# block 1

<file path="config.mk">
export PLATFORM = sky130hd
export DESIGN_NAME = param_digital_lock
export DESIGN_NICKNAME = d
export VERILOG_FILES = /design/src/rtl/param_digital_lock.sv
export SDC_FILE = /design/constraint.sdc
export NUM_CORES = 1
export LEC_CHECK = 0
export ABC_AREA = 1
export CAP_MARGIN = 10
export CORE_MARGIN = 5
export CORE_UTILIZATION = 60
export CTS_CLUSTER_SIZE = 30
export DETAILED_ROUTE_END_ITERATION = 8
export PLACE_DENSITY_LB_ADDON = 0.3
export SETUP_SLACK_MARGIN = 0.05
export SLEW_MARGIN = 5
export SYNTH_ARGS = -nofsm -noshare
export SYNTH_HDL_FRONTEND = slang
export SYNTH_SLANG_ARGS = --single-unit
</file>
<file path="constraint.sdc">
create_clock -name clk -period 3.48 [get_ports clk]
set_input_delay 0.348 -clock clk [delete_from_list [all_inputs] [get_ports clk]]
set_output_delay 0.348 -clock clk [all_outputs]
set_load 0.1 [all_outputs]
</file>
<file path="src/rtl/param_digital_lock.sv">
// Parametrised code lock. Collects one-hot button presses into an N-digit entry,
// compares it against a stored code and manages the OPEN, FAIL, LOCKOUT and PROG
// states. The four flag outputs are bits of the state register.
module param_digital_lock #(
    parameter int NUM_BUTTONS    = 4,
    parameter int CODE_LEN       = 4,
    parameter logic [CODE_LEN*$clog2(NUM_BUTTONS)-1:0] DEFAULT_CODE = 8'hE4,
    parameter int MAX_TRIES      = 3,
    parameter int ERR_CYCLES     = 1000,
    parameter int LOCKOUT_CYCLES = 100000,
    parameter int OPEN_CYCLES    = 50000,
    parameter int ENTRY_TIMEOUT  = 20000
) (
    input  logic                             clk,
    input  logic                             rst,
    input  logic [NUM_BUTTONS-1:0]           btn_pulse,
    input  logic                             relock,
    input  logic                             prog_req,
    output logic                             unlocked,
    output logic                             error,
    output logic                             lockout,
    output logic                             prog_mode,
    output logic [$clog2(CODE_LEN+1)-1:0]    entry_cnt,
    output logic [$clog2(MAX_TRIES+1)-1:0]   fail_cnt,
    output logic [3:0]                       led
);

    function automatic int max_of(input int a, input int b);
        return (a > b) ? a : b;
    endfunction

    localparam int DW      = $clog2(NUM_BUTTONS);
    localparam int CW      = CODE_LEN * DW;
    localparam int ECW     = $clog2(CODE_LEN + 1);
    localparam int FCW     = $clog2(MAX_TRIES + 1);
    localparam int MAX_CYC = max_of(max_of(max_of(ERR_CYCLES, LOCKOUT_CYCLES), OPEN_CYCLES), ENTRY_TIMEOUT);
    localparam int TW      = $clog2(MAX_CYC + 1);

    // Low four bits of each encoding are the {prog_mode, lockout, error, unlocked} flags.
    typedef enum logic [4:0] {
        S_LOCKED  = 5'b00000,
        S_OPEN    = 5'b00001,
        S_FAIL    = 5'b00010,
        S_LOCKOUT = 5'b00100,
        S_PROG    = 5'b01000,
        S_CHECK   = 5'b10000
    } state_t;

    state_t          r_state;
    logic [CW-1:0]   r_code;
    logic [CW-1:0]   r_buf;
    logic [ECW-1:0]  r_entry_cnt;
    logic [FCW-1:0]  r_fail_cnt;
    logic [TW-1:0]   r_timer;

    logic            w_valid;
    logic [DW-1:0]   w_digit;
    logic [CW-1:0]   w_buf_next;
    logic            w_last;
    logic            w_expire;

    // Decode the press: only a single set bit counts as a digit.
    always_comb begin
        w_digit = '0;
        for (int k = 0; k < NUM_BUTTONS; k++) begin
            if (btn_pulse[k]) begin
                w_digit = DW'(k);
            end
        end
        w_valid = $onehot(btn_pulse);
    end

    // Entry buffer with the current digit already merged, so PROG can commit it on the final press.
    always_comb begin
        w_buf_next = r_buf;
        if (int'(r_entry_cnt) < CODE_LEN) begin
            w_buf_next[int'(r_entry_cnt)*DW +: DW] = w_digit;
        end
    end

    assign w_last   = (int'(r_entry_cnt) == CODE_LEN - 1);
    assign w_expire = (r_timer == TW'(1));

    // Lock state machine, shared down-counter, entry buffer and stored code.
    always_ff @(posedge clk) begin
        if (rst) begin
            r_state     <= S_LOCKED;
            r_code      <= DEFAULT_CODE;
            r_buf       <= '0;
            r_entry_cnt <= '0;
            r_fail_cnt  <= '0;
            r_timer     <= '0;
        end else begin
            r_timer <= (r_timer != '0) ? r_timer - TW'(1) : '0;
            case (r_state)
                S_LOCKED, S_PROG: begin
                    if (w_valid) begin
                        r_buf   <= w_buf_next;
                        r_timer <= TW'(ENTRY_TIMEOUT);
                        if (!w_last) begin
                            r_entry_cnt <= r_entry_cnt + ECW'(1);
                        end else if (r_state == S_PROG) begin
                            r_code      <= w_buf_next;
                            r_entry_cnt <= '0;
                            r_state     <= S_LOCKED;
                        end else begin
                            r_entry_cnt <= r_entry_cnt + ECW'(1);
                            r_state     <= S_CHECK;
                        end
                    end else if (w_expire) begin
                        // A stale partial entry is discarded without counting as a failure.
                        r_entry_cnt <= '0;
                        if (r_state == S_PROG) begin
                            r_state <= S_LOCKED;
                            r_timer <= TW'(ENTRY_TIMEOUT);
                        end
                    end
                end
                S_CHECK: begin
                    r_entry_cnt <= '0;
                    if (r_buf == r_code) begin
                        r_fail_cnt <= '0;
                        r_state    <= S_OPEN;
                        r_timer    <= TW'(OPEN_CYCLES);
                    end else if (int'(r_fail_cnt) + 1 == MAX_TRIES) begin
                        r_fail_cnt <= '0;
                        r_state    <= S_LOCKOUT;
                        r_timer    <= TW'(LOCKOUT_CYCLES);
                    end else begin
                        r_fail_cnt <= r_fail_cnt + FCW'(1);
                        r_state    <= S_FAIL;
                        r_timer    <= TW'(ERR_CYCLES);
                    end
                end
                S_OPEN: begin
                    // relock takes priority over a simultaneous prog_req.
                    if (relock || w_expire) begin
                        r_state <= S_LOCKED;
                        r_timer <= TW'(ENTRY_TIMEOUT);
                    end else if (prog_req) begin
                        r_state <= S_PROG;
                        r_timer <= TW'(ENTRY_TIMEOUT);
                    end
                end
                S_FAIL, S_LOCKOUT: begin
                    if (w_expire) begin
                        r_state <= S_LOCKED;
                        r_timer <= TW'(ENTRY_TIMEOUT);
                    end
                end
                default: begin
                    r_state <= S_LOCKED;
                end
            endcase
        end
    end

    assign unlocked  = r_state[0];
    assign error     = r_state[1];
    assign lockout   = r_state[2];
    assign prog_mode = r_state[3];
    assign led       = r_state[3:0];
    assign entry_cnt = r_entry_cnt;
    assign fail_cnt  = r_fail_cnt;

endmodule

</file>
==> impl_metrics.py <==
# Flow results
metrics = {
    "logic_synthesis": {
        "synth-edff-count": 0,
        "avgSynthCellArea_um2": 6.685,
        "synthDistinctLibCells": 29,
        "fp_nets": 410,
        "synth_chip_area_um2": 2634,
        "syn_inst": 394,
        "synth.logic.top_family": "simple AND/OR/NAND/NOR gates",
        "synth_flop_count": 43,
    },
    "power_and_ir_drop": {
        "power_frac_comb_pct": 57.6,
        "power_leader": "combinational cells",
        "ir_worst_vdd_v": 0.0005940,
        "power.leakage_nw": 1.343,
    },
    "finish": {
        "post-route-util_pct": 68.56,
        "comb_share_pct": 51.64,
        "nFlopsAndLatches": 43,
        "layout.area.comb_um2": 1520,
        "largest_class": "combinational gates",
        "largest_reg_flops": 17,
        "lay_top_count": "nand2_1",
        "seq_share_pct": 29.24,
        "nFillCells": 381,
    },
    "hold_path": {
        "hold_class": "reg2reg",
    },
    "grt": {
        "grt_pass1_vias": 2317,
        "grtUsageMet3_pct": 3.546,
    },
    "drt": {
        "vias": 2475,
        "wl_per_cell_um": 12.06,
        "drt.antenna.violating_nets": 0,
        "via_per_inst": 5.311,
    },
    "floorplanning": {
        "core_area_um2": 4294,
        "die_area_um2": 5815,
        "taps": 52,
        "fp.dieH_um": 76.26,
    },
    "place": {
        "dp_slack_ns": 0.4155,
        "gp_congestion": 1.003,
    },
    "critical_path": {
        "crit_family": "adder cells",
        "path_depth": 13,
        "reg2reg_to": "r_buf[4]",
        "crit_path_start_kind": "input port",
    },
    "cts": {
        "cts_tree": "yes",
    },
    "timing": {
        "setup_viol": 0,
        "slew_violations": 0,
    },
    "outcome": {
        "outcome": "finished clean",
    },
}
**Block 1: clock nets**

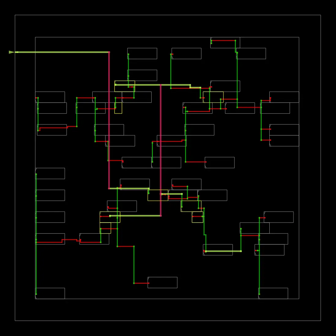
clkbuf count: 5
Final Skew: 0.009792 ns
cts bufs inserted: 5
Insertion Delay late pin: 0.30 ns

**Block 1: nets reached from selected ports**

Bar = 20 um.
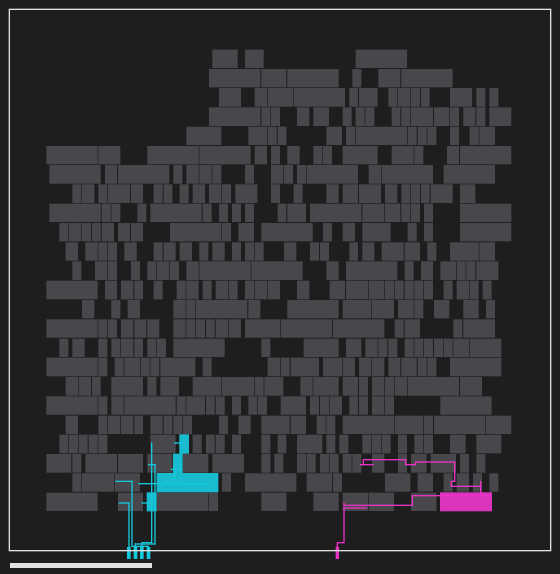
legend:
  `error`:
    colour: magenta
    bits: 1
    direction: output
    edge: bottom
    end_cells: 1
    buffers: 1
    wire: 58.6 um
  `btn_pulse`:
    colour: cyan
    bits: 4
    direction: input
    edge: bottom
    end_cells: 7
    buffers: 4
    wire: 70.7 um


# block 2

**Block 2: signal wires by layer**

Two of the layers only.
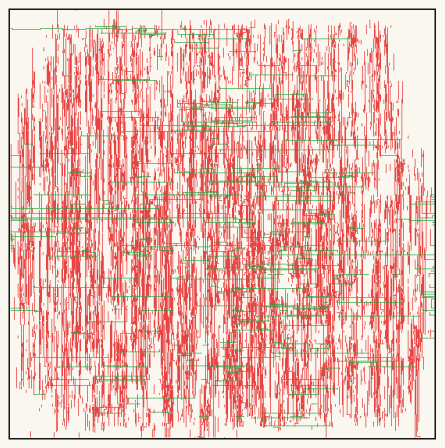
**Block 2: layout detail**

Bar = 10 um. Window x 110 to 140, y 111 to 141 um. Cells in grey, sequential cells in the stronger grey; small squares are vias.
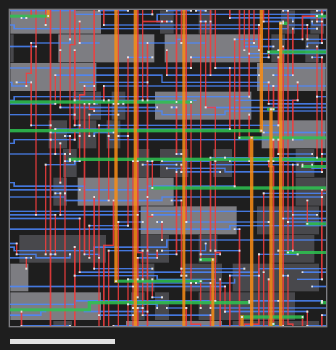
### src/rtl/psg_pkg.sv
// Shared PSG constants and the envelope-controller FSM state encoding.
package psg_pkg;

   localparam int         PSG_NUM_CH   = 16;
   localparam int         PSG_ATTR_AW  = 6;
   localparam logic [1:0] PSG_BYTE_VOL = 2'd2;
   localparam int         PSG_VOL_W    = 6;

   typedef enum logic [1:0] {
      IDLE = 2'd0,
      SCAN = 2'd1,
      EMIT = 2'd2
   } psg_env_state_t;

endpackage

### src/rtl/psg_env_step.sv
// One envelope step for a single channel: counts the rate divider and moves
// the volume one unit toward the target when the divider expires.
module psg_env_step
   import psg_pkg::*;
#(
   parameter int RATE_W = 8
) (
   input  logic [PSG_VOL_W-1:0] vol,
   input  logic [PSG_VOL_W-1:0] target,
   input  logic [RATE_W-1:0]    cnt,
   input  logic [RATE_W-1:0]    rate,
   input  logic                 active,
   output logic [PSG_VOL_W-1:0] vol_nxt,
   output logic [RATE_W-1:0]    cnt_nxt,
   output logic                 emit,
   output logic                 done
);

   always_comb begin
      vol_nxt = vol;
      cnt_nxt = cnt;
      done    = active && (vol == target);
      emit    = active && !done && (cnt == rate);
      if (emit) begin
         cnt_nxt = '0;
         // stepping toward the target keeps the volume inside 0..63
         vol_nxt = (vol < target) ? vol + PSG_VOL_W'(1) : vol - PSG_VOL_W'(1);
      end else if (active && !done) begin
         cnt_nxt = cnt + RATE_W'(1);
      end
   end

endmodule

### src/rtl/psg_env_ctrl.sv
// Volume-envelope engine and attribute-port arbiter in front of the PSG.
// Host writes pass straight through; engine writes fill the idle slots.
module psg_env_ctrl
   import psg_pkg::*;
#(
   parameter int NUM_CH = 16,
   parameter int RATE_W = 8
) (
   input  logic                   clk,
   input  logic                   rst,
   input  logic [5:0]             cpu_addr,
   input  logic [7:0]             cpu_wrdata,
   input  logic                   cpu_write,
   input  logic [3:0]             env_ch,
   input  logic [5:0]             env_target,
   input  logic [RATE_W-1:0]      env_rate,
   input  logic                   env_start,
   input  logic                   env_stop,
   input  logic                   next_sample,
   output logic [5:0]             attr_addr,
   output logic [7:0]             attr_wrdata,
   output logic                   attr_write,
   output logic                   busy,
   output logic [NUM_CH-1:0]      env_active
);

   localparam int              CH_W    = $clog2(NUM_CH);
   localparam logic [CH_W-1:0] LAST_CH = CH_W'(NUM_CH - 1);

   logic [7:0]           shadow [NUM_CH];
   logic [NUM_CH-1:0]    active;
   logic [PSG_VOL_W-1:0] target [NUM_CH];
   logic [RATE_W-1:0]    rate   [NUM_CH];
   logic [RATE_W-1:0]    cnt    [NUM_CH];

   psg_env_state_t  state, state_nxt;
   logic [CH_W-1:0] idx, idx_nxt;
   logic            tick_pend, tick_pend_nxt;
   logic            scan_upd, emit_go;

   logic [CH_W-1:0]      host_ch;
   logic                 host_vol_wr, host_hit, env_hit;
   logic [PSG_VOL_W-1:0] cur_vol, step_vol;
   logic [RATE_W-1:0]    step_cnt;
   logic                 step_emit, step_done;

   assign host_ch     = cpu_addr[5:2];
   assign host_vol_wr = cpu_write && (cpu_addr[1:0] == PSG_BYTE_VOL);
   assign host_hit    = host_vol_wr && (host_ch == idx);
   assign env_hit     = (env_start || env_stop) && (env_ch == idx);
   assign cur_vol     = shadow[idx][PSG_VOL_W-1:0];

   psg_env_step #(.RATE_W(RATE_W)) u_step (
      .vol     (cur_vol),
      .target  (target[idx]),
      .cnt     (cnt[idx]),
      .rate    (rate[idx]),
      .active  (active[idx]),
      .vol_nxt (step_vol),
      .cnt_nxt (step_cnt),
      .emit    (step_emit),
      .done    (step_done)
   );

   always_ff @(posedge clk or posedge rst) begin
      if (rst) begin
         state     <= IDLE;
         idx       <= '0;
         tick_pend <= 1'b0;
      end else begin
         state     <= state_nxt;
         idx       <= idx_nxt;
         tick_pend <= tick_pend_nxt;
      end
   end

   // A host or arming command on the scanned channel overrides the engine
   // for that channel this sample, so the scan simply moves past it.
   always_comb begin
      state_nxt     = state;
      idx_nxt       = idx;
      tick_pend_nxt = tick_pend;
      scan_upd      = 1'b0;
      emit_go       = 1'b0;
      case (state)
         IDLE: begin
            if (next_sample || tick_pend) begin
               tick_pend_nxt = 1'b0;
               idx_nxt       = '0;
               state_nxt     = SCAN;
            end
         end
         SCAN: begin
            if (next_sample) tick_pend_nxt = 1'b1;
            scan_upd = !host_hit && !env_hit;
            if (step_emit && scan_upd) begin
               state_nxt = EMIT;
            end else begin
               idx_nxt = idx + CH_W'(1);
               if (idx == LAST_CH) state_nxt = IDLE;
            end
         end
         EMIT: begin
            if (next_sample) tick_pend_nxt = 1'b1;
            if (host_hit || !cpu_write) begin
               emit_go   = !host_hit;
               idx_nxt   = idx + CH_W'(1);
               state_nxt = (idx == LAST_CH) ? IDLE : SCAN;
            end
         end
         default: state_nxt = IDLE;
      endcase
   end

   always_ff @(posedge clk or posedge rst) begin
      if (rst) begin
         attr_addr   <= '0;
         attr_wrdata <= '0;
         attr_write  <= 1'b0;
         active      <= '0;
         for (int i = 0; i < NUM_CH; i++) begin
            shadow[i] <= '0;
            target[i] <= '0;
            rate[i]   <= '0;
            cnt[i]    <= '0;
         end
      end else begin
         attr_write <= 1'b0;
         if (cpu_write) begin
            attr_addr   <= cpu_addr;
            attr_wrdata <= cpu_wrdata;
            attr_write  <= 1'b1;
         end else if (emit_go) begin
            attr_addr   <= {idx, PSG_BYTE_VOL};
            attr_wrdata <= shadow[idx];
            attr_write  <= 1'b1;
         end
         if (scan_upd) begin
            shadow[idx][PSG_VOL_W-1:0] <= step_vol;
            cnt[idx]                   <= step_cnt;
            if (step_done) active[idx] <= 1'b0;
         end
         if (host_vol_wr) begin
            shadow[host_ch] <= cpu_wrdata;
            active[host_ch] <= 1'b0;
         end
         // arming is applied last so a same-cycle start survives the host clear
         if (env_stop) begin
            active[env_ch] <= 1'b0;
         end else if (env_start) begin
            active[env_ch] <= 1'b1;
            target[env_ch] <= env_target;
            rate[env_ch]   <= env_rate;
            cnt[env_ch]    <= '0;
         end
      end
   end

   assign busy       = (state != IDLE) || tick_pend;
   assign env_active = active;

endmodule

### config.mk
export PLATFORM = sky130hd
export DESIGN_NAME = psg_env_ctrl
export DESIGN_NICKNAME = d
export VERILOG_FILES = /design/src/rtl/psg_pkg.sv /design/src/rtl/psg_env_step.sv /design/src/rtl/psg_env_ctrl.sv
export SDC_FILE = /design/constraint.sdc
export NUM_CORES = 1
export LEC_CHECK = 0
export ABC_CLOCK_PERIOD_IN_PS = 19900
export CAP_MARGIN = 40
export CELL_PAD_IN_SITES_DETAIL_PLACEMENT = 1
export CELL_PAD_IN_SITES_GLOBAL_PLACEMENT = 2
export CORE_AREA = 2 2 248 250
export CTS_CLUSTER_DIAMETER = 60
export DETAILED_ROUTE_END_ITERATION = 10
export DIE_AREA = 0 0 250 252
export DONT_BUFFER_PORTS = 1
export HOLD_SLACK_MARGIN = 0.05
export PLACE_DENSITY_LB_ADDON = 0.1
export SETUP_SLACK_MARGIN = 0.02
export SYNTH_ARGS = -nofsm -noshare
export SYNTH_HDL_FRONTEND = slang
export SYNTH_SLANG_ARGS = --single-unit
### constraint.sdc
create_clock -name clk -period 19.9 [get_ports clk]
set_input_delay 1.99 -clock clk [delete_from_list [all_inputs] [get_ports clk]]
set_output_delay 1.99 -clock clk [all_outputs]
set_load 0.01 [all_outputs]
==> impl_metrics.py <==
# Flow results
metrics = {
    "drt": {
        "drc": 0,
        "highest_layer": "met4",
    },
    "critical_path": {
        "critical_path_class": "reg2reg",
        "crit_path_end": "shadow[101]",
        "path_cells": "buf_4, buf_4, buf_16, mux4_2, mux4_2, ha_1, a21oi_1, nor2_1, a211o_1, ha_1, and3_1, a211o_1, a21oi_1, xnor2_1, nand2_1, xnor2_2, a221o_2",
        "cp_slowest_cell": "dfrtp_4",
        "end_kind": "flip-flop",
        "rrSetupSlack_ns": 13.10,
        "arrival_ns": 7.37,
    },
    "power_and_ir_drop": {
        "powerComb_mw": 1.29,
        "ir_worst_vdd_v": 0.00007215,
        "p_total_mw": 3.888,
        "p_per_area_nw_per_um2": 132.4,
        "power_frac_comb_pct": 33.2,
    },
    "logic_synthesis": {
        "top_cells_by_area": "dfrtp_1, mux4_2, nand2_1",
        "top_area_share_pct": 50.51,
        "synth.logic.top_family": "multiplexers",
    },
    "timing": {
        "slew_headroom_pct": 34.40,
        "tns_ns": 0,
        "fin_crit_sh_pct": 34.18,
        "max_freq_mhz": 147.0,
    },
    "finish": {
        "final.clkbuf_count": 76,
        "clock_tree_area_fraction_pct": 7.181,
        "most-common-layout-cells": "nand2_1, dfrtp_1, a21oi_1",
        "final_layout_size_suffix_gt1_share_pct": 19.54,
        "nets": 2522,
        "antenna-diode-count": 1,
    },
    "run": {
        "maxCapViolations": 0,
        "warnings": 34,
    },
    "place": {
        "placedCellCount": 3184,
        "gp_congestion": 0.9176,
    },
    "outcome": {
        "outcome": "finished clean",
    },
    "cts": {
        "cts_resized": 0,
        "cts_setup_buffers": 0,
        "clk_latency_ns": 0.65,
    },
    "grt": {
        "grt_use_met1_pct": 44.23,
    },
}
Notes on 'signal wires by layer' of block 2 above:
legend:
  M3:
    colour: green
    wire_length: 5,910 um
  M2:
    colour: red
    wire_length: 46.9 mm
Post-Route WL: 99,640 um
Total Routing Usage GR: 32.23%

Notes on 'layout detail' of block 2 above:
legend:
  M1:
    colour: blue
  M2:
    colour: red
  M4:
    colour: orange
  M3:
    colour: green
cells with their middle in the window: 38
most frequent: nand2_1 (12), dfrtp_1 (10)
sequential cells in the window: 10
netlist names of flops here include: `cnt` (5), `shadow` (5)


# block 3

**Block 3: signal wires by layer**

Two of the layers only.
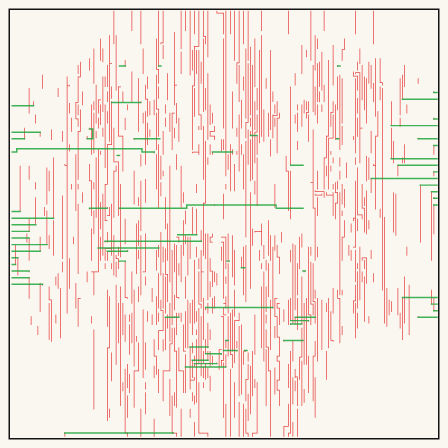
===== src/rtl/xor_cipher_ctrl.sv =====
// -----------------------------------------------------------------------------
// xor_cipher_ctrl
//
// Time-shares one external deserializer between loading a key word and a data
// word, then streams key ^ data out MSB first. One transaction is: clear
// deserializer, load key, latch key, clear deserializer, load data, compute
// ciphertext, shift it out.
//
// Parameters
//   DATA_SIZE     word width for key, data and ciphertext (>= 2)
//
// Ports
//   iClk          system clock, rising edge
//   iRst          asynchronous active-high reset
//   iStart        begin a transaction (only looked at in IDLE)
//   iBit_valid    serial input strobe, one bit accepted per high cycle
//   iDes_data     parallel word from the deserializer
//   oDes_rst_n    registered active-low clear for the deserializer
//   oDes_en       deserializer shift enable (strobe gated by LOAD states)
//   oDes_loading  registered, high only in LOAD_K / LOAD_D
//   oKey          latched key word
//   oSerial_out   ciphertext bit, MSB first
//   oOut_valid    high while oSerial_out carries a ciphertext bit
//   oBusy         high in every state except IDLE
//   oDone         one-cycle pulse after the last ciphertext bit
//   oState        current FSM encoding, for debug
// -----------------------------------------------------------------------------
module xor_cipher_ctrl #(
  parameter int DATA_SIZE = 32
) (
  input  logic                 iClk,
  input  logic                 iRst,
  input  logic                 iStart,
  input  logic                 iBit_valid,
  input  logic [DATA_SIZE-1:0] iDes_data,
  output logic                 oDes_rst_n,
  output logic                 oDes_en,
  output logic                 oDes_loading,
  output logic [DATA_SIZE-1:0] oKey,
  output logic                 oSerial_out,
  output logic                 oOut_valid,
  output logic                 oBusy,
  output logic                 oDone,
  output logic [2:0]           oState
);

  localparam int             CntW    = $clog2(DATA_SIZE) + 1;
  localparam logic [CntW-1:0] LastCnt = CntW'(DATA_SIZE - 1);

  typedef enum logic [2:0] {
    IDLE    = 3'd0,
    CLR_K   = 3'd1,
    LOAD_K  = 3'd2,
    LATCH_K = 3'd3,
    CLR_D   = 3'd4,
    LOAD_D  = 3'd5,
    XOR     = 3'd6,
    SHIFT   = 3'd7
  } state_t;

  state_t                 state;
  state_t                 nextState;
  logic [CntW-1:0]        bitCnt;
  logic [DATA_SIZE-1:0]   shiftReg;
  logic                   inLoad;
  logic                   cntLast;
  logic                   nextInClr;
  logic                   nextInLoad;

  assign inLoad     = (state == LOAD_K) || (state == LOAD_D);
  assign cntLast    = (bitCnt == LastCnt);
  assign nextInClr  = (nextState == CLR_K) || (nextState == CLR_D);
  assign nextInLoad = (nextState == LOAD_K) || (nextState == LOAD_D);

  // NOTE: every output of a combinational block gets a default first, so a
  // branch that forgets to assign it cannot infer a latch.
  always_comb begin
    nextState = state;
    case (state)
      IDLE:    if (iStart) nextState = CLR_K;
      CLR_K:   nextState = LOAD_K;
      LOAD_K:  if (iBit_valid && cntLast) nextState = LATCH_K;
      LATCH_K: nextState = CLR_D;
      CLR_D:   nextState = LOAD_D;
      LOAD_D:  if (iBit_valid && cntLast) nextState = XOR;
      XOR:     nextState = SHIFT;
      SHIFT:   if (cntLast) nextState = IDLE;
      default: nextState = IDLE;
    endcase
  end

  // NOTE: sequential state uses non-blocking assignments so every flop samples
  // the pre-edge values regardless of statement order.
  always_ff @(posedge iClk or posedge iRst) begin
    if (iRst) begin
      state <= IDLE;
    end else begin
      state <= nextState;
    end
  end

  // One counter serves both LOAD states (accepted bits) and SHIFT (cycles).
  always_ff @(posedge iClk or posedge iRst) begin
    if (iRst) begin
      bitCnt <= '0;
    end else begin
      case (state)
        CLR_K, CLR_D, XOR: bitCnt <= '0;
        LOAD_K, LOAD_D:    if (iBit_valid) bitCnt <= bitCnt + 1'b1;
        SHIFT:             bitCnt <= bitCnt + 1'b1;
        default:           bitCnt <= bitCnt;
      endcase
    end
  end

  always_ff @(posedge iClk or posedge iRst) begin
    if (iRst) begin
      oKey     <= '0;
      shiftReg <= '0;
    end else begin
      if (state == LATCH_K) oKey <= iDes_data;
      if (state == XOR) begin
        shiftReg <= oKey ^ iDes_data;
      end else if (state == SHIFT) begin
        shiftReg <= {shiftReg[DATA_SIZE-2:0], 1'b0};
      end
    end
  end

  // Deserializer controls are decoded from the next state and registered so
  // the clear pulse is glitch-free and aligned exactly with CLR_K / CLR_D.
  // The clear is held low throughout reset so the deserializer clears too.
  always_ff @(posedge iClk or posedge iRst) begin
    if (iRst) begin
      oDes_rst_n   <= 1'b0;
      oDes_loading <= 1'b0;
      oDone        <= 1'b0;
    end else begin
      oDes_rst_n   <= ~nextInClr;
      oDes_loading <= nextInLoad;
      oDone        <= (state == SHIFT) && cntLast;
    end
  end

  assign oDes_en     = iBit_valid & inLoad;
  assign oOut_valid  = (state == SHIFT);
  assign oSerial_out = (state == SHIFT) & shiftReg[DATA_SIZE-1];
  assign oBusy       = (state != IDLE);
  assign oState      = state;

endmodule


===== config.mk =====
export PLATFORM = sky130hd
export DESIGN_NAME = xor_cipher_ctrl
export DESIGN_NICKNAME = d
export VERILOG_FILES = /design/src/rtl/xor_cipher_ctrl.sv
export SDC_FILE = /design/constraint.sdc
export NUM_CORES = 1
export LEC_CHECK = 0
export CAP_MARGIN = 20
export CORE_MARGIN = 1.5
export CORE_UTILIZATION = 50
export CTS_CLUSTER_DIAMETER = 50
export DETAILED_ROUTE_END_ITERATION = 8
export PLACE_DENSITY = 0.89
export RECOVER_POWER = 100
export SLEW_MARGIN = 10
export SYNTH_ARGS = -nofsm -noshare
export SYNTH_HDL_FRONTEND = slang
export SYNTH_SLANG_ARGS = --single-unit

===== constraint.sdc =====
create_clock -name iClk -period 2.8 [get_ports iClk]
set_input_delay 0.42 -clock iClk [delete_from_list [all_inputs] [get_ports iClk]]
set_output_delay 0.42 -clock iClk [all_outputs]
set_load 0.01 [all_outputs]

==> impl_metrics.py <==
# Flow results
metrics = {
    "finish": {
        "fin_cells": 539,
        "ff_latch_area_um2": 1902,
        "syn_to_final_growth_pct": 29.65,
        "clock_tree_area_fraction_pct": 4.564,
        "layout.area.comb_um2": 1595,
    },
    "logic_synthesis": {
        "synth-edff-count": 0,
        "ff_type": "dfrtp_1",
        "synth.most_common_cell": "dfrtp_1",
        "ys_warn_count": 0,
        "synth_chip_area_um2": 3616,
        "yosysTopAreaCell": "dfrtp_1",
        "synth_flop_count": 76,
        "netlist_top_cells_count": "dfrtp_1, nand2_1, nor2_1",
    },
    "power_and_ir_drop": {
        "powerComb_mw": 1.74,
        "power_leader": "registers",
        "net-switching-power_mw": 1.591,
    },
    "place": {
        "hpwl_um": 5495,
        "dp_slack_ns": 0.5340,
        "placedCellCount": 523,
    },
    "timing": {
        "slew_headroom_pct": -17.85,
        "slew_violations": 43,
    },
    "cts": {
        "cts_resized": 0,
        "clk_latency_ns": 0.34,
        "clock-root-buffer": "clkbuf_8",
    },
    "floorplanning": {
        "fp.dieH_um": 88.04,
        "dieWidth_um": 88.04,
        "core_area_um2": 6907,
    },
    "critical_path": {
        "end_kind": "output port",
        "path_depth": 4,
        "critical_path_required_ns": 2.38,
    },
    "drt": {
        "via_per_inst": 5.408,
        "drtPass1Iterations": 4,
    },
    "grt": {
        "antenna_found_initial": 0,
        "grt.overflow.total": 0,
        "grt_pass1_wl_um": 13020,
    },
    "run": {
        "maxCapViolations": 1,
    },
    "outcome": {
        "violations": "capacitance limit, slew limit",
        "outcome": "finished, violations left",
    },
    "hold_path": {
        "min_to": "bitCnt[0]",
    },
}
About 'signal wires by layer' of block 3:
legend:
  M3:
    colour: green
    wire_length: 356 um
  M2:
    colour: red
    wire_length: 4,070 um
Total Routing Usage GR: 21.88%
total number of vias: 2,915
routed length per instance: 14.54 um


# block 4

**Block 4: signal wires by layer**

Two of the layers only.
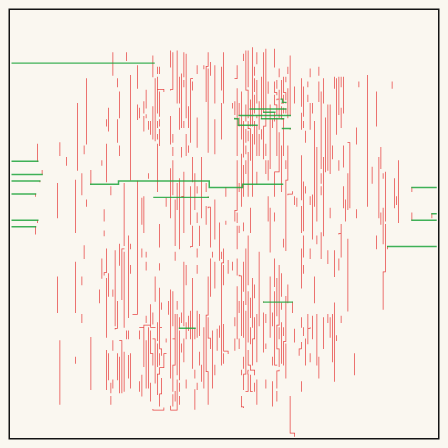
**Block 4: layout detail**

Bar = 10 um. Window x 29 to 59, y 29 to 59 um. Cells in grey, sequential cells in the stronger grey; small squares are vias.
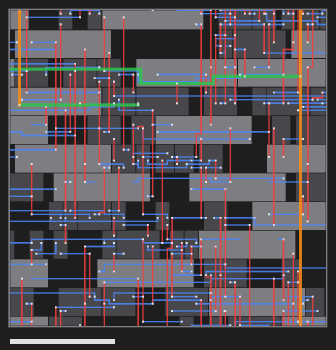
$ cat config.mk
export PLATFORM = sky130hd
export DESIGN_NAME = aukv_eggs_soc_lite
export DESIGN_NICKNAME = d
export VERILOG_FILES = /design/src/rtl/aukv_eggs_pkg.sv /design/src/rtl/aukv_eggs_uart.sv /design/src/rtl/aukv_eggs_soc_lite.sv
export SDC_FILE = /design/constraint.sdc
export NUM_CORES = 1
export LEC_CHECK = 0
export CORE_MARGIN = 5
export CORE_UTILIZATION = 54
export DETAILED_ROUTE_END_ITERATION = 10
export GPL_TIMING_DRIVEN = 0
export HOLD_SLACK_MARGIN = 0.03
export PLACE_DENSITY = 0.83
export SLEW_MARGIN = 20
export SYNTH_ARGS = -nofsm -noshare
export SYNTH_HDL_FRONTEND = slang
export SYNTH_SLANG_ARGS = --single-unit
$ cat constraint.sdc
create_clock -name i_clk -period 2.2 [get_ports i_clk]
set_input_delay 0.44 -clock i_clk [delete_from_list [all_inputs] [get_ports i_clk]]
set_output_delay 0.44 -clock i_clk [all_outputs]
set_load 0.03 [all_outputs]
$ cat src/rtl/aukv_eggs_pkg.sv
// aukv_eggs_pkg: opcodes, UART FSM states and framing option (AUKV_EGGS_PARITY_EN selects 8E1).
package aukv_eggs_pkg;
  localparam logic [2:0] OP_SET_LED = 3'b001;
  localparam logic [2:0] OP_QUERY   = 3'b010;
  localparam logic [2:0] OP_STATUS  = 3'b100;
`ifdef AUKV_EGGS_PARITY_EN
  localparam bit PARITY_EN = 1'b1;
`else
  localparam bit PARITY_EN = 1'b0;
`endif
  typedef enum logic [2:0] {TX_IDLE, TX_START, TX_DATA, TX_PARITY, TX_STOP} tx_state_t;
  typedef enum logic [2:0] {RX_IDLE, RX_START, RX_DATA, RX_PARITY, RX_STOP, RX_WAIT_HIGH} rx_state_t;
endpackage

$ cat src/rtl/aukv_eggs_uart.sv
// aukv_eggs_uart: full-duplex byte UART with rx synchronizer, glitch filter and framing-error lockout.
module aukv_eggs_uart
  import aukv_eggs_pkg::*;
#(
  parameter int CLKS_PER_BIT = 434
) (
  input  logic       clk,
  input  logic       rst,
  input  logic       rx,
  input  logic       tx_start,
  input  logic [7:0] tx_byte,
  output logic       tx,
  output logic       tx_busy,
  output logic       rx_valid,
  output logic [7:0] rx_byte
);
  localparam int CW = $clog2(CLKS_PER_BIT);
  tx_state_t ts;
  rx_state_t rs;
  logic [CW-1:0] tcnt, rcnt;
  logic [2:0] tidx, ridx;
  logic [7:0] tsh, rsh;
  logic tpar, rpar_ok, rx_m, rx_s, rx_p, tend, rend;
  assign tend = tcnt == CW'(CLKS_PER_BIT - 1);
  assign rend = rcnt == CW'(CLKS_PER_BIT - 1);
  assign tx_busy = ts != TX_IDLE;
  assign rx_byte = rsh;
  always_ff @(posedge clk or posedge rst)
    if (rst) begin
      ts <= TX_IDLE;
      tx <= 1'b1;
      tcnt <= '0;
      tidx <= '0;
      tsh <= '0;
      tpar <= 1'b0;
    end else if (ts == TX_IDLE) begin
      if (tx_start) begin
        ts <= TX_START;
        tx <= 1'b0;
        tcnt <= '0;
        tsh <= tx_byte;
        tpar <= ^tx_byte;
      end
    end else if (!tend) tcnt <= tcnt + 1'b1;
    else begin
      tcnt <= '0;
      case (ts)
        TX_START: begin
          ts <= TX_DATA;
          tx <= tsh[0];
          tsh <= tsh >> 1;
          tidx <= '0;
        end
        TX_DATA:
          if (tidx != 3'd7) begin
            tx <= tsh[0];
            tsh <= tsh >> 1;
            tidx <= tidx + 1'b1;
          end else begin
            ts <= PARITY_EN ? TX_PARITY : TX_STOP;
            tx <= PARITY_EN ? tpar : 1'b1;
          end
        TX_PARITY: begin
          ts <= TX_STOP;
          tx <= 1'b1;
        end
        default: ts <= TX_IDLE;
      endcase
    end
  // start is confirmed at half a bit, so every later sample lands at bit centre
  always_ff @(posedge clk or posedge rst)
    if (rst) begin
      rx_m <= 1'b1;
      rx_s <= 1'b1;
      rx_p <= 1'b1;
      rs <= RX_IDLE;
      rcnt <= '0;
      ridx <= '0;
      rsh <= '0;
      rpar_ok <= 1'b1;
      rx_valid <= 1'b0;
    end else begin
      rx_m <= rx;
      rx_s <= rx_m;
      rx_p <= rx_s;
      rx_valid <= 1'b0;
      rcnt <= rcnt + 1'b1;
      case (rs)
        RX_IDLE: begin
          rcnt <= '0;
          if (rx_p && !rx_s) rs <= RX_START;
        end
        RX_START:
          if (rcnt == CW'(CLKS_PER_BIT / 2 - 1)) begin
            rcnt <= '0;
            ridx <= '0;
            rpar_ok <= 1'b1;
            rs <= rx_s ? RX_IDLE : RX_DATA;
          end
        RX_DATA:
          if (rend) begin
            rcnt <= '0;
            rsh <= {rx_s, rsh[7:1]};
            ridx <= ridx + 1'b1;
            if (ridx == 3'd7) rs <= PARITY_EN ? RX_PARITY : RX_STOP;
          end
        RX_PARITY:
          if (rend) begin
            rcnt <= '0;
            rpar_ok <= rx_s == ^rsh;
            rs <= RX_STOP;
          end
        RX_STOP:
          if (rend) begin
            rcnt <= '0;
            rx_valid <= rx_s && rpar_ok;
            rs <= rx_s ? RX_IDLE : RX_WAIT_HIGH;
          end
        default: if (rx_s) rs <= RX_IDLE;
      endcase
    end
endmodule

$ cat src/rtl/aukv_eggs_soc_lite.sv
// aukv_eggs_soc_lite: UART command/status SoC driving LEDs and reporting switches (AUKV_EGGS_PARITY_EN: 8E1 framing).
module aukv_eggs_soc_lite
  import aukv_eggs_pkg::*;
#(
  parameter int CLKS_PER_BIT = 434
) (
  input  logic       i_clk,
  input  logic       i_rst,
  input  logic       i_rx,
  output logic       o_tx,
  output logic [2:0] o_led,
  input  logic [4:0] i_switch
);
  logic [4:0] sw_m, sw_s, sw_p;
  logic [1:0] boot;
  logic [7:0] rx_byte;
  logic [1:0] unused_rsv;
  logic pending, go, tx_busy, rx_valid, is_led, is_query;
  assign go = pending && boot == 2'd3 && !tx_busy;
  assign is_led = rx_valid && (rx_byte[7:5] == OP_SET_LED || rx_byte[7:5] == OP_STATUS);
  assign is_query = rx_valid && rx_byte[7:5] == OP_QUERY;
  assign unused_rsv = rx_byte[4:3];
  aukv_eggs_uart #(.CLKS_PER_BIT(CLKS_PER_BIT)) u_uart (
    .clk(i_clk),
    .rst(i_rst),
    .rx(i_rx),
    .tx_start(go),
    .tx_byte({OP_STATUS, sw_s}),
    .tx(o_tx),
    .tx_busy(tx_busy),
    .rx_valid(rx_valid),
    .rx_byte(rx_byte)
  );
  // new triggers win over the launch clear so nothing arriving on the launch cycle is lost
  always_ff @(posedge i_clk or posedge i_rst)
    if (i_rst) begin
      sw_m <= '0;
      sw_s <= '0;
      sw_p <= '0;
      boot <= '0;
      pending <= 1'b1;
      o_led <= '0;
    end else begin
      sw_m <= i_switch;
      sw_s <= sw_m;
      sw_p <= sw_s;
      boot <= boot + {1'b0, boot != 2'd3};
      pending <= (sw_s != sw_p) || is_query || (pending && !go);
      o_led <= is_led ? rx_byte[2:0] : o_led;
    end
endmodule

==> impl_metrics.py <==
# Flow results
metrics = {
    "place": {
        "gp_congestion": 0.8237,
    },
    "floorplanning": {
        "dieWidth_um": 88.89,
    },
    "finish": {
        "clock_tree_area_fraction_pct": 4.408,
        "most-common-layout-cells": "dfrtp_1, nand2_1, nor2_1",
    },
    "drt": {
        "drt.antenna.violating_nets": 0,
        "drt-met1-wl_um": 2680,
        "drtPass1Iterations": 5,
        "drt_iter0_markers": 163,
    },
    "power_and_ir_drop": {
        "net-switching-power_mw": 1.002,
    },
    "logic_synthesis": {
        "synth-xor-area-share_pct": 5.622,
        "synth-edff-count": 0,
        "syn_inst": 300,
        "top_cells_by_area": "dfrtp_1, mux2_2, dfstp_2",
    },
    "cts": {
        "hold_buffers": 0,
    },
    "critical_path": {
        "path_depth": 6,
        "crit_start": "u_uart.tcnt[1]",
    },
    "outcome": {
        "outcome": "finished clean",
    },
}
Notes on 'signal wires by layer' of block 4 above:
legend:
  M3:
    colour: green
    wire_length: 180 um
  M2:
    colour: red
    wire_length: 2,560 um

Notes on 'layout detail' of block 4 above:
legend:
  M1:
    colour: blue
  M2:
    colour: red
  M3:
    colour: green
  M4:
    colour: orange
cells with their middle in the window: 59
sequential cells in the window: 14
most frequent: dfrtp_1 (12), nand2_1 (11), mux2_2 (6)
netlist names of flops here include: `sw_p` (3), `boot` (2), `u_uart.rx_byte` (2)


# block 5

**src/rtl/ntt_addr_gen_pkg.sv**
```systemverilog
// Shared NTT constants, FSM encoding and the delay-line entry layout
// used by the address generator and its sub-blocks.
package ntt_addr_gen_pkg;

    localparam int LANES      = 4;
    localparam int BANK_DEPTH = 128;
    localparam int ADDR_W     = $clog2(BANK_DEPTH);
    localparam int BANK_W     = $clog2(LANES);
    localparam int IDX_W      = ADDR_W + BANK_W;
    localparam int DLY_R2     = 8;
    localparam int DLY_R4     = 14;
    localparam int LINE_DEPTH = DLY_R4 - 1;

    typedef enum logic [1:0] {
        ST_IDLE  = 2'd0,
        ST_RUN   = 2'd1,
        ST_DRAIN = 2'd2
    } state_t;

    typedef struct packed {
        logic                          valid;
        logic                          intt;
        logic [LANES-1:0][ADDR_W-1:0]  addr;
        logic [LANES-1:0][BANK_W-1:0]  bank;
    } line_t;

    localparam int LINE_W = $bits(line_t);

    // Sum of the base-4 digits of a 9-bit index; 2-bit adds wrap to mod 4.
    function automatic logic [BANK_W-1:0] digit_sum(input logic [IDX_W-1:0] n);
        return n[1:0] + n[3:2] + n[5:4] + n[7:6] + {1'b0, n[8]};
    endfunction

endpackage

```
**src/rtl/ntt_bank_map.sv**
```systemverilog
// Maps one 9-bit coefficient index to its memory bank and bank-local address.
module ntt_bank_map
    import ntt_addr_gen_pkg::*;
(
    input  logic [IDX_W-1:0]  idx,
    output logic [BANK_W-1:0] bank,
    output logic [ADDR_W-1:0] addr
);

    assign bank = digit_sum(idx);
    assign addr = idx[IDX_W-1:2];

endmodule

```
**src/rtl/ntt_shifter.sv**
```systemverilog
// Generic shift register exposing every stage; shifts on each clock.
module ntt_shifter #(
    parameter int WIDTH = 8,
    parameter int DEPTH = 4
) (
    input  logic                         clk,
    input  logic                         rst,
    input  logic [WIDTH-1:0]             din,
    output logic [DEPTH-1:0][WIDTH-1:0]  taps
);

    always_ff @(posedge clk or negedge rst) begin
        if (!rst) begin
            taps <= '0;
        end else begin
            taps <= {taps[DEPTH-2:0], din};
        end
    end

endmodule

```
**src/rtl/ntt_addr_gen.sv**
```systemverilog
// NTT/INTT butterfly address generator: four lanes of (bank, address) for the
// read side and a mode-dependent delayed copy for the write-back side.
module ntt_addr_gen
    import ntt_addr_gen_pkg::*;
(
    input  logic       clk,
    input  logic       rst,
    input  logic       en,
    input  logic       sel,
    input  logic       sel_ntt,
    input  logic [6:0] i,
    input  logic [6:0] k,
    input  logic [6:0] j,
    input  logic [2:0] p,
    output logic [6:0] rd_addr0,
    output logic [6:0] rd_addr1,
    output logic [6:0] rd_addr2,
    output logic [6:0] rd_addr3,
    output logic [1:0] rd_bank0,
    output logic [1:0] rd_bank1,
    output logic [1:0] rd_bank2,
    output logic [1:0] rd_bank3,
    output logic       rd_valid,
    output logic [6:0] wr_addr0,
    output logic [6:0] wr_addr1,
    output logic [6:0] wr_addr2,
    output logic [6:0] wr_addr3,
    output logic [1:0] wr_bank0,
    output logic [1:0] wr_bank1,
    output logic [1:0] wr_bank2,
    output logic [1:0] wr_bank3,
    output logic       wr_valid,
    output logic       wr_intt,
    output logic       drain_done,
    output logic       conflict_err,
    output logic [1:0] dbg_state
);

    state_t                        state_q, state_d;
    logic                          mode_q;
    logic [3:0]                    sh_lo, sh_hi;
    logic [IDX_W-1:0]              base;
    logic [LANES-1:0][IDX_W-1:0]   idx;
    logic [LANES-1:0][BANK_W-1:0]  map_bank;
    logic [LANES-1:0][ADDR_W-1:0]  map_addr;
    logic [LANES-1:0][BANK_W-1:0]  rd_bank_q;
    logic [LANES-1:0][ADDR_W-1:0]  rd_addr_q;
    logic                          rd_valid_q, rd_intt_q;
    logic                          dup, line_busy;
    line_t                         rd_entry, wr_entry;
    logic [LINE_DEPTH-1:0][LINE_W-1:0] line_taps;
    logic [LINE_W-1:0]             wr_bits;

    // Lane indices follow the per-tuple sel; only the write tap is mode-latched.
    always_comb begin
        sh_lo = {p, 1'b0};
        sh_hi = sh_lo + 4'd2;
        base  = ({2'b00, k} << sh_hi) + {2'b00, j};
        for (int m = 0; m < LANES; m++) begin
            if (sel) idx[m] = base + ({7'd0, 2'(m)} << sh_lo);
            else     idx[m] = {2'(m), i};
        end
    end

    for (genvar g = 0; g < LANES; g++) begin : g_map
        ntt_bank_map u_map (
            .idx  (idx[g]),
            .bank (map_bank[g]),
            .addr (map_addr[g])
        );
    end

    always_ff @(posedge clk or negedge rst) begin
        if (!rst) begin
            rd_valid_q <= 1'b0;
            rd_intt_q  <= 1'b0;
            rd_addr_q  <= '0;
            rd_bank_q  <= '0;
        end else begin
            rd_valid_q <= en;
            if (en) begin
                rd_addr_q <= map_addr;
                rd_bank_q <= map_bank;
                rd_intt_q <= sel_ntt;
            end
        end
    end

    assign rd_entry = '{valid: rd_valid_q, intt: rd_intt_q, addr: rd_addr_q, bank: rd_bank_q};

    ntt_shifter #(.WIDTH(LINE_W), .DEPTH(LINE_DEPTH)) u_line (
        .clk  (clk),
        .rst  (rst),
        .din  (rd_entry),
        .taps (line_taps)
    );

    assign wr_bits  = mode_q ? line_taps[DLY_R4-2] : line_taps[DLY_R2-2];
    assign wr_entry = line_t'(wr_bits);

    always_comb begin
        line_busy = rd_valid_q;
        for (int d = 0; d < LINE_DEPTH; d++) begin
            line_busy = line_busy | line_taps[d][LINE_W-1];
        end
        dup = 1'b0;
        for (int a = 0; a < LANES; a++) begin
            for (int b = a + 1; b < LANES; b++) begin
                if (rd_bank_q[a] == rd_bank_q[b]) dup = 1'b1;
            end
        end
    end

    always_ff @(posedge clk or negedge rst) begin
        if (!rst) begin
            state_q      <= ST_IDLE;
            mode_q       <= 1'b0;
            conflict_err <= 1'b0;
        end else begin
            state_q      <= state_d;
            conflict_err <= conflict_err | (rd_valid_q & dup);
            if (state_q == ST_IDLE && en) mode_q <= sel;
        end
    end

    always_comb begin
        state_d    = state_q;
        drain_done = 1'b0;
        case (state_q)
            ST_IDLE:  if (en) state_d = ST_RUN;
            ST_RUN:   if (!en) state_d = ST_DRAIN;
            ST_DRAIN: begin
                if (en) begin
                    state_d = ST_RUN;
                end else if (!line_busy) begin
                    state_d    = ST_IDLE;
                    drain_done = 1'b1;
                end
            end
            default:  state_d = ST_IDLE;
        endcase
    end

    assign dbg_state = state_q;
    assign rd_valid  = rd_valid_q;
    assign rd_addr0  = rd_addr_q[0];
    assign rd_addr1  = rd_addr_q[1];
    assign rd_addr2  = rd_addr_q[2];
    assign rd_addr3  = rd_addr_q[3];
    assign rd_bank0  = rd_bank_q[0];
    assign rd_bank1  = rd_bank_q[1];
    assign rd_bank2  = rd_bank_q[2];
    assign rd_bank3  = rd_bank_q[3];
    assign wr_valid  = wr_entry.valid;
    assign wr_intt   = wr_entry.intt;
    assign wr_addr0  = wr_entry.addr[0];
    assign wr_addr1  = wr_entry.addr[1];
    assign wr_addr2  = wr_entry.addr[2];
    assign wr_addr3  = wr_entry.addr[3];
    assign wr_bank0  = wr_entry.bank[0];
    assign wr_bank1  = wr_entry.bank[1];
    assign wr_bank2  = wr_entry.bank[2];
    assign wr_bank3  = wr_entry.bank[3];

endmodule

```
**config.mk**
```make
export PLATFORM = sky130hd
export DESIGN_NAME = ntt_addr_gen
export DESIGN_NICKNAME = d
export VERILOG_FILES = /design/src/rtl/ntt_addr_gen_pkg.sv /design/src/rtl/ntt_bank_map.sv /design/src/rtl/ntt_shifter.sv /design/src/rtl/ntt_addr_gen.sv
export SDC_FILE = /design/constraint.sdc
export NUM_CORES = 1
export LEC_CHECK = 0
export CAP_MARGIN = 25
export CORE_ASPECT_RATIO = 0.6
export CORE_MARGIN = 4
export CORE_UTILIZATION = 53
export DETAILED_ROUTE_END_ITERATION = 10
export PLACE_DENSITY_LB_ADDON = 0.08
export SLEW_MARGIN = 20
export SYNTH_ARGS = -nofsm -noshare
export SYNTH_HDL_FRONTEND = slang
export SYNTH_SLANG_ARGS = --single-unit
```
**constraint.sdc**
```tcl
create_clock -name clk -period 2.2 [get_ports clk]
set_input_delay 0.55 -clock clk [delete_from_list [all_inputs] [get_ports clk]]
set_output_delay 0.55 -clock clk [all_outputs]
set_load 0.005 [all_outputs]
```
**Block 5: layout detail**

Bar = 10 um. Window x 103 to 133, y 57 to 87 um. Cells in grey, sequential cells in the stronger grey; small squares are vias.
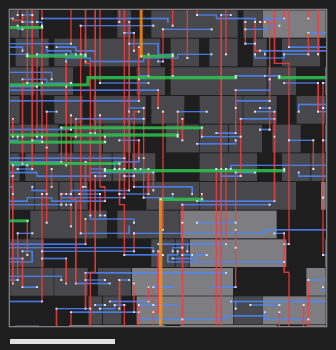
legend:
  M1:
    colour: blue
  M3:
    colour: green
  M4:
    colour: orange
  M2:
    colour: red
cells with their middle in the window: 60
sequential cells in the window: 6
most frequent: buf_4 (13), xnor2_1 (7), dfrtp_1 (5)

==> impl_metrics.py <==
# Flow results
metrics = {
    "logic_synthesis": {
        "synth.most_common_cell": "dfrtp_1",
        "top_area_share_pct": 81.40,
        "ys_cells": 945,
        "ff_type": "dfrtp_1",
    },
    "cts": {
        "clk_latency_ns": 0.56,
        "cts_tree": "yes",
    },
    "critical_path": {
        "crit_start": "p[0]",
        "worst-path-max-fanout": 4,
        "end_kind": "flip-flop",
        "critical_path_class": "in2reg",
        "crit_path_end": "rd_bank3[1]",
    },
    "finish": {
        "layout.area.comb_um2": 3651,
        "final.clkbuf_count": 67,
        "comb_cells": 364,
        "most-common-layout-cells": "dfrtp_1, buf_4, clkdlybuf4s50_1",
        "seq_share_pct": 60.86,
        "ff_latch_area_um2": 13420,
    },
    "outcome": {
        "outcome": "finished, violations left",
        "violations": "setup timing",
    },
    "timing": {
        "setup_viol": 68,
        "setup_ws_ns": -2.519,
    },
    "power_and_ir_drop": {
        "power_clock_mw": 7.95,
    },
}
**Block 5: signal wires on met1**

Supply wires on this layer in grey.
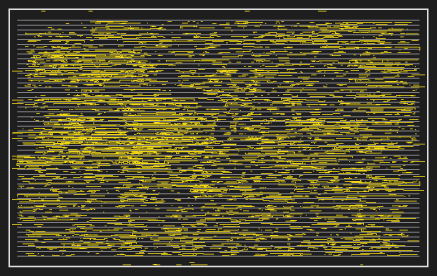
nets with wire on the layer: 1,267
longest straight run: 58.4 um
share of all routed wire: 45%
main direction: horizontal
wire length on this layer: 15,600 um
GR Layer Usage met1: 30.47%
Post-Route WL: 34,650 um
total number of vias: 8,426


# block 6

**Block 6: signal wires on met1**

Supply wires on this layer in grey.
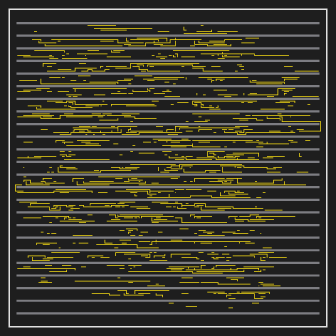
**Block 6: layout detail**

Bar = 10 um. Window x 19 to 49, y 19 to 49 um. Cells in grey, sequential cells in the stronger grey; small squares are vias.
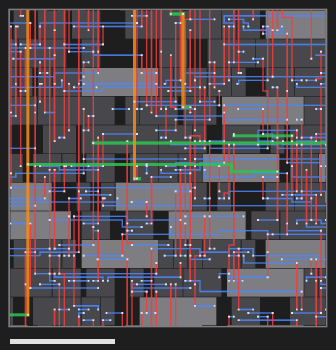
**src/rtl/smart_home_pkg.sv**
```systemverilog
// Shared widths, limits and FSM encoding for the temperature front-end.
`timescale 1ns/1ps
package smart_home_pkg;
   localparam int TEMP_W     = 5;
   localparam int RAW_W      = 8;
   localparam int HIST_DEPTH = 4;
   localparam int TEMP_MAX   = 31;

   typedef enum logic [1:0] {
      IDLE = 2'd0,
      CONV = 2'd1,
      AVG  = 2'd2,
      OUT  = 2'd3
   } sampler_state_t;

   function automatic logic [TEMP_W-1:0] clamp_temp(input logic [RAW_W-1:0] raw);
      return (raw > RAW_W'(TEMP_MAX)) ? TEMP_W'(TEMP_MAX) : raw[TEMP_W-1:0];
   endfunction
endpackage

```
**src/rtl/sensor_spi_rx.sv**
```systemverilog
// Reads one 8-bit frame from the serial sensor: cs_n/sck generation, MSB-first capture.
`timescale 1ns/1ps
module sensor_spi_rx
   import smart_home_pkg::*;
#(
   parameter int SCK_DIV = 2
) (
   input  logic             i_clk,
   input  logic             i_rst,
   input  logic             i_start,
   input  logic             i_sdo,
   output logic             o_cs_n,
   output logic             o_sck,
   output logic             o_done,
   output logic [RAW_W-1:0] o_raw
);
   localparam int DIV_W = (SCK_DIV > 1) ? $clog2(SCK_DIV) : 1;

   logic             r_busy;
   logic [DIV_W-1:0] r_div;
   logic [3:0]       r_tgl_cnt;
   logic             r_sck;
   logic             r_cs_n;
   logic [RAW_W-1:0] r_shift;
   logic             w_tc;

   assign w_tc   = r_busy && (r_div == DIV_W'(SCK_DIV - 1));
   // Done coincides with the 16th toggle, which also returns sck low.
   assign o_done = w_tc && (r_tgl_cnt == 4'd15);
   assign o_cs_n = r_cs_n;
   assign o_sck  = r_sck;
   assign o_raw  = r_shift;

   always_ff @(posedge i_clk) begin
      if (i_rst) begin
         r_busy    <= 1'b0;
         r_div     <= '0;
         r_tgl_cnt <= '0;
         r_sck     <= 1'b0;
         r_cs_n    <= 1'b1;
         r_shift   <= '0;
      end else if (i_start && !r_busy) begin
         r_busy    <= 1'b1;
         r_cs_n    <= 1'b0;
         r_div     <= '0;
         r_tgl_cnt <= '0;
         r_sck     <= 1'b0;
      end else if (r_busy) begin
         if (w_tc) begin
            r_div     <= '0;
            r_sck     <= ~r_sck;
            r_tgl_cnt <= r_tgl_cnt + 4'd1;
            if (!r_sck)
               r_shift <= {r_shift[RAW_W-2:0], i_sdo};
            if (r_tgl_cnt == 4'd15) begin
               r_busy <= 1'b0;
               r_cs_n <= 1'b1;
            end
         end else begin
            r_div <= r_div + DIV_W'(1);
         end
      end
   end
endmodule

```
**src/rtl/temp_sampler.sv**
```systemverilog
// Periodic sensor read, clamp to 5 bits, 4-tap moving average, held output with strobe.
`timescale 1ns/1ps
module temp_sampler
   import smart_home_pkg::*;
#(
   parameter int SAMPLE_PERIOD = 50,
   parameter int SCK_DIV       = 2,
   parameter int RESET_TEMP    = 20
) (
   input  logic              i_clk,
   input  logic              i_rst,
   input  logic              i_sdo,
   output logic              o_cs_n,
   output logic              o_sck,
   output logic [TEMP_W-1:0] o_temperature,
   output logic              o_temp_valid,
   output logic              o_sat
);
   localparam int PW    = $clog2(SAMPLE_PERIOD);
   localparam int SUM_W = TEMP_W + 2;

   sampler_state_t                         r_state, w_next;
   logic [PW-1:0]                          r_per;
   logic                                   r_wrap;
   logic [HIST_DEPTH-1:0][TEMP_W-1:0]      r_hist;
   logic [SUM_W-1:0]                       r_sum;
   logic [TEMP_W-1:0]                      r_temp;
   logic                                   r_valid;
   logic                                   r_sat;
   logic                                   w_start;
   logic                                   w_done;
   logic [RAW_W-1:0]                       w_raw;
   logic [TEMP_W-1:0]                      w_clamped;
   logic [SUM_W-1:0]                       w_sum;

   // Wrap is registered so the first cs_n fall lands exactly SAMPLE_PERIOD edges after release.
   assign w_start = (r_state == IDLE) && r_wrap;

   sensor_spi_rx #(.SCK_DIV(SCK_DIV)) u_rx (
      .i_clk   (i_clk),
      .i_rst   (i_rst),
      .i_start (w_start),
      .i_sdo   (i_sdo),
      .o_cs_n  (o_cs_n),
      .o_sck   (o_sck),
      .o_done  (w_done),
      .o_raw   (w_raw)
   );

   assign w_clamped = clamp_temp(w_raw);

   always_comb begin
      w_sum = SUM_W'(w_clamped);
      for (int i = 0; i < HIST_DEPTH - 1; i++)
         w_sum = w_sum + SUM_W'(r_hist[i]);
   end

   always_ff @(posedge i_clk) begin
      if (i_rst) r_state <= IDLE;
      else       r_state <= w_next;
   end

   always_comb begin
      w_next = r_state;
      case (r_state)
         IDLE:    if (w_start) w_next = CONV;
         CONV:    if (w_done)  w_next = AVG;
         AVG:     w_next = OUT;
         OUT:     w_next = IDLE;
         default: w_next = IDLE;
      endcase
   end

   always_ff @(posedge i_clk) begin
      if (i_rst) begin
         r_per   <= '0;
         r_wrap  <= 1'b0;
         r_hist  <= {HIST_DEPTH{TEMP_W'(RESET_TEMP)}};
         r_sum   <= '0;
         r_temp  <= TEMP_W'(RESET_TEMP);
         r_valid <= 1'b0;
         r_sat   <= 1'b0;
      end else begin
         r_per   <= (r_per == PW'(SAMPLE_PERIOD - 1)) ? '0 : r_per + PW'(1);
         r_wrap  <= (r_per == PW'(SAMPLE_PERIOD - 1));
         r_valid <= 1'b0;
         r_sat   <= 1'b0;
         if (r_state == AVG) begin
            r_hist <= {r_hist[HIST_DEPTH-2:0], w_clamped};
            r_sum  <= w_sum;
         end
         if (r_state == OUT) begin
            r_temp  <= r_sum[SUM_W-1:2];
            r_valid <= 1'b1;
            r_sat   <= (w_raw > RAW_W'(TEMP_MAX));
         end
      end
   end

   assign o_temperature = r_temp;
   assign o_temp_valid  = r_valid;
   assign o_sat         = r_sat;
endmodule

```
**config.mk**
```make
export PLATFORM = sky130hd
export DESIGN_NAME = temp_sampler
export DESIGN_NICKNAME = d
export VERILOG_FILES = /design/src/rtl/smart_home_pkg.sv /design/src/rtl/sensor_spi_rx.sv /design/src/rtl/temp_sampler.sv
export SDC_FILE = /design/constraint.sdc
export NUM_CORES = 1
export LEC_CHECK = 0
export CAP_MARGIN = 30
export CORE_UTILIZATION = 56
export CTS_BUF_LIST = sky130_fd_sc_hd__clkbuf_4
export DETAILED_ROUTE_END_ITERATION = 8
export HOLD_SLACK_MARGIN = 0.15
export PLACE_DENSITY = 0.78
export SLEW_MARGIN = 0
export SYNTH_ARGS = -nofsm -noshare
export SYNTH_HDL_FRONTEND = slang
export SYNTH_HIERARCHICAL = 1
export SYNTH_SLANG_ARGS = --single-unit
export TNS_END_PERCENT = 5
```
**constraint.sdc**
```tcl
create_clock -name i_clk -period 2.3 [get_ports i_clk]
set_input_delay 0.46 -clock i_clk [delete_from_list [all_inputs] [get_ports i_clk]]
set_output_delay 0.46 -clock i_clk [all_outputs]
set_load 0.005 [all_outputs]
```
==> impl_metrics.py <==
# Flow results
metrics = {
    "logic_synthesis": {
        "synth_chip_area_um2": 2446,
        "top_cells_by_area": "dfxtp_1, mux2i_1, fa_1",
        "adder_share_pct": 14.32,
        "synthDistinctLibCells": 43,
        "synth-async-reset-ratio_pct": 0,
        "synth.logic.top_family": "simple AND/OR/NAND/NOR gates",
    },
    "outcome": {
        "violations": "setup timing",
        "outcome": "finished, violations left",
    },
    "finish": {
        "comb_share_pct": 45.79,
        "syn_to_final_growth_pct": 16.52,
        "final_layout_size_suffix_gt1_share_pct": 18.57,
    },
    "hold_path": {
        "min_path_cells": 1,
        "min_to": "u_rx/o_cs_n",
    },
    "timing": {
        "setup_ws_ns": -0.2488,
        "setup_viol": 5,
        "tns_ns": -0.9168,
    },
    "grt": {
        "grt_use_met1_pct": 27.28,
        "grt_pass1_wl_um": 7562,
    },
    "critical_path": {
        "worst-path-max-fanout": 5,
    },
}
## Picture notes: 'signal wires on met1' of block 6
share of all routed wire: 45%
wire length on this layer: 2,040 um
main direction: horizontal

## Picture notes: 'layout detail' of block 6
legend:
  M2:
    colour: red
  M3:
    colour: green
  M4:
    colour: orange
  M1:
    colour: blue
cells with their middle in the window: 82
sequential cells in the window: 12
netlist names of flops here include: `u_rx/o_raw` (6), `r_hist` (3), `r_sum` (2)
most frequent: inv_1 (11), dfxtp_1 (11), nor2_1 (9)


# block 7

**src/rtl/scalar_mult_scheduler_if.sv**
```systemverilog
// Bundle of request, shared-multiplier and response signals for scalar_mult_scheduler.
// The scheduler takes the slave view; the requesters, multiplier and consumer take the master view.
interface scalar_mult_scheduler_if #(
  parameter int unsigned TOTAL_WIDTH = 32,
  parameter int unsigned VECTOR_SIZE = 8,
  parameter int unsigned NUM_REQ     = 4,
  parameter int unsigned ID_W        = $clog2(NUM_REQ)
);
  localparam int unsigned VW = TOTAL_WIDTH * VECTOR_SIZE;

  logic [NUM_REQ-1:0]             req_valid;
  logic [NUM_REQ-1:0]             req_ready;
  logic [NUM_REQ*TOTAL_WIDTH-1:0] req_scalar;
  logic [NUM_REQ*VW-1:0]          req_vector;

  logic [TOTAL_WIDTH-1:0]         mult_scalar;
  logic [VW-1:0]                  mult_in_vector;
  logic [VW-1:0]                  mult_out_vector;

  logic                           rsp_valid;
  logic                           rsp_ready;
  logic [ID_W-1:0]                rsp_id;
  logic [VW-1:0]                  rsp_vector;

  modport slave (
    input  req_valid, req_scalar, req_vector, mult_out_vector, rsp_ready,
    output req_ready, mult_scalar, mult_in_vector, rsp_valid, rsp_id, rsp_vector
  );

  modport master (
    output req_valid, req_scalar, req_vector, mult_out_vector, rsp_ready,
    input  req_ready, mult_scalar, mult_in_vector, rsp_valid, rsp_id, rsp_vector
  );
endinterface

```
**src/rtl/scalar_mult_scheduler.sv**
```systemverilog
// Shares one combinational scalar-by-vector multiplier between NUM_REQ requesters (IDLE/CALC/RESP).
// Define SCHED_FIXED_PRIO_EN to replace round-robin arbitration with lowest-index-wins priority.
module scalar_mult_scheduler #(
  parameter int unsigned TOTAL_WIDTH = 32,
  parameter int unsigned VECTOR_SIZE = 8,
  parameter int unsigned NUM_REQ     = 4,
  parameter int unsigned ID_W        = $clog2(NUM_REQ)
) (
  input  logic                     clk,
  input  logic                     rst_n,
  scalar_mult_scheduler_if.slave   bus
);
  localparam int unsigned VW = TOTAL_WIDTH * VECTOR_SIZE;

  typedef enum logic [1:0] {
    IDLE,
    CALC,
    RESP
  } state_e;

  state_e state_q, state_d;

  logic [TOTAL_WIDTH-1:0] op_scalar_q, op_scalar_d;
  logic [VW-1:0]          op_vector_q, op_vector_d;
  logic [ID_W-1:0]        id_q, id_d;
  logic [VW-1:0]          rsp_vector_q, rsp_vector_d;
`ifndef SCHED_FIXED_PRIO_EN
  logic [ID_W-1:0]        rr_ptr_q, rr_ptr_d;
`endif

  logic [TOTAL_WIDTH-1:0] scalar_arr [NUM_REQ];
  logic [VW-1:0]          vector_arr [NUM_REQ];
  logic                   grant_found;
  logic [ID_W-1:0]        grant_idx;
  logic [31:0]            scan_idx;
  logic                   grant_fire;

  for (genvar r = 0; r < NUM_REQ; r++) begin : g_unpack
    assign scalar_arr[r] = bus.req_scalar[r*TOTAL_WIDTH +: TOTAL_WIDTH];
    assign vector_arr[r] = bus.req_vector[r*VW +: VW];
  end

  // Scan all requesters once, starting at the rotation pointer and wrapping at NUM_REQ.
  always_comb begin
    grant_found = 1'b0;
    grant_idx   = '0;
    scan_idx    = '0;
    for (int unsigned i = 0; i < NUM_REQ; i++) begin
`ifdef SCHED_FIXED_PRIO_EN
      scan_idx = i;
`else
      scan_idx = 32'(rr_ptr_q) + i;
      if (scan_idx >= NUM_REQ) scan_idx = scan_idx - NUM_REQ;
`endif
      if (!grant_found && bus.req_valid[ID_W'(scan_idx)]) begin
        grant_found = 1'b1;
        grant_idx   = ID_W'(scan_idx);
      end
    end
  end

  // Reset gating keeps req_ready low while rst_n is asserted, even in IDLE.
  assign grant_fire = rst_n && (state_q == IDLE) && grant_found;

  always_ff @(posedge clk) begin
    if (!rst_n) state_q <= IDLE;
    else        state_q <= state_d;
  end

  always_comb begin
    state_d = state_q;
    unique case (state_q)
      IDLE:    if (grant_found) state_d = CALC;
      CALC:    state_d = RESP;
      RESP:    if (bus.rsp_ready) state_d = IDLE;
      default: state_d = IDLE;
    endcase
  end

  always_comb begin
    bus.req_ready = '0;
    if (grant_fire) bus.req_ready[grant_idx] = 1'b1;
    bus.rsp_valid = (state_q == RESP);
  end

  always_comb begin
    op_scalar_d  = op_scalar_q;
    op_vector_d  = op_vector_q;
    id_d         = id_q;
    rsp_vector_d = rsp_vector_q;
`ifndef SCHED_FIXED_PRIO_EN
    rr_ptr_d     = rr_ptr_q;
`endif
    if (grant_fire) begin
      op_scalar_d = scalar_arr[grant_idx];
      op_vector_d = vector_arr[grant_idx];
      id_d        = grant_idx;
`ifndef SCHED_FIXED_PRIO_EN
      rr_ptr_d    = (grant_idx == ID_W'(NUM_REQ - 1)) ? '0 : grant_idx + ID_W'(1);
`endif
    end
    if (state_q == CALC) rsp_vector_d = bus.mult_out_vector;
  end

  always_ff @(posedge clk) begin
    if (!rst_n) begin
      op_scalar_q  <= '0;
      op_vector_q  <= '0;
      id_q         <= '0;
      rsp_vector_q <= '0;
`ifndef SCHED_FIXED_PRIO_EN
      rr_ptr_q     <= '0;
`endif
    end else begin
      op_scalar_q  <= op_scalar_d;
      op_vector_q  <= op_vector_d;
      id_q         <= id_d;
      rsp_vector_q <= rsp_vector_d;
`ifndef SCHED_FIXED_PRIO_EN
      rr_ptr_q     <= rr_ptr_d;
`endif
    end
  end

  assign bus.mult_scalar    = op_scalar_q;
  assign bus.mult_in_vector = op_vector_q;
  assign bus.rsp_id         = id_q;
  assign bus.rsp_vector     = rsp_vector_q;
endmodule

```
**src/flat_wrapper.sv**
```systemverilog
// flat-port wrapper written by rule: the top's interface ports become plain ports
module scalar_mult_scheduler_flat 
#(
  parameter int unsigned TOTAL_WIDTH = 32,
  parameter int unsigned VECTOR_SIZE = 8,
  parameter int unsigned NUM_REQ     = 4,
  parameter int unsigned ID_W        = $clog2(NUM_REQ)
)
  (clk, rst_n, bus_req_valid, bus_req_scalar, bus_req_vector, bus_mult_out_vector, bus_rsp_ready, bus_req_ready, bus_mult_scalar, bus_mult_in_vector, bus_rsp_valid, bus_rsp_id, bus_rsp_vector);
  scalar_mult_scheduler_if #(.TOTAL_WIDTH(TOTAL_WIDTH), .VECTOR_SIZE(VECTOR_SIZE), .NUM_REQ(NUM_REQ), .ID_W(ID_W)) bus_i ();
  input  logic clk;
  input  logic rst_n;
  input wire logic [$bits(bus_i.req_valid)-1:0] bus_req_valid;
  input wire logic [$bits(bus_i.req_scalar)-1:0] bus_req_scalar;
  input wire logic [$bits(bus_i.req_vector)-1:0] bus_req_vector;
  input wire logic [$bits(bus_i.mult_out_vector)-1:0] bus_mult_out_vector;
  input wire logic [$bits(bus_i.rsp_ready)-1:0] bus_rsp_ready;
  output wire logic [$bits(bus_i.req_ready)-1:0] bus_req_ready;
  output wire logic [$bits(bus_i.mult_scalar)-1:0] bus_mult_scalar;
  output wire logic [$bits(bus_i.mult_in_vector)-1:0] bus_mult_in_vector;
  output wire logic [$bits(bus_i.rsp_valid)-1:0] bus_rsp_valid;
  output wire logic [$bits(bus_i.rsp_id)-1:0] bus_rsp_id;
  output wire logic [$bits(bus_i.rsp_vector)-1:0] bus_rsp_vector;
  assign bus_i.req_valid = bus_req_valid;
  assign bus_i.req_scalar = bus_req_scalar;
  assign bus_i.req_vector = bus_req_vector;
  assign bus_i.mult_out_vector = bus_mult_out_vector;
  assign bus_i.rsp_ready = bus_rsp_ready;
  assign bus_req_ready = bus_i.req_ready;
  assign bus_mult_scalar = bus_i.mult_scalar;
  assign bus_mult_in_vector = bus_i.mult_in_vector;
  assign bus_rsp_valid = bus_i.rsp_valid;
  assign bus_rsp_id = bus_i.rsp_id;
  assign bus_rsp_vector = bus_i.rsp_vector;
  scalar_mult_scheduler #(.TOTAL_WIDTH(TOTAL_WIDTH), .VECTOR_SIZE(VECTOR_SIZE), .NUM_REQ(NUM_REQ), .ID_W(ID_W)) u_core (.clk(clk), .rst_n(rst_n), .bus(bus_i));
endmodule
```
**config.mk**
```make
export PLATFORM = sky130hd
export DESIGN_NAME = scalar_mult_scheduler_flat
export DESIGN_NICKNAME = d
export VERILOG_FILES = /design/src/rtl/scalar_mult_scheduler_if.sv /design/src/rtl/scalar_mult_scheduler.sv /design/src/flat_wrapper.sv
export SDC_FILE = /design/constraint.sdc
export NUM_CORES = 1
export LEC_CHECK = 0
export CAP_MARGIN = 20
export CELL_PAD_IN_SITES_DETAIL_PLACEMENT = 1
export CELL_PAD_IN_SITES_GLOBAL_PLACEMENT = 2
export CORE_AREA = 2 2 766 768
export DETAILED_ROUTE_END_ITERATION = 12
export DIE_AREA = 0 0 768 770
export GPL_TIMING_DRIVEN = 0
export PLACE_DENSITY = 0.35
export SLEW_MARGIN = 5
export SYNTH_ARGS = -nofsm -noshare
export SYNTH_HDL_FRONTEND = slang
export SYNTH_SLANG_ARGS = --single-unit
```
**constraint.sdc**
```tcl
create_clock -name clk -period 2.5 [get_ports clk]
set_input_delay 0.375 -clock clk [delete_from_list [all_inputs] [get_ports clk]]
set_output_delay 0.375 -clock clk [all_outputs]
set_load 0.02 [all_outputs]
```
**Block 7: signal wires on met4**

Supply wires on this layer in grey.
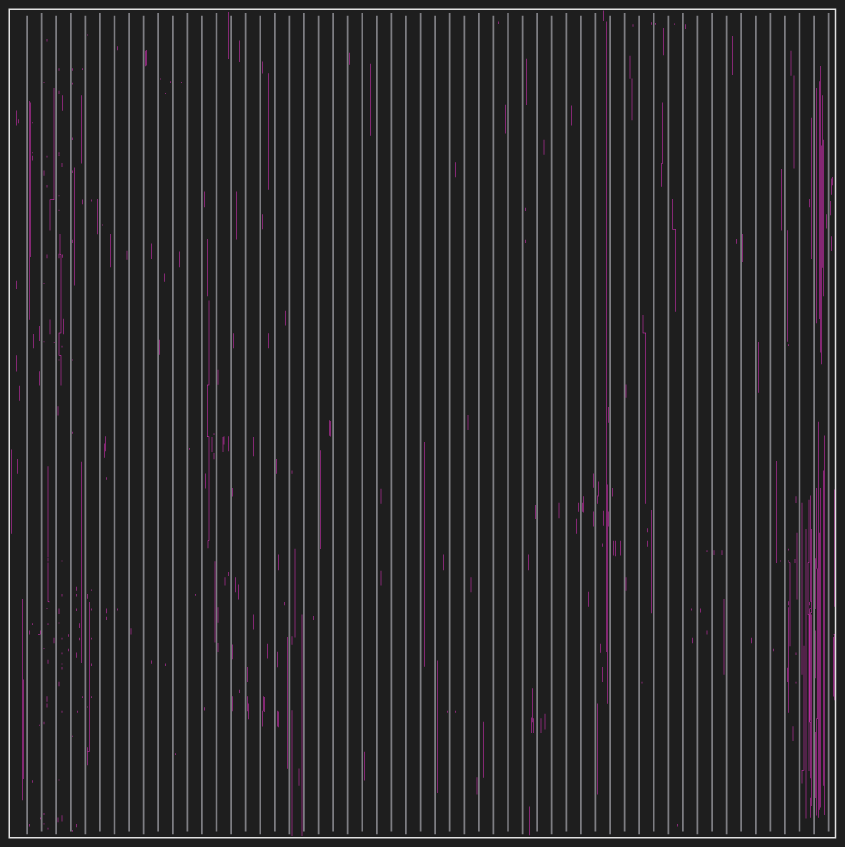
share of all routed wire: 2.7%
main direction: vertical
nets with wire on the layer: 265

==> impl_metrics.py <==
# Flow results
metrics = {
    "critical_path": {
        "cp_slowest_cell": "or4_4",
        "path_cells": "nor2b_4, or4_4, buf_12, nand2_8, buf_16, buf_16, nor3_4, buf_6",
        "reg2reg_from": "u_core.rr_ptr_q[0]",
    },
    "finish": {
        "nets": 7153,
        "largest_class": "non-clock buffers",
        "lay_top_count": "clkdlybuf4s50_1",
        "clock_tree_area_fraction_pct": 4.945,
        "ff_latch_area_um2": 11050,
    },
    "floorplanning": {
        "fp.dieH_um": 770,
        "fp-row-count": 281,
        "core_area_um2": 583600,
    },
    "place": {
        "dp_slack_ns": -2.805,
    },
    "outcome": {
        "violations": "setup timing",
        "outcome": "finished, violations left",
    },
    "logic_synthesis": {
        "synth.most_common_cell": "nand2_1",
        "ff_type": "dfxtp_1",
        "synth-simple-area-share_pct": 19.21,
        "yosysTopAreaCell": "dfxtp_1",
        "adder_share_pct": 0,
    },
    "timing": {
        "fin_crit_sh_pct": 117.7,
        "finalHoldViolCount": 0,
        "setup_ws_ns": -0.4429,
        "setup_viol": 275,
        "tns_ns": -43.29,
        "min_period_ns": 2.943,
    },
    "grt": {
        "grt_busiest_layer": "met2",
    },
    "power_and_ir_drop": {
        "p_seq_share_pct": 22.8,
        "power_frac_comb_pct": 47.4,
        "swShare_pct": 42.57,
    },
    "drt": {
        "drt_iter0_markers": 1788,
        "vias": 39270,
        "finalWirelength_um": 464000,
    },
    "hold_path": {
        "min_to": "u_core.bus.rsp_vector[170]",
    },
    "cts": {
        "cts_resized": 961,
    },
}
**Block 7: clock nets**

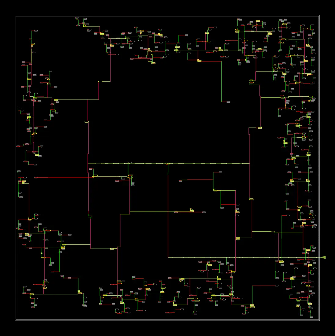
clock sink total: 550
Clock group: 15.2 mW
clkbuf count: 139
seq_cells: 550
Insertion Delay late pin: 0.84 ns


# block 8

**Block 8: signal wires by layer**

Two of the layers only.
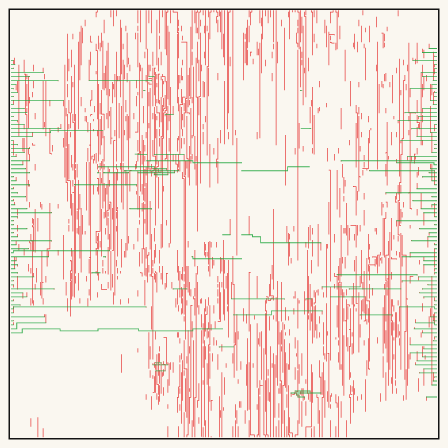
**Block 8: signal wires on met1**

Supply wires on this layer in grey.
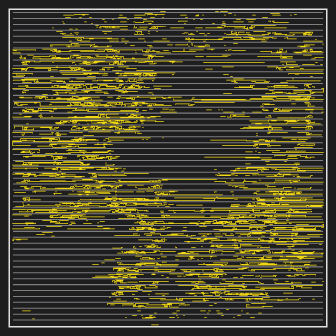
**config.mk**
```make
export PLATFORM = sky130hd
export DESIGN_NAME = mem_stage
export DESIGN_NICKNAME = d
export VERILOG_FILES = /design/src/rtl/mem_stage.sv
export SDC_FILE = /design/constraint.sdc
export NUM_CORES = 1
export LEC_CHECK = 0
export ABC_AREA = 1
export CAP_MARGIN = 15
export CORE_UTILIZATION = 28
export CTS_CLUSTER_DIAMETER = 80
export CTS_CLUSTER_SIZE = 25
export DETAILED_ROUTE_END_ITERATION = 8
export GPL_TIMING_DRIVEN = 0
export SLEW_MARGIN = 15
export SYNTH_ARGS = -nofsm -noshare
export SYNTH_HDL_FRONTEND = slang
export SYNTH_SLANG_ARGS = --single-unit
```
**constraint.sdc**
```tcl
create_clock -name clock -period 5.25 [get_ports clock]
set_clock_uncertainty 0.15 [all_clocks]
set_input_delay 1.05 -clock clock [delete_from_list [all_inputs] [get_ports clock]]
set_output_delay 1.05 -clock clock [all_outputs]
set_load 0.005 [all_outputs]
```
**src/rtl/mem_stage.sv**
```systemverilog
// mem_stage: memory-access stage of the 5-stage MIPS pipeline.
// Non-memory results from EX/MEM pass straight through to MEM/WB. Loads and
// stores go out on a registered req/ack data-memory port. stall_request holds
// the upstream pipeline while an access is outstanding.
//
// Ports:
//   clock, reset                 rising-edge clock, asynchronous active-high reset
//   mem_write_enable/addr/data   register write request from EX/MEM
//   mem_op                       0 none, 1 LB, 2 LBU, 3 LH, 4 LHU, 5 LW,
//                                6 SB, 7 SH, 8 SW, 9-15 none
//   mem_addr, mem_store_data     effective byte address, store source value
//   dmem_req/we/addr/wdata/sel   registered request to data memory
//   dmem_ack, dmem_rdata         one-cycle completion pulse and read word
//   wb_write_enable/addr/data    to MEM/WB
//   stall_request                hold PC/IF/ID/EX/EX-MEM registers
//   bus_error                    one-cycle pulse: misaligned access or timeout
module mem_stage #(
    parameter int TIMEOUT_CYCLES = 16
) (
    input  logic        clock,
    input  logic        reset,
    input  logic        mem_write_enable,
    input  logic [4:0]  mem_write_addr,
    input  logic [31:0] mem_write_data,
    input  logic [3:0]  mem_op,
    input  logic [31:0] mem_addr,
    input  logic [31:0] mem_store_data,
    output logic        dmem_req,
    output logic        dmem_we,
    output logic [31:0] dmem_addr,
    output logic [31:0] dmem_wdata,
    output logic [3:0]  dmem_sel,
    input  logic        dmem_ack,
    input  logic [31:0] dmem_rdata,
    output logic        wb_write_enable,
    output logic [4:0]  wb_write_addr,
    output logic [31:0] wb_write_data,
    output logic        stall_request,
    output logic        bus_error
);

    localparam logic [3:0] OP_LB  = 4'd1;
    localparam logic [3:0] OP_LBU = 4'd2;
    localparam logic [3:0] OP_LH  = 4'd3;
    localparam logic [3:0] OP_LHU = 4'd4;
    localparam logic [3:0] OP_LW  = 4'd5;
    localparam logic [3:0] OP_SB  = 4'd6;
    localparam logic [3:0] OP_SH  = 4'd7;
    localparam logic [3:0] OP_SW  = 4'd8;

    // Counter only needs to reach TIMEOUT_CYCLES-1.
    localparam int CNT_W = (TIMEOUT_CYCLES > 1) ? $clog2(TIMEOUT_CYCLES) : 1;
    localparam logic [CNT_W-1:0] CNT_LAST = CNT_W'(TIMEOUT_CYCLES - 1);

    typedef enum logic [1:0] {IDLE, REQ, DONE} state_t;

    state_t           state;
    logic [CNT_W-1:0] timeout_cnt;
    logic             err_flag;
    logic [31:0]      load_data_p1;

    logic is_load, is_store, is_mem, is_byte, is_half, is_word, misaligned;

    // Byte enables: little-endian, lane i covers bits 8i+7:8i.
    function automatic logic [3:0] lane_sel(input logic byte_acc, input logic half_acc,
                                            input logic [1:0] off);
        if (byte_acc)      return 4'b0001 << off;
        else if (half_acc) return 4'b0011 << off;
        else               return 4'b1111;
    endfunction

    // Store data is replicated across every lane so the memory only needs
    // to honour dmem_sel.
    function automatic logic [31:0] store_lanes(input logic [3:0] op, input logic [31:0] d);
        case (op)
            OP_SB:   return {4{d[7:0]}};
            OP_SH:   return {2{d[15:0]}};
            default: return d;
        endcase
    endfunction

    // Select the addressed lane(s) of the captured word and extend.
    function automatic logic [31:0] load_extract(input logic [3:0] op, input logic [1:0] off,
                                                 input logic [31:0] w);
        logic signed [7:0]  sb;
        logic signed [15:0] sh;
        logic signed [31:0] sx;
        sb = w[8*off +: 8];
        sh = off[1] ? w[31:16] : w[15:0];
        case (op)
            OP_LB:   begin sx = 32'(sb); return sx; end
            OP_LBU:  return {24'd0, sb};
            OP_LH:   begin sx = 32'(sh); return sx; end
            OP_LHU:  return {16'd0, sh};
            default: return w;
        endcase
    endfunction

    always_comb begin
        is_load    = (mem_op >= OP_LB) && (mem_op <= OP_LW);
        is_store   = (mem_op >= OP_SB) && (mem_op <= OP_SW);
        is_mem     = is_load || is_store;
        is_byte    = (mem_op == OP_LB) || (mem_op == OP_LBU) || (mem_op == OP_SB);
        is_half    = (mem_op == OP_LH) || (mem_op == OP_LHU) || (mem_op == OP_SH);
        is_word    = (mem_op == OP_LW) || (mem_op == OP_SW);
        misaligned = (is_half && mem_addr[0]) || (is_word && (mem_addr[1:0] != 2'b00));
    end

    // Request issue / completion / timeout
    always_ff @(posedge clock or posedge reset) begin
        if (reset) begin
            state        <= IDLE;
            timeout_cnt  <= '0;
            err_flag     <= 1'b0;
            dmem_req     <= 1'b0;
            dmem_we      <= 1'b0;
            dmem_addr    <= '0;
            dmem_wdata   <= '0;
            dmem_sel     <= '0;
            load_data_p1 <= '0;
        end else begin
            case (state)
                IDLE: begin
                    if (is_mem && !misaligned) begin
                        state       <= REQ;
                        dmem_req    <= 1'b1;
                        dmem_we     <= is_store;
                        dmem_addr   <= {mem_addr[31:2], 2'b00};
                        dmem_sel    <= lane_sel(is_byte, is_half, mem_addr[1:0]);
                        dmem_wdata  <= store_lanes(mem_op, mem_store_data);
                        timeout_cnt <= '0;
                    end
                end
                REQ: begin
                    // An ack on the final timeout cycle still completes normally.
                    if (dmem_ack) begin
                        load_data_p1 <= dmem_rdata;
                        dmem_req     <= 1'b0;
                        dmem_we      <= 1'b0;
                        timeout_cnt  <= '0;
                        state        <= DONE;
                    end else if (timeout_cnt == CNT_LAST) begin
                        dmem_req    <= 1'b0;
                        dmem_we     <= 1'b0;
                        err_flag    <= 1'b1;
                        timeout_cnt <= '0;
                        state       <= DONE;
                    end else begin
                        timeout_cnt <= timeout_cnt + 1'b1;
                    end
                end
                DONE: begin
                    err_flag <= 1'b0;
                    state    <= IDLE;
                end
                default: state <= IDLE;
            endcase
        end
    end

    // Writeback / stall / error outputs
    always_comb begin
        wb_write_enable = 1'b0;
        wb_write_data   = mem_write_data;
        stall_request   = 1'b0;
        bus_error       = 1'b0;
        case (state)
            IDLE: begin
                if (is_mem) begin
                    if (misaligned) bus_error     = 1'b1;
                    else            stall_request = 1'b1;
                end else begin
                    wb_write_enable = mem_write_enable;
                end
            end
            REQ: stall_request = 1'b1;
            DONE: begin
                if (err_flag) begin
                    bus_error = 1'b1;
                end else if (is_load) begin
                    wb_write_enable = mem_write_enable;
                    wb_write_data   = load_extract(mem_op, mem_addr[1:0], load_data_p1);
                end
            end
            default: ;
        endcase
    end

    assign wb_write_addr = mem_write_addr;

endmodule

```
==> impl_metrics.py <==
# Flow results
metrics = {
    "power_and_ir_drop": {
        "power_leader": "combinational cells",
        "swShare_pct": 34.85,
        "powerComb_mw": 1.72,
        "ir_worst_vdd_v": 0.0001837,
        "net-switching-power_mw": 1.328,
    },
    "logic_synthesis": {
        "avgSynthCellArea_um2": 7.035,
        "ff_type": "dfrtp_1",
        "synth.most_common_cell": "nand2_1",
        "synth-async-reset-ratio_pct": 100.0,
        "ys_warn_count": 0,
        "synth-edff-count": 0,
        "synth-simple-area-share_pct": 31.90,
        "synthDistinctLibCells": 26,
    },
    "critical_path": {
        "reg2reg_from": "state[1]",
        "crit_start": "mem_op[2]",
        "arrival_ns": 3.56,
        "path_depth": 11,
        "worst-path-max-fanout": 10,
        "critical_path_class": "in2out",
        "crit_path_start_kind": "input port",
        "crit_path_end": "wb_write_data[7]",
    },
    "cts": {
        "cts_buffers": 9,
        "cts_htree_levels": 3,
    },
    "drt": {
        "wl_met2_um": 9083,
        "via_per_inst": 4.454,
        "vias": 6008,
        "drt-met1-wl_um": 8844,
        "drt_iter0_markers": 292,
    },
    "finish": {
        "nFillCells": 2067,
        "nets": 1220,
        "seq_share_pct": 30.23,
        "post-route-util_pct": 43.91,
    },
    "place": {
        "postPlaceCellArea_um2": 8561,
        "gp_congestion": 0.8189,
    },
    "hold_path": {
        "min_from": "dmem_addr[3]",
    },
    "floorplanning": {
        "dieWidth_um": 145.4,
        "taps": 270,
        "io_pins": 251,
    },
    "grt": {
        "gr-usage-met2_pct": 31.01,
        "grt_pass1_wl_um": 30950,
    },
    "timing": {
        "fin_crit_sh_pct": 90.59,
    },
    "outcome": {
        "outcome": "finished clean",
    },
}
About 'signal wires by layer' of block 8:
legend:
  M2:
    colour: red
    wire_length: 9,080 um
  M3:
    colour: green
    wire_length: 1,340 um

About 'signal wires on met1' of block 8:
wire length on this layer: 8,840 um
nets with wire on the layer: 1,067
main direction: horizontal
longest straight run: 39.1 um
share of all routed wire: 45%


# block 9

### config.mk
export PLATFORM = sky130hd
export DESIGN_NAME = seg14_msg_source
export DESIGN_NICKNAME = d
export VERILOG_FILES = /design/src/rtl/seg14_pkg.sv /design/src/rtl/seg14_font_rom.sv /design/src/rtl/seg14_msg_source.sv
export SDC_FILE = /design/constraint.sdc
export NUM_CORES = 1
export LEC_CHECK = 0
export CELL_PAD_IN_SITES_DETAIL_PLACEMENT = 2
export CELL_PAD_IN_SITES_GLOBAL_PLACEMENT = 2
export CORE_MARGIN = 2
export CORE_UTILIZATION = 42
export CTS_CLUSTER_DIAMETER = 100
export CTS_CLUSTER_SIZE = 25
export DETAILED_ROUTE_END_ITERATION = 16
export PLACE_DENSITY = 0.86
export SETUP_SLACK_MARGIN = 0.02
export SLEW_MARGIN = 0
export SYNTH_ARGS = -nofsm -noshare
export SYNTH_HDL_FRONTEND = slang
export SYNTH_SLANG_ARGS = --single-unit
### constraint.sdc
create_clock -name clk -period 9.89 [get_ports clk]
set_clock_uncertainty 0.05 [all_clocks]
set_input_delay 2.967 -clock clk [delete_from_list [all_inputs] [get_ports clk]]
set_output_delay 2.967 -clock clk [all_outputs]
set_load 0.005 [all_outputs]
### src/rtl/seg14_pkg.sv
// Shared definitions for the 14-segment message path: character codes, the
// font table and the message-source FSM encoding.
//
// Glyph bit order, MSB first: a b c d e f g1 g2 h i j k l m
//   a..f   outer segments (top, upper-right, lower-right, bottom, lower-left, upper-left)
//   g1/g2  left/right middle bars
//   h i j  upper-left diagonal, upper vertical, upper-right diagonal
//   k l m  lower-left diagonal, lower vertical, lower-right diagonal
package seg14_pkg;

  localparam logic [5:0] CH_SPACE = 6'd0;
  localparam logic [5:0] CH_A     = 6'd1;
  localparam logic [5:0] CH_Z     = 6'd26;
  localparam logic [5:0] CH_ENYE  = 6'd27;
  localparam logic [5:0] CH_0     = 6'd28;
  localparam logic [5:0] CH_9     = 6'd37;

  localparam int unsigned FontEntries = 38;

  // Indexed directly by character code; codes above CH_9 render blank.
  localparam logic [13:0] FONT_TABLE [FontEntries] = '{
    14'b00000000000000,  // space
    14'b11101111000000,  // A
    14'b11110001010010,  // B
    14'b10011100000000,  // C
    14'b11110000010010,  // D
    14'b10011110000000,  // E
    14'b10001110000000,  // F
    14'b10111101000000,  // G
    14'b01101111000000,  // H
    14'b10010000010010,  // I
    14'b01111000000000,  // J
    14'b00001110001001,  // K
    14'b00011100000000,  // L
    14'b01101100101000,  // M
    14'b01101100100001,  // N
    14'b11111100000000,  // O
    14'b11001111000000,  // P
    14'b11111100000001,  // Q
    14'b11001111000001,  // R
    14'b10110111000000,  // S
    14'b10000000010010,  // T
    14'b01111100000000,  // U
    14'b00001100001100,  // V
    14'b01101100000101,  // W
    14'b00000000101101,  // X
    14'b00000000101010,  // Y
    14'b10010000001100,  // Z
    14'b11101100100001,  // N-tilde (N with top bar as tilde)
    14'b11111100001100,  // 0
    14'b01100000001000,  // 1
    14'b11011011000000,  // 2
    14'b11110001000000,  // 3
    14'b01100111000000,  // 4
    14'b10010110000001,  // 5
    14'b10111111000000,  // 6
    14'b11100000000000,  // 7
    14'b11111111000000,  // 8
    14'b11110111000000   // 9
  };

  typedef enum logic [1:0] {
    StBlank,
    StRun,
    StPause
  } msg_state_e;

endpackage

### src/rtl/seg14_font_rom.sv
// Combinational character-code to 14-segment glyph lookup.
// Ports:
//   code   6-bit character code
//   glyph  14-bit segment pattern (0 for codes outside the font)
module seg14_font_rom
  import seg14_pkg::*;
(
  input  logic [5:0]  code,
  output logic [13:0] glyph
);

  always_comb begin
    glyph = '0;
    if (code <= CH_9) begin
      glyph = FONT_TABLE[code];
    end
  end

endmodule

### src/rtl/seg14_msg_source.sv
// Message buffer and scroller feeding the 14-segment scan stage.
// Ports:
//   clk, rst_n          clock, synchronous active-low reset
//   wr_valid/wr_ready   character write handshake into the message buffer
//   wr_addr, wr_char    buffer index and character code to write
//   len_load, len_val   latch a new message length (restarts scrolling)
//   scroll_en           1 = scroll, 0 = freeze
//   digit_idx           digit currently scanned
//   glyph               registered segment pattern for digit_idx
//   wrap_pulse          one-cycle pulse when the scroll offset wraps to 0
module seg14_msg_source
  import seg14_pkg::*;
#(
  parameter int unsigned         DIGITS     = 12,
  parameter int unsigned         MSG_DEPTH  = 32,
  parameter int unsigned         SCROLL_W   = 24,
  parameter logic [SCROLL_W-1:0] SCROLL_DIV = 24'd6_000_000
) (
  input  logic                         clk,
  input  logic                         rst_n,
  input  logic                         wr_valid,
  output logic                         wr_ready,
  input  logic [$clog2(MSG_DEPTH)-1:0] wr_addr,
  input  logic [5:0]                   wr_char,
  input  logic                         len_load,
  input  logic [$clog2(MSG_DEPTH):0]   len_val,
  input  logic                         scroll_en,
  input  logic [$clog2(DIGITS)-1:0]    digit_idx,
  output logic [13:0]                  glyph,
  output logic                         wrap_pulse
);

  localparam int unsigned         AW        = $clog2(MSG_DEPTH);
  localparam int unsigned         LW        = AW + 1;
  localparam int unsigned         SW        = LW + 1;
  localparam logic [SCROLL_W-1:0] PrescLast = SCROLL_DIV - SCROLL_W'(1);
  localparam logic [LW-1:0]       DepthLen  = LW'(MSG_DEPTH);

  msg_state_e          state_q, state_d;
  logic [LW-1:0]       len_q, len_d;
  logic [AW-1:0]       offset_q, offset_d;
  logic [SCROLL_W-1:0] presc_q, presc_d;
  logic [13:0]         glyph_q, glyph_d;
  logic                wrap_q, wrap_d;
  logic                live_q;
  logic [5:0]          buf_q [MSG_DEPTH];

  logic          scrolling, counting, terminal, step, wr_fire, wraps, blank_pos;
  logic [LW-1:0] off_plus;
  logic [SW-1:0] idx_sum, idx_wrapped;
  logic [AW-1:0] rd_idx;
  logic [13:0]   rom_glyph;

  // Only messages longer than the display scroll; shorter ones sit static at offset 0.
  assign scrolling = 32'(len_q) > DIGITS;
  // PAUSE with scroll_en high counts too, so a resumed count picks up exactly where it froze.
  assign counting  = (state_q != StBlank) && scroll_en && !len_load;
  assign terminal  = presc_q == PrescLast;
  assign step      = counting && terminal && scrolling;
  // live_q keeps writes blocked for the first cycle after reset.
  assign wr_ready  = live_q && !step;
  assign wr_fire   = wr_valid && wr_ready;
  assign off_plus  = LW'(offset_q) + LW'(1);
  assign wraps     = off_plus == len_q;

  always_comb begin
    state_d  = state_q;
    len_d    = len_q;
    offset_d = offset_q;
    presc_d  = presc_q;
    wrap_d   = 1'b0;
    if (len_load) begin
      len_d    = (len_val > DepthLen) ? DepthLen : len_val;
      offset_d = '0;
      presc_d  = '0;
      state_d  = (len_val == '0) ? StBlank : StRun;
    end else begin
      unique case (state_q)
        StBlank: ;
        StRun:   if (!scroll_en) state_d = StPause;
        StPause: if (scroll_en) state_d = StRun;
        default: ;
      endcase
      if (counting) begin
        presc_d = terminal ? '0 : presc_q + SCROLL_W'(1);
        if (step) begin
          offset_d = wraps ? '0 : AW'(off_plus);
          wrap_d   = wraps;
        end
      end
    end
  end

  // offset < len and digit_idx < DIGITS, so one conditional subtract gives the modulo.
  assign idx_sum     = SW'(offset_q) + SW'(digit_idx);
  assign idx_wrapped = (idx_sum >= SW'(len_q)) ? idx_sum - SW'(len_q) : idx_sum;
  assign rd_idx      = AW'(idx_wrapped);

  seg14_font_rom u_font (
    .code  (buf_q[rd_idx]),
    .glyph (rom_glyph)
  );

  assign blank_pos = (state_q == StBlank) || (32'(digit_idx) >= DIGITS) ||
                     (!scrolling && (LW'(digit_idx) >= len_q));

  always_comb begin
    glyph_d = rom_glyph;
    if (blank_pos) begin
      glyph_d = '0;
    end
  end

  always_ff @(posedge clk) begin
    if (!rst_n) begin
      state_q  <= StBlank;
      len_q    <= '0;
      offset_q <= '0;
      presc_q  <= '0;
      glyph_q  <= '0;
      wrap_q   <= 1'b0;
      live_q   <= 1'b0;
    end else begin
      state_q  <= state_d;
      len_q    <= len_d;
      offset_q <= offset_d;
      presc_q  <= presc_d;
      glyph_q  <= glyph_d;
      wrap_q   <= wrap_d;
      live_q   <= 1'b1;
    end
  end

  // Buffer contents survive reset.
  always_ff @(posedge clk) begin
    if (wr_fire) begin
      buf_q[wr_addr] <= wr_char;
    end
  end

  assign glyph      = glyph_q;
  assign wrap_pulse = wrap_q;

endmodule

**Block 9: signal wires by layer**

Two of the layers only.
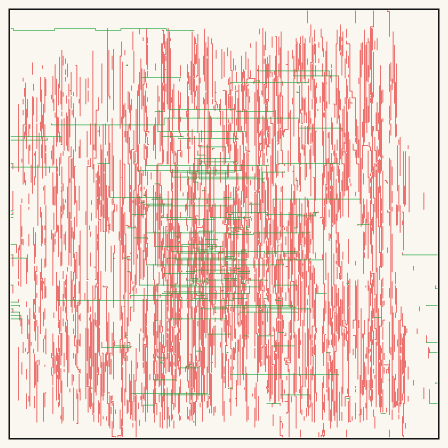
legend:
  M3:
    colour: green
    wire_length: 2,080 um
  M2:
    colour: red
    wire_length: 20.3 mm

==> impl_metrics.py <==
# Flow results
metrics = {
    "timing": {
        "finalHoldViolCount": 0,
        "min_period_ns": 9.009,
        "tightest_slew_ns": 1.003,
        "fin_crit_sh_pct": 91.10,
        "max_freq_mhz": 111.0,
    },
    "grt": {
        "gr-usage-met2_pct": 48.94,
        "track_usage_pct": 27.43,
        "grt_pass1_vias": 9927,
    },
    "critical_path": {
        "path_cells": "clkdlybuf4s50_1, ha_1, fa_1, xnor2_2, clkinv_1, ha_1, nand4_1, o22ai_2, nor3_4, nor2_1, buf_4, a211o_1, a32oi_1, a211oi_1, inv_1, ha_1, or2_2, a21oi_1, o21ai_0, a31oi_1",
        "critPathMostFrequentCell": "ha_1",
        "cp_slowest_cell": "o22ai_2",
        "reg2reg_to": "glyph[6]",
    },
    "floorplanning": {
        "taps": 378,
        "fp-utilization_pct": 42.75,
        "io_pins": 42,
        "die_area_um2": 29720,
    },
    "finish": {
        "comb_cells": 737,
        "nFillCells": 2827,
        "comb_share_pct": 35.43,
    },
    "place": {
        "hpwl_um": 27970,
        "port_buffers": 41,
        "gp_congestion": 0.9158,
    },
    "cts": {
        "cts_htree_levels": 1,
    },
    "drt": {
        "drtPass1Iterations": 5,
        "wl_met2_um": 20320,
        "wl_per_cell_um": 26.89,
    },
    "power_and_ir_drop": {
        "net-switching-power_mw": 0.8374,
        "swShare_pct": 33.59,
        "power.leakage_nw": 4.345,
        "seq_power_mw": 1.12,
        "p_total_mw": 2.493,
        "power_leader": "registers",
    },
    "logic_synthesis": {
        "synthDistinctLibCells": 77,
        "yosysTopAreaCell": "edfxtp_1",
        "ff_type": "edfxtp_1",
        "synth-xor-area-share_pct": 2.564,
        "ys_warn_count": 0,
        "mux_area_share_pct": 2.101,
        "syn_inst": 1069,
        "top_area_share_pct": 48.41,
        "fp_nets": 1121,
    },
    "run": {
        "warnings": 33,
    },
    "outcome": {
        "outcome": "finished clean",
    },
    "hold_path": {
        "min_path_cells": 2,
    },
}
**Block 9: signal wires on met1**

Supply wires on this layer in grey.
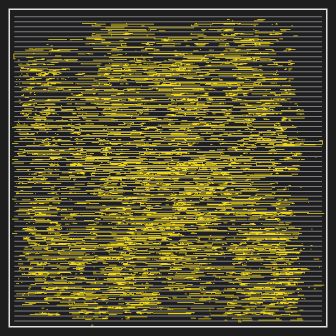
nets with wire on the layer: 1,089
share of all routed wire: 40%
total number of vias: 9,048
GR Layer Usage met1: 34.11%
Post-Route WL: 39,880 um


# block 10

**Block 10: signal wires by layer**

Two of the layers only.
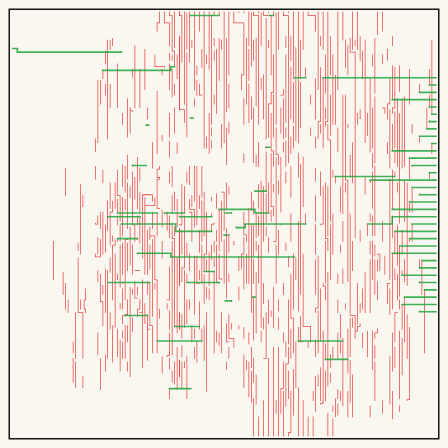
**Block 10: signal wires on met1**

Supply wires on this layer in grey.
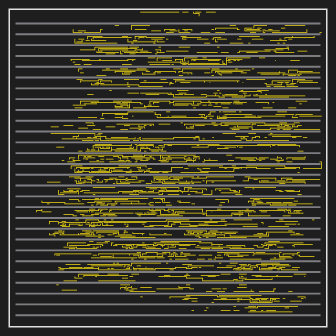
**Block 10: signal wires on met4**

Supply wires on this layer in grey.
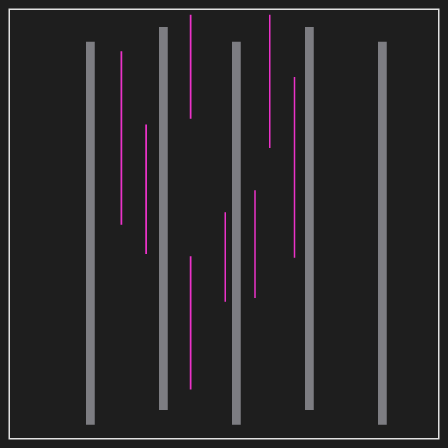
[src/rtl/fact_job_scheduler_pkg.sv]
// Shared types and widths for the factorial job scheduler: FSM state encoding,
// operand/result widths and the largest operand whose factorial fits in 32 bits.
package fact_job_scheduler_pkg;

    typedef enum logic [1:0] {
        S_IDLE   = 2'd0,
        S_LAUNCH = 2'd1,
        S_WAIT   = 2'd2,
        S_RESP   = 2'd3
    } state_t;

    localparam int FACT_N_W   = 4;
    localparam int FACT_RES_W = 32;
    localparam int FACT_N_MAX = 12;

    localparam int TIMER_W = 16;

endpackage

[src/rtl/fact_job_scheduler_if.sv]
// Requester-side bus of the factorial job scheduler: per-requester request/operand
// lines in, one-hot grant and shared response lines out.
interface fact_job_scheduler_if #(
    parameter int NUM_REQ = 2
);
    import fact_job_scheduler_pkg::*;

    logic [NUM_REQ-1:0]          req;
    logic [FACT_N_W*NUM_REQ-1:0] req_n;
    logic [NUM_REQ-1:0]          gnt;
    logic [NUM_REQ-1:0]          rsp_valid;
    logic [FACT_RES_W-1:0]       rsp_result;
    logic                        rsp_err;

    modport master (
        output req, req_n,
        input  gnt, rsp_valid, rsp_result, rsp_err
    );

    modport slave (
        input  req, req_n,
        output gnt, rsp_valid, rsp_result, rsp_err
    );

endinterface

[src/rtl/fact_job_scheduler_rr_arbiter.sv]
// Round-robin pick: first asserted request at or after ptr, wrapping to the lowest
// asserted request when nothing at/above ptr is pending.
module rr_arbiter #(
    parameter  int NUM_REQ = 2,
    localparam int IDX_W   = $clog2(NUM_REQ)
) (
    input  logic [NUM_REQ-1:0] req,
    input  logic [IDX_W-1:0]   ptr,
    output logic [NUM_REQ-1:0] grant,
    output logic [IDX_W-1:0]   index,
    output logic               valid
);

    logic [NUM_REQ-1:0] upper;
    logic [NUM_REQ-1:0] pick_src;

    genvar gi;
    generate
        for (gi = 0; gi < NUM_REQ; gi++) begin : g_mask
            assign upper[gi] = req[gi] && (IDX_W'(gi) >= ptr);
        end
    endgenerate

    assign pick_src = (upper != '0) ? upper : req;

    // Scan downwards so the lowest set bit of pick_src is the one that sticks.
    always_comb begin
        index = '0;
        for (int i = NUM_REQ - 1; i >= 0; i--) begin
            if (pick_src[i]) begin
                index = IDX_W'(i);
            end
        end
    end

    assign valid = (req != '0);
    assign grant = valid ? (NUM_REQ'(1) << index) : '0;

endmodule

[src/rtl/fact_job_scheduler.sv]
// Shares one factorial engine among NUM_REQ requesters, one job at a time, round-robin.
// Optional FACT_OVF_CHECK_EN: operands above 12 are answered with err=1 without launching.
module fact_job_scheduler
    import fact_job_scheduler_pkg::*;
#(
    parameter int NUM_REQ     = 2,
    parameter int TIMEOUT_CYC = 255
) (
    input  logic                  clk,
    input  logic                  rst,
    fact_job_scheduler_if.slave   bus,
    output logic                  busy,
    output logic                  fact_go,
    output logic [FACT_N_W-1:0]   fact_n,
    input  logic                  fact_done,
    input  logic [FACT_RES_W-1:0] fact_result
);

    localparam int IDX_W = $clog2(NUM_REQ);

`ifdef FACT_OVF_CHECK_EN
    localparam bit OVF_CHECK = 1'b1;
`else
    localparam bit OVF_CHECK = 1'b0;
`endif

    state_t                state_reg, state_next;
    logic [IDX_W-1:0]      ptr_reg, ptr_next;
    logic [IDX_W-1:0]      owner_reg, owner_next;
    logic [NUM_REQ-1:0]    gnt_reg, gnt_next;
    logic [FACT_N_W-1:0]   n_reg, n_next;
    logic [TIMER_W-1:0]    cnt_reg, cnt_next;
    logic [FACT_RES_W-1:0] result_reg, result_next;
    logic                  err_reg, err_next;

    logic [NUM_REQ-1:0]    arb_grant;
    logic [IDX_W-1:0]      arb_index;
    logic                  arb_valid;
    logic [FACT_N_W-1:0]   n_arr [NUM_REQ];
    logic [FACT_N_W-1:0]   win_n;

    genvar gi;
    generate
        for (gi = 0; gi < NUM_REQ; gi++) begin : g_unpack
            assign n_arr[gi] = bus.req_n[FACT_N_W*gi +: FACT_N_W];
        end
    endgenerate

    rr_arbiter #(
        .NUM_REQ (NUM_REQ)
    ) u_arb (
        .req   (bus.req),
        .ptr   (ptr_reg),
        .grant (arb_grant),
        .index (arb_index),
        .valid (arb_valid)
    );

    assign win_n = n_arr[arb_index];

    always_ff @(posedge clk) begin
        if (rst) begin
            state_reg  <= S_IDLE;
            ptr_reg    <= '0;
            owner_reg  <= '0;
            gnt_reg    <= '0;
            n_reg      <= '0;
            cnt_reg    <= '0;
            result_reg <= '0;
            err_reg    <= 1'b0;
        end else begin
            state_reg  <= state_next;
            ptr_reg    <= ptr_next;
            owner_reg  <= owner_next;
            gnt_reg    <= gnt_next;
            n_reg      <= n_next;
            cnt_reg    <= cnt_next;
            result_reg <= result_next;
            err_reg    <= err_next;
        end
    end

    always_comb begin
        state_next  = state_reg;
        ptr_next    = ptr_reg;
        owner_next  = owner_reg;
        gnt_next    = gnt_reg;
        n_next      = n_reg;
        cnt_next    = cnt_reg;
        result_next = result_reg;
        err_next    = err_reg;

        case (state_reg)
            S_IDLE: begin
                if (arb_valid) begin
                    owner_next = arb_index;
                    gnt_next   = arb_grant;
                    n_next     = win_n;
                    state_next = S_LAUNCH;
                    if (OVF_CHECK && (win_n > FACT_N_W'(FACT_N_MAX))) begin
                        result_next = '0;
                        err_next    = 1'b1;
                        state_next  = S_RESP;
                    end
                end
            end
            // Any fact_done seen here belongs to the previous job and is ignored.
            S_LAUNCH: begin
                cnt_next   = '0;
                state_next = S_WAIT;
            end
            S_WAIT: begin
                cnt_next = cnt_reg + TIMER_W'(1);
                if (fact_done) begin
                    result_next = fact_result;
                    err_next    = 1'b0;
                    state_next  = S_RESP;
                end else if (cnt_next == TIMER_W'(TIMEOUT_CYC)) begin
                    result_next = '0;
                    err_next    = 1'b1;
                    state_next  = S_RESP;
                end
            end
            S_RESP: begin
                ptr_next   = (owner_reg == IDX_W'(NUM_REQ - 1)) ? '0 : owner_reg + IDX_W'(1);
                gnt_next   = '0;
                state_next = S_IDLE;
            end
            default: begin
                state_next = S_IDLE;
            end
        endcase
    end

    assign busy           = (state_reg != S_IDLE);
    assign fact_go        = (state_reg == S_LAUNCH);
    assign fact_n         = n_reg;
    assign bus.gnt        = gnt_reg;
    assign bus.rsp_valid  = (state_reg == S_RESP) ? gnt_reg : '0;
    assign bus.rsp_result = result_reg;
    assign bus.rsp_err    = err_reg;

endmodule

[src/flat_wrapper.sv]
// flat-port wrapper written by rule: the top's interface ports become plain ports
module fact_job_scheduler_flat import fact_job_scheduler_pkg::*;
#(
    parameter int NUM_REQ     = 2,
    parameter int TIMEOUT_CYC = 255
)
  (clk, rst, busy, fact_go, fact_n, fact_done, fact_result, bus_req, bus_req_n, bus_gnt, bus_rsp_valid, bus_rsp_result, bus_rsp_err);
  fact_job_scheduler_if #(.NUM_REQ(NUM_REQ)) bus_i ();
  input  logic clk;
  input  logic rst;
  output logic busy;
  output logic fact_go;
  output logic [FACT_N_W-1:0] fact_n;
  input  logic fact_done;
  input  logic [FACT_RES_W-1:0] fact_result;
  input wire logic [$bits(bus_i.req)-1:0] bus_req;
  input wire logic [$bits(bus_i.req_n)-1:0] bus_req_n;
  output wire logic [$bits(bus_i.gnt)-1:0] bus_gnt;
  output wire logic [$bits(bus_i.rsp_valid)-1:0] bus_rsp_valid;
  output wire logic [$bits(bus_i.rsp_result)-1:0] bus_rsp_result;
  output wire logic [$bits(bus_i.rsp_err)-1:0] bus_rsp_err;
  assign bus_i.req = bus_req;
  assign bus_i.req_n = bus_req_n;
  assign bus_gnt = bus_i.gnt;
  assign bus_rsp_valid = bus_i.rsp_valid;
  assign bus_rsp_result = bus_i.rsp_result;
  assign bus_rsp_err = bus_i.rsp_err;
  fact_job_scheduler #(.NUM_REQ(NUM_REQ), .TIMEOUT_CYC(TIMEOUT_CYC)) u_core (.clk(clk), .rst(rst), .bus(bus_i), .busy(busy), .fact_go(fact_go), .fact_n(fact_n), .fact_done(fact_done), .fact_result(fact_result));
endmodule
[config.mk]
export PLATFORM = sky130hd
export DESIGN_NAME = fact_job_scheduler_flat
export DESIGN_NICKNAME = d
export VERILOG_FILES = /design/src/rtl/fact_job_scheduler_pkg.sv /design/src/rtl/fact_job_scheduler_if.sv /design/src/rtl/fact_job_scheduler_rr_arbiter.sv /design/src/rtl/fact_job_scheduler.sv /design/src/flat_wrapper.sv
export SDC_FILE = /design/constraint.sdc
export NUM_CORES = 1
export LEC_CHECK = 0
export ABC_CLOCK_PERIOD_IN_PS = 3100
export CORE_UTILIZATION = 47
export DETAILED_ROUTE_END_ITERATION = 8
export PLACE_DENSITY = 0.92
export SYNTH_ARGS = -nofsm -noshare
export SYNTH_HDL_FRONTEND = slang
export SYNTH_SLANG_ARGS = --single-unit
[constraint.sdc]
create_clock -name clk -period 3.1 [get_ports clk]
set_input_delay 0.62 -clock clk [delete_from_list [all_inputs] [get_ports clk]]
set_output_delay 0.62 -clock clk [all_outputs]
set_load 0.02 [all_outputs]
==> impl_metrics.py <==
# Flow results
metrics = {
    "grt": {
        "grtUsageMet3_pct": 5.029,
    },
    "critical_path": {
        "worst-path-max-fanout": 33,
        "end_kind": "flip-flop",
        "critical_path_required_ns": 3.31,
        "r2r_cells": 8,
        "cpPeakStageDelay_ns": 0.49,
        "crit_family": "AND-OR/OR-AND gates",
        "crit_start": "u_core.cnt_reg[0]",
    },
    "floorplanning": {
        "fp-utilization_pct": 50.12,
        "taps": 72,
    },
    "power_and_ir_drop": {
        "seq_power_mw": 0.925,
        "power_clock_mw": 0.710,
        "p_per_area_nw_per_um2": 636.4,
        "p_total_mw": 2.506,
        "p_int_mw": 1.592,
    },
    "logic_synthesis": {
        "yosysTopAreaCell": "dfxtp_1",
        "fp_nets": 424,
        "synth-xor-area-share_pct": 1.549,
        "adder_share_pct": 2.655,
        "netlist_top_cells_count": "nand2_1, dfxtp_1, o21ai_0",
        "synth-edff-count": 0,
        "top_cells_by_area": "dfxtp_1, nand2_1, o21ai_0",
    },
    "cts": {
        "cts_buffers": 9,
        "cts_setup_buffers": 0,
    },
    "outcome": {
        "outcome": "finished clean",
    },
    "finish": {
        "nFillCells": 403,
        "comb_share_pct": 38.42,
        "ff_latch_area_um2": 1181,
        "nets": 503,
        "final.clkbuf_count": 9,
        "largest_class": "combinational gates",
    },
    "drt": {
        "drc": 0,
        "drt-met1-wl_um": 3303,
    },
    "place": {
        "port_buffers": 87,
    },
    "timing": {
        "hold_slack_ns": 0.4374,
        "setup_ws_ns": 0.3289,
        "tns_ns": 0,
    },
}
Notes on 'signal wires by layer' of block 10 above:
legend:
  M3:
    colour: green
    wire_length: 381 um
  M2:
    colour: red
    wire_length: 3,800 um
routed length per instance: 14.52 um
Total Routing Usage GR: 24.93%

Notes on 'signal wires on met1' of block 10 above:
share of all routed wire: 43%
main direction: horizontal
GR Layer Usage met1: 29.40%
Post-Route WL: 7681 um
total number of vias: 2,914

Notes on 'signal wires on met4' of block 10 above:
longest straight run: 33.3 um
share of all routed wire: 2.5%


# block 11

**Block 11: cell density map**

Bar = 50 um. 19 x 19 tiles, from white (low) to dark blue (high), 0 to 100% covered.
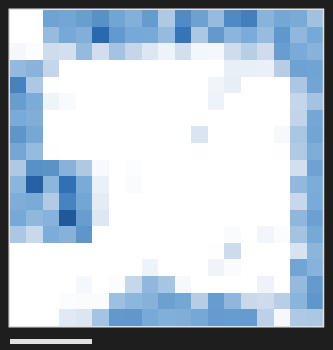
**Block 11: nets reached from selected ports**

Bar = 50 um.
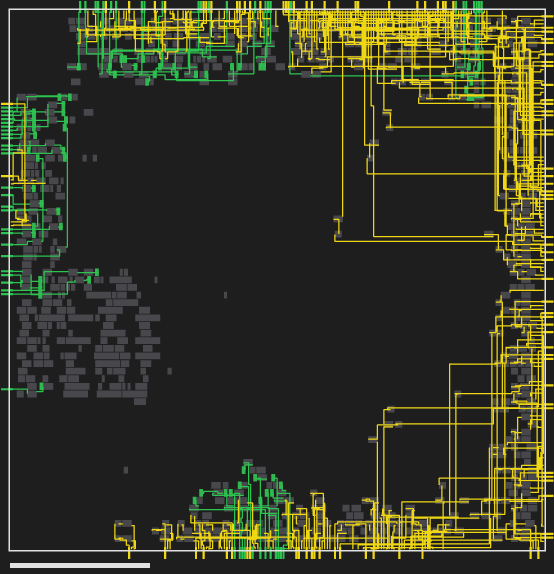
<file path="src/rtl/fpu_demux_nt.sv">
// fpu_demux_nt: steers core FP requests to N execution units by type
// and returns their responses in issue order via a tag FIFO.
module fpu_demux_nt #(
  parameter int unsigned DATA_WIDTH      = 32,
  parameter int unsigned NB_ARGS         = 3,
  parameter int unsigned OPCODE_WIDTH    = 6,
  parameter int unsigned DSFLAGS_WIDTH   = 15,
  parameter int unsigned USFLAGS_WIDTH   = 5,
  parameter int unsigned FP_TYPE_WIDTH   = 5,
  parameter int unsigned NB_TARGETS      = 2,
  parameter int unsigned MAX_OUTSTANDING = 4,
  parameter logic [DATA_WIDTH-1:0] ERR_DATA = 32'hBADF7ACC
) (
  input  logic clk,
  input  logic rst_n,

  input  logic core_slave_req_i,
  output logic core_slave_gnt_o,
  input  logic [FP_TYPE_WIDTH-1:0] core_slave_type_i,
  input  logic [NB_ARGS*DATA_WIDTH-1:0] core_slave_operands_i,
  input  logic [OPCODE_WIDTH-1:0] core_slave_op_i,
  input  logic [DSFLAGS_WIDTH-1:0] core_slave_flags_i,
  input  logic core_slave_rready_i,
  output logic core_slave_rvalid_o,
  output logic [DATA_WIDTH-1:0] core_slave_rdata_o,
  output logic [USFLAGS_WIDTH-1:0] core_slave_rflags_o,

  output logic [NB_TARGETS-1:0] tgt_req_o,
  input  logic [NB_TARGETS-1:0] tgt_gnt_i,
  output logic [NB_TARGETS*NB_ARGS*DATA_WIDTH-1:0] tgt_operands_o,
  output logic [NB_TARGETS*OPCODE_WIDTH-1:0] tgt_op_o,
  output logic [NB_TARGETS*DSFLAGS_WIDTH-1:0] tgt_flags_o,
  output logic [NB_TARGETS-1:0] tgt_rready_o,
  input  logic [NB_TARGETS-1:0] tgt_rvalid_i,
  input  logic [NB_TARGETS*DATA_WIDTH-1:0] tgt_rdata_i,
  input  logic [NB_TARGETS*USFLAGS_WIDTH-1:0] tgt_rflags_i,

  output logic [$clog2(MAX_OUTSTANDING+1)-1:0] outstanding_o,
  output logic err_o
);

  localparam int unsigned IDX_W =
    (NB_TARGETS > 1) ? $clog2(NB_TARGETS) : 1;
  localparam int unsigned PTR_W = $clog2(MAX_OUTSTANDING);
  localparam int unsigned CNT_W = $clog2(MAX_OUTSTANDING+1);

  typedef struct packed {
    logic             err;
    logic [IDX_W-1:0] idx;
  } tag_t;

  tag_t             mem [MAX_OUTSTANDING];
  logic [PTR_W-1:0] wptr;
  logic [PTR_W-1:0] rptr;
  logic [CNT_W-1:0] count;

  logic             full;
  logic             empty;
  logic             push;
  logic             pop;
  logic             type_ok;
  logic [IDX_W-1:0] type_idx;
  tag_t             push_tag;
  tag_t             head;

  assign tgt_operands_o = {NB_TARGETS{core_slave_operands_i}};
  assign tgt_op_o       = {NB_TARGETS{core_slave_op_i}};
  assign tgt_flags_o    = {NB_TARGETS{core_slave_flags_i}};

  assign full  = (count == CNT_W'(MAX_OUTSTANDING));
  assign empty = (count == '0);
  assign head  = mem[rptr];

  assign type_ok  = core_slave_type_i < FP_TYPE_WIDTH'(NB_TARGETS);
  assign type_idx = IDX_W'(core_slave_type_i);

  always_comb begin
    push_tag.err = ~type_ok;
    push_tag.idx = type_idx;
  end

  // rst_n gates the request side so nothing is granted during reset
  always_comb begin
    tgt_req_o        = '0;
    core_slave_gnt_o = 1'b0;
    if (rst_n && core_slave_req_i && !full) begin
      if (type_ok) begin
        for (int i = 0; i < NB_TARGETS; i++) begin
          if (type_idx == IDX_W'(i)) begin
            tgt_req_o[i]     = 1'b1;
            core_slave_gnt_o = tgt_gnt_i[i];
          end
        end
      end else begin
        core_slave_gnt_o = 1'b1;
      end
    end
  end

  assign push = core_slave_gnt_o;

  always_comb begin
    core_slave_rvalid_o = 1'b0;
    core_slave_rdata_o  = '0;
    core_slave_rflags_o = '0;
    tgt_rready_o        = '0;
    if (!empty) begin
      if (head.err) begin
        core_slave_rvalid_o = 1'b1;
        core_slave_rdata_o  = ERR_DATA;
      end else begin
        for (int i = 0; i < NB_TARGETS; i++) begin
          if (head.idx == IDX_W'(i)) begin
            core_slave_rvalid_o = tgt_rvalid_i[i];
            core_slave_rdata_o  =
              tgt_rdata_i[i*DATA_WIDTH +: DATA_WIDTH];
            core_slave_rflags_o =
              tgt_rflags_i[i*USFLAGS_WIDTH +: USFLAGS_WIDTH];
            tgt_rready_o[i]     = core_slave_rready_i;
          end
        end
      end
    end
  end

  assign pop           = core_slave_rvalid_o && core_slave_rready_i;
  assign err_o         = pop && head.err;
  assign outstanding_o = count;

  always_ff @(posedge clk or negedge rst_n) begin
    if (!rst_n) begin
      for (int i = 0; i < MAX_OUTSTANDING; i++) begin
        mem[i] <= '0;
      end
    end else if (push) begin
      mem[wptr] <= push_tag;
    end
  end

  always_ff @(posedge clk or negedge rst_n) begin
    if (!rst_n) begin
      wptr  <= '0;
      rptr  <= '0;
      count <= '0;
    end else begin
      if (push) wptr <= wptr + PTR_W'(1);
      if (pop)  rptr <= rptr + PTR_W'(1);
      unique case ({push, pop})
        2'b10:   count <= count + CNT_W'(1);
        2'b01:   count <= count - CNT_W'(1);
        default: count <= count;
      endcase
    end
  end

endmodule
</file>
<file path="config.mk">
export PLATFORM = sky130hd
export DESIGN_NAME = fpu_demux_nt
export DESIGN_NICKNAME = d
export VERILOG_FILES = /design/src/rtl/fpu_demux_nt.sv
export SDC_FILE = /design/constraint.sdc
export NUM_CORES = 1
export LEC_CHECK = 0
export ABC_CLOCK_PERIOD_IN_PS = 3400
export CORE_AREA = 2 2 189 191
export CTS_BUF_LIST = sky130_fd_sc_hd__clkbuf_4
export DETAILED_ROUTE_END_ITERATION = 7
export DIE_AREA = 0 0 191 193
export GPL_TIMING_DRIVEN = 0
export SLEW_MARGIN = 20
export SYNTH_ARGS = -nofsm -noshare
export SYNTH_HDL_FRONTEND = slang
export SYNTH_SLANG_ARGS = --single-unit
</file>
<file path="constraint.sdc">
create_clock -name clk -period 3.4 [get_ports clk]
set_input_delay 0.34 -clock clk [delete_from_list [all_inputs] [get_ports clk]]
set_output_delay 0.34 -clock clk [all_outputs]
set_load 0.01 [all_outputs]
</file>
==> impl_metrics.py <==
# Flow results
metrics = {
    "outcome": {
        "outcome": "finished clean",
    },
    "place": {
        "postPlaceCellArea_um2": 7456,
    },
    "timing": {
        "min_period_ns": 3.182,
        "fin_crit_sh_pct": 93.59,
        "max_freq_mhz": 314.3,
    },
    "critical_path": {
        "arrival_ns": 2.84,
        "r2r_cells": 9,
        "path_cells": "buf_2, mux4_2, clkbuf_1, nand2_1, a31oi_1, clkdlybuf4s50_1",
        "path_depth": 6,
        "crit_start": "rptr[0]",
    },
    "power_and_ir_drop": {
        "power_frac_comb_pct": 87.1,
        "ir_worst_vdd_v": 0.0004275,
    },
    "logic_synthesis": {
        "synth-xor-area-share_pct": 1.639,
        "synth.most_common_cell": "buf_4",
        "synth.logic.top_family": "buffers and inverters",
        "synth-async-reset-ratio_pct": 100.0,
    },
    "grt": {
        "grt_max_degree": 17,
        "grtUsageMet3_pct": 1.502,
        "grt_pass1_wl_um": 22620,
    },
    "run": {
        "maxCapViolations": 0,
    },
    "finish": {
        "lay_top_count": "clkdlybuf4s50_1",
        "nNonClkBuffers": 616,
        "ff_latch_area_um2": 375.4,
    },
    "cts": {
        "hold_buffers": 0,
    },
}
About 'cell density map' of block 11:
mean over tiles: 19%
fullest tile: 84%
emptiest ninth of the die: middle
nearly empty tiles: 50%
Placeable Area: 34,960 um2
fp util: 9.168%
Final Util: 21.42%

About 'nets reached from selected ports' of block 11:
legend:
  `tgt_rdata_i`:
    colour: green
    bits: 64
    direction: input
    edge: 26 left, 26 top, 12 bottom
    end_cells: 64
    buffers: 64
    wire: 1,850 um
  `core_slave_operands_i`:
    colour: yellow
    bits: 96
    direction: input
    edge: 43 right, 29 top, 22 bottom, 2 left
    end_cells: 0
    buffers: 384
    wire: 8,010 um
# IOs: 485
# port buffers: 367


# block 12

`src/rtl/rfctl_pkg.sv`:
```
// Shared definitions for the register-file access controller: operation codes,
// FSM states, port identifiers and default widths.
package rfctl_pkg;

  localparam int unsigned RFCTL_ADDR_W = 3;
  localparam int unsigned RFCTL_DATA_W = 8;

  typedef enum logic [1:0] {
    OP_RD8  = 2'b00,
    OP_WR8  = 2'b01,
    OP_RD16 = 2'b10,
    OP_WR16 = 2'b11
  } op_e;

  typedef enum logic [1:0] {
    ST_IDLE    = 2'd0,
    ST_XFER_HI = 2'd1,
    ST_XFER_LO = 2'd2,
    ST_ACK     = 2'd3
  } state_e;

  localparam logic PORT_CPU = 1'b0;
  localparam logic PORT_DBG = 1'b1;

  function automatic logic op_is_pair(input op_e op);
    return op[1];
  endfunction

  function automatic logic op_is_write(input op_e op);
    return op[0];
  endfunction

endpackage

```
`src/rtl/rfctl_arbiter.sv`:
```
// Two-way grant between core and debug port.
// RFCTL_ROUND_ROBIN_EN selects round-robin on ties; otherwise the core always wins.
module rfctl_arbiter
  import rfctl_pkg::*;
(
`ifdef RFCTL_ROUND_ROBIN_EN
  input  logic clk,
  input  logic reset_n,
`endif
  input  logic grant_en,
  input  logic cpu_req,
  input  logic dbg_req,
  output logic gnt_valid_c,
  output logic gnt_dbg_c
);

`ifdef RFCTL_ROUND_ROBIN_EN
  // Pointer names the port that wins the next tie; it flips away from each winner.
  logic prefer_dbg_q, prefer_dbg_d;

  always_comb begin
    gnt_valid_c  = grant_en & (cpu_req | dbg_req);
    gnt_dbg_c    = dbg_req & (~cpu_req | prefer_dbg_q);
    prefer_dbg_d = prefer_dbg_q;
    if (gnt_valid_c) begin
      prefer_dbg_d = (gnt_dbg_c == PORT_DBG) ? PORT_CPU : PORT_DBG;
    end
  end

  always_ff @(posedge clk or negedge reset_n) begin
    if (!reset_n) begin
      prefer_dbg_q <= PORT_CPU;
    end else begin
      prefer_dbg_q <= prefer_dbg_d;
    end
  end
`else
  always_comb begin
    gnt_valid_c = grant_en & (cpu_req | dbg_req);
    gnt_dbg_c   = dbg_req & ~cpu_req;
  end
`endif

endmodule

```
`src/rtl/regfile_access_ctrl.sv`:
```
// Sequences core/debug accesses onto the register file's single read and write port,
// splitting pair operations into two atomic byte cycles. Tie policy: RFCTL_ROUND_ROBIN_EN.
module regfile_access_ctrl
  import rfctl_pkg::*;
#(
  parameter int unsigned ADDR_W = RFCTL_ADDR_W,
  parameter int unsigned DATA_W = RFCTL_DATA_W
) (
  input  logic                clk,
  input  logic                reset_n,
  input  logic                cpu_req,
  input  logic [1:0]          cpu_op,
  input  logic [ADDR_W-1:0]   cpu_addr,
  input  logic [2*DATA_W-1:0] cpu_wdata,
  output logic                cpu_ack,
  output logic [2*DATA_W-1:0] cpu_rdata,
  input  logic                dbg_req,
  input  logic [1:0]          dbg_op,
  input  logic [ADDR_W-1:0]   dbg_addr,
  input  logic [2*DATA_W-1:0] dbg_wdata,
  output logic                dbg_ack,
  output logic [2*DATA_W-1:0] dbg_rdata,
  output logic [ADDR_W-1:0]   rf_read_addr,
  output logic [ADDR_W-1:0]   rf_write_addr,
  output logic [DATA_W-1:0]   rf_data_in,
  output logic                rf_we,
  input  logic [DATA_W-1:0]   rf_data_out,
  output logic                busy,
  output logic                grant_dbg
);

  state_e              state_q, state_d;
  op_e                 op_q, op_d;
  logic [ADDR_W-1:0]   addr_q, addr_d;
  logic [2*DATA_W-1:0] wdata_q, wdata_d;
  logic                own_q, own_d;
  logic [2*DATA_W-1:0] cpu_rdata_q, cpu_rdata_d;
  logic [2*DATA_W-1:0] dbg_rdata_q, dbg_rdata_d;
  logic [ADDR_W-1:0]   rf_addr_q, rf_addr_d;
  logic [DATA_W-1:0]   rf_data_in_q, rf_data_in_d;
  logic                rf_we_q, rf_we_d;
  logic                cpu_ack_q, cpu_ack_d;
  logic                dbg_ack_q, dbg_ack_d;
  logic                busy_q, busy_d;

  logic                arb_en_c, gnt_valid_c, gnt_dbg_c;
  logic                capture;
  logic [2*DATA_W-1:0] rdata_old, rdata_new;

  assign arb_en_c = (state_q == ST_IDLE);

  rfctl_arbiter u_arbiter (
`ifdef RFCTL_ROUND_ROBIN_EN
    .clk         (clk),
    .reset_n     (reset_n),
`endif
    .grant_en    (arb_en_c),
    .cpu_req     (cpu_req),
    .dbg_req     (dbg_req),
    .gnt_valid_c (gnt_valid_c),
    .gnt_dbg_c   (gnt_dbg_c)
  );

  always_comb begin
    state_d     = state_q;
    op_d        = op_q;
    addr_d      = addr_q;
    wdata_d     = wdata_q;
    own_d       = own_q;
    cpu_rdata_d = cpu_rdata_q;
    dbg_rdata_d = dbg_rdata_q;
    capture     = 1'b0;
    rdata_old   = own_q ? dbg_rdata_q : cpu_rdata_q;
    rdata_new   = rdata_old;

    case (state_q)
      ST_IDLE: begin
        if (gnt_valid_c) begin
          state_d = ST_XFER_HI;
          own_d   = gnt_dbg_c;
          op_d    = gnt_dbg_c ? op_e'(dbg_op) : op_e'(cpu_op);
          addr_d  = gnt_dbg_c ? dbg_addr : cpu_addr;
          wdata_d = gnt_dbg_c ? dbg_wdata : cpu_wdata;
        end
      end
      ST_XFER_HI: begin
        state_d   = op_is_pair(op_q) ? ST_XFER_LO : ST_ACK;
        capture   = !op_is_write(op_q);
        rdata_new = op_is_pair(op_q) ? {rf_data_out, rdata_old[DATA_W-1:0]}
                                     : {DATA_W'(0), rf_data_out};
      end
      ST_XFER_LO: begin
        state_d   = ST_ACK;
        capture   = !op_is_write(op_q);
        rdata_new = {rdata_old[2*DATA_W-1:DATA_W], rf_data_out};
      end
      ST_ACK:  state_d = ST_IDLE;
      default: state_d = ST_IDLE;
    endcase

    if (capture) begin
      if (own_q) dbg_rdata_d = rdata_new;
      else       cpu_rdata_d = rdata_new;
    end

    // Port outputs are decoded from the state being entered so they register cleanly.
    rf_addr_d    = '0;
    rf_data_in_d = '0;
    rf_we_d      = 1'b0;
    case (state_d)
      ST_XFER_HI: begin
        rf_addr_d = op_is_pair(op_d) ? {addr_d[ADDR_W-1:1], 1'b0} : addr_d;
        rf_we_d   = op_is_write(op_d);
        if (rf_we_d) begin
          rf_data_in_d = op_is_pair(op_d) ? wdata_d[2*DATA_W-1:DATA_W] : wdata_d[DATA_W-1:0];
        end
      end
      ST_XFER_LO: begin
        rf_addr_d = {addr_d[ADDR_W-1:1], 1'b1};
        rf_we_d   = op_is_write(op_d);
        if (rf_we_d) rf_data_in_d = wdata_d[DATA_W-1:0];
      end
      default: ;
    endcase

    cpu_ack_d = (state_d == ST_ACK) && (own_d == PORT_CPU);
    dbg_ack_d = (state_d == ST_ACK) && (own_d == PORT_DBG);
    busy_d    = (state_d != ST_IDLE);
  end

  always_ff @(posedge clk or negedge reset_n) begin
    if (!reset_n) begin
      state_q      <= ST_IDLE;
      op_q         <= OP_RD8;
      addr_q       <= '0;
      wdata_q      <= '0;
      own_q        <= PORT_CPU;
      cpu_rdata_q  <= '0;
      dbg_rdata_q  <= '0;
      rf_addr_q    <= '0;
      rf_data_in_q <= '0;
      rf_we_q      <= 1'b0;
      cpu_ack_q    <= 1'b0;
      dbg_ack_q    <= 1'b0;
      busy_q       <= 1'b0;
    end else begin
      state_q      <= state_d;
      op_q         <= op_d;
      addr_q       <= addr_d;
      wdata_q      <= wdata_d;
      own_q        <= own_d;
      cpu_rdata_q  <= cpu_rdata_d;
      dbg_rdata_q  <= dbg_rdata_d;
      rf_addr_q    <= rf_addr_d;
      rf_data_in_q <= rf_data_in_d;
      rf_we_q      <= rf_we_d;
      cpu_ack_q    <= cpu_ack_d;
      dbg_ack_q    <= dbg_ack_d;
      busy_q       <= busy_d;
    end
  end

  assign cpu_ack       = cpu_ack_q;
  assign dbg_ack       = dbg_ack_q;
  assign cpu_rdata     = cpu_rdata_q;
  assign dbg_rdata     = dbg_rdata_q;
  assign rf_read_addr  = rf_addr_q;
  assign rf_write_addr = rf_addr_q;
  assign rf_data_in    = rf_data_in_q;
  assign rf_we         = rf_we_q;
  assign busy          = busy_q;
  assign grant_dbg     = own_q;

endmodule

```
`config.mk`:
```
export PLATFORM = sky130hd
export DESIGN_NAME = regfile_access_ctrl
export DESIGN_NICKNAME = d
export VERILOG_FILES = /design/src/rtl/rfctl_pkg.sv /design/src/rtl/rfctl_arbiter.sv /design/src/rtl/regfile_access_ctrl.sv
export SDC_FILE = /design/constraint.sdc
export NUM_CORES = 1
export LEC_CHECK = 0
export CAP_MARGIN = 25
export CELL_PAD_IN_SITES_DETAIL_PLACEMENT = 0
export CELL_PAD_IN_SITES_GLOBAL_PLACEMENT = 1
export CORE_MARGIN = 5
export CORE_UTILIZATION = 30
export DETAILED_ROUTE_END_ITERATION = 7
export PLACE_DENSITY_LB_ADDON = 0.1
export SETUP_SLACK_MARGIN = 0.4
export SLEW_MARGIN = 20
export SYNTH_ARGS = -nofsm -noshare
export SYNTH_HDL_FRONTEND = slang
export SYNTH_SLANG_ARGS = --single-unit
```
`constraint.sdc`:
```
create_clock -name clk -period 6.85 [get_ports clk]
set_input_delay 1.37 -clock clk [delete_from_list [all_inputs] [get_ports clk]]
set_output_delay 1.37 -clock clk [all_outputs]
set_load 0.02 [all_outputs]
```
==> impl_metrics.py <==
# Flow results
metrics = {
    "outcome": {
        "outcome": "finished clean",
    },
    "drt": {
        "wl_met3_um": 596,
    },
    "cts": {
        "cts_buffer_depth": 2,
        "clk_latency_ns": 0.33,
        "numClockSinks": 71,
    },
    "logic_synthesis": {
        "top_area_share_pct": 55.08,
        "ys_sh_aoi_pct": 18.35,
        "synth_chip_area_um2": 3226,
        "top_cells_by_area": "dfrtp_1, o211ai_1, nand2_1",
        "fp_nets": 371,
        "ys_seq_share_pct": 55.08,
    },
    "finish": {
        "lay_top_count": "clkdlybuf4s50_1",
        "nNonClkBuffers": 107,
        "fin_area_um2": 4541,
    },
    "power_and_ir_drop": {
        "power.leakage_nw": 1.899,
    },
    "floorplanning": {
        "fp-row-count": 37,
        "fp.dieH_um": 113.7,
    },
    "run": {
        "warnings": 32,
    },
    "grt": {
        "track_usage_pct": 13.82,
    },
    "critical_path": {
        "critical_path_required_ns": 7.11,
    },
}
**Block 12: signal wires by layer**

Two of the layers only.
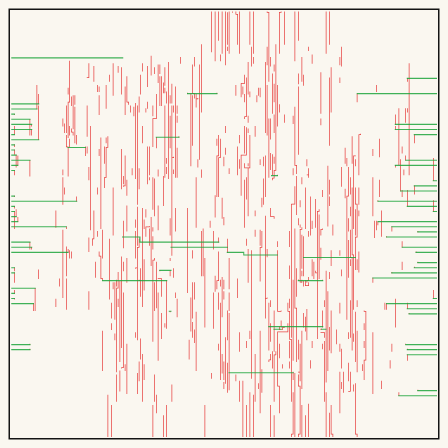
legend:
  M2:
    colour: red
    wire_length: 3,770 um
  M3:
    colour: green
    wire_length: 597 um


# block 13

<file path="src/rtl/hicore_commit.sv">
// rtl/hicore_commit.sv - in-order commit unit: retires ROB head, writes RF/CSR, raises traps, flushes and redirects
module hicore_commit #(
    parameter int XLEN     = 32,
    parameter int RFIDX_W  = 5,
    parameter int CSRIDX_W = 12
) (
    input  logic                clk,
    input  logic                rst_n,

    // ROB side
    output logic                commit_valid,
    input  logic                commit_ready,
    input  logic                commit_rd_need,
    input  logic [RFIDX_W-1:0]  commit_rd_idx,
    input  logic [XLEN-1:0]     commit_rd_data,
    input  logic                commit_csr_need,
    input  logic [CSRIDX_W-1:0] commit_csr_idx,
    input  logic [XLEN-1:0]     commit_csr_data,
    input  logic                commit_fence_i_op,
    input  logic                commit_mret_op,
    input  logic [XLEN-1:0]     commit_next_pc,
    input  logic [7:0]          commit_info,
    output logic                flush,

    // core side
    output logic                redirect_valid,
    output logic [XLEN-1:0]     redirect_pc,
    output logic                rf_wen,
    output logic [RFIDX_W-1:0]  rf_waddr,
    output logic [XLEN-1:0]     rf_wdata,
    output logic                csr_wen,
    output logic [CSRIDX_W-1:0] csr_waddr,
    output logic [XLEN-1:0]     csr_wdata,
    output logic                trap_valid,
    output logic [3:0]          trap_cause,
    output logic [XLEN-1:0]     trap_epc,
    output logic                mret_valid,
    input  logic [XLEN-1:0]     mtvec,
    input  logic [XLEN-1:0]     mepc,
    output logic                icache_inv_req,
    input  logic                icache_inv_ack
);

    typedef enum logic [1:0] {
        S_RUN    = 2'd0,
        S_FENCEI = 2'd1,
        S_FLUSH  = 2'd2
    } state_t;

    state_t                state_q;
    logic                  flush_q;
    logic                  redirect_valid_q;
    logic [XLEN-1:0]       redirect_pc_q;
    logic                  rf_wen_q;
    logic [RFIDX_W-1:0]    rf_waddr_q;
    logic [XLEN-1:0]       rf_wdata_q;
    logic                  csr_wen_q;
    logic [CSRIDX_W-1:0]   csr_waddr_q;
    logic [XLEN-1:0]       csr_wdata_q;
    logic                  trap_valid_q;
    logic [3:0]            trap_cause_q;
    logic [XLEN-1:0]       trap_epc_q;
    logic                  mret_valid_q;
    logic                  icache_inv_req_q;
    logic [XLEN-1:0]       fencei_pc_q;

    logic fire;
    logic is_exc;
    logic is_mret;
    logic is_fencei;
    logic is_mispred;
    logic rd_write;
    logic unused_info;

    // Entry classification; exception dominates, then mret, fence.i, mispredict
    assign commit_valid = (state_q == S_RUN);
    assign fire         = commit_valid & commit_ready;
    assign is_exc       = commit_info[1];
    assign is_mret      = ~is_exc & commit_mret_op;
    assign is_fencei    = ~is_exc & ~commit_mret_op & commit_fence_i_op;
    assign is_mispred   = ~is_exc & ~commit_mret_op & ~commit_fence_i_op & commit_info[0];
    assign rd_write     = commit_rd_need & (commit_rd_idx != '0);
    assign unused_info  = ^commit_info[7:6];

    // Commit FSM; every pulse output is a register cleared by default each cycle
    always_ff @(posedge clk or negedge rst_n) begin
        if (!rst_n) begin
            state_q          <= S_RUN;
            flush_q          <= 1'b0;
            redirect_valid_q <= 1'b0;
            redirect_pc_q    <= '0;
            rf_wen_q         <= 1'b0;
            rf_waddr_q       <= '0;
            rf_wdata_q       <= '0;
            csr_wen_q        <= 1'b0;
            csr_waddr_q      <= '0;
            csr_wdata_q      <= '0;
            trap_valid_q     <= 1'b0;
            trap_cause_q     <= '0;
            trap_epc_q       <= '0;
            mret_valid_q     <= 1'b0;
            icache_inv_req_q <= 1'b0;
            fencei_pc_q      <= '0;
        end else begin
            flush_q          <= 1'b0;
            redirect_valid_q <= 1'b0;
            rf_wen_q         <= 1'b0;
            csr_wen_q        <= 1'b0;
            trap_valid_q     <= 1'b0;
            mret_valid_q     <= 1'b0;
            case (state_q)
                S_RUN: begin
                    if (fire) begin
                        if (!is_exc && rd_write) begin
                            rf_wen_q   <= 1'b1;
                            rf_waddr_q <= commit_rd_idx;
                            rf_wdata_q <= commit_rd_data;
                        end
                        if (!is_exc && commit_csr_need) begin
                            csr_wen_q   <= 1'b1;
                            csr_waddr_q <= commit_csr_idx;
                            csr_wdata_q <= commit_csr_data;
                        end
                        if (is_exc) begin
                            trap_valid_q     <= 1'b1;
                            trap_cause_q     <= commit_info[5:2];
                            trap_epc_q       <= commit_next_pc - XLEN'(4);
                            flush_q          <= 1'b1;
                            redirect_valid_q <= 1'b1;
                            redirect_pc_q    <= mtvec;
                            state_q          <= S_FLUSH;
                        end else if (is_mret) begin
                            mret_valid_q     <= 1'b1;
                            flush_q          <= 1'b1;
                            redirect_valid_q <= 1'b1;
                            redirect_pc_q    <= mepc;
                            state_q          <= S_FLUSH;
                        end else if (is_fencei) begin
                            fencei_pc_q      <= commit_next_pc;
                            icache_inv_req_q <= 1'b1;
                            state_q          <= S_FENCEI;
                        end else if (is_mispred) begin
                            flush_q          <= 1'b1;
                            redirect_valid_q <= 1'b1;
                            redirect_pc_q    <= commit_next_pc;
                            state_q          <= S_FLUSH;
                        end
                    end
                end
                S_FENCEI: begin
                    // Request stays up until the cache acknowledges, then flush to the latched PC
                    if (icache_inv_ack) begin
                        icache_inv_req_q <= 1'b0;
                        flush_q          <= 1'b1;
                        redirect_valid_q <= 1'b1;
                        redirect_pc_q    <= fencei_pc_q;
                        state_q          <= S_FLUSH;
                    end
                end
                S_FLUSH: begin
                    state_q <= S_RUN;
                end
                default: begin
                    state_q <= S_RUN;
                end
            endcase
        end
    end

    assign flush          = flush_q;
    assign redirect_valid = redirect_valid_q;
    assign redirect_pc    = redirect_pc_q;
    assign rf_wen         = rf_wen_q;
    assign rf_waddr       = rf_waddr_q;
    assign rf_wdata       = rf_wdata_q;
    assign csr_wen        = csr_wen_q;
    assign csr_waddr      = csr_waddr_q;
    assign csr_wdata      = csr_wdata_q;
    assign trap_valid     = trap_valid_q;
    assign trap_cause     = trap_cause_q;
    assign trap_epc       = trap_epc_q;
    assign mret_valid     = mret_valid_q;
    assign icache_inv_req = icache_inv_req_q;

endmodule
</file>
<file path="config.mk">
export PLATFORM = sky130hd
export DESIGN_NAME = hicore_commit
export DESIGN_NICKNAME = d
export VERILOG_FILES = /design/src/rtl/hicore_commit.sv
export SDC_FILE = /design/constraint.sdc
export NUM_CORES = 1
export LEC_CHECK = 0
export CAP_MARGIN = 30
export CORE_MARGIN = 5
export CORE_UTILIZATION = 38
export CTS_CLUSTER_DIAMETER = 60
export DETAILED_ROUTE_END_ITERATION = 7
export PLACE_DENSITY = 0.74
export SETUP_SLACK_MARGIN = 0.2
export SYNTH_ARGS = -nofsm -noshare
export SYNTH_HDL_FRONTEND = slang
export SYNTH_SLANG_ARGS = --single-unit
</file>
<file path="constraint.sdc">
create_clock -name clk -period 4.5 [get_ports clk]
set_input_delay 0.9 -clock clk [delete_from_list [all_inputs] [get_ports clk]]
set_output_delay 0.9 -clock clk [all_outputs]
set_load 0.01 [all_outputs]
</file>
**Block 13: signal wires on met1**

Supply wires on this layer in grey.
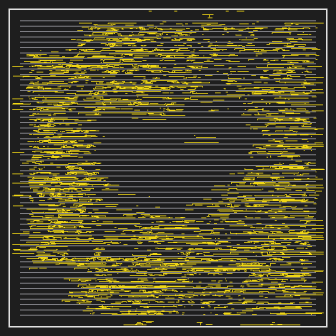
wire length on this layer: 10,900 um
nets with wire on the layer: 1,123
longest straight run: 50.1 um
main direction: horizontal
total number of vias: 6,822
GR Layer Usage met1: 25.33%
Post-Route WL: 27,370 um

**Block 13: clock nets**

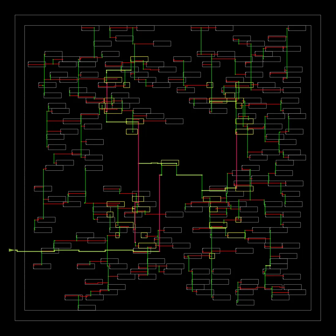
Clock group: 1.48 mW
clkbuf count: 19

==> impl_metrics.py <==
# Flow results
metrics = {
    "outcome": {
        "outcome": "finished clean",
    },
    "finish": {
        "post-route-util_pct": 57.36,
        "inv_count": 7,
        "buffer_area_share_pct": 27.54,
        "clock_tree_area_fraction_pct": 4.497,
        "most-common-layout-cells": "clkdlybuf4s50_1, dfrtp_1, nand2_1",
        "fin_area_um2": 12910,
        "layout.area.comb_um2": 3659,
        "nFillCells": 1921,
    },
    "logic_synthesis": {
        "synth-xor-area-share_pct": 2.644,
        "top_cells_by_area": "dfrtp_1, mux2_2, mux2i_1",
        "adder_share_pct": 0.1453,
        "synth_chip_area_um2": 8613,
        "synth.most_common_cell": "dfrtp_1",
        "top_area_share_pct": 54.91,
        "mux_area_share_pct": 21.73,
    },
    "run": {
        "warnings": 30,
        "maxCapViolations": 0,
    },
    "critical_path": {
        "cpPeakStageDelay_ns": 0.56,
        "reg2reg_from": "state_q[1]",
        "path_cells": "clkdlybuf4s50_1, or4_1, o21ai_4, buf_4, mux2_1",
    },
    "timing": {
        "slew_headroom_pct": 36.79,
        "setup_viol": 0,
        "slew_violations": 0,
        "tightest_slew_ns": 0.9449,
        "setup_ws_ns": 1.573,
        "fin_crit_sh_pct": 65.04,
    },
    "grt": {
        "grt_pass1_vias": 6849,
        "antenna_found_initial": 2,
    },
    "cts": {
        "cts_setup_buffers": 0,
    },
    "power_and_ir_drop": {
        "pwr-share-clk_pct": 26.5,
    },
    "place": {
        "port_buffers": 347,
        "postPlaceCellArea_um2": 12330,
        "dp_slack_ns": 1.146,
    },
    "floorplanning": {
        "die_area_um2": 25780,
    },
    "drt": {
        "drt_iter0_markers": 259,
        "drt-met1-wl_um": 10900,
        "drc": 0,
    },
}

# block 14

## src/rtl/midi_defs.sv

```systemverilog
// Shared MIDI constants and helpers for the event framer.
// Status nibbles, system byte codes and the per-status data-byte count.
package midi_defs;

  localparam logic [3:0] NOTE_OFF = 4'h8;
  localparam logic [3:0] NOTE_ON  = 4'h9;
  localparam logic [3:0] POLY_AT  = 4'hA;
  localparam logic [3:0] CC       = 4'hB;
  localparam logic [3:0] PROG     = 4'hC;
  localparam logic [3:0] CHAN_AT  = 4'hD;
  localparam logic [3:0] PITCH    = 4'hE;
  localparam logic [3:0] SYS      = 4'hF;

  localparam logic [7:0] SYSEX_START  = 8'hF0;
  localparam logic [7:0] TUNE_REQ     = 8'hF6;
  localparam logic [7:0] SYSEX_END    = 8'hF7;
  localparam logic [7:0] REALTIME_MIN = 8'hF8;

  // Data bytes that follow a channel-voice status byte (0 for system).
  function automatic logic [1:0] data_bytes(input logic [7:0] status);
    logic [1:0] n;
    case (status[7:4])
      NOTE_OFF, NOTE_ON, POLY_AT, CC, PITCH: n = 2'd2;
      PROG, CHAN_AT:                         n = 2'd1;
      SYS:                                   n = 2'd0;
      default:                               n = 2'd0;
    endcase
    return n;
  endfunction

endpackage

```

## src/rtl/midi_event_framer_if.sv

```systemverilog
// Byte-in / event-out bundle of the MIDI event framer.
// master = framer side, slave = byte source plus event consumer.
interface midi_event_framer_if #(
  parameter int OVERRUN_BITS = 8
);
  logic                    byte_valid;
  logic [7:0]              byte_data;
  logic                    midi_event_valid;
  logic [7:0]              midi_command;
  logic [6:0]              midi_parameter_1;
  logic [6:0]              midi_parameter_2;
  logic                    midi_event_ack;
  logic [OVERRUN_BITS-1:0] overrun_count;

  modport master (
    input  byte_valid, byte_data, midi_event_ack,
    output midi_event_valid, midi_command,
    output midi_parameter_1, midi_parameter_2,
    output overrun_count
  );

  modport slave (
    output byte_valid, byte_data, midi_event_ack,
    input  midi_event_valid, midi_command,
    input  midi_parameter_1, midi_parameter_2,
    input  overrun_count
  );
endinterface

```

## src/rtl/midi_event_holder.sv

```systemverilog
// Output register for completed MIDI events with valid/ack handshake.
// A completion while an un-acked event is held is dropped and counted.
module midi_event_holder #(
  parameter int OVERRUN_BITS = 8
) (
  input  logic                    clk,
  input  logic                    rst,
  input  logic                    load_i,
  input  logic [7:0]              cmd_i,
  input  logic [6:0]              p1_i,
  input  logic [6:0]              p2_i,
  input  logic                    ack_i,
  output logic                    valid_o,
  output logic [7:0]              cmd_o,
  output logic [6:0]              p1_o,
  output logic [6:0]              p2_o,
  output logic [OVERRUN_BITS-1:0] overrun_o
);

  logic                    valid_q, valid_d;
  logic [7:0]              cmd_q, cmd_d;
  logic [6:0]              p1_q, p1_d;
  logic [6:0]              p2_q, p2_d;
  logic [OVERRUN_BITS-1:0] ovr_q, ovr_d;

  // Load when the slot is free or being retired this cycle; else drop.
  always_comb begin
    valid_d = valid_q;
    cmd_d   = cmd_q;
    p1_d    = p1_q;
    p2_d    = p2_q;
    ovr_d   = ovr_q;
    if (load_i && (!valid_q || ack_i)) begin
      valid_d = 1'b1;
      cmd_d   = cmd_i;
      p1_d    = p1_i;
      p2_d    = p2_i;
    end else begin
      if (load_i && (ovr_q != '1)) begin
        ovr_d = ovr_q + OVERRUN_BITS'(1);
      end
      if (valid_q && ack_i) begin
        valid_d = 1'b0;
      end
    end
  end

  // Event and counter state.
  always_ff @(posedge clk or posedge rst) begin
    if (rst) begin
      valid_q <= 1'b0;
      cmd_q   <= '0;
      p1_q    <= '0;
      p2_q    <= '0;
      ovr_q   <= '0;
    end else begin
      valid_q <= valid_d;
      cmd_q   <= cmd_d;
      p1_q    <= p1_d;
      p2_q    <= p2_d;
      ovr_q   <= ovr_d;
    end
  end

  assign valid_o   = valid_q;
  assign cmd_o     = cmd_q;
  assign p1_o      = p1_q;
  assign p2_o      = p2_q;
  assign overrun_o = ovr_q;

endmodule

```

## src/rtl/midi_event_framer.sv

```systemverilog
// MIDI byte stream to channel-voice event framer (running status, filters).
// Optional: MIDI_NOTE_ON_VEL0_AS_OFF_EN maps note-on vel 0 to note-off.
module midi_event_framer
  import midi_defs::*;
#(
  parameter bit         OMNI         = 1'b1,
  parameter logic [3:0] CHANNEL      = 4'd0,
  parameter int         OVERRUN_BITS = 8
) (
  input  logic clk,
  input  logic rst,
  midi_event_framer_if.master bus
);

  localparam logic [1:0] S_IDLE = 2'd0;
  localparam logic [1:0] S_P1   = 2'd1;
  localparam logic [1:0] S_P2   = 2'd2;
  localparam logic [1:0] S_SKIP = 2'd3;

  logic [1:0] state_q, state_d;
  logic [7:0] rs_q, rs_d;
  logic [7:0] cmd_q, cmd_d;
  logic [6:0] p1_q, p1_d;

  logic       done;
  logic [7:0] ev_cmd;
  logic [6:0] ev_p1;
  logic [6:0] ev_p2;
  logic       load;
  logic [7:0] out_cmd;
  logic [6:0] out_p2;
  logic [7:0] b;

  assign b = bus.byte_data;

  // Parser: rs_q == 0 means no running status (real ones have bit 7).
  always_comb begin
    state_d = state_q;
    rs_d    = rs_q;
    cmd_d   = cmd_q;
    p1_d    = p1_q;
    done    = 1'b0;
    ev_cmd  = cmd_q;
    ev_p1   = p1_q;
    ev_p2   = '0;
    if (bus.byte_valid && (b < REALTIME_MIN)) begin
      if (b[7]) begin
        if (b >= SYSEX_START) begin
          rs_d    = '0;
          state_d = (b == TUNE_REQ || b == SYSEX_END) ? S_IDLE : S_SKIP;
        end else begin
          rs_d    = b;
          cmd_d   = b;
          state_d = S_P1;
        end
      end else begin
        case (state_q)
          S_IDLE: begin
            if (rs_q[7]) begin
              cmd_d = rs_q;
              if (data_bytes(rs_q) == 2'd1) begin
                done   = 1'b1;
                ev_cmd = rs_q;
                ev_p1  = b[6:0];
              end else begin
                p1_d    = b[6:0];
                state_d = S_P2;
              end
            end
          end
          S_P1: begin
            if (data_bytes(cmd_q) == 2'd1) begin
              done    = 1'b1;
              ev_p1   = b[6:0];
              state_d = S_IDLE;
            end else begin
              p1_d    = b[6:0];
              state_d = S_P2;
            end
          end
          S_P2: begin
            done    = 1'b1;
            ev_p2   = b[6:0];
            state_d = S_IDLE;
          end
          default: ;
        endcase
      end
    end
  end

  assign load = done && (OMNI || (ev_cmd[3:0] == CHANNEL));

`ifdef MIDI_NOTE_ON_VEL0_AS_OFF_EN
  // Present note-on with zero velocity as note-off, velocity 0x40.
  always_comb begin
    out_cmd = ev_cmd;
    out_p2  = ev_p2;
    if (ev_cmd[7:4] == NOTE_ON && ev_p2 == 7'd0) begin
      out_cmd = {NOTE_OFF, ev_cmd[3:0]};
      out_p2  = 7'h40;
    end
  end
`else
  assign out_cmd = ev_cmd;
  assign out_p2  = ev_p2;
`endif

  // Parser state registers.
  always_ff @(posedge clk or posedge rst) begin
    if (rst) begin
      state_q <= S_IDLE;
      rs_q    <= '0;
      cmd_q   <= '0;
      p1_q    <= '0;
    end else begin
      state_q <= state_d;
      rs_q    <= rs_d;
      cmd_q   <= cmd_d;
      p1_q    <= p1_d;
    end
  end

  midi_event_holder #(
    .OVERRUN_BITS(OVERRUN_BITS)
  ) u_holder (
    .clk       (clk),
    .rst       (rst),
    .load_i    (load),
    .cmd_i     (out_cmd),
    .p1_i      (ev_p1),
    .p2_i      (out_p2),
    .ack_i     (bus.midi_event_ack),
    .valid_o   (bus.midi_event_valid),
    .cmd_o     (bus.midi_command),
    .p1_o      (bus.midi_parameter_1),
    .p2_o      (bus.midi_parameter_2),
    .overrun_o (bus.overrun_count)
  );

endmodule

```

## src/flat_wrapper.sv

```systemverilog
// flat-port wrapper written by rule: the top's interface ports become plain ports
module midi_event_framer_flat import midi_defs::*;
#(
  parameter bit         OMNI         = 1'b1,
  parameter logic [3:0] CHANNEL      = 4'd0,
  parameter int         OVERRUN_BITS = 8
)
  (clk, rst, bus_byte_valid, bus_byte_data, bus_midi_event_ack, bus_midi_event_valid, bus_midi_command, bus_midi_parameter_1, bus_midi_parameter_2, bus_overrun_count);
  midi_event_framer_if #(.OVERRUN_BITS(OVERRUN_BITS)) bus_i ();
  input  logic clk;
  input  logic rst;
  input wire logic [$bits(bus_i.byte_valid)-1:0] bus_byte_valid;
  input wire logic [$bits(bus_i.byte_data)-1:0] bus_byte_data;
  input wire logic [$bits(bus_i.midi_event_ack)-1:0] bus_midi_event_ack;
  output wire logic [$bits(bus_i.midi_event_valid)-1:0] bus_midi_event_valid;
  output wire logic [$bits(bus_i.midi_command)-1:0] bus_midi_command;
  output wire logic [$bits(bus_i.midi_parameter_1)-1:0] bus_midi_parameter_1;
  output wire logic [$bits(bus_i.midi_parameter_2)-1:0] bus_midi_parameter_2;
  output wire logic [$bits(bus_i.overrun_count)-1:0] bus_overrun_count;
  assign bus_i.byte_valid = bus_byte_valid;
  assign bus_i.byte_data = bus_byte_data;
  assign bus_i.midi_event_ack = bus_midi_event_ack;
  assign bus_midi_event_valid = bus_i.midi_event_valid;
  assign bus_midi_command = bus_i.midi_command;
  assign bus_midi_parameter_1 = bus_i.midi_parameter_1;
  assign bus_midi_parameter_2 = bus_i.midi_parameter_2;
  assign bus_overrun_count = bus_i.overrun_count;
  midi_event_framer #(.OMNI(OMNI), .CHANNEL(CHANNEL), .OVERRUN_BITS(OVERRUN_BITS)) u_core (.clk(clk), .rst(rst), .bus(bus_i));
endmodule
```

## config.mk

```make
export PLATFORM = sky130hd
export DESIGN_NAME = midi_event_framer_flat
export DESIGN_NICKNAME = d
export VERILOG_FILES = /design/src/rtl/midi_defs.sv /design/src/rtl/midi_event_framer_if.sv /design/src/rtl/midi_event_holder.sv /design/src/rtl/midi_event_framer.sv /design/src/flat_wrapper.sv
export SDC_FILE = /design/constraint.sdc
export NUM_CORES = 1
export LEC_CHECK = 0
export CAP_MARGIN = 20
export CORE_MARGIN = 2
export CORE_UTILIZATION = 53
export DETAILED_ROUTE_END_ITERATION = 12
export HOLD_SLACK_MARGIN = 0.12
export PLACE_DENSITY = 0.79
export SETUP_SLACK_MARGIN = 0.15
export SYNTH_ARGS = -nofsm -noshare
export SYNTH_HDL_FRONTEND = slang
export SYNTH_SLANG_ARGS = --single-unit
export TNS_END_PERCENT = 10
```

## constraint.sdc

```tcl
create_clock -name clk -period 2.1 [get_ports clk]
set_input_delay 0.21 -clock clk [delete_from_list [all_inputs] [get_ports clk]]
set_output_delay 0.21 -clock clk [all_outputs]
set_load 0.05 [all_outputs]
```

**Block 14: nets reached from selected ports**

Bar = 20 um.
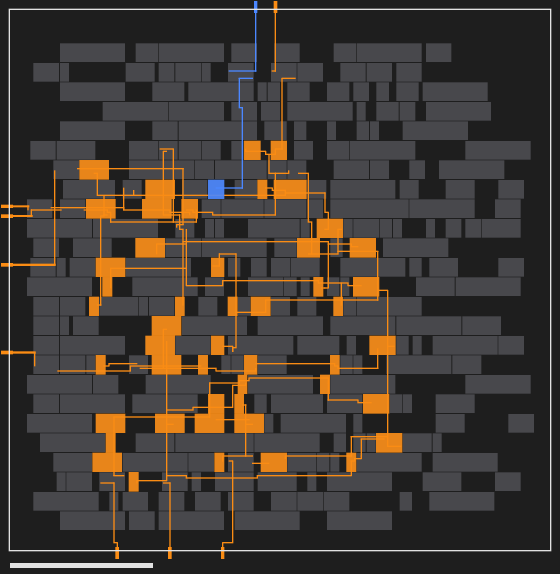
legend:
  `bus_midi_event_ack`:
    colour: blue
    bits: 1
    direction: input
    edge: top
    end_cells: 1
    buffers: 1
    wire: 33.3 um
  `bus_byte_data`:
    colour: orange
    bits: 8
    direction: input
    edge: 4 left, 3 bottom, 1 top
    end_cells: 48
    buffers: 13
    wire: 712 um
# port buffers: 42
# IOs: 43

**Block 14: signal wires by layer**

Two of the layers only.
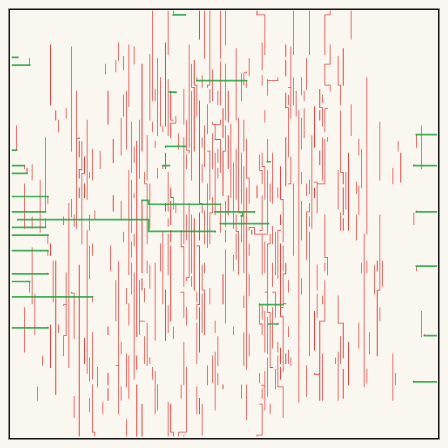
legend:
  M2:
    colour: red
    wire_length: 2,620 um
  M3:
    colour: green
    wire_length: 179 um
Total Routing Usage GR: 21.42%
routed length per instance: 15.80 um
total number of vias: 1,868

==> impl_metrics.py <==
# Flow results
metrics = {
    "finish": {
        "layout.area.comb_um2": 1217,
        "final_layout_size_suffix_gt1_share_pct": 24.74,
        "nets": 299,
    },
    "drt": {
        "wl_met2_um": 2617,
        "via_per_inst": 5.277,
        "drt-met1-wl_um": 2703,
        "finalWirelength_um": 5592,
    },
    "place": {
        "postPlaceCellArea_um2": 3324,
    },
    "critical_path": {
        "reg2reg_from": "u_core.cmd_q[5]",
        "cpPeakStageDelay_ns": 0.50,
    },
    "cts": {
        "cts_buffer_depth": 2,
    },
    "outcome": {
        "outcome": "finished clean",
    },
    "power_and_ir_drop": {
        "power_frac_comb_pct": 40.8,
        "powerComb_mw": 1.72,
    },
    "grt": {
        "grtUsageMet3_pct": 3.307,
    },
    "logic_synthesis": {
        "synth.most_common_cell": "dfrtp_1",
        "adder_share_pct": 0.4640,
        "synth_flop_count": 56,
        "synth-xor-area-share_pct": 2.274,
        "ys_warn_count": 0,
    },
    "timing": {
        "hold_slack_ns": 0.2218,
        "tightest_slew_ns": 0.5437,
        "rsz0062_at_grt": "true",
    },
    "floorplanning": {
        "fp-utilization_pct": 55.97,
    },
}

# block 15

**Block 15: signal wires by layer**

Two of the layers only.
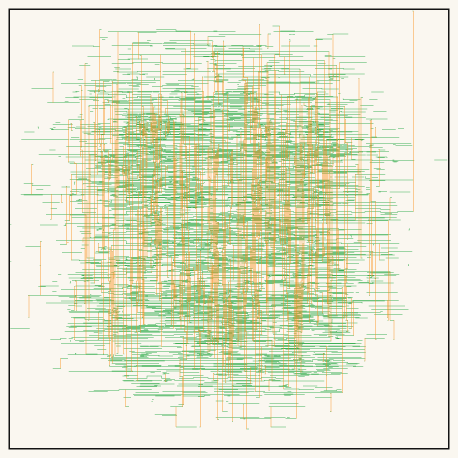
**Block 15: clock nets**

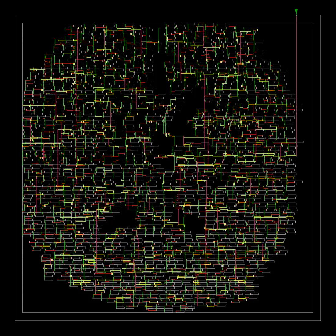
**Block 15: layout detail**

Bar = 10 um. Window x 193 to 223, y 193 to 223 um. Cells in grey, sequential cells in the stronger grey; small squares are vias.
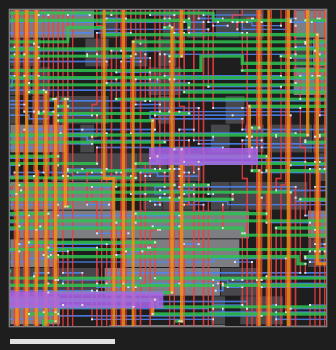
--- src/rtl/dmem_pkg.sv ---
// Shared types and default parameters for the data-memory controller.
package dmem_pkg;

    localparam int DEF_DATA_W   = 8;
    localparam int DEF_ADDR_W   = 8;
    localparam int DEF_LO_LIMIT = 0;
    localparam int DEF_HI_LIMIT = 255;

    typedef enum logic {
        INIT  = 1'b0,
        READY = 1'b1
    } state_e;

    // Index width for a storage of the given depth; never below one bit.
    function automatic int unsigned idx_width(input int unsigned depth);
        return (depth > 1) ? $clog2(depth) : 1;
    endfunction

endpackage

--- src/rtl/dmem_array.sv ---
// DEPTH x DATA_W storage: one write port, one registered read port.
// Read data reads back zero on cycles without a read enable.
module dmem_array
    import dmem_pkg::*;
#(
    parameter int DATA_W = DEF_DATA_W,
    parameter int DEPTH  = DEF_HI_LIMIT - DEF_LO_LIMIT + 1,
    parameter int IDX_W  = 8
) (
    input  logic              clk,
    input  logic              reset,
    input  logic              we,
    input  logic [IDX_W-1:0]  waddr,
    input  logic [DATA_W-1:0] wdata,
    input  logic              re,
    input  logic [IDX_W-1:0]  raddr,
    output logic [DATA_W-1:0] rdata
);

    logic [DATA_W-1:0] mem_q [DEPTH];
    logic [DATA_W-1:0] rdata_q;
    logic [DATA_W-1:0] rdata_d;

    // Storage itself is never reset; its contents come from the init sweep.
    always_ff @(posedge clk) begin
        if (we) begin
            mem_q[waddr] <= wdata;
        end
    end

    always_comb begin
        rdata_d = '0;
        if (re) begin
            rdata_d = mem_q[raddr];
        end
    end

    always_ff @(posedge clk or posedge reset) begin
        if (reset) begin
            rdata_q <= '0;
        end else begin
            rdata_q <= rdata_d;
        end
    end

    assign rdata = rdata_q;

endmodule

--- src/rtl/dmem_ctrl.sv ---
// Data-memory controller: init sweep FSM, range check and 1-cycle response path
// in front of a dmem_array storage block.
module dmem_ctrl
    import dmem_pkg::*;
#(
    parameter int DATA_W   = DEF_DATA_W,
    parameter int ADDR_W   = DEF_ADDR_W,
    parameter int LO_LIMIT = DEF_LO_LIMIT,
    parameter int HI_LIMIT = DEF_HI_LIMIT
) (
    input  logic              clk,
    input  logic              reset,
    input  logic              init_req,
    input  logic              req_valid,
    output logic              req_ready,
    input  logic              req_we,
    input  logic [ADDR_W-1:0] req_addr,
    input  logic [DATA_W-1:0] req_wdata,
    output logic              rsp_valid,
    output logic [DATA_W-1:0] rsp_rdata,
    output logic              rsp_err,
    output logic              init_busy
);

    localparam int unsigned DEPTH = unsigned'(HI_LIMIT - LO_LIMIT + 1);
    localparam int unsigned IDX_W = idx_width(DEPTH);
    localparam logic [ADDR_W-1:0] LO_ADDR = ADDR_W'(LO_LIMIT);
    localparam logic [ADDR_W-1:0] HI_ADDR = ADDR_W'(HI_LIMIT);

    state_e            state_q, state_d;
    logic [ADDR_W-1:0] ptr_q, ptr_d;
    logic              rsp_valid_q, rsp_valid_d;
    logic              rsp_err_q, rsp_err_d;

    logic              arr_we;
    logic              arr_re;
    logic [IDX_W-1:0]  arr_waddr;
    logic [IDX_W-1:0]  arr_raddr;
    logic [DATA_W-1:0] arr_wdata;
    logic              in_range_c;

    assign in_range_c = (int'(req_addr) >= LO_LIMIT) && (int'(req_addr) <= HI_LIMIT);

    // Next-state, sweep pointer, storage port control and response flags.
    always_comb begin
        state_d     = state_q;
        ptr_d       = ptr_q;
        rsp_valid_d = 1'b0;
        rsp_err_d   = 1'b0;
        arr_we      = 1'b0;
        arr_re      = 1'b0;
        arr_waddr   = IDX_W'(req_addr - LO_ADDR);
        arr_raddr   = IDX_W'(req_addr - LO_ADDR);
        arr_wdata   = req_wdata;

        unique case (state_q)
            INIT: begin
                arr_we    = 1'b1;
                arr_waddr = IDX_W'(ptr_q - LO_ADDR);
                arr_wdata = DATA_W'(ptr_q);
                if (ptr_q == HI_ADDR) begin
                    state_d = READY;
                end else begin
                    ptr_d = ptr_q + ADDR_W'(1);
                end
            end
            READY: begin
                if (req_valid) begin
                    rsp_valid_d = 1'b1;
                    if (!in_range_c) begin
                        rsp_err_d = 1'b1;
                    end else if (req_we) begin
                        arr_we = 1'b1;
                    end else begin
                        arr_re = 1'b1;
                    end
                end
                // A request in the same cycle still completes; sweep starts next cycle.
                if (init_req) begin
                    state_d = INIT;
                    ptr_d   = LO_ADDR;
                end
            end
            default: begin
                state_d = INIT;
                ptr_d   = LO_ADDR;
            end
        endcase
    end

    always_ff @(posedge clk or posedge reset) begin
        if (reset) begin
            state_q     <= INIT;
            ptr_q       <= LO_ADDR;
            rsp_valid_q <= 1'b0;
            rsp_err_q   <= 1'b0;
        end else begin
            state_q     <= state_d;
            ptr_q       <= ptr_d;
            rsp_valid_q <= rsp_valid_d;
            rsp_err_q   <= rsp_err_d;
        end
    end

    dmem_array #(
        .DATA_W (DATA_W),
        .DEPTH  (int'(DEPTH)),
        .IDX_W  (int'(IDX_W))
    ) u_array (
        .clk   (clk),
        .reset (reset),
        .we    (arr_we),
        .waddr (arr_waddr),
        .wdata (arr_wdata),
        .re    (arr_re),
        .raddr (arr_raddr),
        .rdata (rsp_rdata)
    );

    assign init_busy = (state_q == INIT);
    assign req_ready = (state_q == READY);
    assign rsp_valid = rsp_valid_q;
    assign rsp_err   = rsp_err_q;

endmodule

--- config.mk ---
export PLATFORM = sky130hd
export DESIGN_NAME = dmem_ctrl
export DESIGN_NICKNAME = d
export VERILOG_FILES = /design/src/rtl/dmem_pkg.sv /design/src/rtl/dmem_array.sv /design/src/rtl/dmem_ctrl.sv
export SDC_FILE = /design/constraint.sdc
export NUM_CORES = 2
export LEC_CHECK = 0
export CAP_MARGIN = 20
export CORE_MARGIN = 10
export CORE_UTILIZATION = 52
export CTS_CLUSTER_SIZE = 25
export DETAILED_ROUTE_END_ITERATION = 8
export GPL_TIMING_DRIVEN = 0
export PLACE_DENSITY = 0.73
export SLEW_MARGIN = 20
export SYNTH_ARGS = -nofsm -noshare
export SYNTH_HDL_FRONTEND = slang
export SYNTH_SLANG_ARGS = --single-unit
--- constraint.sdc ---
create_clock -name clk -period 33.3 [get_ports clk]
set_input_delay 4.995 -clock clk [delete_from_list [all_inputs] [get_ports clk]]
set_output_delay 4.995 -clock clk [all_outputs]
set_load 0.01 [all_outputs]
==> impl_metrics.py <==
# Flow results
metrics = {
    "logic_synthesis": {
        "synth_chip_area_um2": 81600,
        "mux_area_share_pct": 14.52,
        "avgSynthCellArea_um2": 19.98,
        "synth-edff-count": 2048,
        "top_area_share_pct": 75.37,
    },
    "drt": {
        "drc": 0,
        "drt_iter0_markers": 10310,
        "drtPass1Iterations": 6,
        "drt.antenna.violating_nets": 0,
    },
    "power_and_ir_drop": {
        "power_leader": "registers",
        "p_int_mw": 4.734,
        "p_total_mw": 6.601,
        "p_per_area_nw_per_um2": 71.49,
    },
    "hold_path": {
        "min_from": "ptr_q[6]",
    },
    "finish": {
        "comb_share_pct": 19.45,
        "nFillCells": 11080,
        "top_register": "u_array.mem_q",
        "syn_to_final_growth_pct": 13.16,
        "largest_reg_flops": 2048,
    },
    "grt": {
        "gr-usage-met2_pct": 48.79,
        "grt_use_met1_pct": 43.93,
        "grt.overflow.total": 0,
        "grtUsageMet3_pct": 16.53,
    },
    "floorplanning": {
        "core_area_um2": 156000,
        "fp-utilization_pct": 52.30,
    },
    "cts": {
        "cts_htree_levels": 4,
        "clkSlewWorstSetupHoldPaths_ns": 0.07,
        "cts_buffers": 199,
        "clock-root-buffer": "clkbuf_16",
    },
    "outcome": {
        "outcome": "finished clean",
    },
    "critical_path": {
        "path_cells": "clkdlybuf4s50_1, nand2_1, buf_2, buf_1, buf_1, o221ai_1, a21oi_1, a41oi_1, nand4_1, o22ai_1",
        "cpPeakStageDelay_ns": 1.01,
    },
    "place": {
        "placedCellCount": 6217,
    },
    "run": {
        "maxCapViolations": 0,
    },
}
Notes on 'signal wires by layer' of block 15 above:
legend:
  M4:
    colour: orange
    wire_length: 27.5 mm
  M3:
    colour: green
    wire_length: 53.3 mm

Notes on 'clock nets' of block 15 above:
Clock group: 2.30 mW
Final Skew: 0.07034 ns

Notes on 'layout detail' of block 15 above:
legend:
  M4:
    colour: orange
  M3:
    colour: green
  M2:
    colour: red
  M5:
    colour: purple
  M1:
    colour: blue
most frequent: nor2_1 (6), edfxtp_1 (6), buf_2 (5)
netlist names of flops here include: `u_array.mem_q` (6)
sequential cells in the window: 6
cells with their middle in the window: 42


# block 16

### config.mk
export PLATFORM = sky130hd
export DESIGN_NAME = mult_control
export DESIGN_NICKNAME = d
export VERILOG_FILES = /design/src/rtl/mult_control.sv
export SDC_FILE = /design/constraint.sdc
export NUM_CORES = 1
export LEC_CHECK = 0
export CORE_MARGIN = 4
export CORE_UTILIZATION = 28
export CTS_CLUSTER_SIZE = 30
export DETAILED_ROUTE_END_ITERATION = 10
export GPL_TIMING_DRIVEN = 0
export PLACE_DENSITY = 0.52
export SLEW_MARGIN = 20
export SYNTH_ARGS = -nofsm -noshare
export SYNTH_HDL_FRONTEND = slang
export SYNTH_SLANG_ARGS = --single-unit
### constraint.sdc
create_clock -name Clk -period 1.5 [get_ports Clk]
set_input_delay 0.15 -clock Clk [delete_from_list [all_inputs] [get_ports Clk]]
set_output_delay 0.15 -clock Clk [all_outputs]
set_load 0.01 [all_outputs]
### src/rtl/mult_control.sv
// mult_control -- sequencer for a shift-and-add multiplier datapath.
// One Moore FSM walks LOAD -> (CHECK -> [ADD] -> SHIFT) x WIDTH -> DONE,
// with a shift counter reported on Cnt.
// Optional build macro MULT_CTRL_DONE_HOLD_EN: DONE is held until Ack.
module mult_control #(
   parameter int WIDTH = 8
) (
   input  logic                     Clk,
   input  logic                     rst,
   input  logic                     St,
   input  logic                     LSB,
   input  logic                     Ack,
   output logic                     Load,
   output logic                     Ad,
   output logic                     Sh,
   output logic                     Done,
   output logic                     Busy,
   output logic [$clog2(WIDTH):0]   Cnt
);

   localparam int CW = $clog2(WIDTH) + 1;

   typedef enum logic [2:0] {
      IDLE  = 3'd0,
      LOAD  = 3'd1,
      CHECK = 3'd2,
      ADD   = 3'd3,
      SHIFT = 3'd4,
      DONE  = 3'd5
   } state_t;

   state_t          state_reg, state_next;
   logic [CW-1:0]   cnt_reg, cnt_next;
   logic [CW-1:0]   cnt_inc;
   logic            last_shift;

   assign cnt_inc    = cnt_reg + CW'(1);
   assign last_shift = (cnt_inc == CW'(WIDTH));

`ifndef MULT_CTRL_DONE_HOLD_EN
   // Ack has no role when DONE is a single-cycle pulse.
   logic unused_ack;
   assign unused_ack = Ack;
`endif

   // State and shift-count registers; reset forces IDLE with a cleared count.
   always_ff @(posedge Clk or negedge rst) begin
      if (!rst) begin
         state_reg <= IDLE;
         cnt_reg   <= '0;
      end else begin
         state_reg <= state_next;
         cnt_reg   <= cnt_next;
      end
   end

   // Next-state and next-count: the count is cleared on the way into LOAD
   // and advanced by every SHIFT, so it never passes WIDTH.
   always_comb begin
      state_next = state_reg;
      cnt_next   = cnt_reg;
      unique case (state_reg)
         IDLE: begin
            if (St) begin
               state_next = LOAD;
               cnt_next   = '0;
            end
         end
         LOAD:  state_next = CHECK;
         CHECK: state_next = LSB ? ADD : SHIFT;
         ADD:   state_next = SHIFT;
         SHIFT: begin
            cnt_next   = cnt_inc;
            state_next = last_shift ? DONE : CHECK;
         end
         DONE: begin
`ifdef MULT_CTRL_DONE_HOLD_EN
            if (Ack) state_next = IDLE;
`else
            state_next = IDLE;
`endif
         end
         default: state_next = IDLE;
      endcase
   end

   // Moore outputs decoded purely from the registered state and count.
   always_comb begin
      Load = (state_reg == LOAD);
      Ad   = (state_reg == ADD);
      Sh   = (state_reg == SHIFT);
      Done = (state_reg == DONE);
      Busy = (state_reg != IDLE);
      Cnt  = cnt_reg;
   end

endmodule

**Block 16: layout detail**

Bar = 10 um. Window x 8 to 38, y 8 to 38 um. Cells in grey, sequential cells in the stronger grey; small squares are vias.
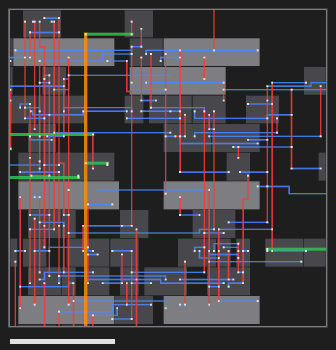
legend:
  M1:
    colour: blue
  M2:
    colour: red
  M4:
    colour: orange
  M3:
    colour: green
netlist names of flops here include: `Cnt` (4), `state_reg` (3)
cells with their middle in the window: 45
sequential cells in the window: 7
most frequent: dfrtp_1 (5), clkdlybuf4s50_1 (3)

**Block 16: signal wires by layer**

Two of the layers only.
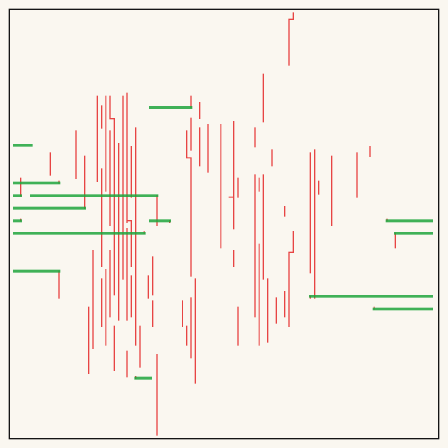
legend:
  M3:
    colour: green
    wire_length: 84.2 um
  M2:
    colour: red
    wire_length: 466 um

==> impl_metrics.py <==
# Flow results
metrics = {
    "outcome": {
        "outcome": "finished clean",
    },
    "logic_synthesis": {
        "syn_inst": 37,
        "mux_area_share_pct": 7.951,
        "top_area_share_pct": 42.81,
        "ys_warn_count": 0,
    },
    "drt": {
        "drt_iter0_markers": 3,
        "drt.antenna.violating_nets": 0,
    },
    "cts": {
        "cts_buffer_depth": 2,
        "cts_setup_buffers": 1,
        "cts_tree": "yes",
    },
    "timing": {
        "rsz0062_at_grt": "false",
        "finalHoldViolCount": 0,
        "tightest_slew_ns": 0.4720,
    },
    "grt": {
        "grt_pass1_wl_um": 1828,
        "grtUsageMet3_pct": 5.469,
    },
    "place": {
        "gp_congestion": 0.7178,
    },
    "floorplanning": {
        "fp-row-count": 13,
    },
    "critical_path": {
        "cp_slowest_cell": "dfrtp_1",
        "crit_path_end": "Busy",
        "crit_family": "flip-flops",
        "end_kind": "output port",
        "crit_start": "state_reg[2]",
    },
    "finish": {
        "nFillCells": 129,
        "nets": 62,
        "post-route-util_pct": 44.84,
        "syn_to_final_growth_pct": 46.18,
        "final.clkbuf_count": 4,
    },
    "power_and_ir_drop": {
        "net-switching-power_mw": 0.4207,
        "pwr-share-clk_pct": 16.6,
        "p_int_mw": 0.6457,
    },
    "run": {
        "warnings": 28,
    },
}
**Block 16: nets reached from selected ports**

Bar = 10 um.
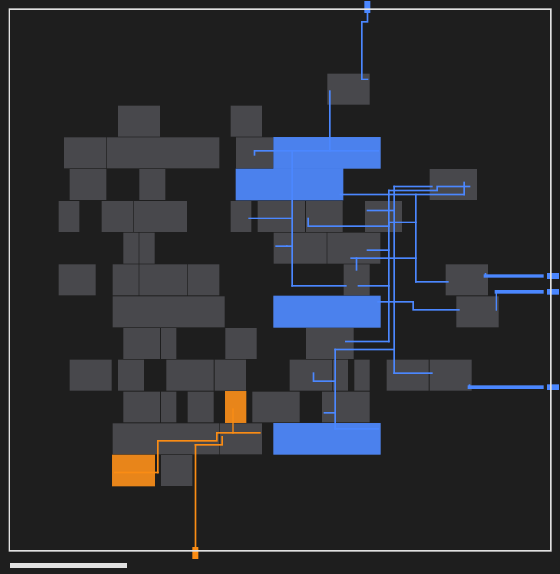
legend:
  `Cnt`:
    colour: blue
    bits: 4
    direction: output
    edge: 3 right, 1 top
    end_cells: 4
    buffers: 4
    wire: 179 um
  `St`:
    colour: orange
    bits: 1
    direction: input
    edge: bottom
    end_cells: 2
    buffers: 1
    wire: 29.5 um
# IOs: 14
# port buffers: 12


# block 17

**config.mk**
```make
export PLATFORM = sky130hd
export DESIGN_NAME = pipe_stage_elastic
export DESIGN_NICKNAME = d
export VERILOG_FILES = /design/src/rtl/pipe_stage_elastic_pkg.sv /design/src/rtl/pipe_stage_elastic_sat_cnt.sv /design/src/rtl/pipe_stage_elastic.sv
export SDC_FILE = /design/constraint.sdc
export NUM_CORES = 1
export LEC_CHECK = 0
export CORE_ASPECT_RATIO = 1.4
export CORE_UTILIZATION = 44
export DETAILED_ROUTE_END_ITERATION = 12
export GPL_TIMING_DRIVEN = 1
export MAX_ROUTING_LAYER = met4
export PLACE_DENSITY = 0.72
export SKIP_CTS_REPAIR_TIMING = 1
export SYNTH_ARGS = -nofsm -noshare
export SYNTH_HDL_FRONTEND = slang
export SYNTH_SLANG_ARGS = --single-unit
```
**constraint.sdc**
```tcl
create_clock -name clk -period 2.3 [get_ports clk]
set_input_delay 0.345 -clock clk [delete_from_list [all_inputs] [get_ports clk]]
set_output_delay 0.345 -clock clk [all_outputs]
set_load 0.005 [all_outputs]
```
**src/rtl/pipe_stage_elastic_pkg.sv**
```systemverilog
// pipe_pkg: shared types and constants for the elastic pipeline stage.
//   pipe_state_t : stage state (EMPTY / FULL / SKID); the encoding equals
//                  the number of entries held.
//   PIPE_OCC_MAX : maximum number of entries one stage can hold.
package pipe_pkg;

  typedef enum logic [1:0] {
    PS_EMPTY = 2'd0,
    PS_FULL  = 2'd1,
    PS_SKID  = 2'd2
  } pipe_state_t;

  localparam int unsigned PIPE_OCC_MAX = 2;

endpackage

```
**src/rtl/pipe_stage_elastic_sat_cnt.sv**
```systemverilog
// pipe_sat_cnt: saturating up-counter with a 0..2 increment per cycle.
// Ports:
//   clk_i  : clock, rising edge
//   rst_ni : asynchronous active-low reset (clears the count)
//   inc_i  : amount added this cycle (0, 1 or 2)
//   cnt_o  : current count; holds at 2^CNT_W-1 once reached
module pipe_sat_cnt #(
  parameter int unsigned CNT_W = 16
) (
  input  logic             clk_i,
  input  logic             rst_ni,
  input  logic [1:0]       inc_i,
  output logic [CNT_W-1:0] cnt_o
);

  logic [CNT_W-1:0] cnt_q;
  logic [CNT_W-1:0] cnt_d;
  logic [CNT_W:0]   sum;

  // One extra bit catches the wrap; cnt_q + 2 never exceeds 2^(CNT_W+1)-1.
  always_comb begin
    sum   = {1'b0, cnt_q} + (CNT_W+1)'(inc_i);
    cnt_d = sum[CNT_W] ? '1 : sum[CNT_W-1:0];
  end

  always_ff @(posedge clk_i or negedge rst_ni) begin
    if (!rst_ni) begin
      cnt_q <= '0;
    end else begin
      cnt_q <= cnt_d;
    end
  end

  assign cnt_o = cnt_q;

endmodule

```
**src/rtl/pipe_stage_elastic.sv**
```systemverilog
// pipe_stage_elastic: elastic pipeline stage register with valid/ready
// handshake, 2-entry skid buffer, synchronous flush and bubble value.
// in_ready is registered, so there is no combinational path from
// out_ready back to in_ready.
// Ports:
//   clk        : clock, rising edge
//   rst        : asynchronous active-low reset
//   flush      : synchronous squash of all held entries
//   in_valid   : upstream payload valid
//   in_ready   : stage can accept (registered)
//   in_data    : upstream payload
//   out_valid  : downstream payload valid
//   out_ready  : downstream accepts
//   out_data   : payload, NOP_VAL whenever out_valid=0
//   occupancy  : entries held (0, 1, 2)
//   stall_cnt  : cycles with out_valid & !out_ready (PIPE_STAGE_PERF_EN only)
//   squash_cnt : entries discarded by flush (PIPE_STAGE_PERF_EN only)
// Configuration macro: PIPE_STAGE_PERF_EN enables the saturating perf counters.
module pipe_stage_elastic
  import pipe_pkg::*;
#(
  parameter int unsigned          DATA_W  = 16,
  parameter logic [DATA_W-1:0]    NOP_VAL = '0,
  parameter int unsigned          CNT_W   = 16
) (
  input  logic              clk,
  input  logic              rst,
  input  logic              flush,
  input  logic              in_valid,
  output logic              in_ready,
  input  logic [DATA_W-1:0] in_data,
  output logic              out_valid,
  input  logic              out_ready,
  output logic [DATA_W-1:0] out_data,
  output logic [1:0]        occupancy
`ifdef PIPE_STAGE_PERF_EN
  ,
  output logic [CNT_W-1:0]  stall_cnt,
  output logic [CNT_W-1:0]  squash_cnt
`endif
);

  pipe_state_t       state_q;
  logic [DATA_W-1:0] main_q;
  logic [DATA_W-1:0] skid_q;
  logic              in_ready_q;
  logic              out_valid_q;

  // Outputs are registered alongside the state: in_ready_q tracks
  // (next state != SKID), out_valid_q tracks (next state != EMPTY).
  always_ff @(posedge clk or negedge rst) begin
    if (!rst) begin
      state_q     <= PS_EMPTY;
      main_q      <= NOP_VAL;
      skid_q      <= NOP_VAL;
      in_ready_q  <= 1'b1;
      out_valid_q <= 1'b0;
    end else if (flush) begin
      state_q     <= PS_EMPTY;
      main_q      <= NOP_VAL;
      skid_q      <= NOP_VAL;
      in_ready_q  <= 1'b1;
      out_valid_q <= 1'b0;
    end else begin
      unique case (state_q)
        PS_EMPTY: begin
          if (in_valid) begin
            state_q     <= PS_FULL;
            main_q      <= in_data;
            out_valid_q <= 1'b1;
          end
        end
        PS_FULL: begin
          if (out_ready && in_valid) begin
            main_q <= in_data;
          end else if (out_ready) begin
            state_q     <= PS_EMPTY;
            out_valid_q <= 1'b0;
          end else if (in_valid) begin
            state_q    <= PS_SKID;
            skid_q     <= in_data;
            in_ready_q <= 1'b0;
          end
        end
        PS_SKID: begin
          if (out_ready) begin
            state_q    <= PS_FULL;
            main_q     <= skid_q;
            in_ready_q <= 1'b1;
          end
        end
        default: begin
          state_q     <= PS_EMPTY;
          main_q      <= NOP_VAL;
          skid_q      <= NOP_VAL;
          in_ready_q  <= 1'b1;
          out_valid_q <= 1'b0;
        end
      endcase
    end
  end

  always_comb begin
    occupancy = 2'd0;
    unique case (state_q)
      PS_EMPTY: occupancy = 2'd0;
      PS_FULL:  occupancy = 2'd1;
      PS_SKID:  occupancy = 2'(PIPE_OCC_MAX);
      default:  occupancy = 2'd0;
    endcase
  end

  assign in_ready  = in_ready_q;
  assign out_valid = out_valid_q;
  // main_q keeps stale data after a drain, so the bubble value is muxed in.
  assign out_data  = out_valid_q ? main_q : NOP_VAL;

`ifdef PIPE_STAGE_PERF_EN
  pipe_sat_cnt #(
    .CNT_W (CNT_W)
  ) u_stall_cnt (
    .clk_i  (clk),
    .rst_ni (rst),
    .inc_i  ({1'b0, out_valid_q & ~out_ready}),
    .cnt_o  (stall_cnt)
  );

  pipe_sat_cnt #(
    .CNT_W (CNT_W)
  ) u_squash_cnt (
    .clk_i  (clk),
    .rst_ni (rst),
    .inc_i  (flush ? occupancy : 2'd0),
    .cnt_o  (squash_cnt)
  );
`endif

endmodule

```
==> impl_metrics.py <==
# Flow results
metrics = {
    "finish": {
        "final.clkbuf_count": 8,
        "ff_latch_area_um2": 902.1,
        "syn_to_final_growth_pct": 30.69,
        "inv_count": 16,
        "nNonClkBuffers": 46,
    },
    "place": {
        "dp_slack_ns": 0.2568,
        "postPlaceCellArea_um2": 2238,
        "port_buffers": 40,
        "hpwl_um": 2391,
    },
    "run": {
        "maxCapViolations": 0,
    },
    "critical_path": {
        "crit_family": "flip-flops",
        "worst-path-max-fanout": 19,
        "crit_path_end": "out_data[8]",
    },
    "power_and_ir_drop": {
        "powerComb_mw": 0.228,
        "p_per_area_nw_per_um2": 597.2,
        "pwr-share-clk_pct": 32.5,
        "p_int_mw": 1.047,
        "p_total_mw": 1.390,
        "ir_worst_vdd_v": 0.0004602,
    },
    "floorplanning": {
        "die_area_um2": 4311,
        "fp-utilization_pct": 45.47,
        "dieWidth_um": 55.78,
        "fp-row-count": 27,
    },
    "drt": {
        "drtPass1Iterations": 4,
        "highest_layer": "met4",
        "drt_iter0_markers": 51,
        "drc": 0,
        "via_per_inst": 5.033,
    },
    "logic_synthesis": {
        "synth-simple-area-share_pct": 18.05,
    },
    "timing": {
        "fin_crit_sh_pct": 85.54,
    },
    "outcome": {
        "outcome": "finished clean",
    },
}
**Block 17: signal wires on met1**

Supply wires on this layer in grey.
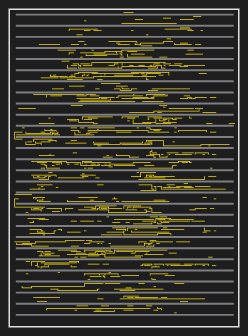
main direction: horizontal
share of all routed wire: 46%
nets with wire on the layer: 216
longest straight run: 25.3 um
total number of vias: 1,369
Post-Route WL: 3512 um

**Block 17: clock nets**

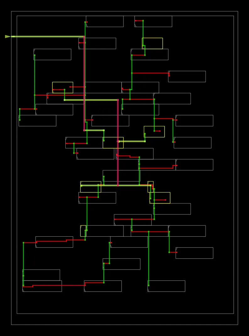
clock sink total: 36
seq_cells: 36
Final Skew: 0.001652 ns
cts bufs inserted: 5
Insertion Delay late pin: 0.28 ns

**Block 17: signal wires by layer**

Two of the layers only.
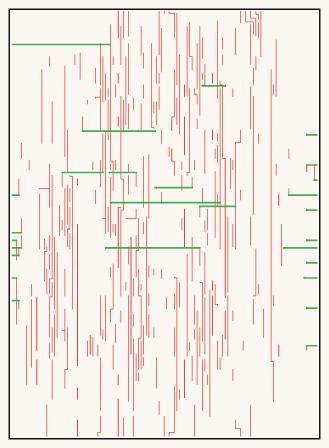
legend:
  M2:
    colour: red
    wire_length: 1,720 um
  M3:
    colour: green
    wire_length: 131 um


# block 18

File: config.mk
export PLATFORM = sky130hd
export DESIGN_NAME = mmio_ctrl
export DESIGN_NICKNAME = d
export VERILOG_FILES = /design/src/rtl/mmio_pkg.sv /design/src/rtl/mmio_rx_fifo.sv /design/src/rtl/mmio_ctrl.sv
export SDC_FILE = /design/constraint.sdc
export NUM_CORES = 1
export LEC_CHECK = 0
export CORE_UTILIZATION = 39
export DETAILED_ROUTE_END_ITERATION = 16
export GPL_TIMING_DRIVEN = 0
export PLACE_DENSITY = 0.77
export RECOVER_POWER = 100
export SLEW_MARGIN = 5
export SYNTH_ARGS = -nofsm -noshare
export SYNTH_HDL_FRONTEND = slang
export SYNTH_SLANG_ARGS = --single-unit
File: constraint.sdc
create_clock -name clk -period 2.5 [get_ports clk]
set_input_delay 0.625 -clock clk [delete_from_list [all_inputs] [get_ports clk]]
set_output_delay 0.625 -clock clk [all_outputs]
set_load 0.1 [all_outputs]
File: src/rtl/mmio_pkg.sv
// -----------------------------------------------------------------------------
// mmio_pkg
//
// Purpose: shared constants and types for the core's memory-mapped I/O
// controller (mmio_ctrl) and its optional RX FIFO (mmio_rx_fifo).
//
// Contents:
//   MMIO_REGION            addr[31:28] code that selects the MMIO region
//   OFF_*                  register offsets, expressed as the addr[6:2] index
//   DEFAULT_COUNTER_WIDTH  default width of the cycle/instruction counters
//   DEFAULT_RX_DEPTH       default RX FIFO depth (MMIO_RX_FIFO_EN builds)
//   tx_state_e             TX slot state; the encoding is visible on trmt_full
//   is_mmio_region()       region decode helper
// -----------------------------------------------------------------------------
package mmio_pkg;

  localparam logic [3:0] MMIO_REGION = 4'b1000;

  // Offsets are word indices taken from addr[6:2].
  localparam logic [4:0] OFF_UART_STAT = 5'h00;  // byte offset 0x00
  localparam logic [4:0] OFF_RX_DATA   = 5'h01;  // byte offset 0x04
  localparam logic [4:0] OFF_TX_DATA   = 5'h02;  // byte offset 0x08
  localparam logic [4:0] OFF_CYC       = 5'h04;  // byte offset 0x10
  localparam logic [4:0] OFF_INST      = 5'h05;  // byte offset 0x14
  localparam logic [4:0] OFF_CNT_RST   = 5'h06;  // byte offset 0x18
  localparam logic [4:0] OFF_BTN_DATA  = 5'h09;  // byte offset 0x24

  localparam int DEFAULT_COUNTER_WIDTH = 32;
  localparam int DEFAULT_RX_DEPTH      = 4;

  // The TX slot state doubles as trmt_full / tx_data_out_valid, so the
  // encoding is deliberately the one-bit "slot occupied" flag.
  typedef enum logic {
    TX_EMPTY = 1'b0,
    TX_FULL  = 1'b1
  } tx_state_e;

  function automatic logic is_mmio_region(input logic [3:0] region_bits);
    return (region_bits == MMIO_REGION);
  endfunction

endpackage

File: src/rtl/mmio_rx_fifo.sv
// -----------------------------------------------------------------------------
// mmio_rx_fifo
//
// Purpose: small synchronous FIFO that buffers bytes from the UART receiver
// when the design is built with MMIO_RX_FIFO_EN. The head entry is shown
// combinationally so a load can return it in the same cycle it pops.
//
// Parameters:
//   DEPTH  number of entries; power of two, >= 2 (pointers wrap naturally)
//   WIDTH  entry width in bits
//
// Ports:
//   clk          input   core clock
//   rst          input   asynchronous, active-high reset
//   i_push       input   write i_push_data at the tail (ignored when full)
//   i_push_data  input   entry to append
//   i_pop        input   drop the head entry (ignored when empty)
//   o_full       output  all DEPTH entries occupied
//   o_empty      output  no entries held
//   o_head       output  oldest entry (stale contents when empty)
//
// A push and a pop in the same cycle leave the count unchanged; the pushed
// entry lands behind the entries that remain.
// -----------------------------------------------------------------------------
module mmio_rx_fifo #(
  parameter int DEPTH = 4,
  parameter int WIDTH = 8
) (
  input  logic             clk,
  input  logic             rst,
  input  logic             i_push,
  input  logic [WIDTH-1:0] i_push_data,
  input  logic             i_pop,
  output logic             o_full,
  output logic             o_empty,
  output logic [WIDTH-1:0] o_head
);

  localparam int AW = $clog2(DEPTH);
  localparam logic [AW-1:0] PTR_ONE   = AW'(1);
  localparam logic [AW:0]   CNT_ONE   = (AW + 1)'(1);
  localparam logic [AW:0]   CNT_DEPTH = (AW + 1)'(DEPTH);

  logic [WIDTH-1:0] r_mem [DEPTH];
  logic [AW-1:0]    r_wr_ptr;
  logic [AW-1:0]    r_rd_ptr;
  logic [AW:0]      r_count;

  logic w_push;
  logic w_pop;

  assign o_full  = (r_count == CNT_DEPTH);
  assign o_empty = (r_count == '0);
  assign o_head  = r_mem[r_rd_ptr];

  assign w_push = i_push & ~o_full;
  assign w_pop  = i_pop  & ~o_empty;

  always_ff @(posedge clk or posedge rst) begin
    if (rst) begin
      // Storage is cleared so the head reads as zero straight out of reset.
      for (int i = 0; i < DEPTH; i++) begin
        r_mem[i] <= '0;
      end
      r_wr_ptr <= '0;
      r_rd_ptr <= '0;
      r_count  <= '0;
    end else begin
      if (w_push) begin
        r_mem[r_wr_ptr] <= i_push_data;
        r_wr_ptr        <= r_wr_ptr + PTR_ONE;
      end
      if (w_pop) begin
        r_rd_ptr <= r_rd_ptr + PTR_ONE;
      end
      case ({w_push, w_pop})
        2'b10:   r_count <= r_count + CNT_ONE;
        2'b01:   r_count <= r_count - CNT_ONE;
        default: r_count <= r_count;
      endcase
    end
  end

endmodule

File: src/rtl/mmio_ctrl.sv
// -----------------------------------------------------------------------------
// mmio_ctrl
//
// Purpose: sequential controller for the core's memory-mapped I/O region
// (addr[31:28] == 4'b1000). It decodes memory-stage loads and stores, owns
// the UART TX/RX handshakes, the cycle and retired-instruction counters and
// the button-FIFO pop, and presents the status/data signals that the
// pipeline's load-data select mux returns.
//
// Register map (byte offset, decoded from addr[6:2]):
//   0x00 UART status (read by the load mux)   0x04 RX data (load pops)
//   0x08 TX data (store)                      0x10 cycle counter
//   0x14 instruction counter                  0x18 counter reset (store)
//   0x24 button data (load pops button FIFO)
//
// Build option: define MMIO_RX_FIFO_EN to replace the single RX holding
// register with an RX_DEPTH-entry FIFO (mmio_rx_fifo).
//
// Handshakes: both UART links use strict valid/ready. A byte moves only in a
// cycle where valid and ready are both high; the source holds valid and data
// stable until then, and ready may depend only on the sink's own state.
//
// Ports:
//   clk, rst             clock, asynchronous active-high reset
//   addr, wdata          memory-stage byte address and store data
//   we                   store byte mask (any nonzero bit = store)
//   re                   load strobe
//   inst_retire          one instruction retired this cycle
//   tx_data_out(_valid)  byte and valid towards the UART transmitter
//   tx_data_out_ready    transmitter accepts the byte
//   rx_data_in(_valid)   byte and valid from the UART receiver
//   rx_data_in_ready     controller can accept an RX byte
//   buttons_empty        button FIFO empty
//   buttons_rd_en        button FIFO pop (combinational, one per load)
//   trmt_full            TX slot occupied
//   recv_empty           no RX byte held
//   recv_data            oldest held RX byte
//   counter_cycle        free-running cycle counter
//   counter_inst         retired-instruction counter
// -----------------------------------------------------------------------------
module mmio_ctrl
  import mmio_pkg::*;
#(
  parameter int COUNTER_WIDTH = DEFAULT_COUNTER_WIDTH,
  parameter int RX_DEPTH      = DEFAULT_RX_DEPTH
) (
  input  logic                     clk,
  input  logic                     rst,
  input  logic [31:0]              addr,
  input  logic [31:0]              wdata,
  input  logic [3:0]               we,
  input  logic                     re,
  input  logic                     inst_retire,
  output logic [7:0]               tx_data_out,
  output logic                     tx_data_out_valid,
  input  logic                     tx_data_out_ready,
  input  logic [7:0]               rx_data_in,
  input  logic                     rx_data_in_valid,
  output logic                     rx_data_in_ready,
  input  logic                     buttons_empty,
  output logic                     buttons_rd_en,
  output logic                     trmt_full,
  output logic                     recv_empty,
  output logic [7:0]               recv_data,
  output logic [COUNTER_WIDTH-1:0] counter_cycle,
  output logic [COUNTER_WIDTH-1:0] counter_inst
);

  localparam logic [COUNTER_WIDTH-1:0] CNT_ONE = COUNTER_WIDTH'(1);

  // ---------------------------------------------------------------------------
  // Address decode
  // ---------------------------------------------------------------------------
  logic [4:0] w_off;
  logic       w_hit;
  logic       w_store;
  logic       w_load;
  logic       w_tx_wr;
  logic       w_cnt_clr;
  logic       w_rx_rd;
  logic       w_btn_rd;
  logic       w_plain_load;

  assign w_off        = addr[6:2];
  assign w_hit        = is_mmio_region(addr[31:28]);
  assign w_store      = w_hit & (|we);
  assign w_load       = w_hit & re;
  assign w_tx_wr      = w_store & (w_off == OFF_TX_DATA);
  assign w_cnt_clr    = w_store & (w_off == OFF_CNT_RST);
  assign w_rx_rd      = w_load  & (w_off == OFF_RX_DATA);
  assign w_btn_rd     = w_load  & (w_off == OFF_BTN_DATA);
  // Status and counter reads are served entirely by the external load mux;
  // they have no side effect here.
  assign w_plain_load = w_load & ((w_off == OFF_UART_STAT) |
                                  (w_off == OFF_CYC) |
                                  (w_off == OFF_INST));

  // Address bits outside the decode, upper store-data bits and side-effect
  // free reads are intentionally ignored by this block.
  logic w_unused;
  assign w_unused = ^{addr[27:7], addr[1:0], wdata[31:8], w_plain_load};

  // ---------------------------------------------------------------------------
  // TX slot: one-entry buffer, two-process FSM
  // ---------------------------------------------------------------------------
  tx_state_e  r_tx_state;
  tx_state_e  w_tx_state_nxt;
  logic [7:0] r_tx_data;
  logic [7:0] w_tx_data_nxt;

  always_ff @(posedge clk or posedge rst) begin
    if (rst) begin
      r_tx_state <= TX_EMPTY;
      r_tx_data  <= 8'h00;
    end else begin
      r_tx_state <= w_tx_state_nxt;
      r_tx_data  <= w_tx_data_nxt;
    end
  end

  always_comb begin
    w_tx_state_nxt = r_tx_state;
    w_tx_data_nxt  = r_tx_data;
    case (r_tx_state)
      TX_EMPTY: begin
        if (w_tx_wr) begin
          w_tx_state_nxt = TX_FULL;
          w_tx_data_nxt  = wdata[7:0];
        end
      end
      TX_FULL: begin
        // Any store while occupied is dropped, including one in the very
        // cycle the transmitter takes the byte: software polls status first.
        if (tx_data_out_ready) begin
          w_tx_state_nxt = TX_EMPTY;
        end
      end
    endcase
  end

  assign tx_data_out       = r_tx_data;
  assign tx_data_out_valid = (r_tx_state == TX_FULL);
  assign trmt_full         = (r_tx_state == TX_FULL);

  // ---------------------------------------------------------------------------
  // RX path
  // ---------------------------------------------------------------------------
`ifdef MMIO_RX_FIFO_EN
  logic       w_rx_full;
  logic       w_rx_empty;
  logic [7:0] w_rx_head;
  logic       w_rx_push;
  logic       w_rx_pop;

  assign w_rx_push = rx_data_in_valid & ~w_rx_full;
  assign w_rx_pop  = w_rx_rd & ~w_rx_empty;

  mmio_rx_fifo #(
    .DEPTH (RX_DEPTH),
    .WIDTH (8)
  ) u_rx_fifo (
    .clk         (clk),
    .rst         (rst),
    .i_push      (w_rx_push),
    .i_push_data (rx_data_in),
    .i_pop       (w_rx_pop),
    .o_full      (w_rx_full),
    .o_empty     (w_rx_empty),
    .o_head      (w_rx_head)
  );

  assign rx_data_in_ready = ~w_rx_full;
  assign recv_empty       = w_rx_empty;
  assign recv_data        = w_rx_head;
`else
  logic       r_recv_empty;
  logic [7:0] r_recv_data;
  logic       w_rx_push;
  logic       w_rx_pop;

  // Push needs an empty register and pop needs a full one, so the two
  // never coincide.
  assign w_rx_push = rx_data_in_valid & r_recv_empty;
  assign w_rx_pop  = w_rx_rd & ~r_recv_empty;

  always_ff @(posedge clk or posedge rst) begin
    if (rst) begin
      r_recv_empty <= 1'b1;
      r_recv_data  <= 8'h00;
    end else if (w_rx_push) begin
      r_recv_empty <= 1'b0;
      r_recv_data  <= rx_data_in;
    end else if (w_rx_pop) begin
      // The byte stays in r_recv_data; only the occupancy flag drops, so the
      // load mux still returns it during the pop cycle.
      r_recv_empty <= 1'b1;
    end
  end

  assign rx_data_in_ready = r_recv_empty;
  assign recv_empty       = r_recv_empty;
  assign recv_data        = r_recv_data;

  // The FIFO depth only matters in MMIO_RX_FIFO_EN builds.
  logic w_unused_rx_depth;
  assign w_unused_rx_depth = (RX_DEPTH >= 2);
`endif

  // ---------------------------------------------------------------------------
  // Cycle and retired-instruction counters (wrap modulo 2^COUNTER_WIDTH)
  // ---------------------------------------------------------------------------
  logic [COUNTER_WIDTH-1:0] r_cnt_cycle;
  logic [COUNTER_WIDTH-1:0] r_cnt_inst;

  always_ff @(posedge clk or posedge rst) begin
    if (rst) begin
      r_cnt_cycle <= '0;
      r_cnt_inst  <= '0;
    end else if (w_cnt_clr) begin
      // Clear beats the increment of the same cycle.
      r_cnt_cycle <= '0;
      r_cnt_inst  <= '0;
    end else begin
      r_cnt_cycle <= r_cnt_cycle + CNT_ONE;
      if (inst_retire) begin
        r_cnt_inst <= r_cnt_inst + CNT_ONE;
      end
    end
  end

  assign counter_cycle = r_cnt_cycle;
  assign counter_inst  = r_cnt_inst;

  // ---------------------------------------------------------------------------
  // Button FIFO pop: combinational, one pop per qualified load
  // ---------------------------------------------------------------------------
  assign buttons_rd_en = w_btn_rd & ~buttons_empty;

endmodule
==> impl_metrics.py <==
# Flow results
metrics = {
    "timing": {
        "skew_ns": 0.008734,
        "setup_ws_ns": -0.1850,
        "slew_violations": 0,
        "setup_viol": 1,
    },
    "grt": {
        "track_usage_pct": 20.17,
        "grtUsageMet3_pct": 4.657,
        "grt_busiest_layer": "met2",
    },
    "outcome": {
        "violations": "setup timing",
        "outcome": "finished, violations left",
    },
    "place": {
        "dp_slack_ns": -1.495,
        "gp_congestion": 0.8132,
    },
    "logic_synthesis": {
        "synth-async-reset-ratio_pct": 100.0,
        "ff_type": "dfrtp_1",
        "syn_inst": 401,
        "mux_area_share_pct": 5.444,
    },
    "finish": {
        "clock_tree_area_fraction_pct": 4.244,
        "final.clkbuf_count": 14,
    },
    "floorplanning": {
        "io_pins": 168,
    },
    "cts": {
        "cts_resized": 98,
        "clk_latency_ns": 0.34,
        "cts_setup_buffers": 6,
    },
    "drt": {
        "via_per_inst": 5.548,
        "wl_per_cell_um": 15.95,
    },
    "critical_path": {
        "critical_path_required_ns": 1.88,
        "arrival_ns": 2.06,
    },
    "run": {
        "maxCapViolations": 0,
    },
}
**Block 18: clock nets**

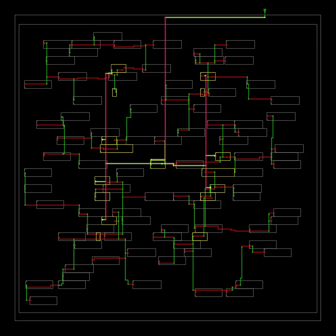
Clock group: 1.09 mW
cts bufs inserted: 9

**Block 18: signal wires on met4**

Supply wires on this layer in grey.
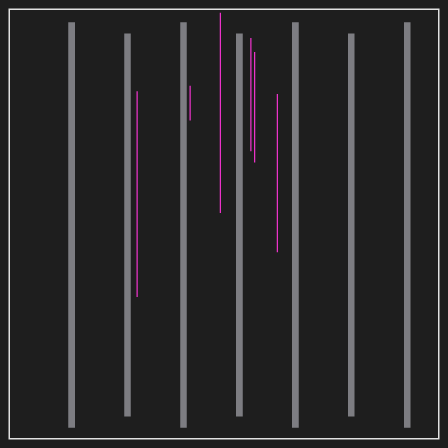
share of all routed wire: 1.8%
main direction: vertical
nets with wire on the layer: 5
total number of vias: 3,756
Post-Route WL: 10,800 um

**Block 18: signal wires by layer**

Two of the layers only.
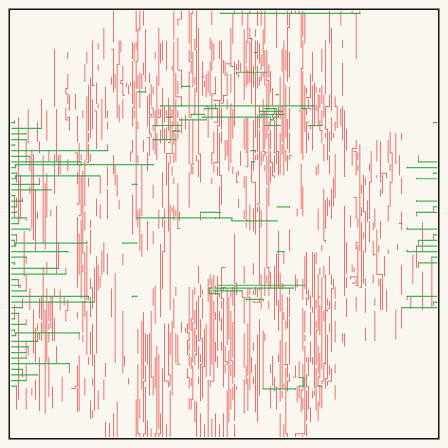
legend:
  M2:
    colour: red
    wire_length: 5,320 um
  M3:
    colour: green
    wire_length: 675 um


# block 19

$ cat src/rtl/ola_trigger_ctl_writer.sv
// Serial loader for the trigger state registers: queued parallel commands are sent LSB-first on ctl_*.
// Latency: enable rises one cycle after a command is accepted into an idle, empty writer; cmd_ready falls only when the FIFO is full.
module ola_trigger_ctl_fifo #(
  parameter int width = 8,
  parameter int depth = 4
) (
  input  logic             clock,
  input  logic             reset,
  input  logic             i_push,
  input  logic [width-1:0] i_dat,
  input  logic             i_pop,
  output logic [width-1:0] o_dat,
  output logic             o_full,
  output logic             o_empty
);
  localparam int AW = (depth > 1) ? $clog2(depth) : 1;

  logic [width-1:0] r_mem [depth];
  logic [AW-1:0]    r_wr;
  logic [AW-1:0]    r_rd;
  logic [AW:0]      r_count;
  logic             w_push;
  logic             w_pop;

  assign o_full  = (r_count == (AW+1)'(depth));
  assign o_empty = (r_count == '0);
  assign w_push  = i_push && !o_full;
  assign w_pop   = i_pop && !o_empty;
  assign o_dat   = r_mem[r_rd];

  // Depth is a power of two, so the pointers wrap on their own.
  always_ff @(posedge clock or posedge reset) begin
    if (reset) begin
      r_wr    <= '0;
      r_rd    <= '0;
      r_count <= '0;
    end else begin
      if (w_push) r_wr <= r_wr + AW'(1);
      if (w_pop)  r_rd <= r_rd + AW'(1);
      r_count <= r_count + (AW+1)'(w_push) - (AW+1)'(w_pop);
    end
  end

  always_ff @(posedge clock) begin
    if (w_push) r_mem[r_wr] <= i_dat;
  end
endmodule

module ola_trigger_ctl_writer #(
  parameter int data_width = 32,
  parameter int len_width  = 8,
  parameter int sel_width  = 2,
  parameter int reg_width  = 2,
  parameter int fifo_depth = 4,
  parameter int gap_cycles = 1
) (
  input  logic                  clock,
  input  logic                  reset,
  input  logic                  cmd_valid,
  output logic                  cmd_ready,
  input  logic [data_width-1:0] cmd_data,
  input  logic [len_width-1:0]  cmd_len,
  input  logic [sel_width-1:0]  cmd_which,
  input  logic [reg_width-1:0]  cmd_what,
  output logic                  ctl_enable,
  output logic                  ctl_data,
  output logic [sel_width-1:0]  ctl_state_which,
  output logic [reg_width-1:0]  ctl_state_what,
  output logic                  busy,
  output logic                  done,
  output logic                  err_len
);
  localparam int GW = (gap_cycles > 1) ? $clog2(gap_cycles) : 1;
  localparam int CW = data_width + len_width + sel_width + reg_width;

  typedef struct packed {
    logic [data_width-1:0] data;
    logic [len_width-1:0]  len;
    logic [sel_width-1:0]  which;
    logic [reg_width-1:0]  what;
  } cmd_t;

  typedef enum logic [1:0] {S_IDLE, S_SHIFT, S_GAP} state_t;

  state_t                r_state, w_state_nxt;
  logic [data_width-1:0] r_shift, w_shift_nxt;
  logic [len_width-1:0]  r_cnt, w_cnt_nxt;
  logic [GW-1:0]         r_gap, w_gap_nxt;
  logic                  w_en_nxt, w_dat_nxt, w_done_nxt, w_err_nxt;
  logic [sel_width-1:0]  w_which_nxt;
  logic [reg_width-1:0]  w_what_nxt;
  logic                  w_pop, w_full, w_empty, w_len_ok;
  cmd_t                  w_in, w_head;
  logic [CW-1:0]         w_head_bits;

  assign w_in = '{data: cmd_data, len: cmd_len, which: cmd_which, what: cmd_what};

  ola_trigger_ctl_fifo #(.width(CW), .depth(fifo_depth)) u_fifo (
    .clock   (clock),
    .reset   (reset),
    .i_push  (cmd_valid),
    .i_dat   (w_in),
    .i_pop   (w_pop),
    .o_dat   (w_head_bits),
    .o_full  (w_full),
    .o_empty (w_empty)
  );

  assign w_head    = cmd_t'(w_head_bits);
  assign cmd_ready = !w_full;
  assign busy      = !w_empty || (r_state != S_IDLE);
  // Full-width compare: oversized lengths are rejected, never truncated.
  assign w_len_ok  = (w_head.len != '0) && (w_head.len <= len_width'(data_width));

  always_comb begin
    w_state_nxt = r_state;
    w_shift_nxt = r_shift;
    w_cnt_nxt   = r_cnt;
    w_gap_nxt   = r_gap;
    w_en_nxt    = 1'b0;
    w_dat_nxt   = 1'b0;
    w_done_nxt  = 1'b0;
    w_err_nxt   = 1'b0;
    w_which_nxt = ctl_state_which;
    w_what_nxt  = ctl_state_what;
    w_pop       = 1'b0;
    case (r_state)
      S_IDLE: begin
        if (!w_empty) begin
          w_pop = 1'b1;
          if (w_len_ok) begin
            w_shift_nxt = w_head.data;
            w_cnt_nxt   = w_head.len - len_width'(1);
            w_dat_nxt   = w_head.data[0];
            w_en_nxt    = 1'b1;
            w_which_nxt = w_head.which;
            w_what_nxt  = w_head.what;
            w_state_nxt = S_SHIFT;
          end else begin
            w_err_nxt = 1'b1;
          end
        end
      end
      S_SHIFT: begin
        if (r_cnt != '0) begin
          w_shift_nxt = r_shift >> 1;
          w_dat_nxt   = r_shift[1];
          w_en_nxt    = 1'b1;
          w_cnt_nxt   = r_cnt - len_width'(1);
        end else begin
          w_done_nxt  = 1'b1;
          w_gap_nxt   = GW'(gap_cycles - 1);
          w_state_nxt = S_GAP;
        end
      end
      S_GAP: begin
        if (r_gap == '0) w_state_nxt = S_IDLE;
        else             w_gap_nxt   = r_gap - GW'(1);
      end
      default: w_state_nxt = S_IDLE;
    endcase
  end

  always_ff @(posedge clock or posedge reset) begin
    if (reset) begin
      r_state         <= S_IDLE;
      r_shift         <= '0;
      r_cnt           <= '0;
      r_gap           <= '0;
      ctl_enable      <= 1'b0;
      ctl_data        <= 1'b0;
      ctl_state_which <= '0;
      ctl_state_what  <= '0;
      done            <= 1'b0;
      err_len         <= 1'b0;
    end else begin
      r_state         <= w_state_nxt;
      r_shift         <= w_shift_nxt;
      r_cnt           <= w_cnt_nxt;
      r_gap           <= w_gap_nxt;
      ctl_enable      <= w_en_nxt;
      ctl_data        <= w_dat_nxt;
      ctl_state_which <= w_which_nxt;
      ctl_state_what  <= w_what_nxt;
      done            <= w_done_nxt;
      err_len         <= w_err_nxt;
    end
  end
endmodule

$ cat config.mk
export PLATFORM = sky130hd
export DESIGN_NAME = ola_trigger_ctl_writer
export DESIGN_NICKNAME = d
export VERILOG_FILES = /design/src/rtl/ola_trigger_ctl_writer.sv
export SDC_FILE = /design/constraint.sdc
export NUM_CORES = 1
export LEC_CHECK = 0
export CAP_MARGIN = 20
export CORE_ASPECT_RATIO = 1.75
export CORE_MARGIN = 2
export CORE_UTILIZATION = 28
export DETAILED_ROUTE_END_ITERATION = 8
export HOLD_SLACK_MARGIN = 0.02
export MAX_ROUTING_LAYER = met4
export PLACE_DENSITY = 0.41
export SYNTH_ARGS = -nofsm -noshare
export SYNTH_HDL_FRONTEND = slang
export SYNTH_SLANG_ARGS = --single-unit
$ cat constraint.sdc
create_clock -name clock -period 3.7 [get_ports clock]
set_input_delay 0.555 -clock clock [delete_from_list [all_inputs] [get_ports clock]]
set_output_delay 0.555 -clock clock [all_outputs]
set_load 0.01 [all_outputs]
==> impl_metrics.py <==
# Flow results
metrics = {
    "finish": {
        "top_register": "u_fifo.r_mem",
        "nets": 657,
        "comb_cells": 266,
        "largest_class": "sequential cells",
        "layout.area.comb_um2": 2286,
        "buffer_area_share_pct": 6.540,
        "largest_reg_flops": 176,
    },
    "power_and_ir_drop": {
        "swShare_pct": 32.06,
        "powerComb_mw": 2.83,
        "pwr-share-clk_pct": 25.2,
    },
    "timing": {
        "tns_ns": 0,
        "hold_slack_ns": 0.3838,
        "slew_headroom_pct": 23.50,
        "rsz0062_at_grt": "false",
    },
    "floorplanning": {
        "fp.dieH_um": 243.1,
        "dieWidth_um": 140.6,
        "taps": 400,
    },
    "drt": {
        "drtPass1Iterations": 4,
        "via_per_inst": 4.692,
        "drt_iter0_markers": 320,
        "finalWirelength_um": 20770,
        "wl_met3_um": 576,
    },
    "run": {
        "warnings": 29,
    },
    "outcome": {
        "outcome": "finished clean",
    },
    "cts": {
        "numClockSinks": 232,
        "cts_tree": "yes",
        "cts_resized": 0,
        "cts_buffer_depth": 3,
    },
    "grt": {
        "grt_max_degree": 38,
        "gr-usage-met2_pct": 23.76,
        "grt_use_met1_pct": 14.09,
    },
    "critical_path": {
        "reg2reg_from": "u_fifo.r_rd[0]",
        "critical_path_class": "reg2reg",
        "crit_path_end": "r_shift[23]",
        "reg2reg_to": "r_shift[23]",
    },
    "place": {
        "port_buffers": 56,
    },
    "logic_synthesis": {
        "synth_area_um2": 9146,
        "top_area_share_pct": 57.78,
        "synthDistinctLibCells": 47,
    },
}
**Block 19: clock nets**

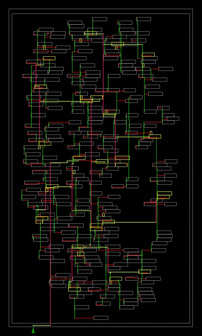
clkbuf count: 31
Final Skew: 0.005711 ns
seq_cells: 232

**Block 19: layout detail**

Bar = 10 um. Window x 55 to 85, y 107 to 137 um. Cells in grey, sequential cells in the stronger grey; small squares are vias.
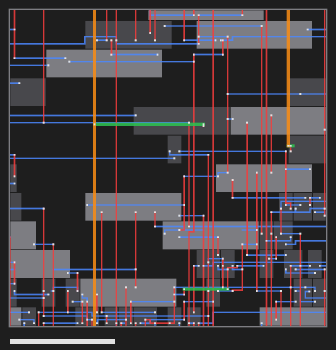
legend:
  M3:
    colour: green
  M4:
    colour: orange
  M1:
    colour: blue
  M2:
    colour: red
most frequent: nand2_1 (8), dfrtp_1 (7), nor2_1 (6)
sequential cells in the window: 9
netlist names of flops here include: `r_shift` (5), `r_cnt` (2), `u_fifo.r_mem` (2)
cells with their middle in the window: 34


# block 20

**Block 20: layout detail**

Bar = 10 um. Window x 18 to 48, y 18 to 48 um. Cells in grey, sequential cells in the stronger grey; small squares are vias.
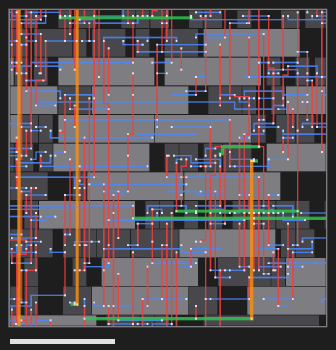
`config.mk`:
```
export PLATFORM = sky130hd
export DESIGN_NAME = ddr_rx_deser
export DESIGN_NICKNAME = d
export VERILOG_FILES = /design/src/rtl/ddr_rx_deser_pkg.sv /design/src/rtl/ddr_rx_deser_in.sv /design/src/rtl/ddr_rx_deser.sv
export SDC_FILE = /design/constraint.sdc
export NUM_CORES = 1
export LEC_CHECK = 0
export ABC_AREA = 1
export CAP_MARGIN = 10
export CORE_MARGIN = 8
export CORE_UTILIZATION = 55
export DETAILED_ROUTE_END_ITERATION = 12
export PLACE_DENSITY = 0.91
export SLEW_MARGIN = 40
export SYNTH_ARGS = -nofsm -noshare
export SYNTH_HDL_FRONTEND = slang
export SYNTH_SLANG_ARGS = --single-unit
```
`constraint.sdc`:
```
create_clock -name clk -period 3.05 [get_ports clk]
set_input_delay 0.4575 -clock clk [delete_from_list [all_inputs] [get_ports clk]]
set_output_delay 0.4575 -clock clk [all_outputs]
set_load 0.01 [all_outputs]
```
`src/rtl/ddr_rx_deser_pkg.sv`:
```
// Shared constants for the DDR receive deserialiser.
package ddr_rx_deser_pkg;

    localparam int unsigned FifoDepth = 2;
    localparam int unsigned OccW      = 2;

endpackage

```
`src/rtl/ddr_rx_deser_in.sv`:
```
// Pad capture for the DDR receiver: rise bit on posedge, fall bit on the following negedge,
// plus the sample enable registered alongside the rise bit.
module ddr_in
    import ddr_rx_deser_pkg::*;
(
    input  logic clk,
    input  logic rst_n,
    input  logic pad_i,
    input  logic e_i,
    output logic rise_o,
    output logic fall_o,
    output logic valid_o
);

    logic e_q;

`ifdef FPGA_ICE40
    logic rise_w;
    logic fall_w;

    // Registered DDR input, no output driver.
    SB_IO #(
        .PIN_TYPE (6'b000000),
        .PULLUP   (1'b0)
    ) u_io (
        .PACKAGE_PIN  (pad_i),
        .INPUT_CLK    (clk),
        .CLOCK_ENABLE (1'b1),
        .D_IN_0       (rise_w),
        .D_IN_1       (fall_w)
    );

    assign rise_o = rise_w;
    assign fall_o = fall_w;
`else
    logic rise_q;
    logic fall_q;

    always_ff @(posedge clk or negedge rst_n) begin
        if (!rst_n) begin
            rise_q <= 1'b0;
        end else begin
            rise_q <= pad_i;
        end
    end

    always_ff @(negedge clk or negedge rst_n) begin
        if (!rst_n) begin
            fall_q <= 1'b0;
        end else begin
            fall_q <= pad_i;
        end
    end

    assign rise_o = rise_q;
    assign fall_o = fall_q;
`endif

    always_ff @(posedge clk or negedge rst_n) begin
        if (!rst_n) begin
            e_q <= 1'b0;
        end else begin
            e_q <= e_i;
        end
    end

    assign valid_o = e_q;

endmodule

```
`src/rtl/ddr_rx_deser.sv`:
```
// DDR serial receiver: assembles captured bit pairs into W-bit words and queues them in a
// 2-entry FIFO on a valid/ready stream, flagging words dropped under backpressure.
module ddr_rx_deser
    import ddr_rx_deser_pkg::*;
#(
    parameter int unsigned W         = 8,
    parameter bit          MSB_FIRST = 1'b1
) (
    input  logic         clk,
    input  logic         rst_n,
    input  logic         pad,
    input  logic         e,
    input  logic         align,
    output logic [W-1:0] out_data,
    output logic         out_valid,
    input  logic         out_ready,
    output logic         overflow,
    input  logic         clr_overflow
);

    localparam int unsigned Pairs = W / 2;
    localparam int unsigned CntW  = (Pairs > 1) ? $clog2(Pairs) : 1;
    localparam logic [CntW-1:0] LastCnt = CntW'(Pairs - 1);

    logic            rise;
    logic            fall;
    logic            pair_vld;
    logic [1:0]      pair;
    logic [W-1:0]    word_msb;
    logic [W-1:0]    word;
    logic            shift_en;
    logic            push_req;
    logic            push;
    logic            pop;
    logic            drop;
    logic            at_last;
    logic            full;

    logic [CntW-1:0] count_q, count_d;
    logic [OccW-1:0] occ_q, occ_d;
    logic            rd_q, rd_d;
    logic            wr_q, wr_d;
    logic [W-1:0]    mem_q [FifoDepth];
    logic [W-1:0]    mem_d [FifoDepth];
    logic            overflow_q, overflow_d;

    ddr_in u_ddr_in (
        .clk     (clk),
        .rst_n   (rst_n),
        .pad_i   (pad),
        .e_i     (e),
        .rise_o  (rise),
        .fall_o  (fall),
        .valid_o (pair_vld)
    );

    assign pair = {rise, fall};

    // Earliest pair sits at the top of {shreg, pair}; the LSB-first order is its mirror.
    if (W > 2) begin : g_sh
        logic [W-3:0] shreg_q;

        assign word_msb = {shreg_q, pair};

        always_ff @(posedge clk or negedge rst_n) begin
            if (!rst_n) begin
                shreg_q <= '0;
            end else if (shift_en) begin
                shreg_q <= word_msb[W-3:0];
            end
        end
    end else begin : g_no_sh
        assign word_msb = pair;
    end

    always_comb begin
        word = '0;
        for (int i = 0; i < int'(W); i++) begin
            word[i] = MSB_FIRST ? word_msb[i] : word_msb[int'(W) - 1 - i];
        end
    end

    always_comb begin
        at_last    = (count_q == LastCnt);
        full       = (occ_q == OccW'(FifoDepth));
        out_valid  = (occ_q != '0);
        pop        = out_valid & out_ready;
        shift_en   = pair_vld & ~align & ~at_last;
        push_req   = pair_vld & ~align & at_last;
        push       = push_req & (~full | pop);
        drop       = push_req & ~push;

        count_d = count_q;
        if (align) begin
            count_d = '0;
        end else if (pair_vld) begin
            count_d = at_last ? '0 : count_q + CntW'(1);
        end

        occ_d = occ_q;
        unique case ({push, pop})
            2'b10:   occ_d = occ_q + OccW'(1);
            2'b01:   occ_d = occ_q - OccW'(1);
            default: occ_d = occ_q;
        endcase

        mem_d = mem_q;
        if (push) begin
            mem_d[wr_q] = word;
        end
        wr_d = wr_q ^ push;
        rd_d = rd_q ^ pop;

        // A drop on the same edge as a clear leaves the flag set.
        overflow_d = drop | (overflow_q & ~clr_overflow);
    end

    always_ff @(posedge clk or negedge rst_n) begin
        if (!rst_n) begin
            count_q    <= '0;
            occ_q      <= '0;
            rd_q       <= 1'b0;
            wr_q       <= 1'b0;
            mem_q      <= '{default: '0};
            overflow_q <= 1'b0;
        end else begin
            count_q    <= count_d;
            occ_q      <= occ_d;
            rd_q       <= rd_d;
            wr_q       <= wr_d;
            mem_q      <= mem_d;
            overflow_q <= overflow_d;
        end
    end

    assign out_data = mem_q[rd_q];
    assign overflow = overflow_q;

endmodule

```
==> impl_metrics.py <==
# Flow results
metrics = {
    "grt": {
        "grt_use_met1_pct": 13.99,
        "grt_pass1_wl_um": 4429,
        "gr-usage-met2_pct": 21.86,
        "grt_pass1_vias": 1080,
        "grtUsageMet3_pct": 4.027,
        "grt.overflow.total": 0,
    },
    "drt": {
        "finalWirelength_um": 2534,
        "drt.antenna.violating_nets": 0,
        "wl_met2_um": 1256,
    },
    "hold_path": {
        "min_to": "count_q[0]",
        "min_from": "count_q[0]",
        "hold_class": "reg2reg",
    },
    "logic_synthesis": {
        "synth_chip_area_um2": 1415,
        "synth-simple-area-share_pct": 16.00,
    },
    "run": {
        "maxCapViolations": 0,
    },
    "finish": {
        "ff_latch_area_um2": 800.8,
        "seq_share_pct": 48.37,
        "largest_class": "sequential cells",
        "inv_count": 26,
        "buffer_area_share_pct": 10.13,
        "comb_share_pct": 28.50,
        "clock_tree_area_fraction_pct": 4.837,
    },
    "place": {
        "hpwl_um": 1833,
        "gp_congestion": 0.7878,
    },
    "critical_path": {
        "critical_path_required_ns": 2.59,
        "end_kind": "output port",
        "crit_family": "flip-flops",
        "cp_slowest_cell": "dfrtp_1",
        "crit_buf_inv": 1,
        "r2r_cells": 2,
    },
    "floorplanning": {
        "core_area_um2": 2455,
        "io_pins": 17,
        "fp.dieH_um": 66.73,
        "die_area_um2": 4452,
    },
    "timing": {
        "slew_violations": 0,
    },
    "cts": {
        "cts_resized": 0,
        "clkSlewWorstSetupHoldPaths_ns": 0.10,
        "clock-root-buffer": "clkbuf_4",
    },
    "outcome": {
        "outcome": "finished clean",
    },
    "power_and_ir_drop": {
        "seq_power_mw": 0.584,
        "ir_worst_vdd_v": 0.0005837,
        "p_seq_share_pct": 45.3,
    },
}
## Picture notes: 'layout detail' of block 20
legend:
  M2:
    colour: red
  M3:
    colour: green
  M1:
    colour: blue
  M4:
    colour: orange
most frequent: nand2_1 (25), dfrtp_1 (15), o21ai_0 (12)
cells with their middle in the window: 81
sequential cells in the window: 15
netlist names of flops here include: `g_sh.shreg_q` (6), `mem_q` (6), `count_q` (2)


# block 21

## config.mk

```make
export PLATFORM = sky130hd
export DESIGN_NAME = snake_body_sequencer
export DESIGN_NICKNAME = d
export VERILOG_FILES = /design/src/rtl/snake_pkg.sv /design/src/rtl/snake_seg_ram.sv /design/src/rtl/snake_body_sequencer.sv
export SDC_FILE = /design/constraint.sdc
export NUM_CORES = 1
export LEC_CHECK = 0
export CELL_PAD_IN_SITES_DETAIL_PLACEMENT = 1
export CELL_PAD_IN_SITES_GLOBAL_PLACEMENT = 1
export CORE_MARGIN = 1
export CORE_UTILIZATION = 46
export DETAILED_ROUTE_END_ITERATION = 16
export PLACE_DENSITY_LB_ADDON = 0.1
export SLEW_MARGIN = 25
export SYNTH_ARGS = -nofsm -noshare
export SYNTH_HDL_FRONTEND = slang
export SYNTH_SLANG_ARGS = --single-unit
```

## constraint.sdc

```tcl
create_clock -name clock_25 -period 2.7 [get_ports clock_25]
set_clock_uncertainty 0.05 [all_clocks]
set_input_delay 0.27 -clock clock_25 [delete_from_list [all_inputs] [get_ports clock_25]]
set_output_delay 0.27 -clock clock_25 [all_outputs]
set_load 0.005 [all_outputs]
```

## src/rtl/snake_pkg.sv

```systemverilog
// Shared widths, limits and FSM encoding for the snake body sequencer.
package snake_pkg;

  localparam int COORD_W  = 7;
  localparam int IDX_W    = 4;
  localparam int MAX_LEN  = 15;
  localparam int INIT_LEN = 3;
  localparam int SEG_W    = 2 * COORD_W;

  typedef enum logic [2:0] {
    ST_IDLE  = 3'd0,
    ST_INIT  = 3'd1,
    ST_READ  = 3'd2,
    ST_LATCH = 3'd3,
    ST_WRITE = 3'd4,
    ST_HEAD  = 3'd5,
    ST_DONE  = 3'd6
  } state_t;

  // Length after a step: grow adds one segment unless the body is already full.
  function automatic logic [IDX_W-1:0] next_len(input logic [IDX_W-1:0] len,
                                                input logic grow);
    if (grow && (len != IDX_W'(MAX_LEN)))
      return len + 1'b1;
    else
      return len;
  endfunction

endpackage

```

## src/rtl/snake_seg_ram.sv

```systemverilog
// Single-port 16x14 segment store with registered read; contents are never reset.
module snake_seg_ram
  import snake_pkg::*;
(
  input  logic             clock_25,
  input  logic             we,
  input  logic [IDX_W-1:0] addr,
  input  logic [SEG_W-1:0] wdata,
  output logic [SEG_W-1:0] q
);

  logic [SEG_W-1:0] mem [0:(2**IDX_W)-1];

  always_ff @(posedge clock_25) begin
    if (we)
      mem[addr] <= wdata;
    q <= mem[addr];
  end

endmodule

```

## src/rtl/snake_body_sequencer.sv

```systemverilog
// Shifts the snake body in the shared segment RAM during blanking and flags self-collision.
module snake_body_sequencer
  import snake_pkg::*;
#(
  parameter int INIT_X = 20,
  parameter int INIT_Y = 15
) (
  input  logic               clock_25,
  input  logic               reset,
  input  logic               start,
  input  logic               game_tik,
  input  logic               grow,
  input  logic [COORD_W-1:0] head_x,
  input  logic [COORD_W-1:0] head_y,
  input  logic               display_area,
  input  logic [IDX_W-1:0]   rd_idx,
  output logic [COORD_W-1:0] rd_x,
  output logic [COORD_W-1:0] rd_y,
  output logic [IDX_W-1:0]   snake_length,
  output logic               busy,
  output logic               done,
  output logic               self_collision,
  output logic               tik_overrun
);

  generate
    if (INIT_X < 2) begin : g_bad_init_x
      $error("snake_body_sequencer: INIT_X must be at least 2");
    end
  endgenerate

  localparam logic [COORD_W-1:0] INIT_XC = COORD_W'(INIT_X);
  localparam logic [COORD_W-1:0] INIT_YC = COORD_W'(INIT_Y);

  state_t             state;
  logic [IDX_W-1:0]   idx;
  logic [IDX_W-1:0]   len_new;
  logic [1:0]         init_cnt;
  logic [SEG_W-1:0]   hold;
  logic [SEG_W-1:0]   head_reg;
  logic               pend;
  logic [SEG_W-1:0]   pend_head;
  logic               pend_grow;
  logic               coll;

  logic               grant;
  logic               seq_we;
  logic [IDX_W-1:0]   seq_addr;
  logic [SEG_W-1:0]   seq_wdata;
  logic               ram_we;
  logic [IDX_W-1:0]   ram_addr;
  logic [SEG_W-1:0]   ram_q;

  logic               use_pend;
  logic               launch_grow;
  logic [SEG_W-1:0]   launch_head;
  logic [IDX_W-1:0]   launch_len;

  // The renderer owns the port whenever the beam is in the visible area.
  assign grant    = !display_area;
  assign ram_addr = display_area ? rd_idx : seq_addr;
  assign ram_we   = grant & seq_we;
  assign rd_x     = ram_q[SEG_W-1:COORD_W];
  assign rd_y     = ram_q[COORD_W-1:0];

  always_comb begin
    seq_we    = 1'b0;
    seq_addr  = '0;
    seq_wdata = '0;
    case (state)
      ST_INIT: begin
        seq_we    = 1'b1;
        seq_addr  = IDX_W'(init_cnt);
        seq_wdata = {INIT_XC - COORD_W'(init_cnt), INIT_YC};
      end
      ST_READ:  seq_addr = idx - 1'b1;
      ST_WRITE: begin
        seq_we    = 1'b1;
        seq_addr  = idx;
        seq_wdata = hold;
      end
      ST_HEAD: begin
        seq_we    = 1'b1;
        seq_wdata = head_reg;
      end
      default: ;
    endcase
  end

  // A step launched from DONE uses the queued tik; from IDLE it uses the live inputs.
  assign use_pend    = (state == ST_DONE) && pend;
  assign launch_grow = use_pend ? pend_grow : grow;
  assign launch_head = use_pend ? pend_head : {head_x, head_y};
  assign launch_len  = next_len(snake_length, launch_grow);

  snake_seg_ram u_ram (
    .clock_25 (clock_25),
    .we       (ram_we),
    .addr     (ram_addr),
    .wdata    (seq_wdata),
    .q        (ram_q)
  );

  always_ff @(posedge clock_25 or negedge reset) begin
    if (!reset) begin
      state          <= ST_IDLE;
      idx            <= '0;
      len_new        <= '0;
      init_cnt       <= '0;
      hold           <= '0;
      head_reg       <= '0;
      pend           <= 1'b0;
      pend_head      <= '0;
      pend_grow      <= 1'b0;
      coll           <= 1'b0;
      snake_length   <= '0;
      busy           <= 1'b0;
      done           <= 1'b0;
      self_collision <= 1'b0;
      tik_overrun    <= 1'b0;
    end else begin
      done <= 1'b0;
      if (start) begin
        state       <= ST_INIT;
        busy        <= 1'b1;
        init_cnt    <= '0;
        pend        <= 1'b0;
        tik_overrun <= 1'b0;
        coll        <= 1'b0;
      end else begin
        // One tik may queue behind a running step; a second one is lost.
        if (game_tik && (state != ST_IDLE) && (state != ST_DONE)) begin
          if (!pend) begin
            pend      <= 1'b1;
            pend_head <= {head_x, head_y};
            pend_grow <= grow;
          end else begin
            tik_overrun <= 1'b1;
          end
        end
        case (state)
          ST_IDLE: begin
            if (game_tik && (snake_length != '0)) begin
              head_reg <= launch_head;
              len_new  <= launch_len;
              idx      <= launch_len - 1'b1;
              busy     <= 1'b1;
              state    <= (launch_len == IDX_W'(1)) ? ST_HEAD : ST_READ;
            end
          end
          ST_INIT: begin
            if (grant) begin
              init_cnt <= init_cnt + 1'b1;
              if (init_cnt == 2'd2) begin
                snake_length   <= IDX_W'(INIT_LEN);
                self_collision <= 1'b0;
                coll           <= 1'b0;
                done           <= 1'b1;
                state          <= ST_DONE;
              end
            end
          end
          ST_READ: begin
            if (grant)
              state <= ST_LATCH;
          end
          ST_LATCH: begin
            hold <= ram_q;
            if (ram_q == head_reg)
              coll <= 1'b1;
            state <= ST_WRITE;
          end
          ST_WRITE: begin
            if (grant) begin
              idx   <= idx - 1'b1;
              state <= (idx == IDX_W'(1)) ? ST_HEAD : ST_READ;
            end
          end
          ST_HEAD: begin
            if (grant) begin
              snake_length   <= len_new;
              self_collision <= coll;
              coll           <= 1'b0;
              done           <= 1'b1;
              state          <= ST_DONE;
            end
          end
          ST_DONE: begin
            if (pend || game_tik) begin
              head_reg <= launch_head;
              len_new  <= launch_len;
              idx      <= launch_len - 1'b1;
              pend     <= 1'b0;
              if (pend && game_tik)
                tik_overrun <= 1'b1;
              state <= (launch_len == IDX_W'(1)) ? ST_HEAD : ST_READ;
            end else begin
              busy  <= 1'b0;
              state <= ST_IDLE;
            end
          end
          default: begin
            busy  <= 1'b0;
            state <= ST_IDLE;
          end
        endcase
      end
    end
  end

endmodule

```

**Block 21: signal wires on met4**

Supply wires on this layer in grey.
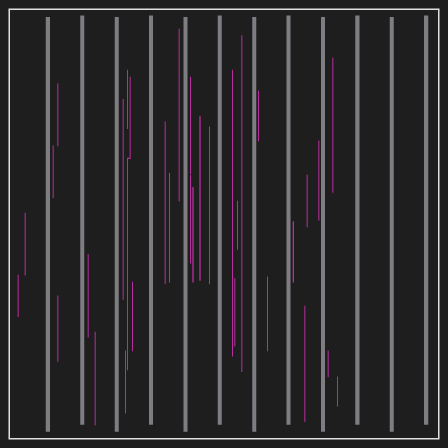
longest straight run: 133 um
wire length on this layer: 1,400 um
main direction: vertical
share of all routed wire: 3.6%
nets with wire on the layer: 20
Post-Route WL: 38,810 um
total number of vias: 8,858

**Block 21: layout detail**

Bar = 10 um. Window x 69 to 99, y 69 to 99 um. Cells in grey, sequential cells in the stronger grey; small squares are vias.
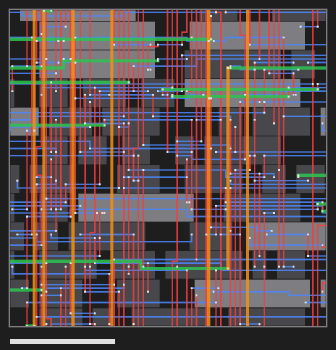
legend:
  M4:
    colour: orange
  M3:
    colour: green
  M2:
    colour: red
  M1:
    colour: blue
sequential cells in the window: 7
cells with their middle in the window: 42
most frequent: edfxtp_1 (7), buf_12 (6), buf_4 (6)
netlist names of flops here include: `u_ram.mem` (7)

==> impl_metrics.py <==
# Flow results
metrics = {
    "outcome": {
        "violations": "setup timing",
        "outcome": "finished, violations left",
    },
    "timing": {
        "setup_viol": 3,
        "slew_headroom_pct": 49.55,
        "setup_ws_ns": -0.01565,
    },
    "critical_path": {
        "path_depth": 10,
        "cpPeakStageDelay_ns": 0.52,
        "crit_family": "simple AND/OR/NAND/NOR gates",
        "critical_path_required_ns": 3.10,
        "reg2reg_from": "state[2]",
        "crit_path_start_kind": "flip-flop",
    },
    "drt": {
        "via_per_inst": 5.913,
        "drt_iter0_markers": 585,
        "drc": 0,
        "highest_layer": "met4",
        "wl_per_cell_um": 25.91,
    },
    "cts": {
        "hold_buffers": 1,
        "cts_setup_buffers": 11,
        "clock-root-buffer": "clkbuf_16",
    },
    "finish": {
        "lay_top_count": "edfxtp_1",
        "ff_latch_area_um2": 8661,
        "antenna-diode-count": 0,
        "clock_tree_area_fraction_pct": 6.461,
    },
    "power_and_ir_drop": {
        "swShare_pct": 31.75,
    },
    "logic_synthesis": {
        "avgSynthCellArea_um2": 13.57,
        "yosysTopAreaCell": "edfxtp_1",
        "synth_area_um2": 12810,
        "fp_nets": 976,
        "synth-edff-count": 224,
        "top_cells_by_area": "edfxtp_1, dfrtp_1, mux2i_1",
        "netlist_top_cells_count": "edfxtp_1, nand2_1, dfrtp_1",
    },
    "floorplanning": {
        "fp-utilization_pct": 47.15,
        "fp-row-count": 60,
    },
    "hold_path": {
        "hold_class": "in2reg",
        "min_from": "head_y[2]",
    },
    "grt": {
        "grt_pass1_wl_um": 57100,
    },
}

# block 22

**Block 22: signal wires on met1**

Supply wires on this layer in grey.
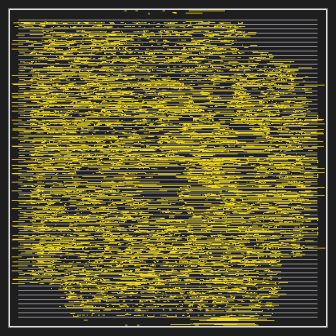
**Block 22: signal wires by layer**

Two of the layers only.
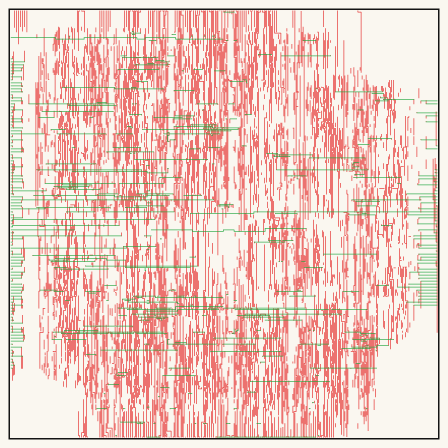
**Block 22: signal wires on met4**

Supply wires on this layer in grey.
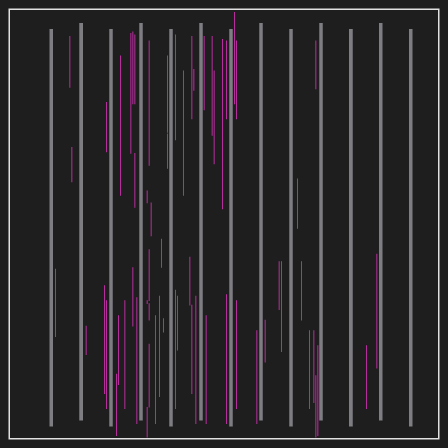
**config.mk**
```make
export PLATFORM = sky130hd
export DESIGN_NAME = collision_scanner
export DESIGN_NICKNAME = d
export VERILOG_FILES = /design/src/rtl/collision_scanner.sv
export SDC_FILE = /design/constraint.sdc
export NUM_CORES = 1
export LEC_CHECK = 0
export CAP_MARGIN = 30
export CORE_MARGIN = 5
export CORE_UTILIZATION = 51
export DETAILED_ROUTE_END_ITERATION = 7
export GPL_TIMING_DRIVEN = 1
export MAX_ROUTING_LAYER = met4
export PLACE_DENSITY = 0.8
export RECOVER_POWER = 100
export SYNTH_ARGS = -nofsm -noshare
export SYNTH_HDL_FRONTEND = slang
export SYNTH_SLANG_ARGS = --single-unit
```
**constraint.sdc**
```tcl
create_clock -name clk -period 4.6 [get_ports clk]
set_clock_uncertainty 0.15 [all_clocks]
set_input_delay 0.92 -clock clk [delete_from_list [all_inputs] [get_ports clk]]
set_output_delay 0.92 -clock clk [all_outputs]
set_load 0.01 [all_outputs]
```
**src/rtl/collision_scanner.sv**
```systemverilog
// collision_scanner: per-frame player/obstacle overlap scan with lives,
// post-hit invulnerability frames and a sticky game-over status.
//
// Ports:
//   clk, reset      - clock and synchronous active-high reset
//   refresh_tick    - one-cycle frame strobe that starts a scan
//   player_pos      - player top-left, x = [COORD_W-1:0], y = upper half
//   obj_pos         - NUM_OBJ obstacle top-lefts, slot k at k*2*COORD_W
//   obj_valid       - per-slot enable
//   status          - 1 = alive, 0 = game over (sticky)
//   hit             - one-cycle pulse when a hit is counted
//   hit_idx         - lowest colliding slot of the last counted hit
//   lives           - remaining lives
//   busy            - scan in progress
//   overrun         - sticky: a frame strobe arrived while busy
module collision_scanner #(
    parameter int NUM_OBJ     = 16,
    parameter int COORD_W     = 10,
    parameter int SQUARE_SIZE = 30,
    parameter int LIVES       = 3,
    parameter int IFRAMES     = 2,
    localparam int IDX_W      = (NUM_OBJ > 1) ? $clog2(NUM_OBJ) : 1
) (
    input  logic                         clk,
    input  logic                         reset,
    input  logic                         refresh_tick,
    input  logic [2*COORD_W-1:0]         player_pos,
    input  logic [NUM_OBJ*2*COORD_W-1:0] obj_pos,
    input  logic [NUM_OBJ-1:0]           obj_valid,
    output logic                         status,
    output logic                         hit,
    output logic [IDX_W-1:0]             hit_idx,
    output logic [3:0]                   lives,
    output logic                         busy,
    output logic                         overrun
);

    localparam int FW = (IFRAMES > 0) ? $clog2(IFRAMES + 1) : 1;
    localparam int PW = 2 * COORD_W;

    localparam logic [COORD_W:0] SQ      = (COORD_W + 1)'(SQUARE_SIZE);
    localparam logic [FW-1:0]    IF_LOAD = FW'(IFRAMES);
    localparam logic [IDX_W-1:0] LAST    = IDX_W'(NUM_OBJ - 1);
    localparam logic [3:0]       LIVES_I = 4'(LIVES);

    typedef enum logic [1:0] {
        S_IDLE,
        S_SCAN,
        S_DONE,
        S_OVER
    } state_t;

    state_t                     state;
    logic [IDX_W-1:0]           idx;
    logic [IDX_W-1:0]           cand;
    logic                       frame_hit;
    logic [FW-1:0]              iframe;
    logic [PW-1:0]              snap_player;
    logic [NUM_OBJ*PW-1:0]      snap_obj;
    logic [NUM_OBJ-1:0]         snap_valid;

    logic [PW-1:0]              cur_obj;
    logic [COORD_W:0]           px;
    logic [COORD_W:0]           py;
    logic [COORD_W:0]           ox;
    logic [COORD_W:0]           oy;
    logic                       overlap;
    logic [3:0]                 lives_dec;

    assign cur_obj = snap_obj[int'(idx)*PW +: PW];

    // One extra bit so coordinate + size near the top of the range
    // cannot wrap around to a small value.
    assign px = {1'b0, snap_player[COORD_W-1:0]};
    assign py = {1'b0, snap_player[PW-1:COORD_W]};
    assign ox = {1'b0, cur_obj[COORD_W-1:0]};
    assign oy = {1'b0, cur_obj[PW-1:COORD_W]};

    // Half-open squares: touching edges do not overlap.
    assign overlap = snap_valid[idx]
                   & (px < ox + SQ)
                   & (ox < px + SQ)
                   & (py < oy + SQ)
                   & (oy < py + SQ);

    assign lives_dec = lives - 4'd1;

    always_ff @(posedge clk) begin
        if (reset) begin
            state       <= S_IDLE;
            idx         <= '0;
            cand        <= '0;
            frame_hit   <= 1'b0;
            iframe      <= '0;
            snap_player <= '0;
            snap_obj    <= '0;
            snap_valid  <= '0;
            status      <= 1'b1;
            hit         <= 1'b0;
            hit_idx     <= '0;
            lives       <= LIVES_I;
            busy        <= 1'b0;
            overrun     <= 1'b0;
        end else begin
            hit <= 1'b0;
            unique case (state)
                S_IDLE: begin
                    if (refresh_tick) begin
                        snap_player <= player_pos;
                        snap_obj    <= obj_pos;
                        snap_valid  <= obj_valid;
                        frame_hit   <= 1'b0;
                        cand        <= '0;
                        idx         <= '0;
                        busy        <= 1'b1;
                        state       <= S_SCAN;
                    end
                end
                S_SCAN: begin
                    if (refresh_tick) begin
                        overrun <= 1'b1;
                    end
                    // Keep only the first overlapping slot in scan order.
                    if (overlap && !frame_hit) begin
                        frame_hit <= 1'b1;
                        cand      <= idx;
                    end
                    if (idx == LAST) begin
                        idx   <= '0;
                        busy  <= 1'b0;
                        state <= S_DONE;
                    end else begin
                        idx <= idx + 1'b1;
                    end
                end
                S_DONE: begin
                    if (refresh_tick) begin
                        overrun <= 1'b1;
                    end
                    state <= S_IDLE;
                    if (frame_hit && iframe == '0) begin
                        hit     <= 1'b1;
                        hit_idx <= cand;
                        lives   <= lives_dec;
                        iframe  <= IF_LOAD;
                        if (lives_dec == 4'd0) begin
                            status <= 1'b0;
                            state  <= S_OVER;
                        end
                    end else if (iframe != '0) begin
                        // Invulnerability counts frames, hit or not.
                        iframe <= iframe - 1'b1;
                    end
                end
                S_OVER: begin
                    status <= 1'b0;
                    lives  <= 4'd0;
                    busy   <= 1'b0;
                end
                default: begin
                    state <= S_IDLE;
                end
            endcase
        end
    end

endmodule

```
==> impl_metrics.py <==
# Flow results
metrics = {
    "outcome": {
        "outcome": "finished clean",
    },
    "finish": {
        "syn_to_final_growth_pct": 32.35,
        "most-common-layout-cells": "nand2_1, a21oi_1, dfxtp_1",
        "lay_top_count": "nand2_1",
        "post-route-util_pct": 68.16,
        "nFillCells": 2605,
        "layout.area.comb_um2": 8866,
        "largest_class": "combinational gates",
    },
    "drt": {
        "wl_met3_um": 4047,
        "drc": 0,
    },
    "logic_synthesis": {
        "top_cells_by_area": "dfxtp_1, nand2_1, mux4_2",
        "adder_share_pct": 3.414,
        "syn_inst": 2040,
        "synth.logic.top_family": "simple AND/OR/NAND/NOR gates",
        "yosysTopAreaCell": "dfxtp_1",
        "netlist_top_cells_count": "nand2_1, a21oi_1, dfxtp_1",
    },
    "timing": {
        "min_period_ns": 4.368,
        "rsz0062_at_grt": "false",
        "setup_ws_ns": 0.2317,
        "setup_viol": 0,
    },
    "critical_path": {
        "rrSetupSlack_ns": 0.23,
        "reg2reg_from": "idx[0]",
        "cp_slowest_cell": "mux4_2",
        "cpPeakStageDelay_ns": 0.50,
        "crit_buf_inv": 2,
        "path_depth": 16,
    },
    "run": {
        "warnings": 33,
        "maxCapViolations": 0,
    },
    "grt": {
        "grt_pass1_wl_um": 86020,
    },
    "floorplanning": {
        "dieWidth_um": 193.8,
        "fp-utilization_pct": 51.50,
        "fp.dieH_um": 193.8,
    },
    "cts": {
        "clkSlewWorstSetupHoldPaths_ns": 0.06,
        "cts_tree": "yes",
        "cts_setup_buffers": 0,
    },
    "place": {
        "placedCellCount": 2753,
        "postPlaceCellArea_um2": 21410,
    },
    "power_and_ir_drop": {
        "p_per_area_nw_per_um2": 421.9,
        "power_clock_mw": 3.32,
    },
}
About 'signal wires on met1' of block 22:
wire length on this layer: 23.2 mm
longest straight run: 55.7 um

About 'signal wires by layer' of block 22:
legend:
  M3:
    colour: green
    wire_length: 4,050 um
  M2:
    colour: red
    wire_length: 26.2 mm
Total Routing Usage GR: 29.10%
Post-Route WL: 55,580 um
total number of vias: 15,950
routed length per instance: 19.60 um

About 'signal wires on met4' of block 22:
share of all routed wire: 3.9%
nets with wire on the layer: 49
longest straight run: 76.8 um
main direction: vertical


# block 23

### config.mk
export PLATFORM = sky130hd
export DESIGN_NAME = uart_tx_frame_flat
export DESIGN_NICKNAME = d
export VERILOG_FILES = /design/src/rtl/uart_tx_frame_if.sv /design/src/rtl/uart_tx_frame.sv /design/src/flat_wrapper.sv
export SDC_FILE = /design/constraint.sdc
export NUM_CORES = 1
export LEC_CHECK = 0
export CAP_MARGIN = 15
export CELL_PAD_IN_SITES_DETAIL_PLACEMENT = 1
export CELL_PAD_IN_SITES_GLOBAL_PLACEMENT = 1
export CORE_ASPECT_RATIO = 1.5
export CORE_MARGIN = 2
export CORE_UTILIZATION = 35
export DETAILED_ROUTE_END_ITERATION = 10
export PLACE_DENSITY_LB_ADDON = 0.1
export SLEW_MARGIN = 20
export SYNTH_ARGS = -nofsm -noshare
export SYNTH_HDL_FRONTEND = slang
export SYNTH_SLANG_ARGS = --single-unit
### constraint.sdc
create_clock -name clk26m -period 1.6 [get_ports clk26m]
set_input_delay 0.32 -clock clk26m [delete_from_list [all_inputs] [get_ports clk26m]]
set_output_delay 0.32 -clock clk26m [all_outputs]
set_load 0.01 [all_outputs]
### src/rtl/uart_tx_frame_if.sv
// Host-side transmit handshake: one byte plus its frame configuration,
// transferred on tx_valid & tx_ready.
interface uart_tx_frame_if #(
    parameter int DATA_BITS = 8
);
    logic [DATA_BITS-1:0] tx_data;
    logic                 tx_valid;
    logic                 tx_ready;
    logic                 parity_en;
    logic                 parity_odd;
    logic                 stop2;

    modport master (
        output tx_data, tx_valid, parity_en, parity_odd, stop2,
        input  tx_ready
    );

    modport slave (
        input  tx_data, tx_valid, parity_en, parity_odd, stop2,
        output tx_ready
    );
endinterface

### src/rtl/uart_tx_frame.sv
// UART transmit framer: start bit, LSB-first data, optional parity, 1 or 2 stop bits.
// Every line transition is aligned to a baud tick from the external generator.
module uart_tx_frame #(
    parameter int DATA_BITS = 8
) (
    input  logic           clk26m,
    input  logic           rst26m,
    uart_tx_frame_if.slave host,
    input  logic           tx_bpsclk,
    output logic           tx_bps_en,
    output logic           txd,
    output logic           tx_busy,
    output logic           tx_done
);

    typedef enum logic [2:0] {
        S_IDLE,
        S_LEAD,
        S_START,
        S_DATA,
        S_PARITY,
        S_STOP1,
        S_STOP2
    } state_e;

    localparam logic [2:0] LAST_BIT = 3'(DATA_BITS - 1);

    state_e               state_q, state_d;
    logic [DATA_BITS-1:0] shift_q, shift_d;
    logic [2:0]           bit_cnt_q, bit_cnt_d;
    logic                 par_acc_q, par_acc_d;
    logic                 par_en_q, par_en_d;
    logic                 stop2_q, stop2_d;
    logic                 txd_q, txd_d;
    logic                 bps_en_q, bps_en_d;
    logic                 ready_q, ready_d;
    logic                 busy_q, busy_d;
    logic                 done_q, done_d;

    logic tick;
    logic accept;
    logic last_bit;
    logic finish;

    // A generator pulse only counts while this side has its counter enabled.
    assign tick     = tx_bpsclk & bps_en_q;
    assign accept   = host.tx_valid & ready_q;
    assign last_bit = (bit_cnt_q == LAST_BIT);
    assign finish   = tick & (((state_q == S_STOP1) & ~stop2_q) | (state_q == S_STOP2));

    always_ff @(posedge clk26m) begin
        // NOTE: sequential state uses non-blocking assignments so every register
        // samples the pre-edge values, independent of statement order.
        if (rst26m) begin
            state_q   <= S_IDLE;
            shift_q   <= '0;
            bit_cnt_q <= '0;
            par_acc_q <= 1'b0;
            par_en_q  <= 1'b0;
            stop2_q   <= 1'b0;
            txd_q     <= 1'b1;
            bps_en_q  <= 1'b0;
            ready_q   <= 1'b1;
            busy_q    <= 1'b0;
            done_q    <= 1'b0;
        end else begin
            state_q   <= state_d;
            shift_q   <= shift_d;
            bit_cnt_q <= bit_cnt_d;
            par_acc_q <= par_acc_d;
            par_en_q  <= par_en_d;
            stop2_q   <= stop2_d;
            txd_q     <= txd_d;
            bps_en_q  <= bps_en_d;
            ready_q   <= ready_d;
            busy_q    <= busy_d;
            done_q    <= done_d;
        end
    end

    always_comb begin
        // NOTE: every signal gets a hold-value default before the case so that
        // no path leaves it unassigned, which would infer a latch.
        state_d   = state_q;
        shift_d   = shift_q;
        bit_cnt_d = bit_cnt_q;
        par_acc_d = par_acc_q;
        par_en_d  = par_en_q;
        stop2_d   = stop2_q;

        unique case (state_q)
            S_IDLE: begin
                if (accept) begin
                    shift_d   = host.tx_data;
                    par_acc_d = host.parity_odd;
                    par_en_d  = host.parity_en;
                    stop2_d   = host.stop2;
                    state_d   = S_LEAD;
                end
            end
            S_LEAD: begin
                if (tick) state_d = S_START;
            end
            S_START: begin
                if (tick) begin
                    shift_d   = shift_q >> 1;
                    par_acc_d = par_acc_q ^ shift_q[0];
                    bit_cnt_d = '0;
                    state_d   = S_DATA;
                end
            end
            S_DATA: begin
                if (tick) begin
                    if (!last_bit) begin
                        shift_d   = shift_q >> 1;
                        par_acc_d = par_acc_q ^ shift_q[0];
                        bit_cnt_d = bit_cnt_q + 3'd1;
                    end else if (par_en_q) begin
                        state_d = S_PARITY;
                    end else begin
                        state_d = S_STOP1;
                    end
                end
            end
            S_PARITY: begin
                if (tick) state_d = S_STOP1;
            end
            S_STOP1: begin
                if (tick) state_d = stop2_q ? S_STOP2 : S_IDLE;
            end
            S_STOP2: begin
                if (tick) state_d = S_IDLE;
            end
            default: state_d = S_IDLE;
        endcase
    end

    // Registered outputs: next values for the line and the handshake flags.
    always_comb begin
        txd_d    = txd_q;
        bps_en_d = bps_en_q;
        ready_d  = ready_q;
        busy_d   = busy_q;
        done_d   = 1'b0;

        if (accept) begin
            txd_d    = 1'b1;
            bps_en_d = 1'b1;
            ready_d  = 1'b0;
            busy_d   = 1'b1;
        end

        unique case (state_q)
            S_LEAD:   if (tick) txd_d = 1'b0;
            S_START:  if (tick) txd_d = shift_q[0];
            S_DATA: begin
                if (tick) begin
                    if (!last_bit)     txd_d = shift_q[0];
                    else if (par_en_q) txd_d = par_acc_q;
                    else               txd_d = 1'b1;
                end
            end
            S_PARITY: if (tick) txd_d = 1'b1;
            default:  ;
        endcase

        // The final stop tick closes the frame and frees the host side.
        if (finish) begin
            txd_d    = 1'b1;
            done_d   = 1'b1;
            bps_en_d = 1'b0;
            busy_d   = 1'b0;
            ready_d  = 1'b1;
        end
    end

    assign host.tx_ready = ready_q;
    assign tx_bps_en     = bps_en_q;
    assign txd           = txd_q;
    assign tx_busy       = busy_q;
    assign tx_done       = done_q;

    a_ready_not_busy: assert property (@(posedge clk26m) disable iff (rst26m)
        !(ready_q && busy_q));

    a_done_single: assert property (@(posedge clk26m) disable iff (rst26m)
        done_q |=> !done_q);

endmodule

### src/flat_wrapper.sv
// flat-port wrapper written by rule: the top's interface ports become plain ports
module uart_tx_frame_flat 
#(
    parameter int DATA_BITS = 8
)
  (clk26m, rst26m, tx_bpsclk, tx_bps_en, txd, tx_busy, tx_done, host_tx_data, host_tx_valid, host_parity_en, host_parity_odd, host_stop2, host_tx_ready);
  uart_tx_frame_if #(.DATA_BITS(DATA_BITS)) host_i ();
  input  logic clk26m;
  input  logic rst26m;
  input  logic tx_bpsclk;
  output logic tx_bps_en;
  output logic txd;
  output logic tx_busy;
  output logic tx_done;
  input wire logic [$bits(host_i.tx_data)-1:0] host_tx_data;
  input wire logic [$bits(host_i.tx_valid)-1:0] host_tx_valid;
  input wire logic [$bits(host_i.parity_en)-1:0] host_parity_en;
  input wire logic [$bits(host_i.parity_odd)-1:0] host_parity_odd;
  input wire logic [$bits(host_i.stop2)-1:0] host_stop2;
  output wire logic [$bits(host_i.tx_ready)-1:0] host_tx_ready;
  assign host_i.tx_data = host_tx_data;
  assign host_i.tx_valid = host_tx_valid;
  assign host_i.parity_en = host_parity_en;
  assign host_i.parity_odd = host_parity_odd;
  assign host_i.stop2 = host_stop2;
  assign host_tx_ready = host_i.tx_ready;
  uart_tx_frame #(.DATA_BITS(DATA_BITS)) u_core (.clk26m(clk26m), .rst26m(rst26m), .host(host_i), .tx_bpsclk(tx_bpsclk), .tx_bps_en(tx_bps_en), .txd(txd), .tx_busy(tx_busy), .tx_done(tx_done));
endmodule
==> impl_metrics.py <==
# Flow results
metrics = {
    "critical_path": {
        "crit_family": "adder cells",
        "worst-path-max-fanout": 17,
        "cpPeakStageDelay_ns": 0.37,
        "end_kind": "flip-flop",
        "path_depth": 7,
        "reg2reg_from": "u_core.bit_cnt_q[1]",
    },
    "drt": {
        "drtPass1Iterations": 4,
        "drt.antenna.violating_nets": 0,
        "vias": 1130,
        "highest_layer": "met4",
    },
    "timing": {
        "finalHoldViolCount": 0,
        "setup_viol": 0,
        "slew_headroom_pct": 77.38,
    },
    "power_and_ir_drop": {
        "seq_power_mw": 0.646,
        "p_per_area_nw_per_um2": 974.3,
    },
    "floorplanning": {
        "fp-utilization_pct": 36.60,
        "fp.dieH_um": 74.05,
        "core_area_um2": 3128,
        "dieWidth_um": 50.70,
    },
    "grt": {
        "antenna_found_initial": 0,
        "grt_pass1_vias": 1192,
    },
    "logic_synthesis": {
        "ff_type": "dfxtp_1",
        "synthDistinctLibCells": 36,
        "netlist_top_cells_count": "dfxtp_1, nor2_1, mux2i_1, nand2_1",
        "synth.most_common_cell": "dfxtp_1",
    },
    "cts": {
        "cts_setup_buffers": 0,
        "clock-root-buffer": "clkbuf_8",
        "numClockSinks": 21,
        "cts_htree_levels": 1,
    },
    "outcome": {
        "outcome": "finished clean",
    },
    "place": {
        "gp_congestion": 0.8644,
        "port_buffers": 19,
        "hpwl_um": 2552,
    },
    "finish": {
        "nFlopsAndLatches": 21,
        "comb_share_pct": 42.73,
        "layout.area.comb_um2": 676.9,
        "reg.largest.list": "u_core.shift_q: 8 flops, u_core.bit_cnt_q: 3 flops, u_core.state_q: 3 flops",
        "seq_share_pct": 26.86,
    },
}
**Block 23: layout detail**

Bar = 10 um. Window x 10 to 40, y 22 to 52 um. Cells in grey, sequential cells in the stronger grey; small squares are vias.
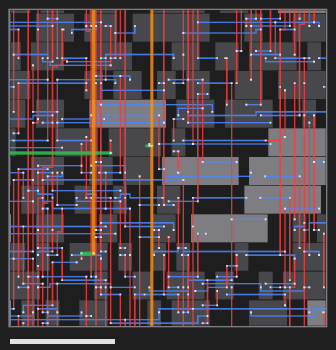
legend:
  M3:
    colour: green
  M2:
    colour: red
  M4:
    colour: orange
  M1:
    colour: blue
cells with their middle in the window: 65
sequential cells in the window: 6
netlist names of flops here include: `u_core.shift_q` (3)
most frequent: nor2_1 (11), buf_4 (9), dfxtp_1 (6)

**Block 23: signal wires on met1**

Supply wires on this layer in grey.
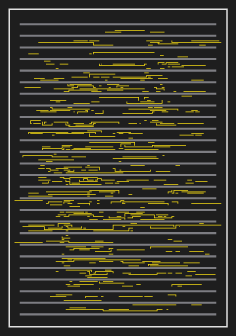
wire length on this layer: 1,270 um
nets with wire on the layer: 164
GR Layer Usage met1: 20.35%
Post-Route WL: 3286 um


# block 24

--- config.mk ---
export PLATFORM = sky130hd
export DESIGN_NAME = mod_mul_seq
export DESIGN_NICKNAME = d
export VERILOG_FILES = /design/src/rtl/mod_arith_pkg.sv /design/src/rtl/mod_mul_step.sv /design/src/rtl/mod_mul_seq.sv
export SDC_FILE = /design/constraint.sdc
export NUM_CORES = 1
export LEC_CHECK = 0
export ABC_AREA = 0
export CAP_MARGIN = 10
export CORE_MARGIN = 3
export CORE_UTILIZATION = 40
export DETAILED_ROUTE_END_ITERATION = 12
export SKIP_LAST_GASP = 1
export SLEW_MARGIN = 0
export SYNTH_ARGS = -nofsm -noshare
export SYNTH_HDL_FRONTEND = slang
export SYNTH_HIERARCHICAL = 1
export SYNTH_SLANG_ARGS = --single-unit
--- constraint.sdc ---
create_clock -name clk -period 3.3 [get_ports clk]
set_input_delay 0.66 -clock clk [delete_from_list [all_inputs] [get_ports clk]]
set_output_delay 0.66 -clock clk [all_outputs]
set_load 0.03 [all_outputs]
--- src/rtl/mod_arith_pkg.sv ---
// rtl/mod_arith_pkg.sv - shared types, constants and width helper for the modular-arithmetic datapath
package mod_arith_pkg;

  localparam int MOD47 = 47;

  typedef enum logic [1:0] {
    IDLE = 2'd0,
    RUN  = 2'd1,
    DONE = 2'd2
  } state_t;

  // Smallest w with 2**w >= value.
  function automatic int clog2_mod(input int value);
    int w;
    w = 0;
    for (int i = 0; i < 31; i++) begin
      if ((1 << i) < value) w = i + 1;
    end
    return w;
  endfunction

endpackage

--- src/rtl/mod_mul_step.sv ---
// rtl/mod_mul_step.sv - one MSB-first interleaved step: acc' = (2*acc + bit*a) mod MOD
module mod_mul_step
  import mod_arith_pkg::*;
#(
  parameter int MOD = MOD47,
  parameter int W   = clog2_mod(MOD)
) (
  input  logic [W-1:0] i_acc,
  input  logic [W-1:0] i_a,
  input  logic         i_bit,
  output logic [W-1:0] o_acc
);

  localparam logic [W:0] MOD_V = MOD[W:0];

  logic [W:0] w_dbl;
  logic [W:0] w_red1;
  logic [W:0] w_sum;
  logic [W:0] w_red2;

  assign w_dbl  = {i_acc, 1'b0};
  assign w_red1 = (w_dbl >= MOD_V) ? (w_dbl - MOD_V) : w_dbl;
  assign w_sum  = i_bit ? (w_red1 + {1'b0, i_a}) : w_red1;
  // An out-of-range a still leaves w_red2 below 2**W, so the truncation is safe.
  assign w_red2 = (w_sum >= MOD_V) ? (w_sum - MOD_V) : w_sum;
  assign o_acc  = w_red2[W-1:0];

endmodule

--- src/rtl/mod_mul_seq.sv ---
// rtl/mod_mul_seq.sv - sequential (a*b) mod MOD, one multiplier bit per cycle, valid/ready on both sides
module mod_mul_seq
  import mod_arith_pkg::*;
#(
  parameter int MOD = MOD47,
  parameter int W   = clog2_mod(MOD)
) (
  input  logic         clk,
  input  logic         rst,
  input  logic         in_valid,
  output logic         in_ready,
  input  logic [W-1:0] a,
  input  logic [W-1:0] b,
  output logic         out_valid,
  input  logic         out_ready,
  output logic [W-1:0] r,
  output logic         out_err
);

  localparam int         CW    = (W > 1) ? $clog2(W) : 1;
  localparam logic [W:0] MOD_V = MOD[W:0];

  state_t          r_state;
  logic [CW-1:0]   r_cnt;
  logic [W-1:0]    r_a;
  logic [W-1:0]    r_b;
  logic [W-1:0]    r_acc;
  logic            r_err;
  logic [W-1:0]    r_r;
  logic            r_out_valid;
  logic            r_out_err;

  logic            w_bit;
  logic [W-1:0]    w_next_acc;

  assign w_bit = r_b[r_cnt];

  mod_mul_step #(.MOD(MOD), .W(W)) u_step (
    .i_acc (r_acc),
    .i_a   (r_a),
    .i_bit (w_bit),
    .o_acc (w_next_acc)
  );

  always_ff @(posedge clk) begin
    if (rst) begin
      r_state     <= IDLE;
      r_cnt       <= '0;
      r_a         <= '0;
      r_b         <= '0;
      r_acc       <= '0;
      r_err       <= 1'b0;
      r_r         <= '0;
      r_out_valid <= 1'b0;
      r_out_err   <= 1'b0;
    end else begin
      case (r_state)
        IDLE: begin
          if (in_valid) begin
            r_a     <= a;
            r_b     <= b;
            r_err   <= ({1'b0, a} >= MOD_V) || ({1'b0, b} >= MOD_V);
            r_acc   <= '0;
            r_cnt   <= CW'(W - 1);
            r_state <= RUN;
          end
        end
        RUN: begin
          r_acc <= w_next_acc;
          r_cnt <= r_cnt - CW'(1);
          if (r_cnt == '0) r_state <= DONE;
        end
        DONE: begin
          // First DONE cycle registers the result; afterwards it is held until taken.
          if (!r_out_valid) begin
            r_out_valid <= 1'b1;
            r_r         <= r_err ? '0 : r_acc;
            r_out_err   <= r_err;
          end else if (out_ready) begin
            r_out_valid <= 1'b0;
            r_state     <= IDLE;
          end
        end
        default: r_state <= IDLE;
      endcase
    end
  end

  assign in_ready  = (r_state == IDLE);
  assign out_valid = r_out_valid;
  assign r         = r_r;
  assign out_err   = r_out_err;

endmodule

**Block 24: signal wires on met1**

Supply wires on this layer in grey.
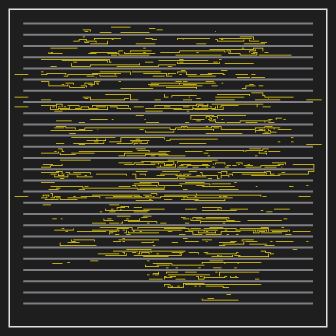
longest straight run: 23.5 um
main direction: horizontal
nets with wire on the layer: 262
share of all routed wire: 50%
wire length on this layer: 2,130 um
total number of vias: 1,689
GR Layer Usage met1: 19.88%
Post-Route WL: 4222 um

**Block 24: layout detail**

Bar = 10 um. Window x 23 to 53, y 23 to 53 um. Cells in grey, sequential cells in the stronger grey; small squares are vias.
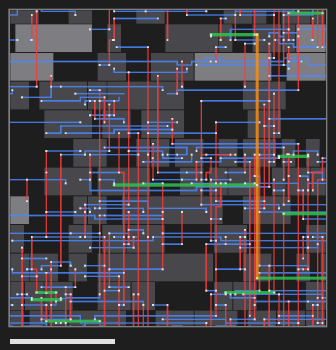
legend:
  M2:
    colour: red
  M1:
    colour: blue
  M4:
    colour: orange
  M3:
    colour: green
cells with their middle in the window: 66
sequential cells in the window: 4

==> impl_metrics.py <==
# Flow results
metrics = {
    "power_and_ir_drop": {
        "seq_power_mw": 0.440,
        "swShare_pct": 28.90,
        "net-switching-power_mw": 0.2975,
        "ir_worst_vdd_v": 0.0001901,
        "power_clock_mw": 0.378,
    },
    "outcome": {
        "outcome": "finished clean",
    },
    "timing": {
        "tightest_slew_ns": 0.9100,
        "slew_violations": 0,
        "max_freq_mhz": 330.3,
    },
    "logic_synthesis": {
        "mux_area_share_pct": 4.875,
        "synth.logic.top_family": "AND-OR/OR-AND gates",
        "synth.most_common_cell": "dfxtp_1",
        "synth-async-reset-ratio_pct": 0,
        "adder_share_pct": 7.250,
        "synthDistinctLibCells": 59,
    },
    "critical_path": {
        "path_depth": 12,
        "crit_path_end": "r_acc[1]",
        "path_cells": "mux4_2, nand2_1, o31ai_1, buf_4, nor2b_1, a221o_1, a311oi_4, o21ai_1, a21oi_2, mux2_1, a22oi_1, nor2_1",
        "reg2reg_to": "r_acc[1]",
        "r2r_cells": 12,
        "end_kind": "flip-flop",
    },
    "finish": {
        "final.clkbuf_count": 6,
        "most-common-layout-cells": "dfxtp_1, nand2_1, clkdlybuf4s50_1",
        "fin_cells": 324,
        "nNonClkBuffers": 33,
        "final_layout_size_suffix_gt1_share_pct": 20.23,
        "lay_top_count": "dfxtp_1",
        "layout.area.comb_um2": 1266,
        "buffer_area_share_pct": 12.65,
        "ff_latch_area_um2": 641.9,
    },
    "drt": {
        "wl_met2_um": 1883,
        "wl_met3_um": 179,
        "wl_per_cell_um": 13.03,
    },
    "floorplanning": {
        "fp-row-count": 25,
        "dieWidth_um": 76.75,
    },
    "cts": {
        "numClockSinks": 32,
    },
    "hold_path": {
        "min_to": "out_err",
        "min_from": "out_err",
    },
    "grt": {
        "track_usage_pct": 15.06,
        "gr-usage-met2_pct": 23.78,
    },
    "place": {
        "hpwl_um": 3195,
        "port_buffers": 24,
    },
}


==> gallery <==
Signal wires on met4.
Supply wires on this layer in grey.
picture 1
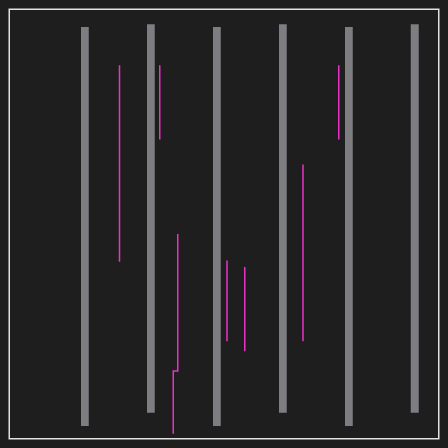
picture 2
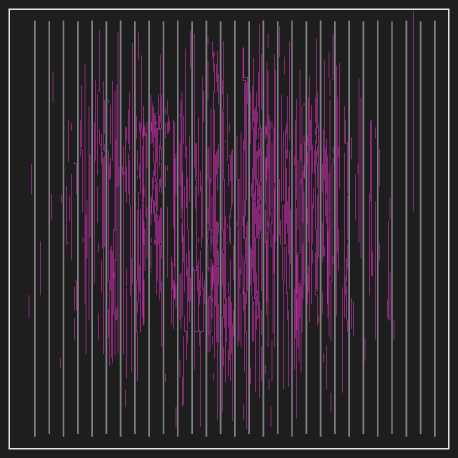
picture 3
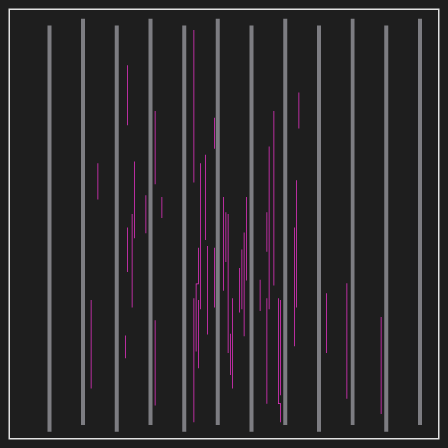
picture 4
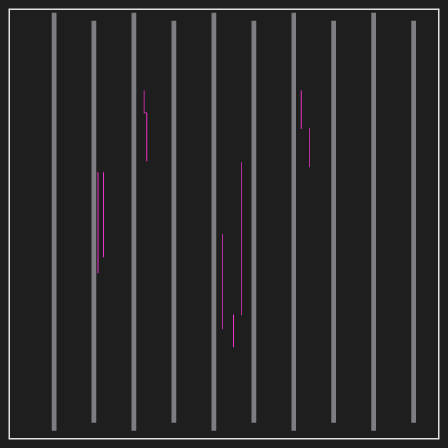
picture 5
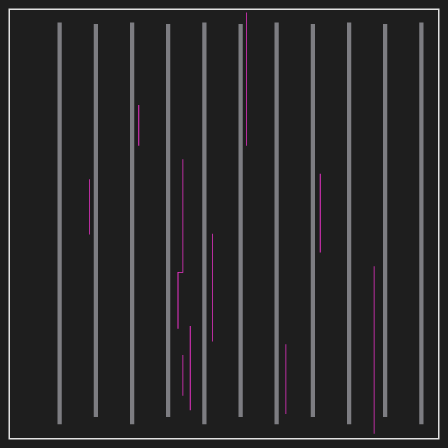
picture 6
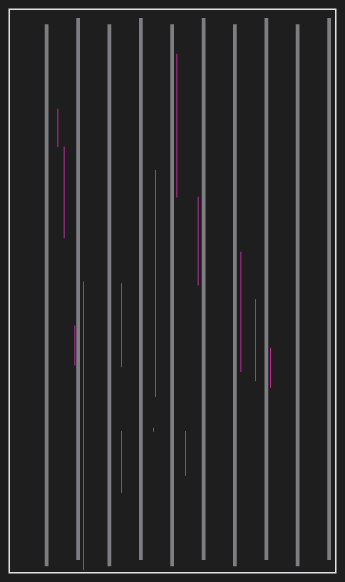
Picture 3 is block 9.
Picture 1 is block 3.
Picture 6 is block 19.
Picture 4 is block 8.
Picture 5 is block 13.
Picture 2 is block 15.

Key to picture 2:
wire length on this layer: 27.5 mm
main direction: vertical


==> gallery <==
Layout detail.
panel A
Bar = 10 um. Window x 58 to 88, y 58 to 88 um. Cells in grey, sequential cells in the stronger grey; small squares are vias.
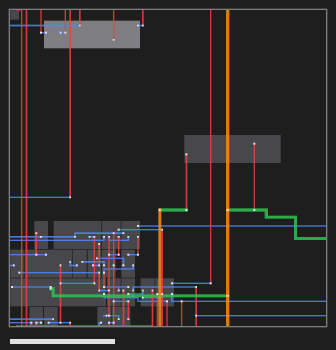
panel B
Bar = 10 um. Window x 25 to 55, y 25 to 55 um. Cells in grey, sequential cells in the stronger grey; small squares are vias.
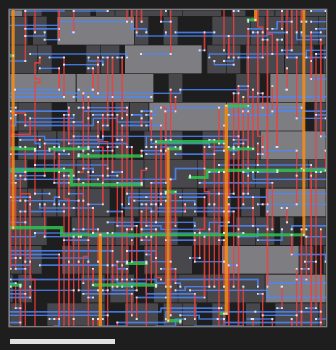
panel C
Bar = 10 um. Window x 23 to 53, y 23 to 53 um. Cells in grey, sequential cells in the stronger grey; small squares are vias.
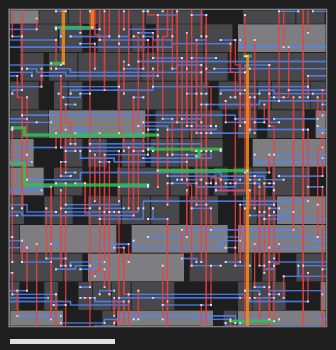
panel D
Bar = 10 um. Window x 37 to 67, y 37 to 67 um. Cells in grey, sequential cells in the stronger grey; small squares are vias.
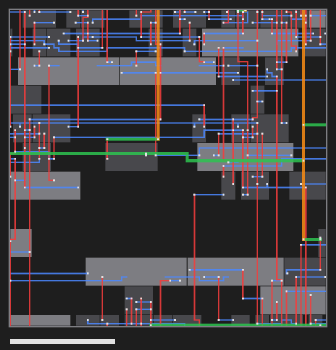
panel E
Bar = 10 um. Window x 42 to 72, y 42 to 72 um. Cells in grey, sequential cells in the stronger grey; small squares are vias.
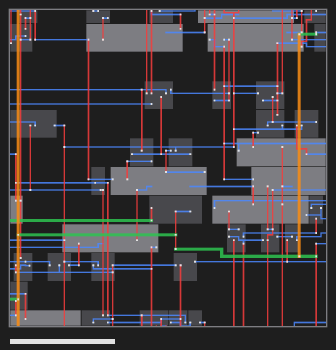
panel F
Bar = 10 um. Window x 23 to 53, y 23 to 53 um. Cells in grey, sequential cells in the stronger grey; small squares are vias.
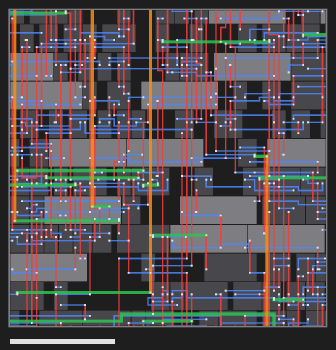
Of these, largest die: panel A
block 12: panel E
block 8: panel A
block 1: panel F
block 10: panel B
block 18: panel D
block 14: panel C

Key to panel F:
legend:
  M3:
    colour: green
  M1:
    colour: blue
  M4:
    colour: orange
  M2:
    colour: red
most frequent: nand2_1 (15), a21oi_1 (12), dfxtp_1 (12)
cells with their middle in the window: 95
netlist names of flops here include: `r_buf` (5), `r_timer` (5), `r_code` (2)
sequential cells in the window: 12

Power and IR drop assume default switching activity.
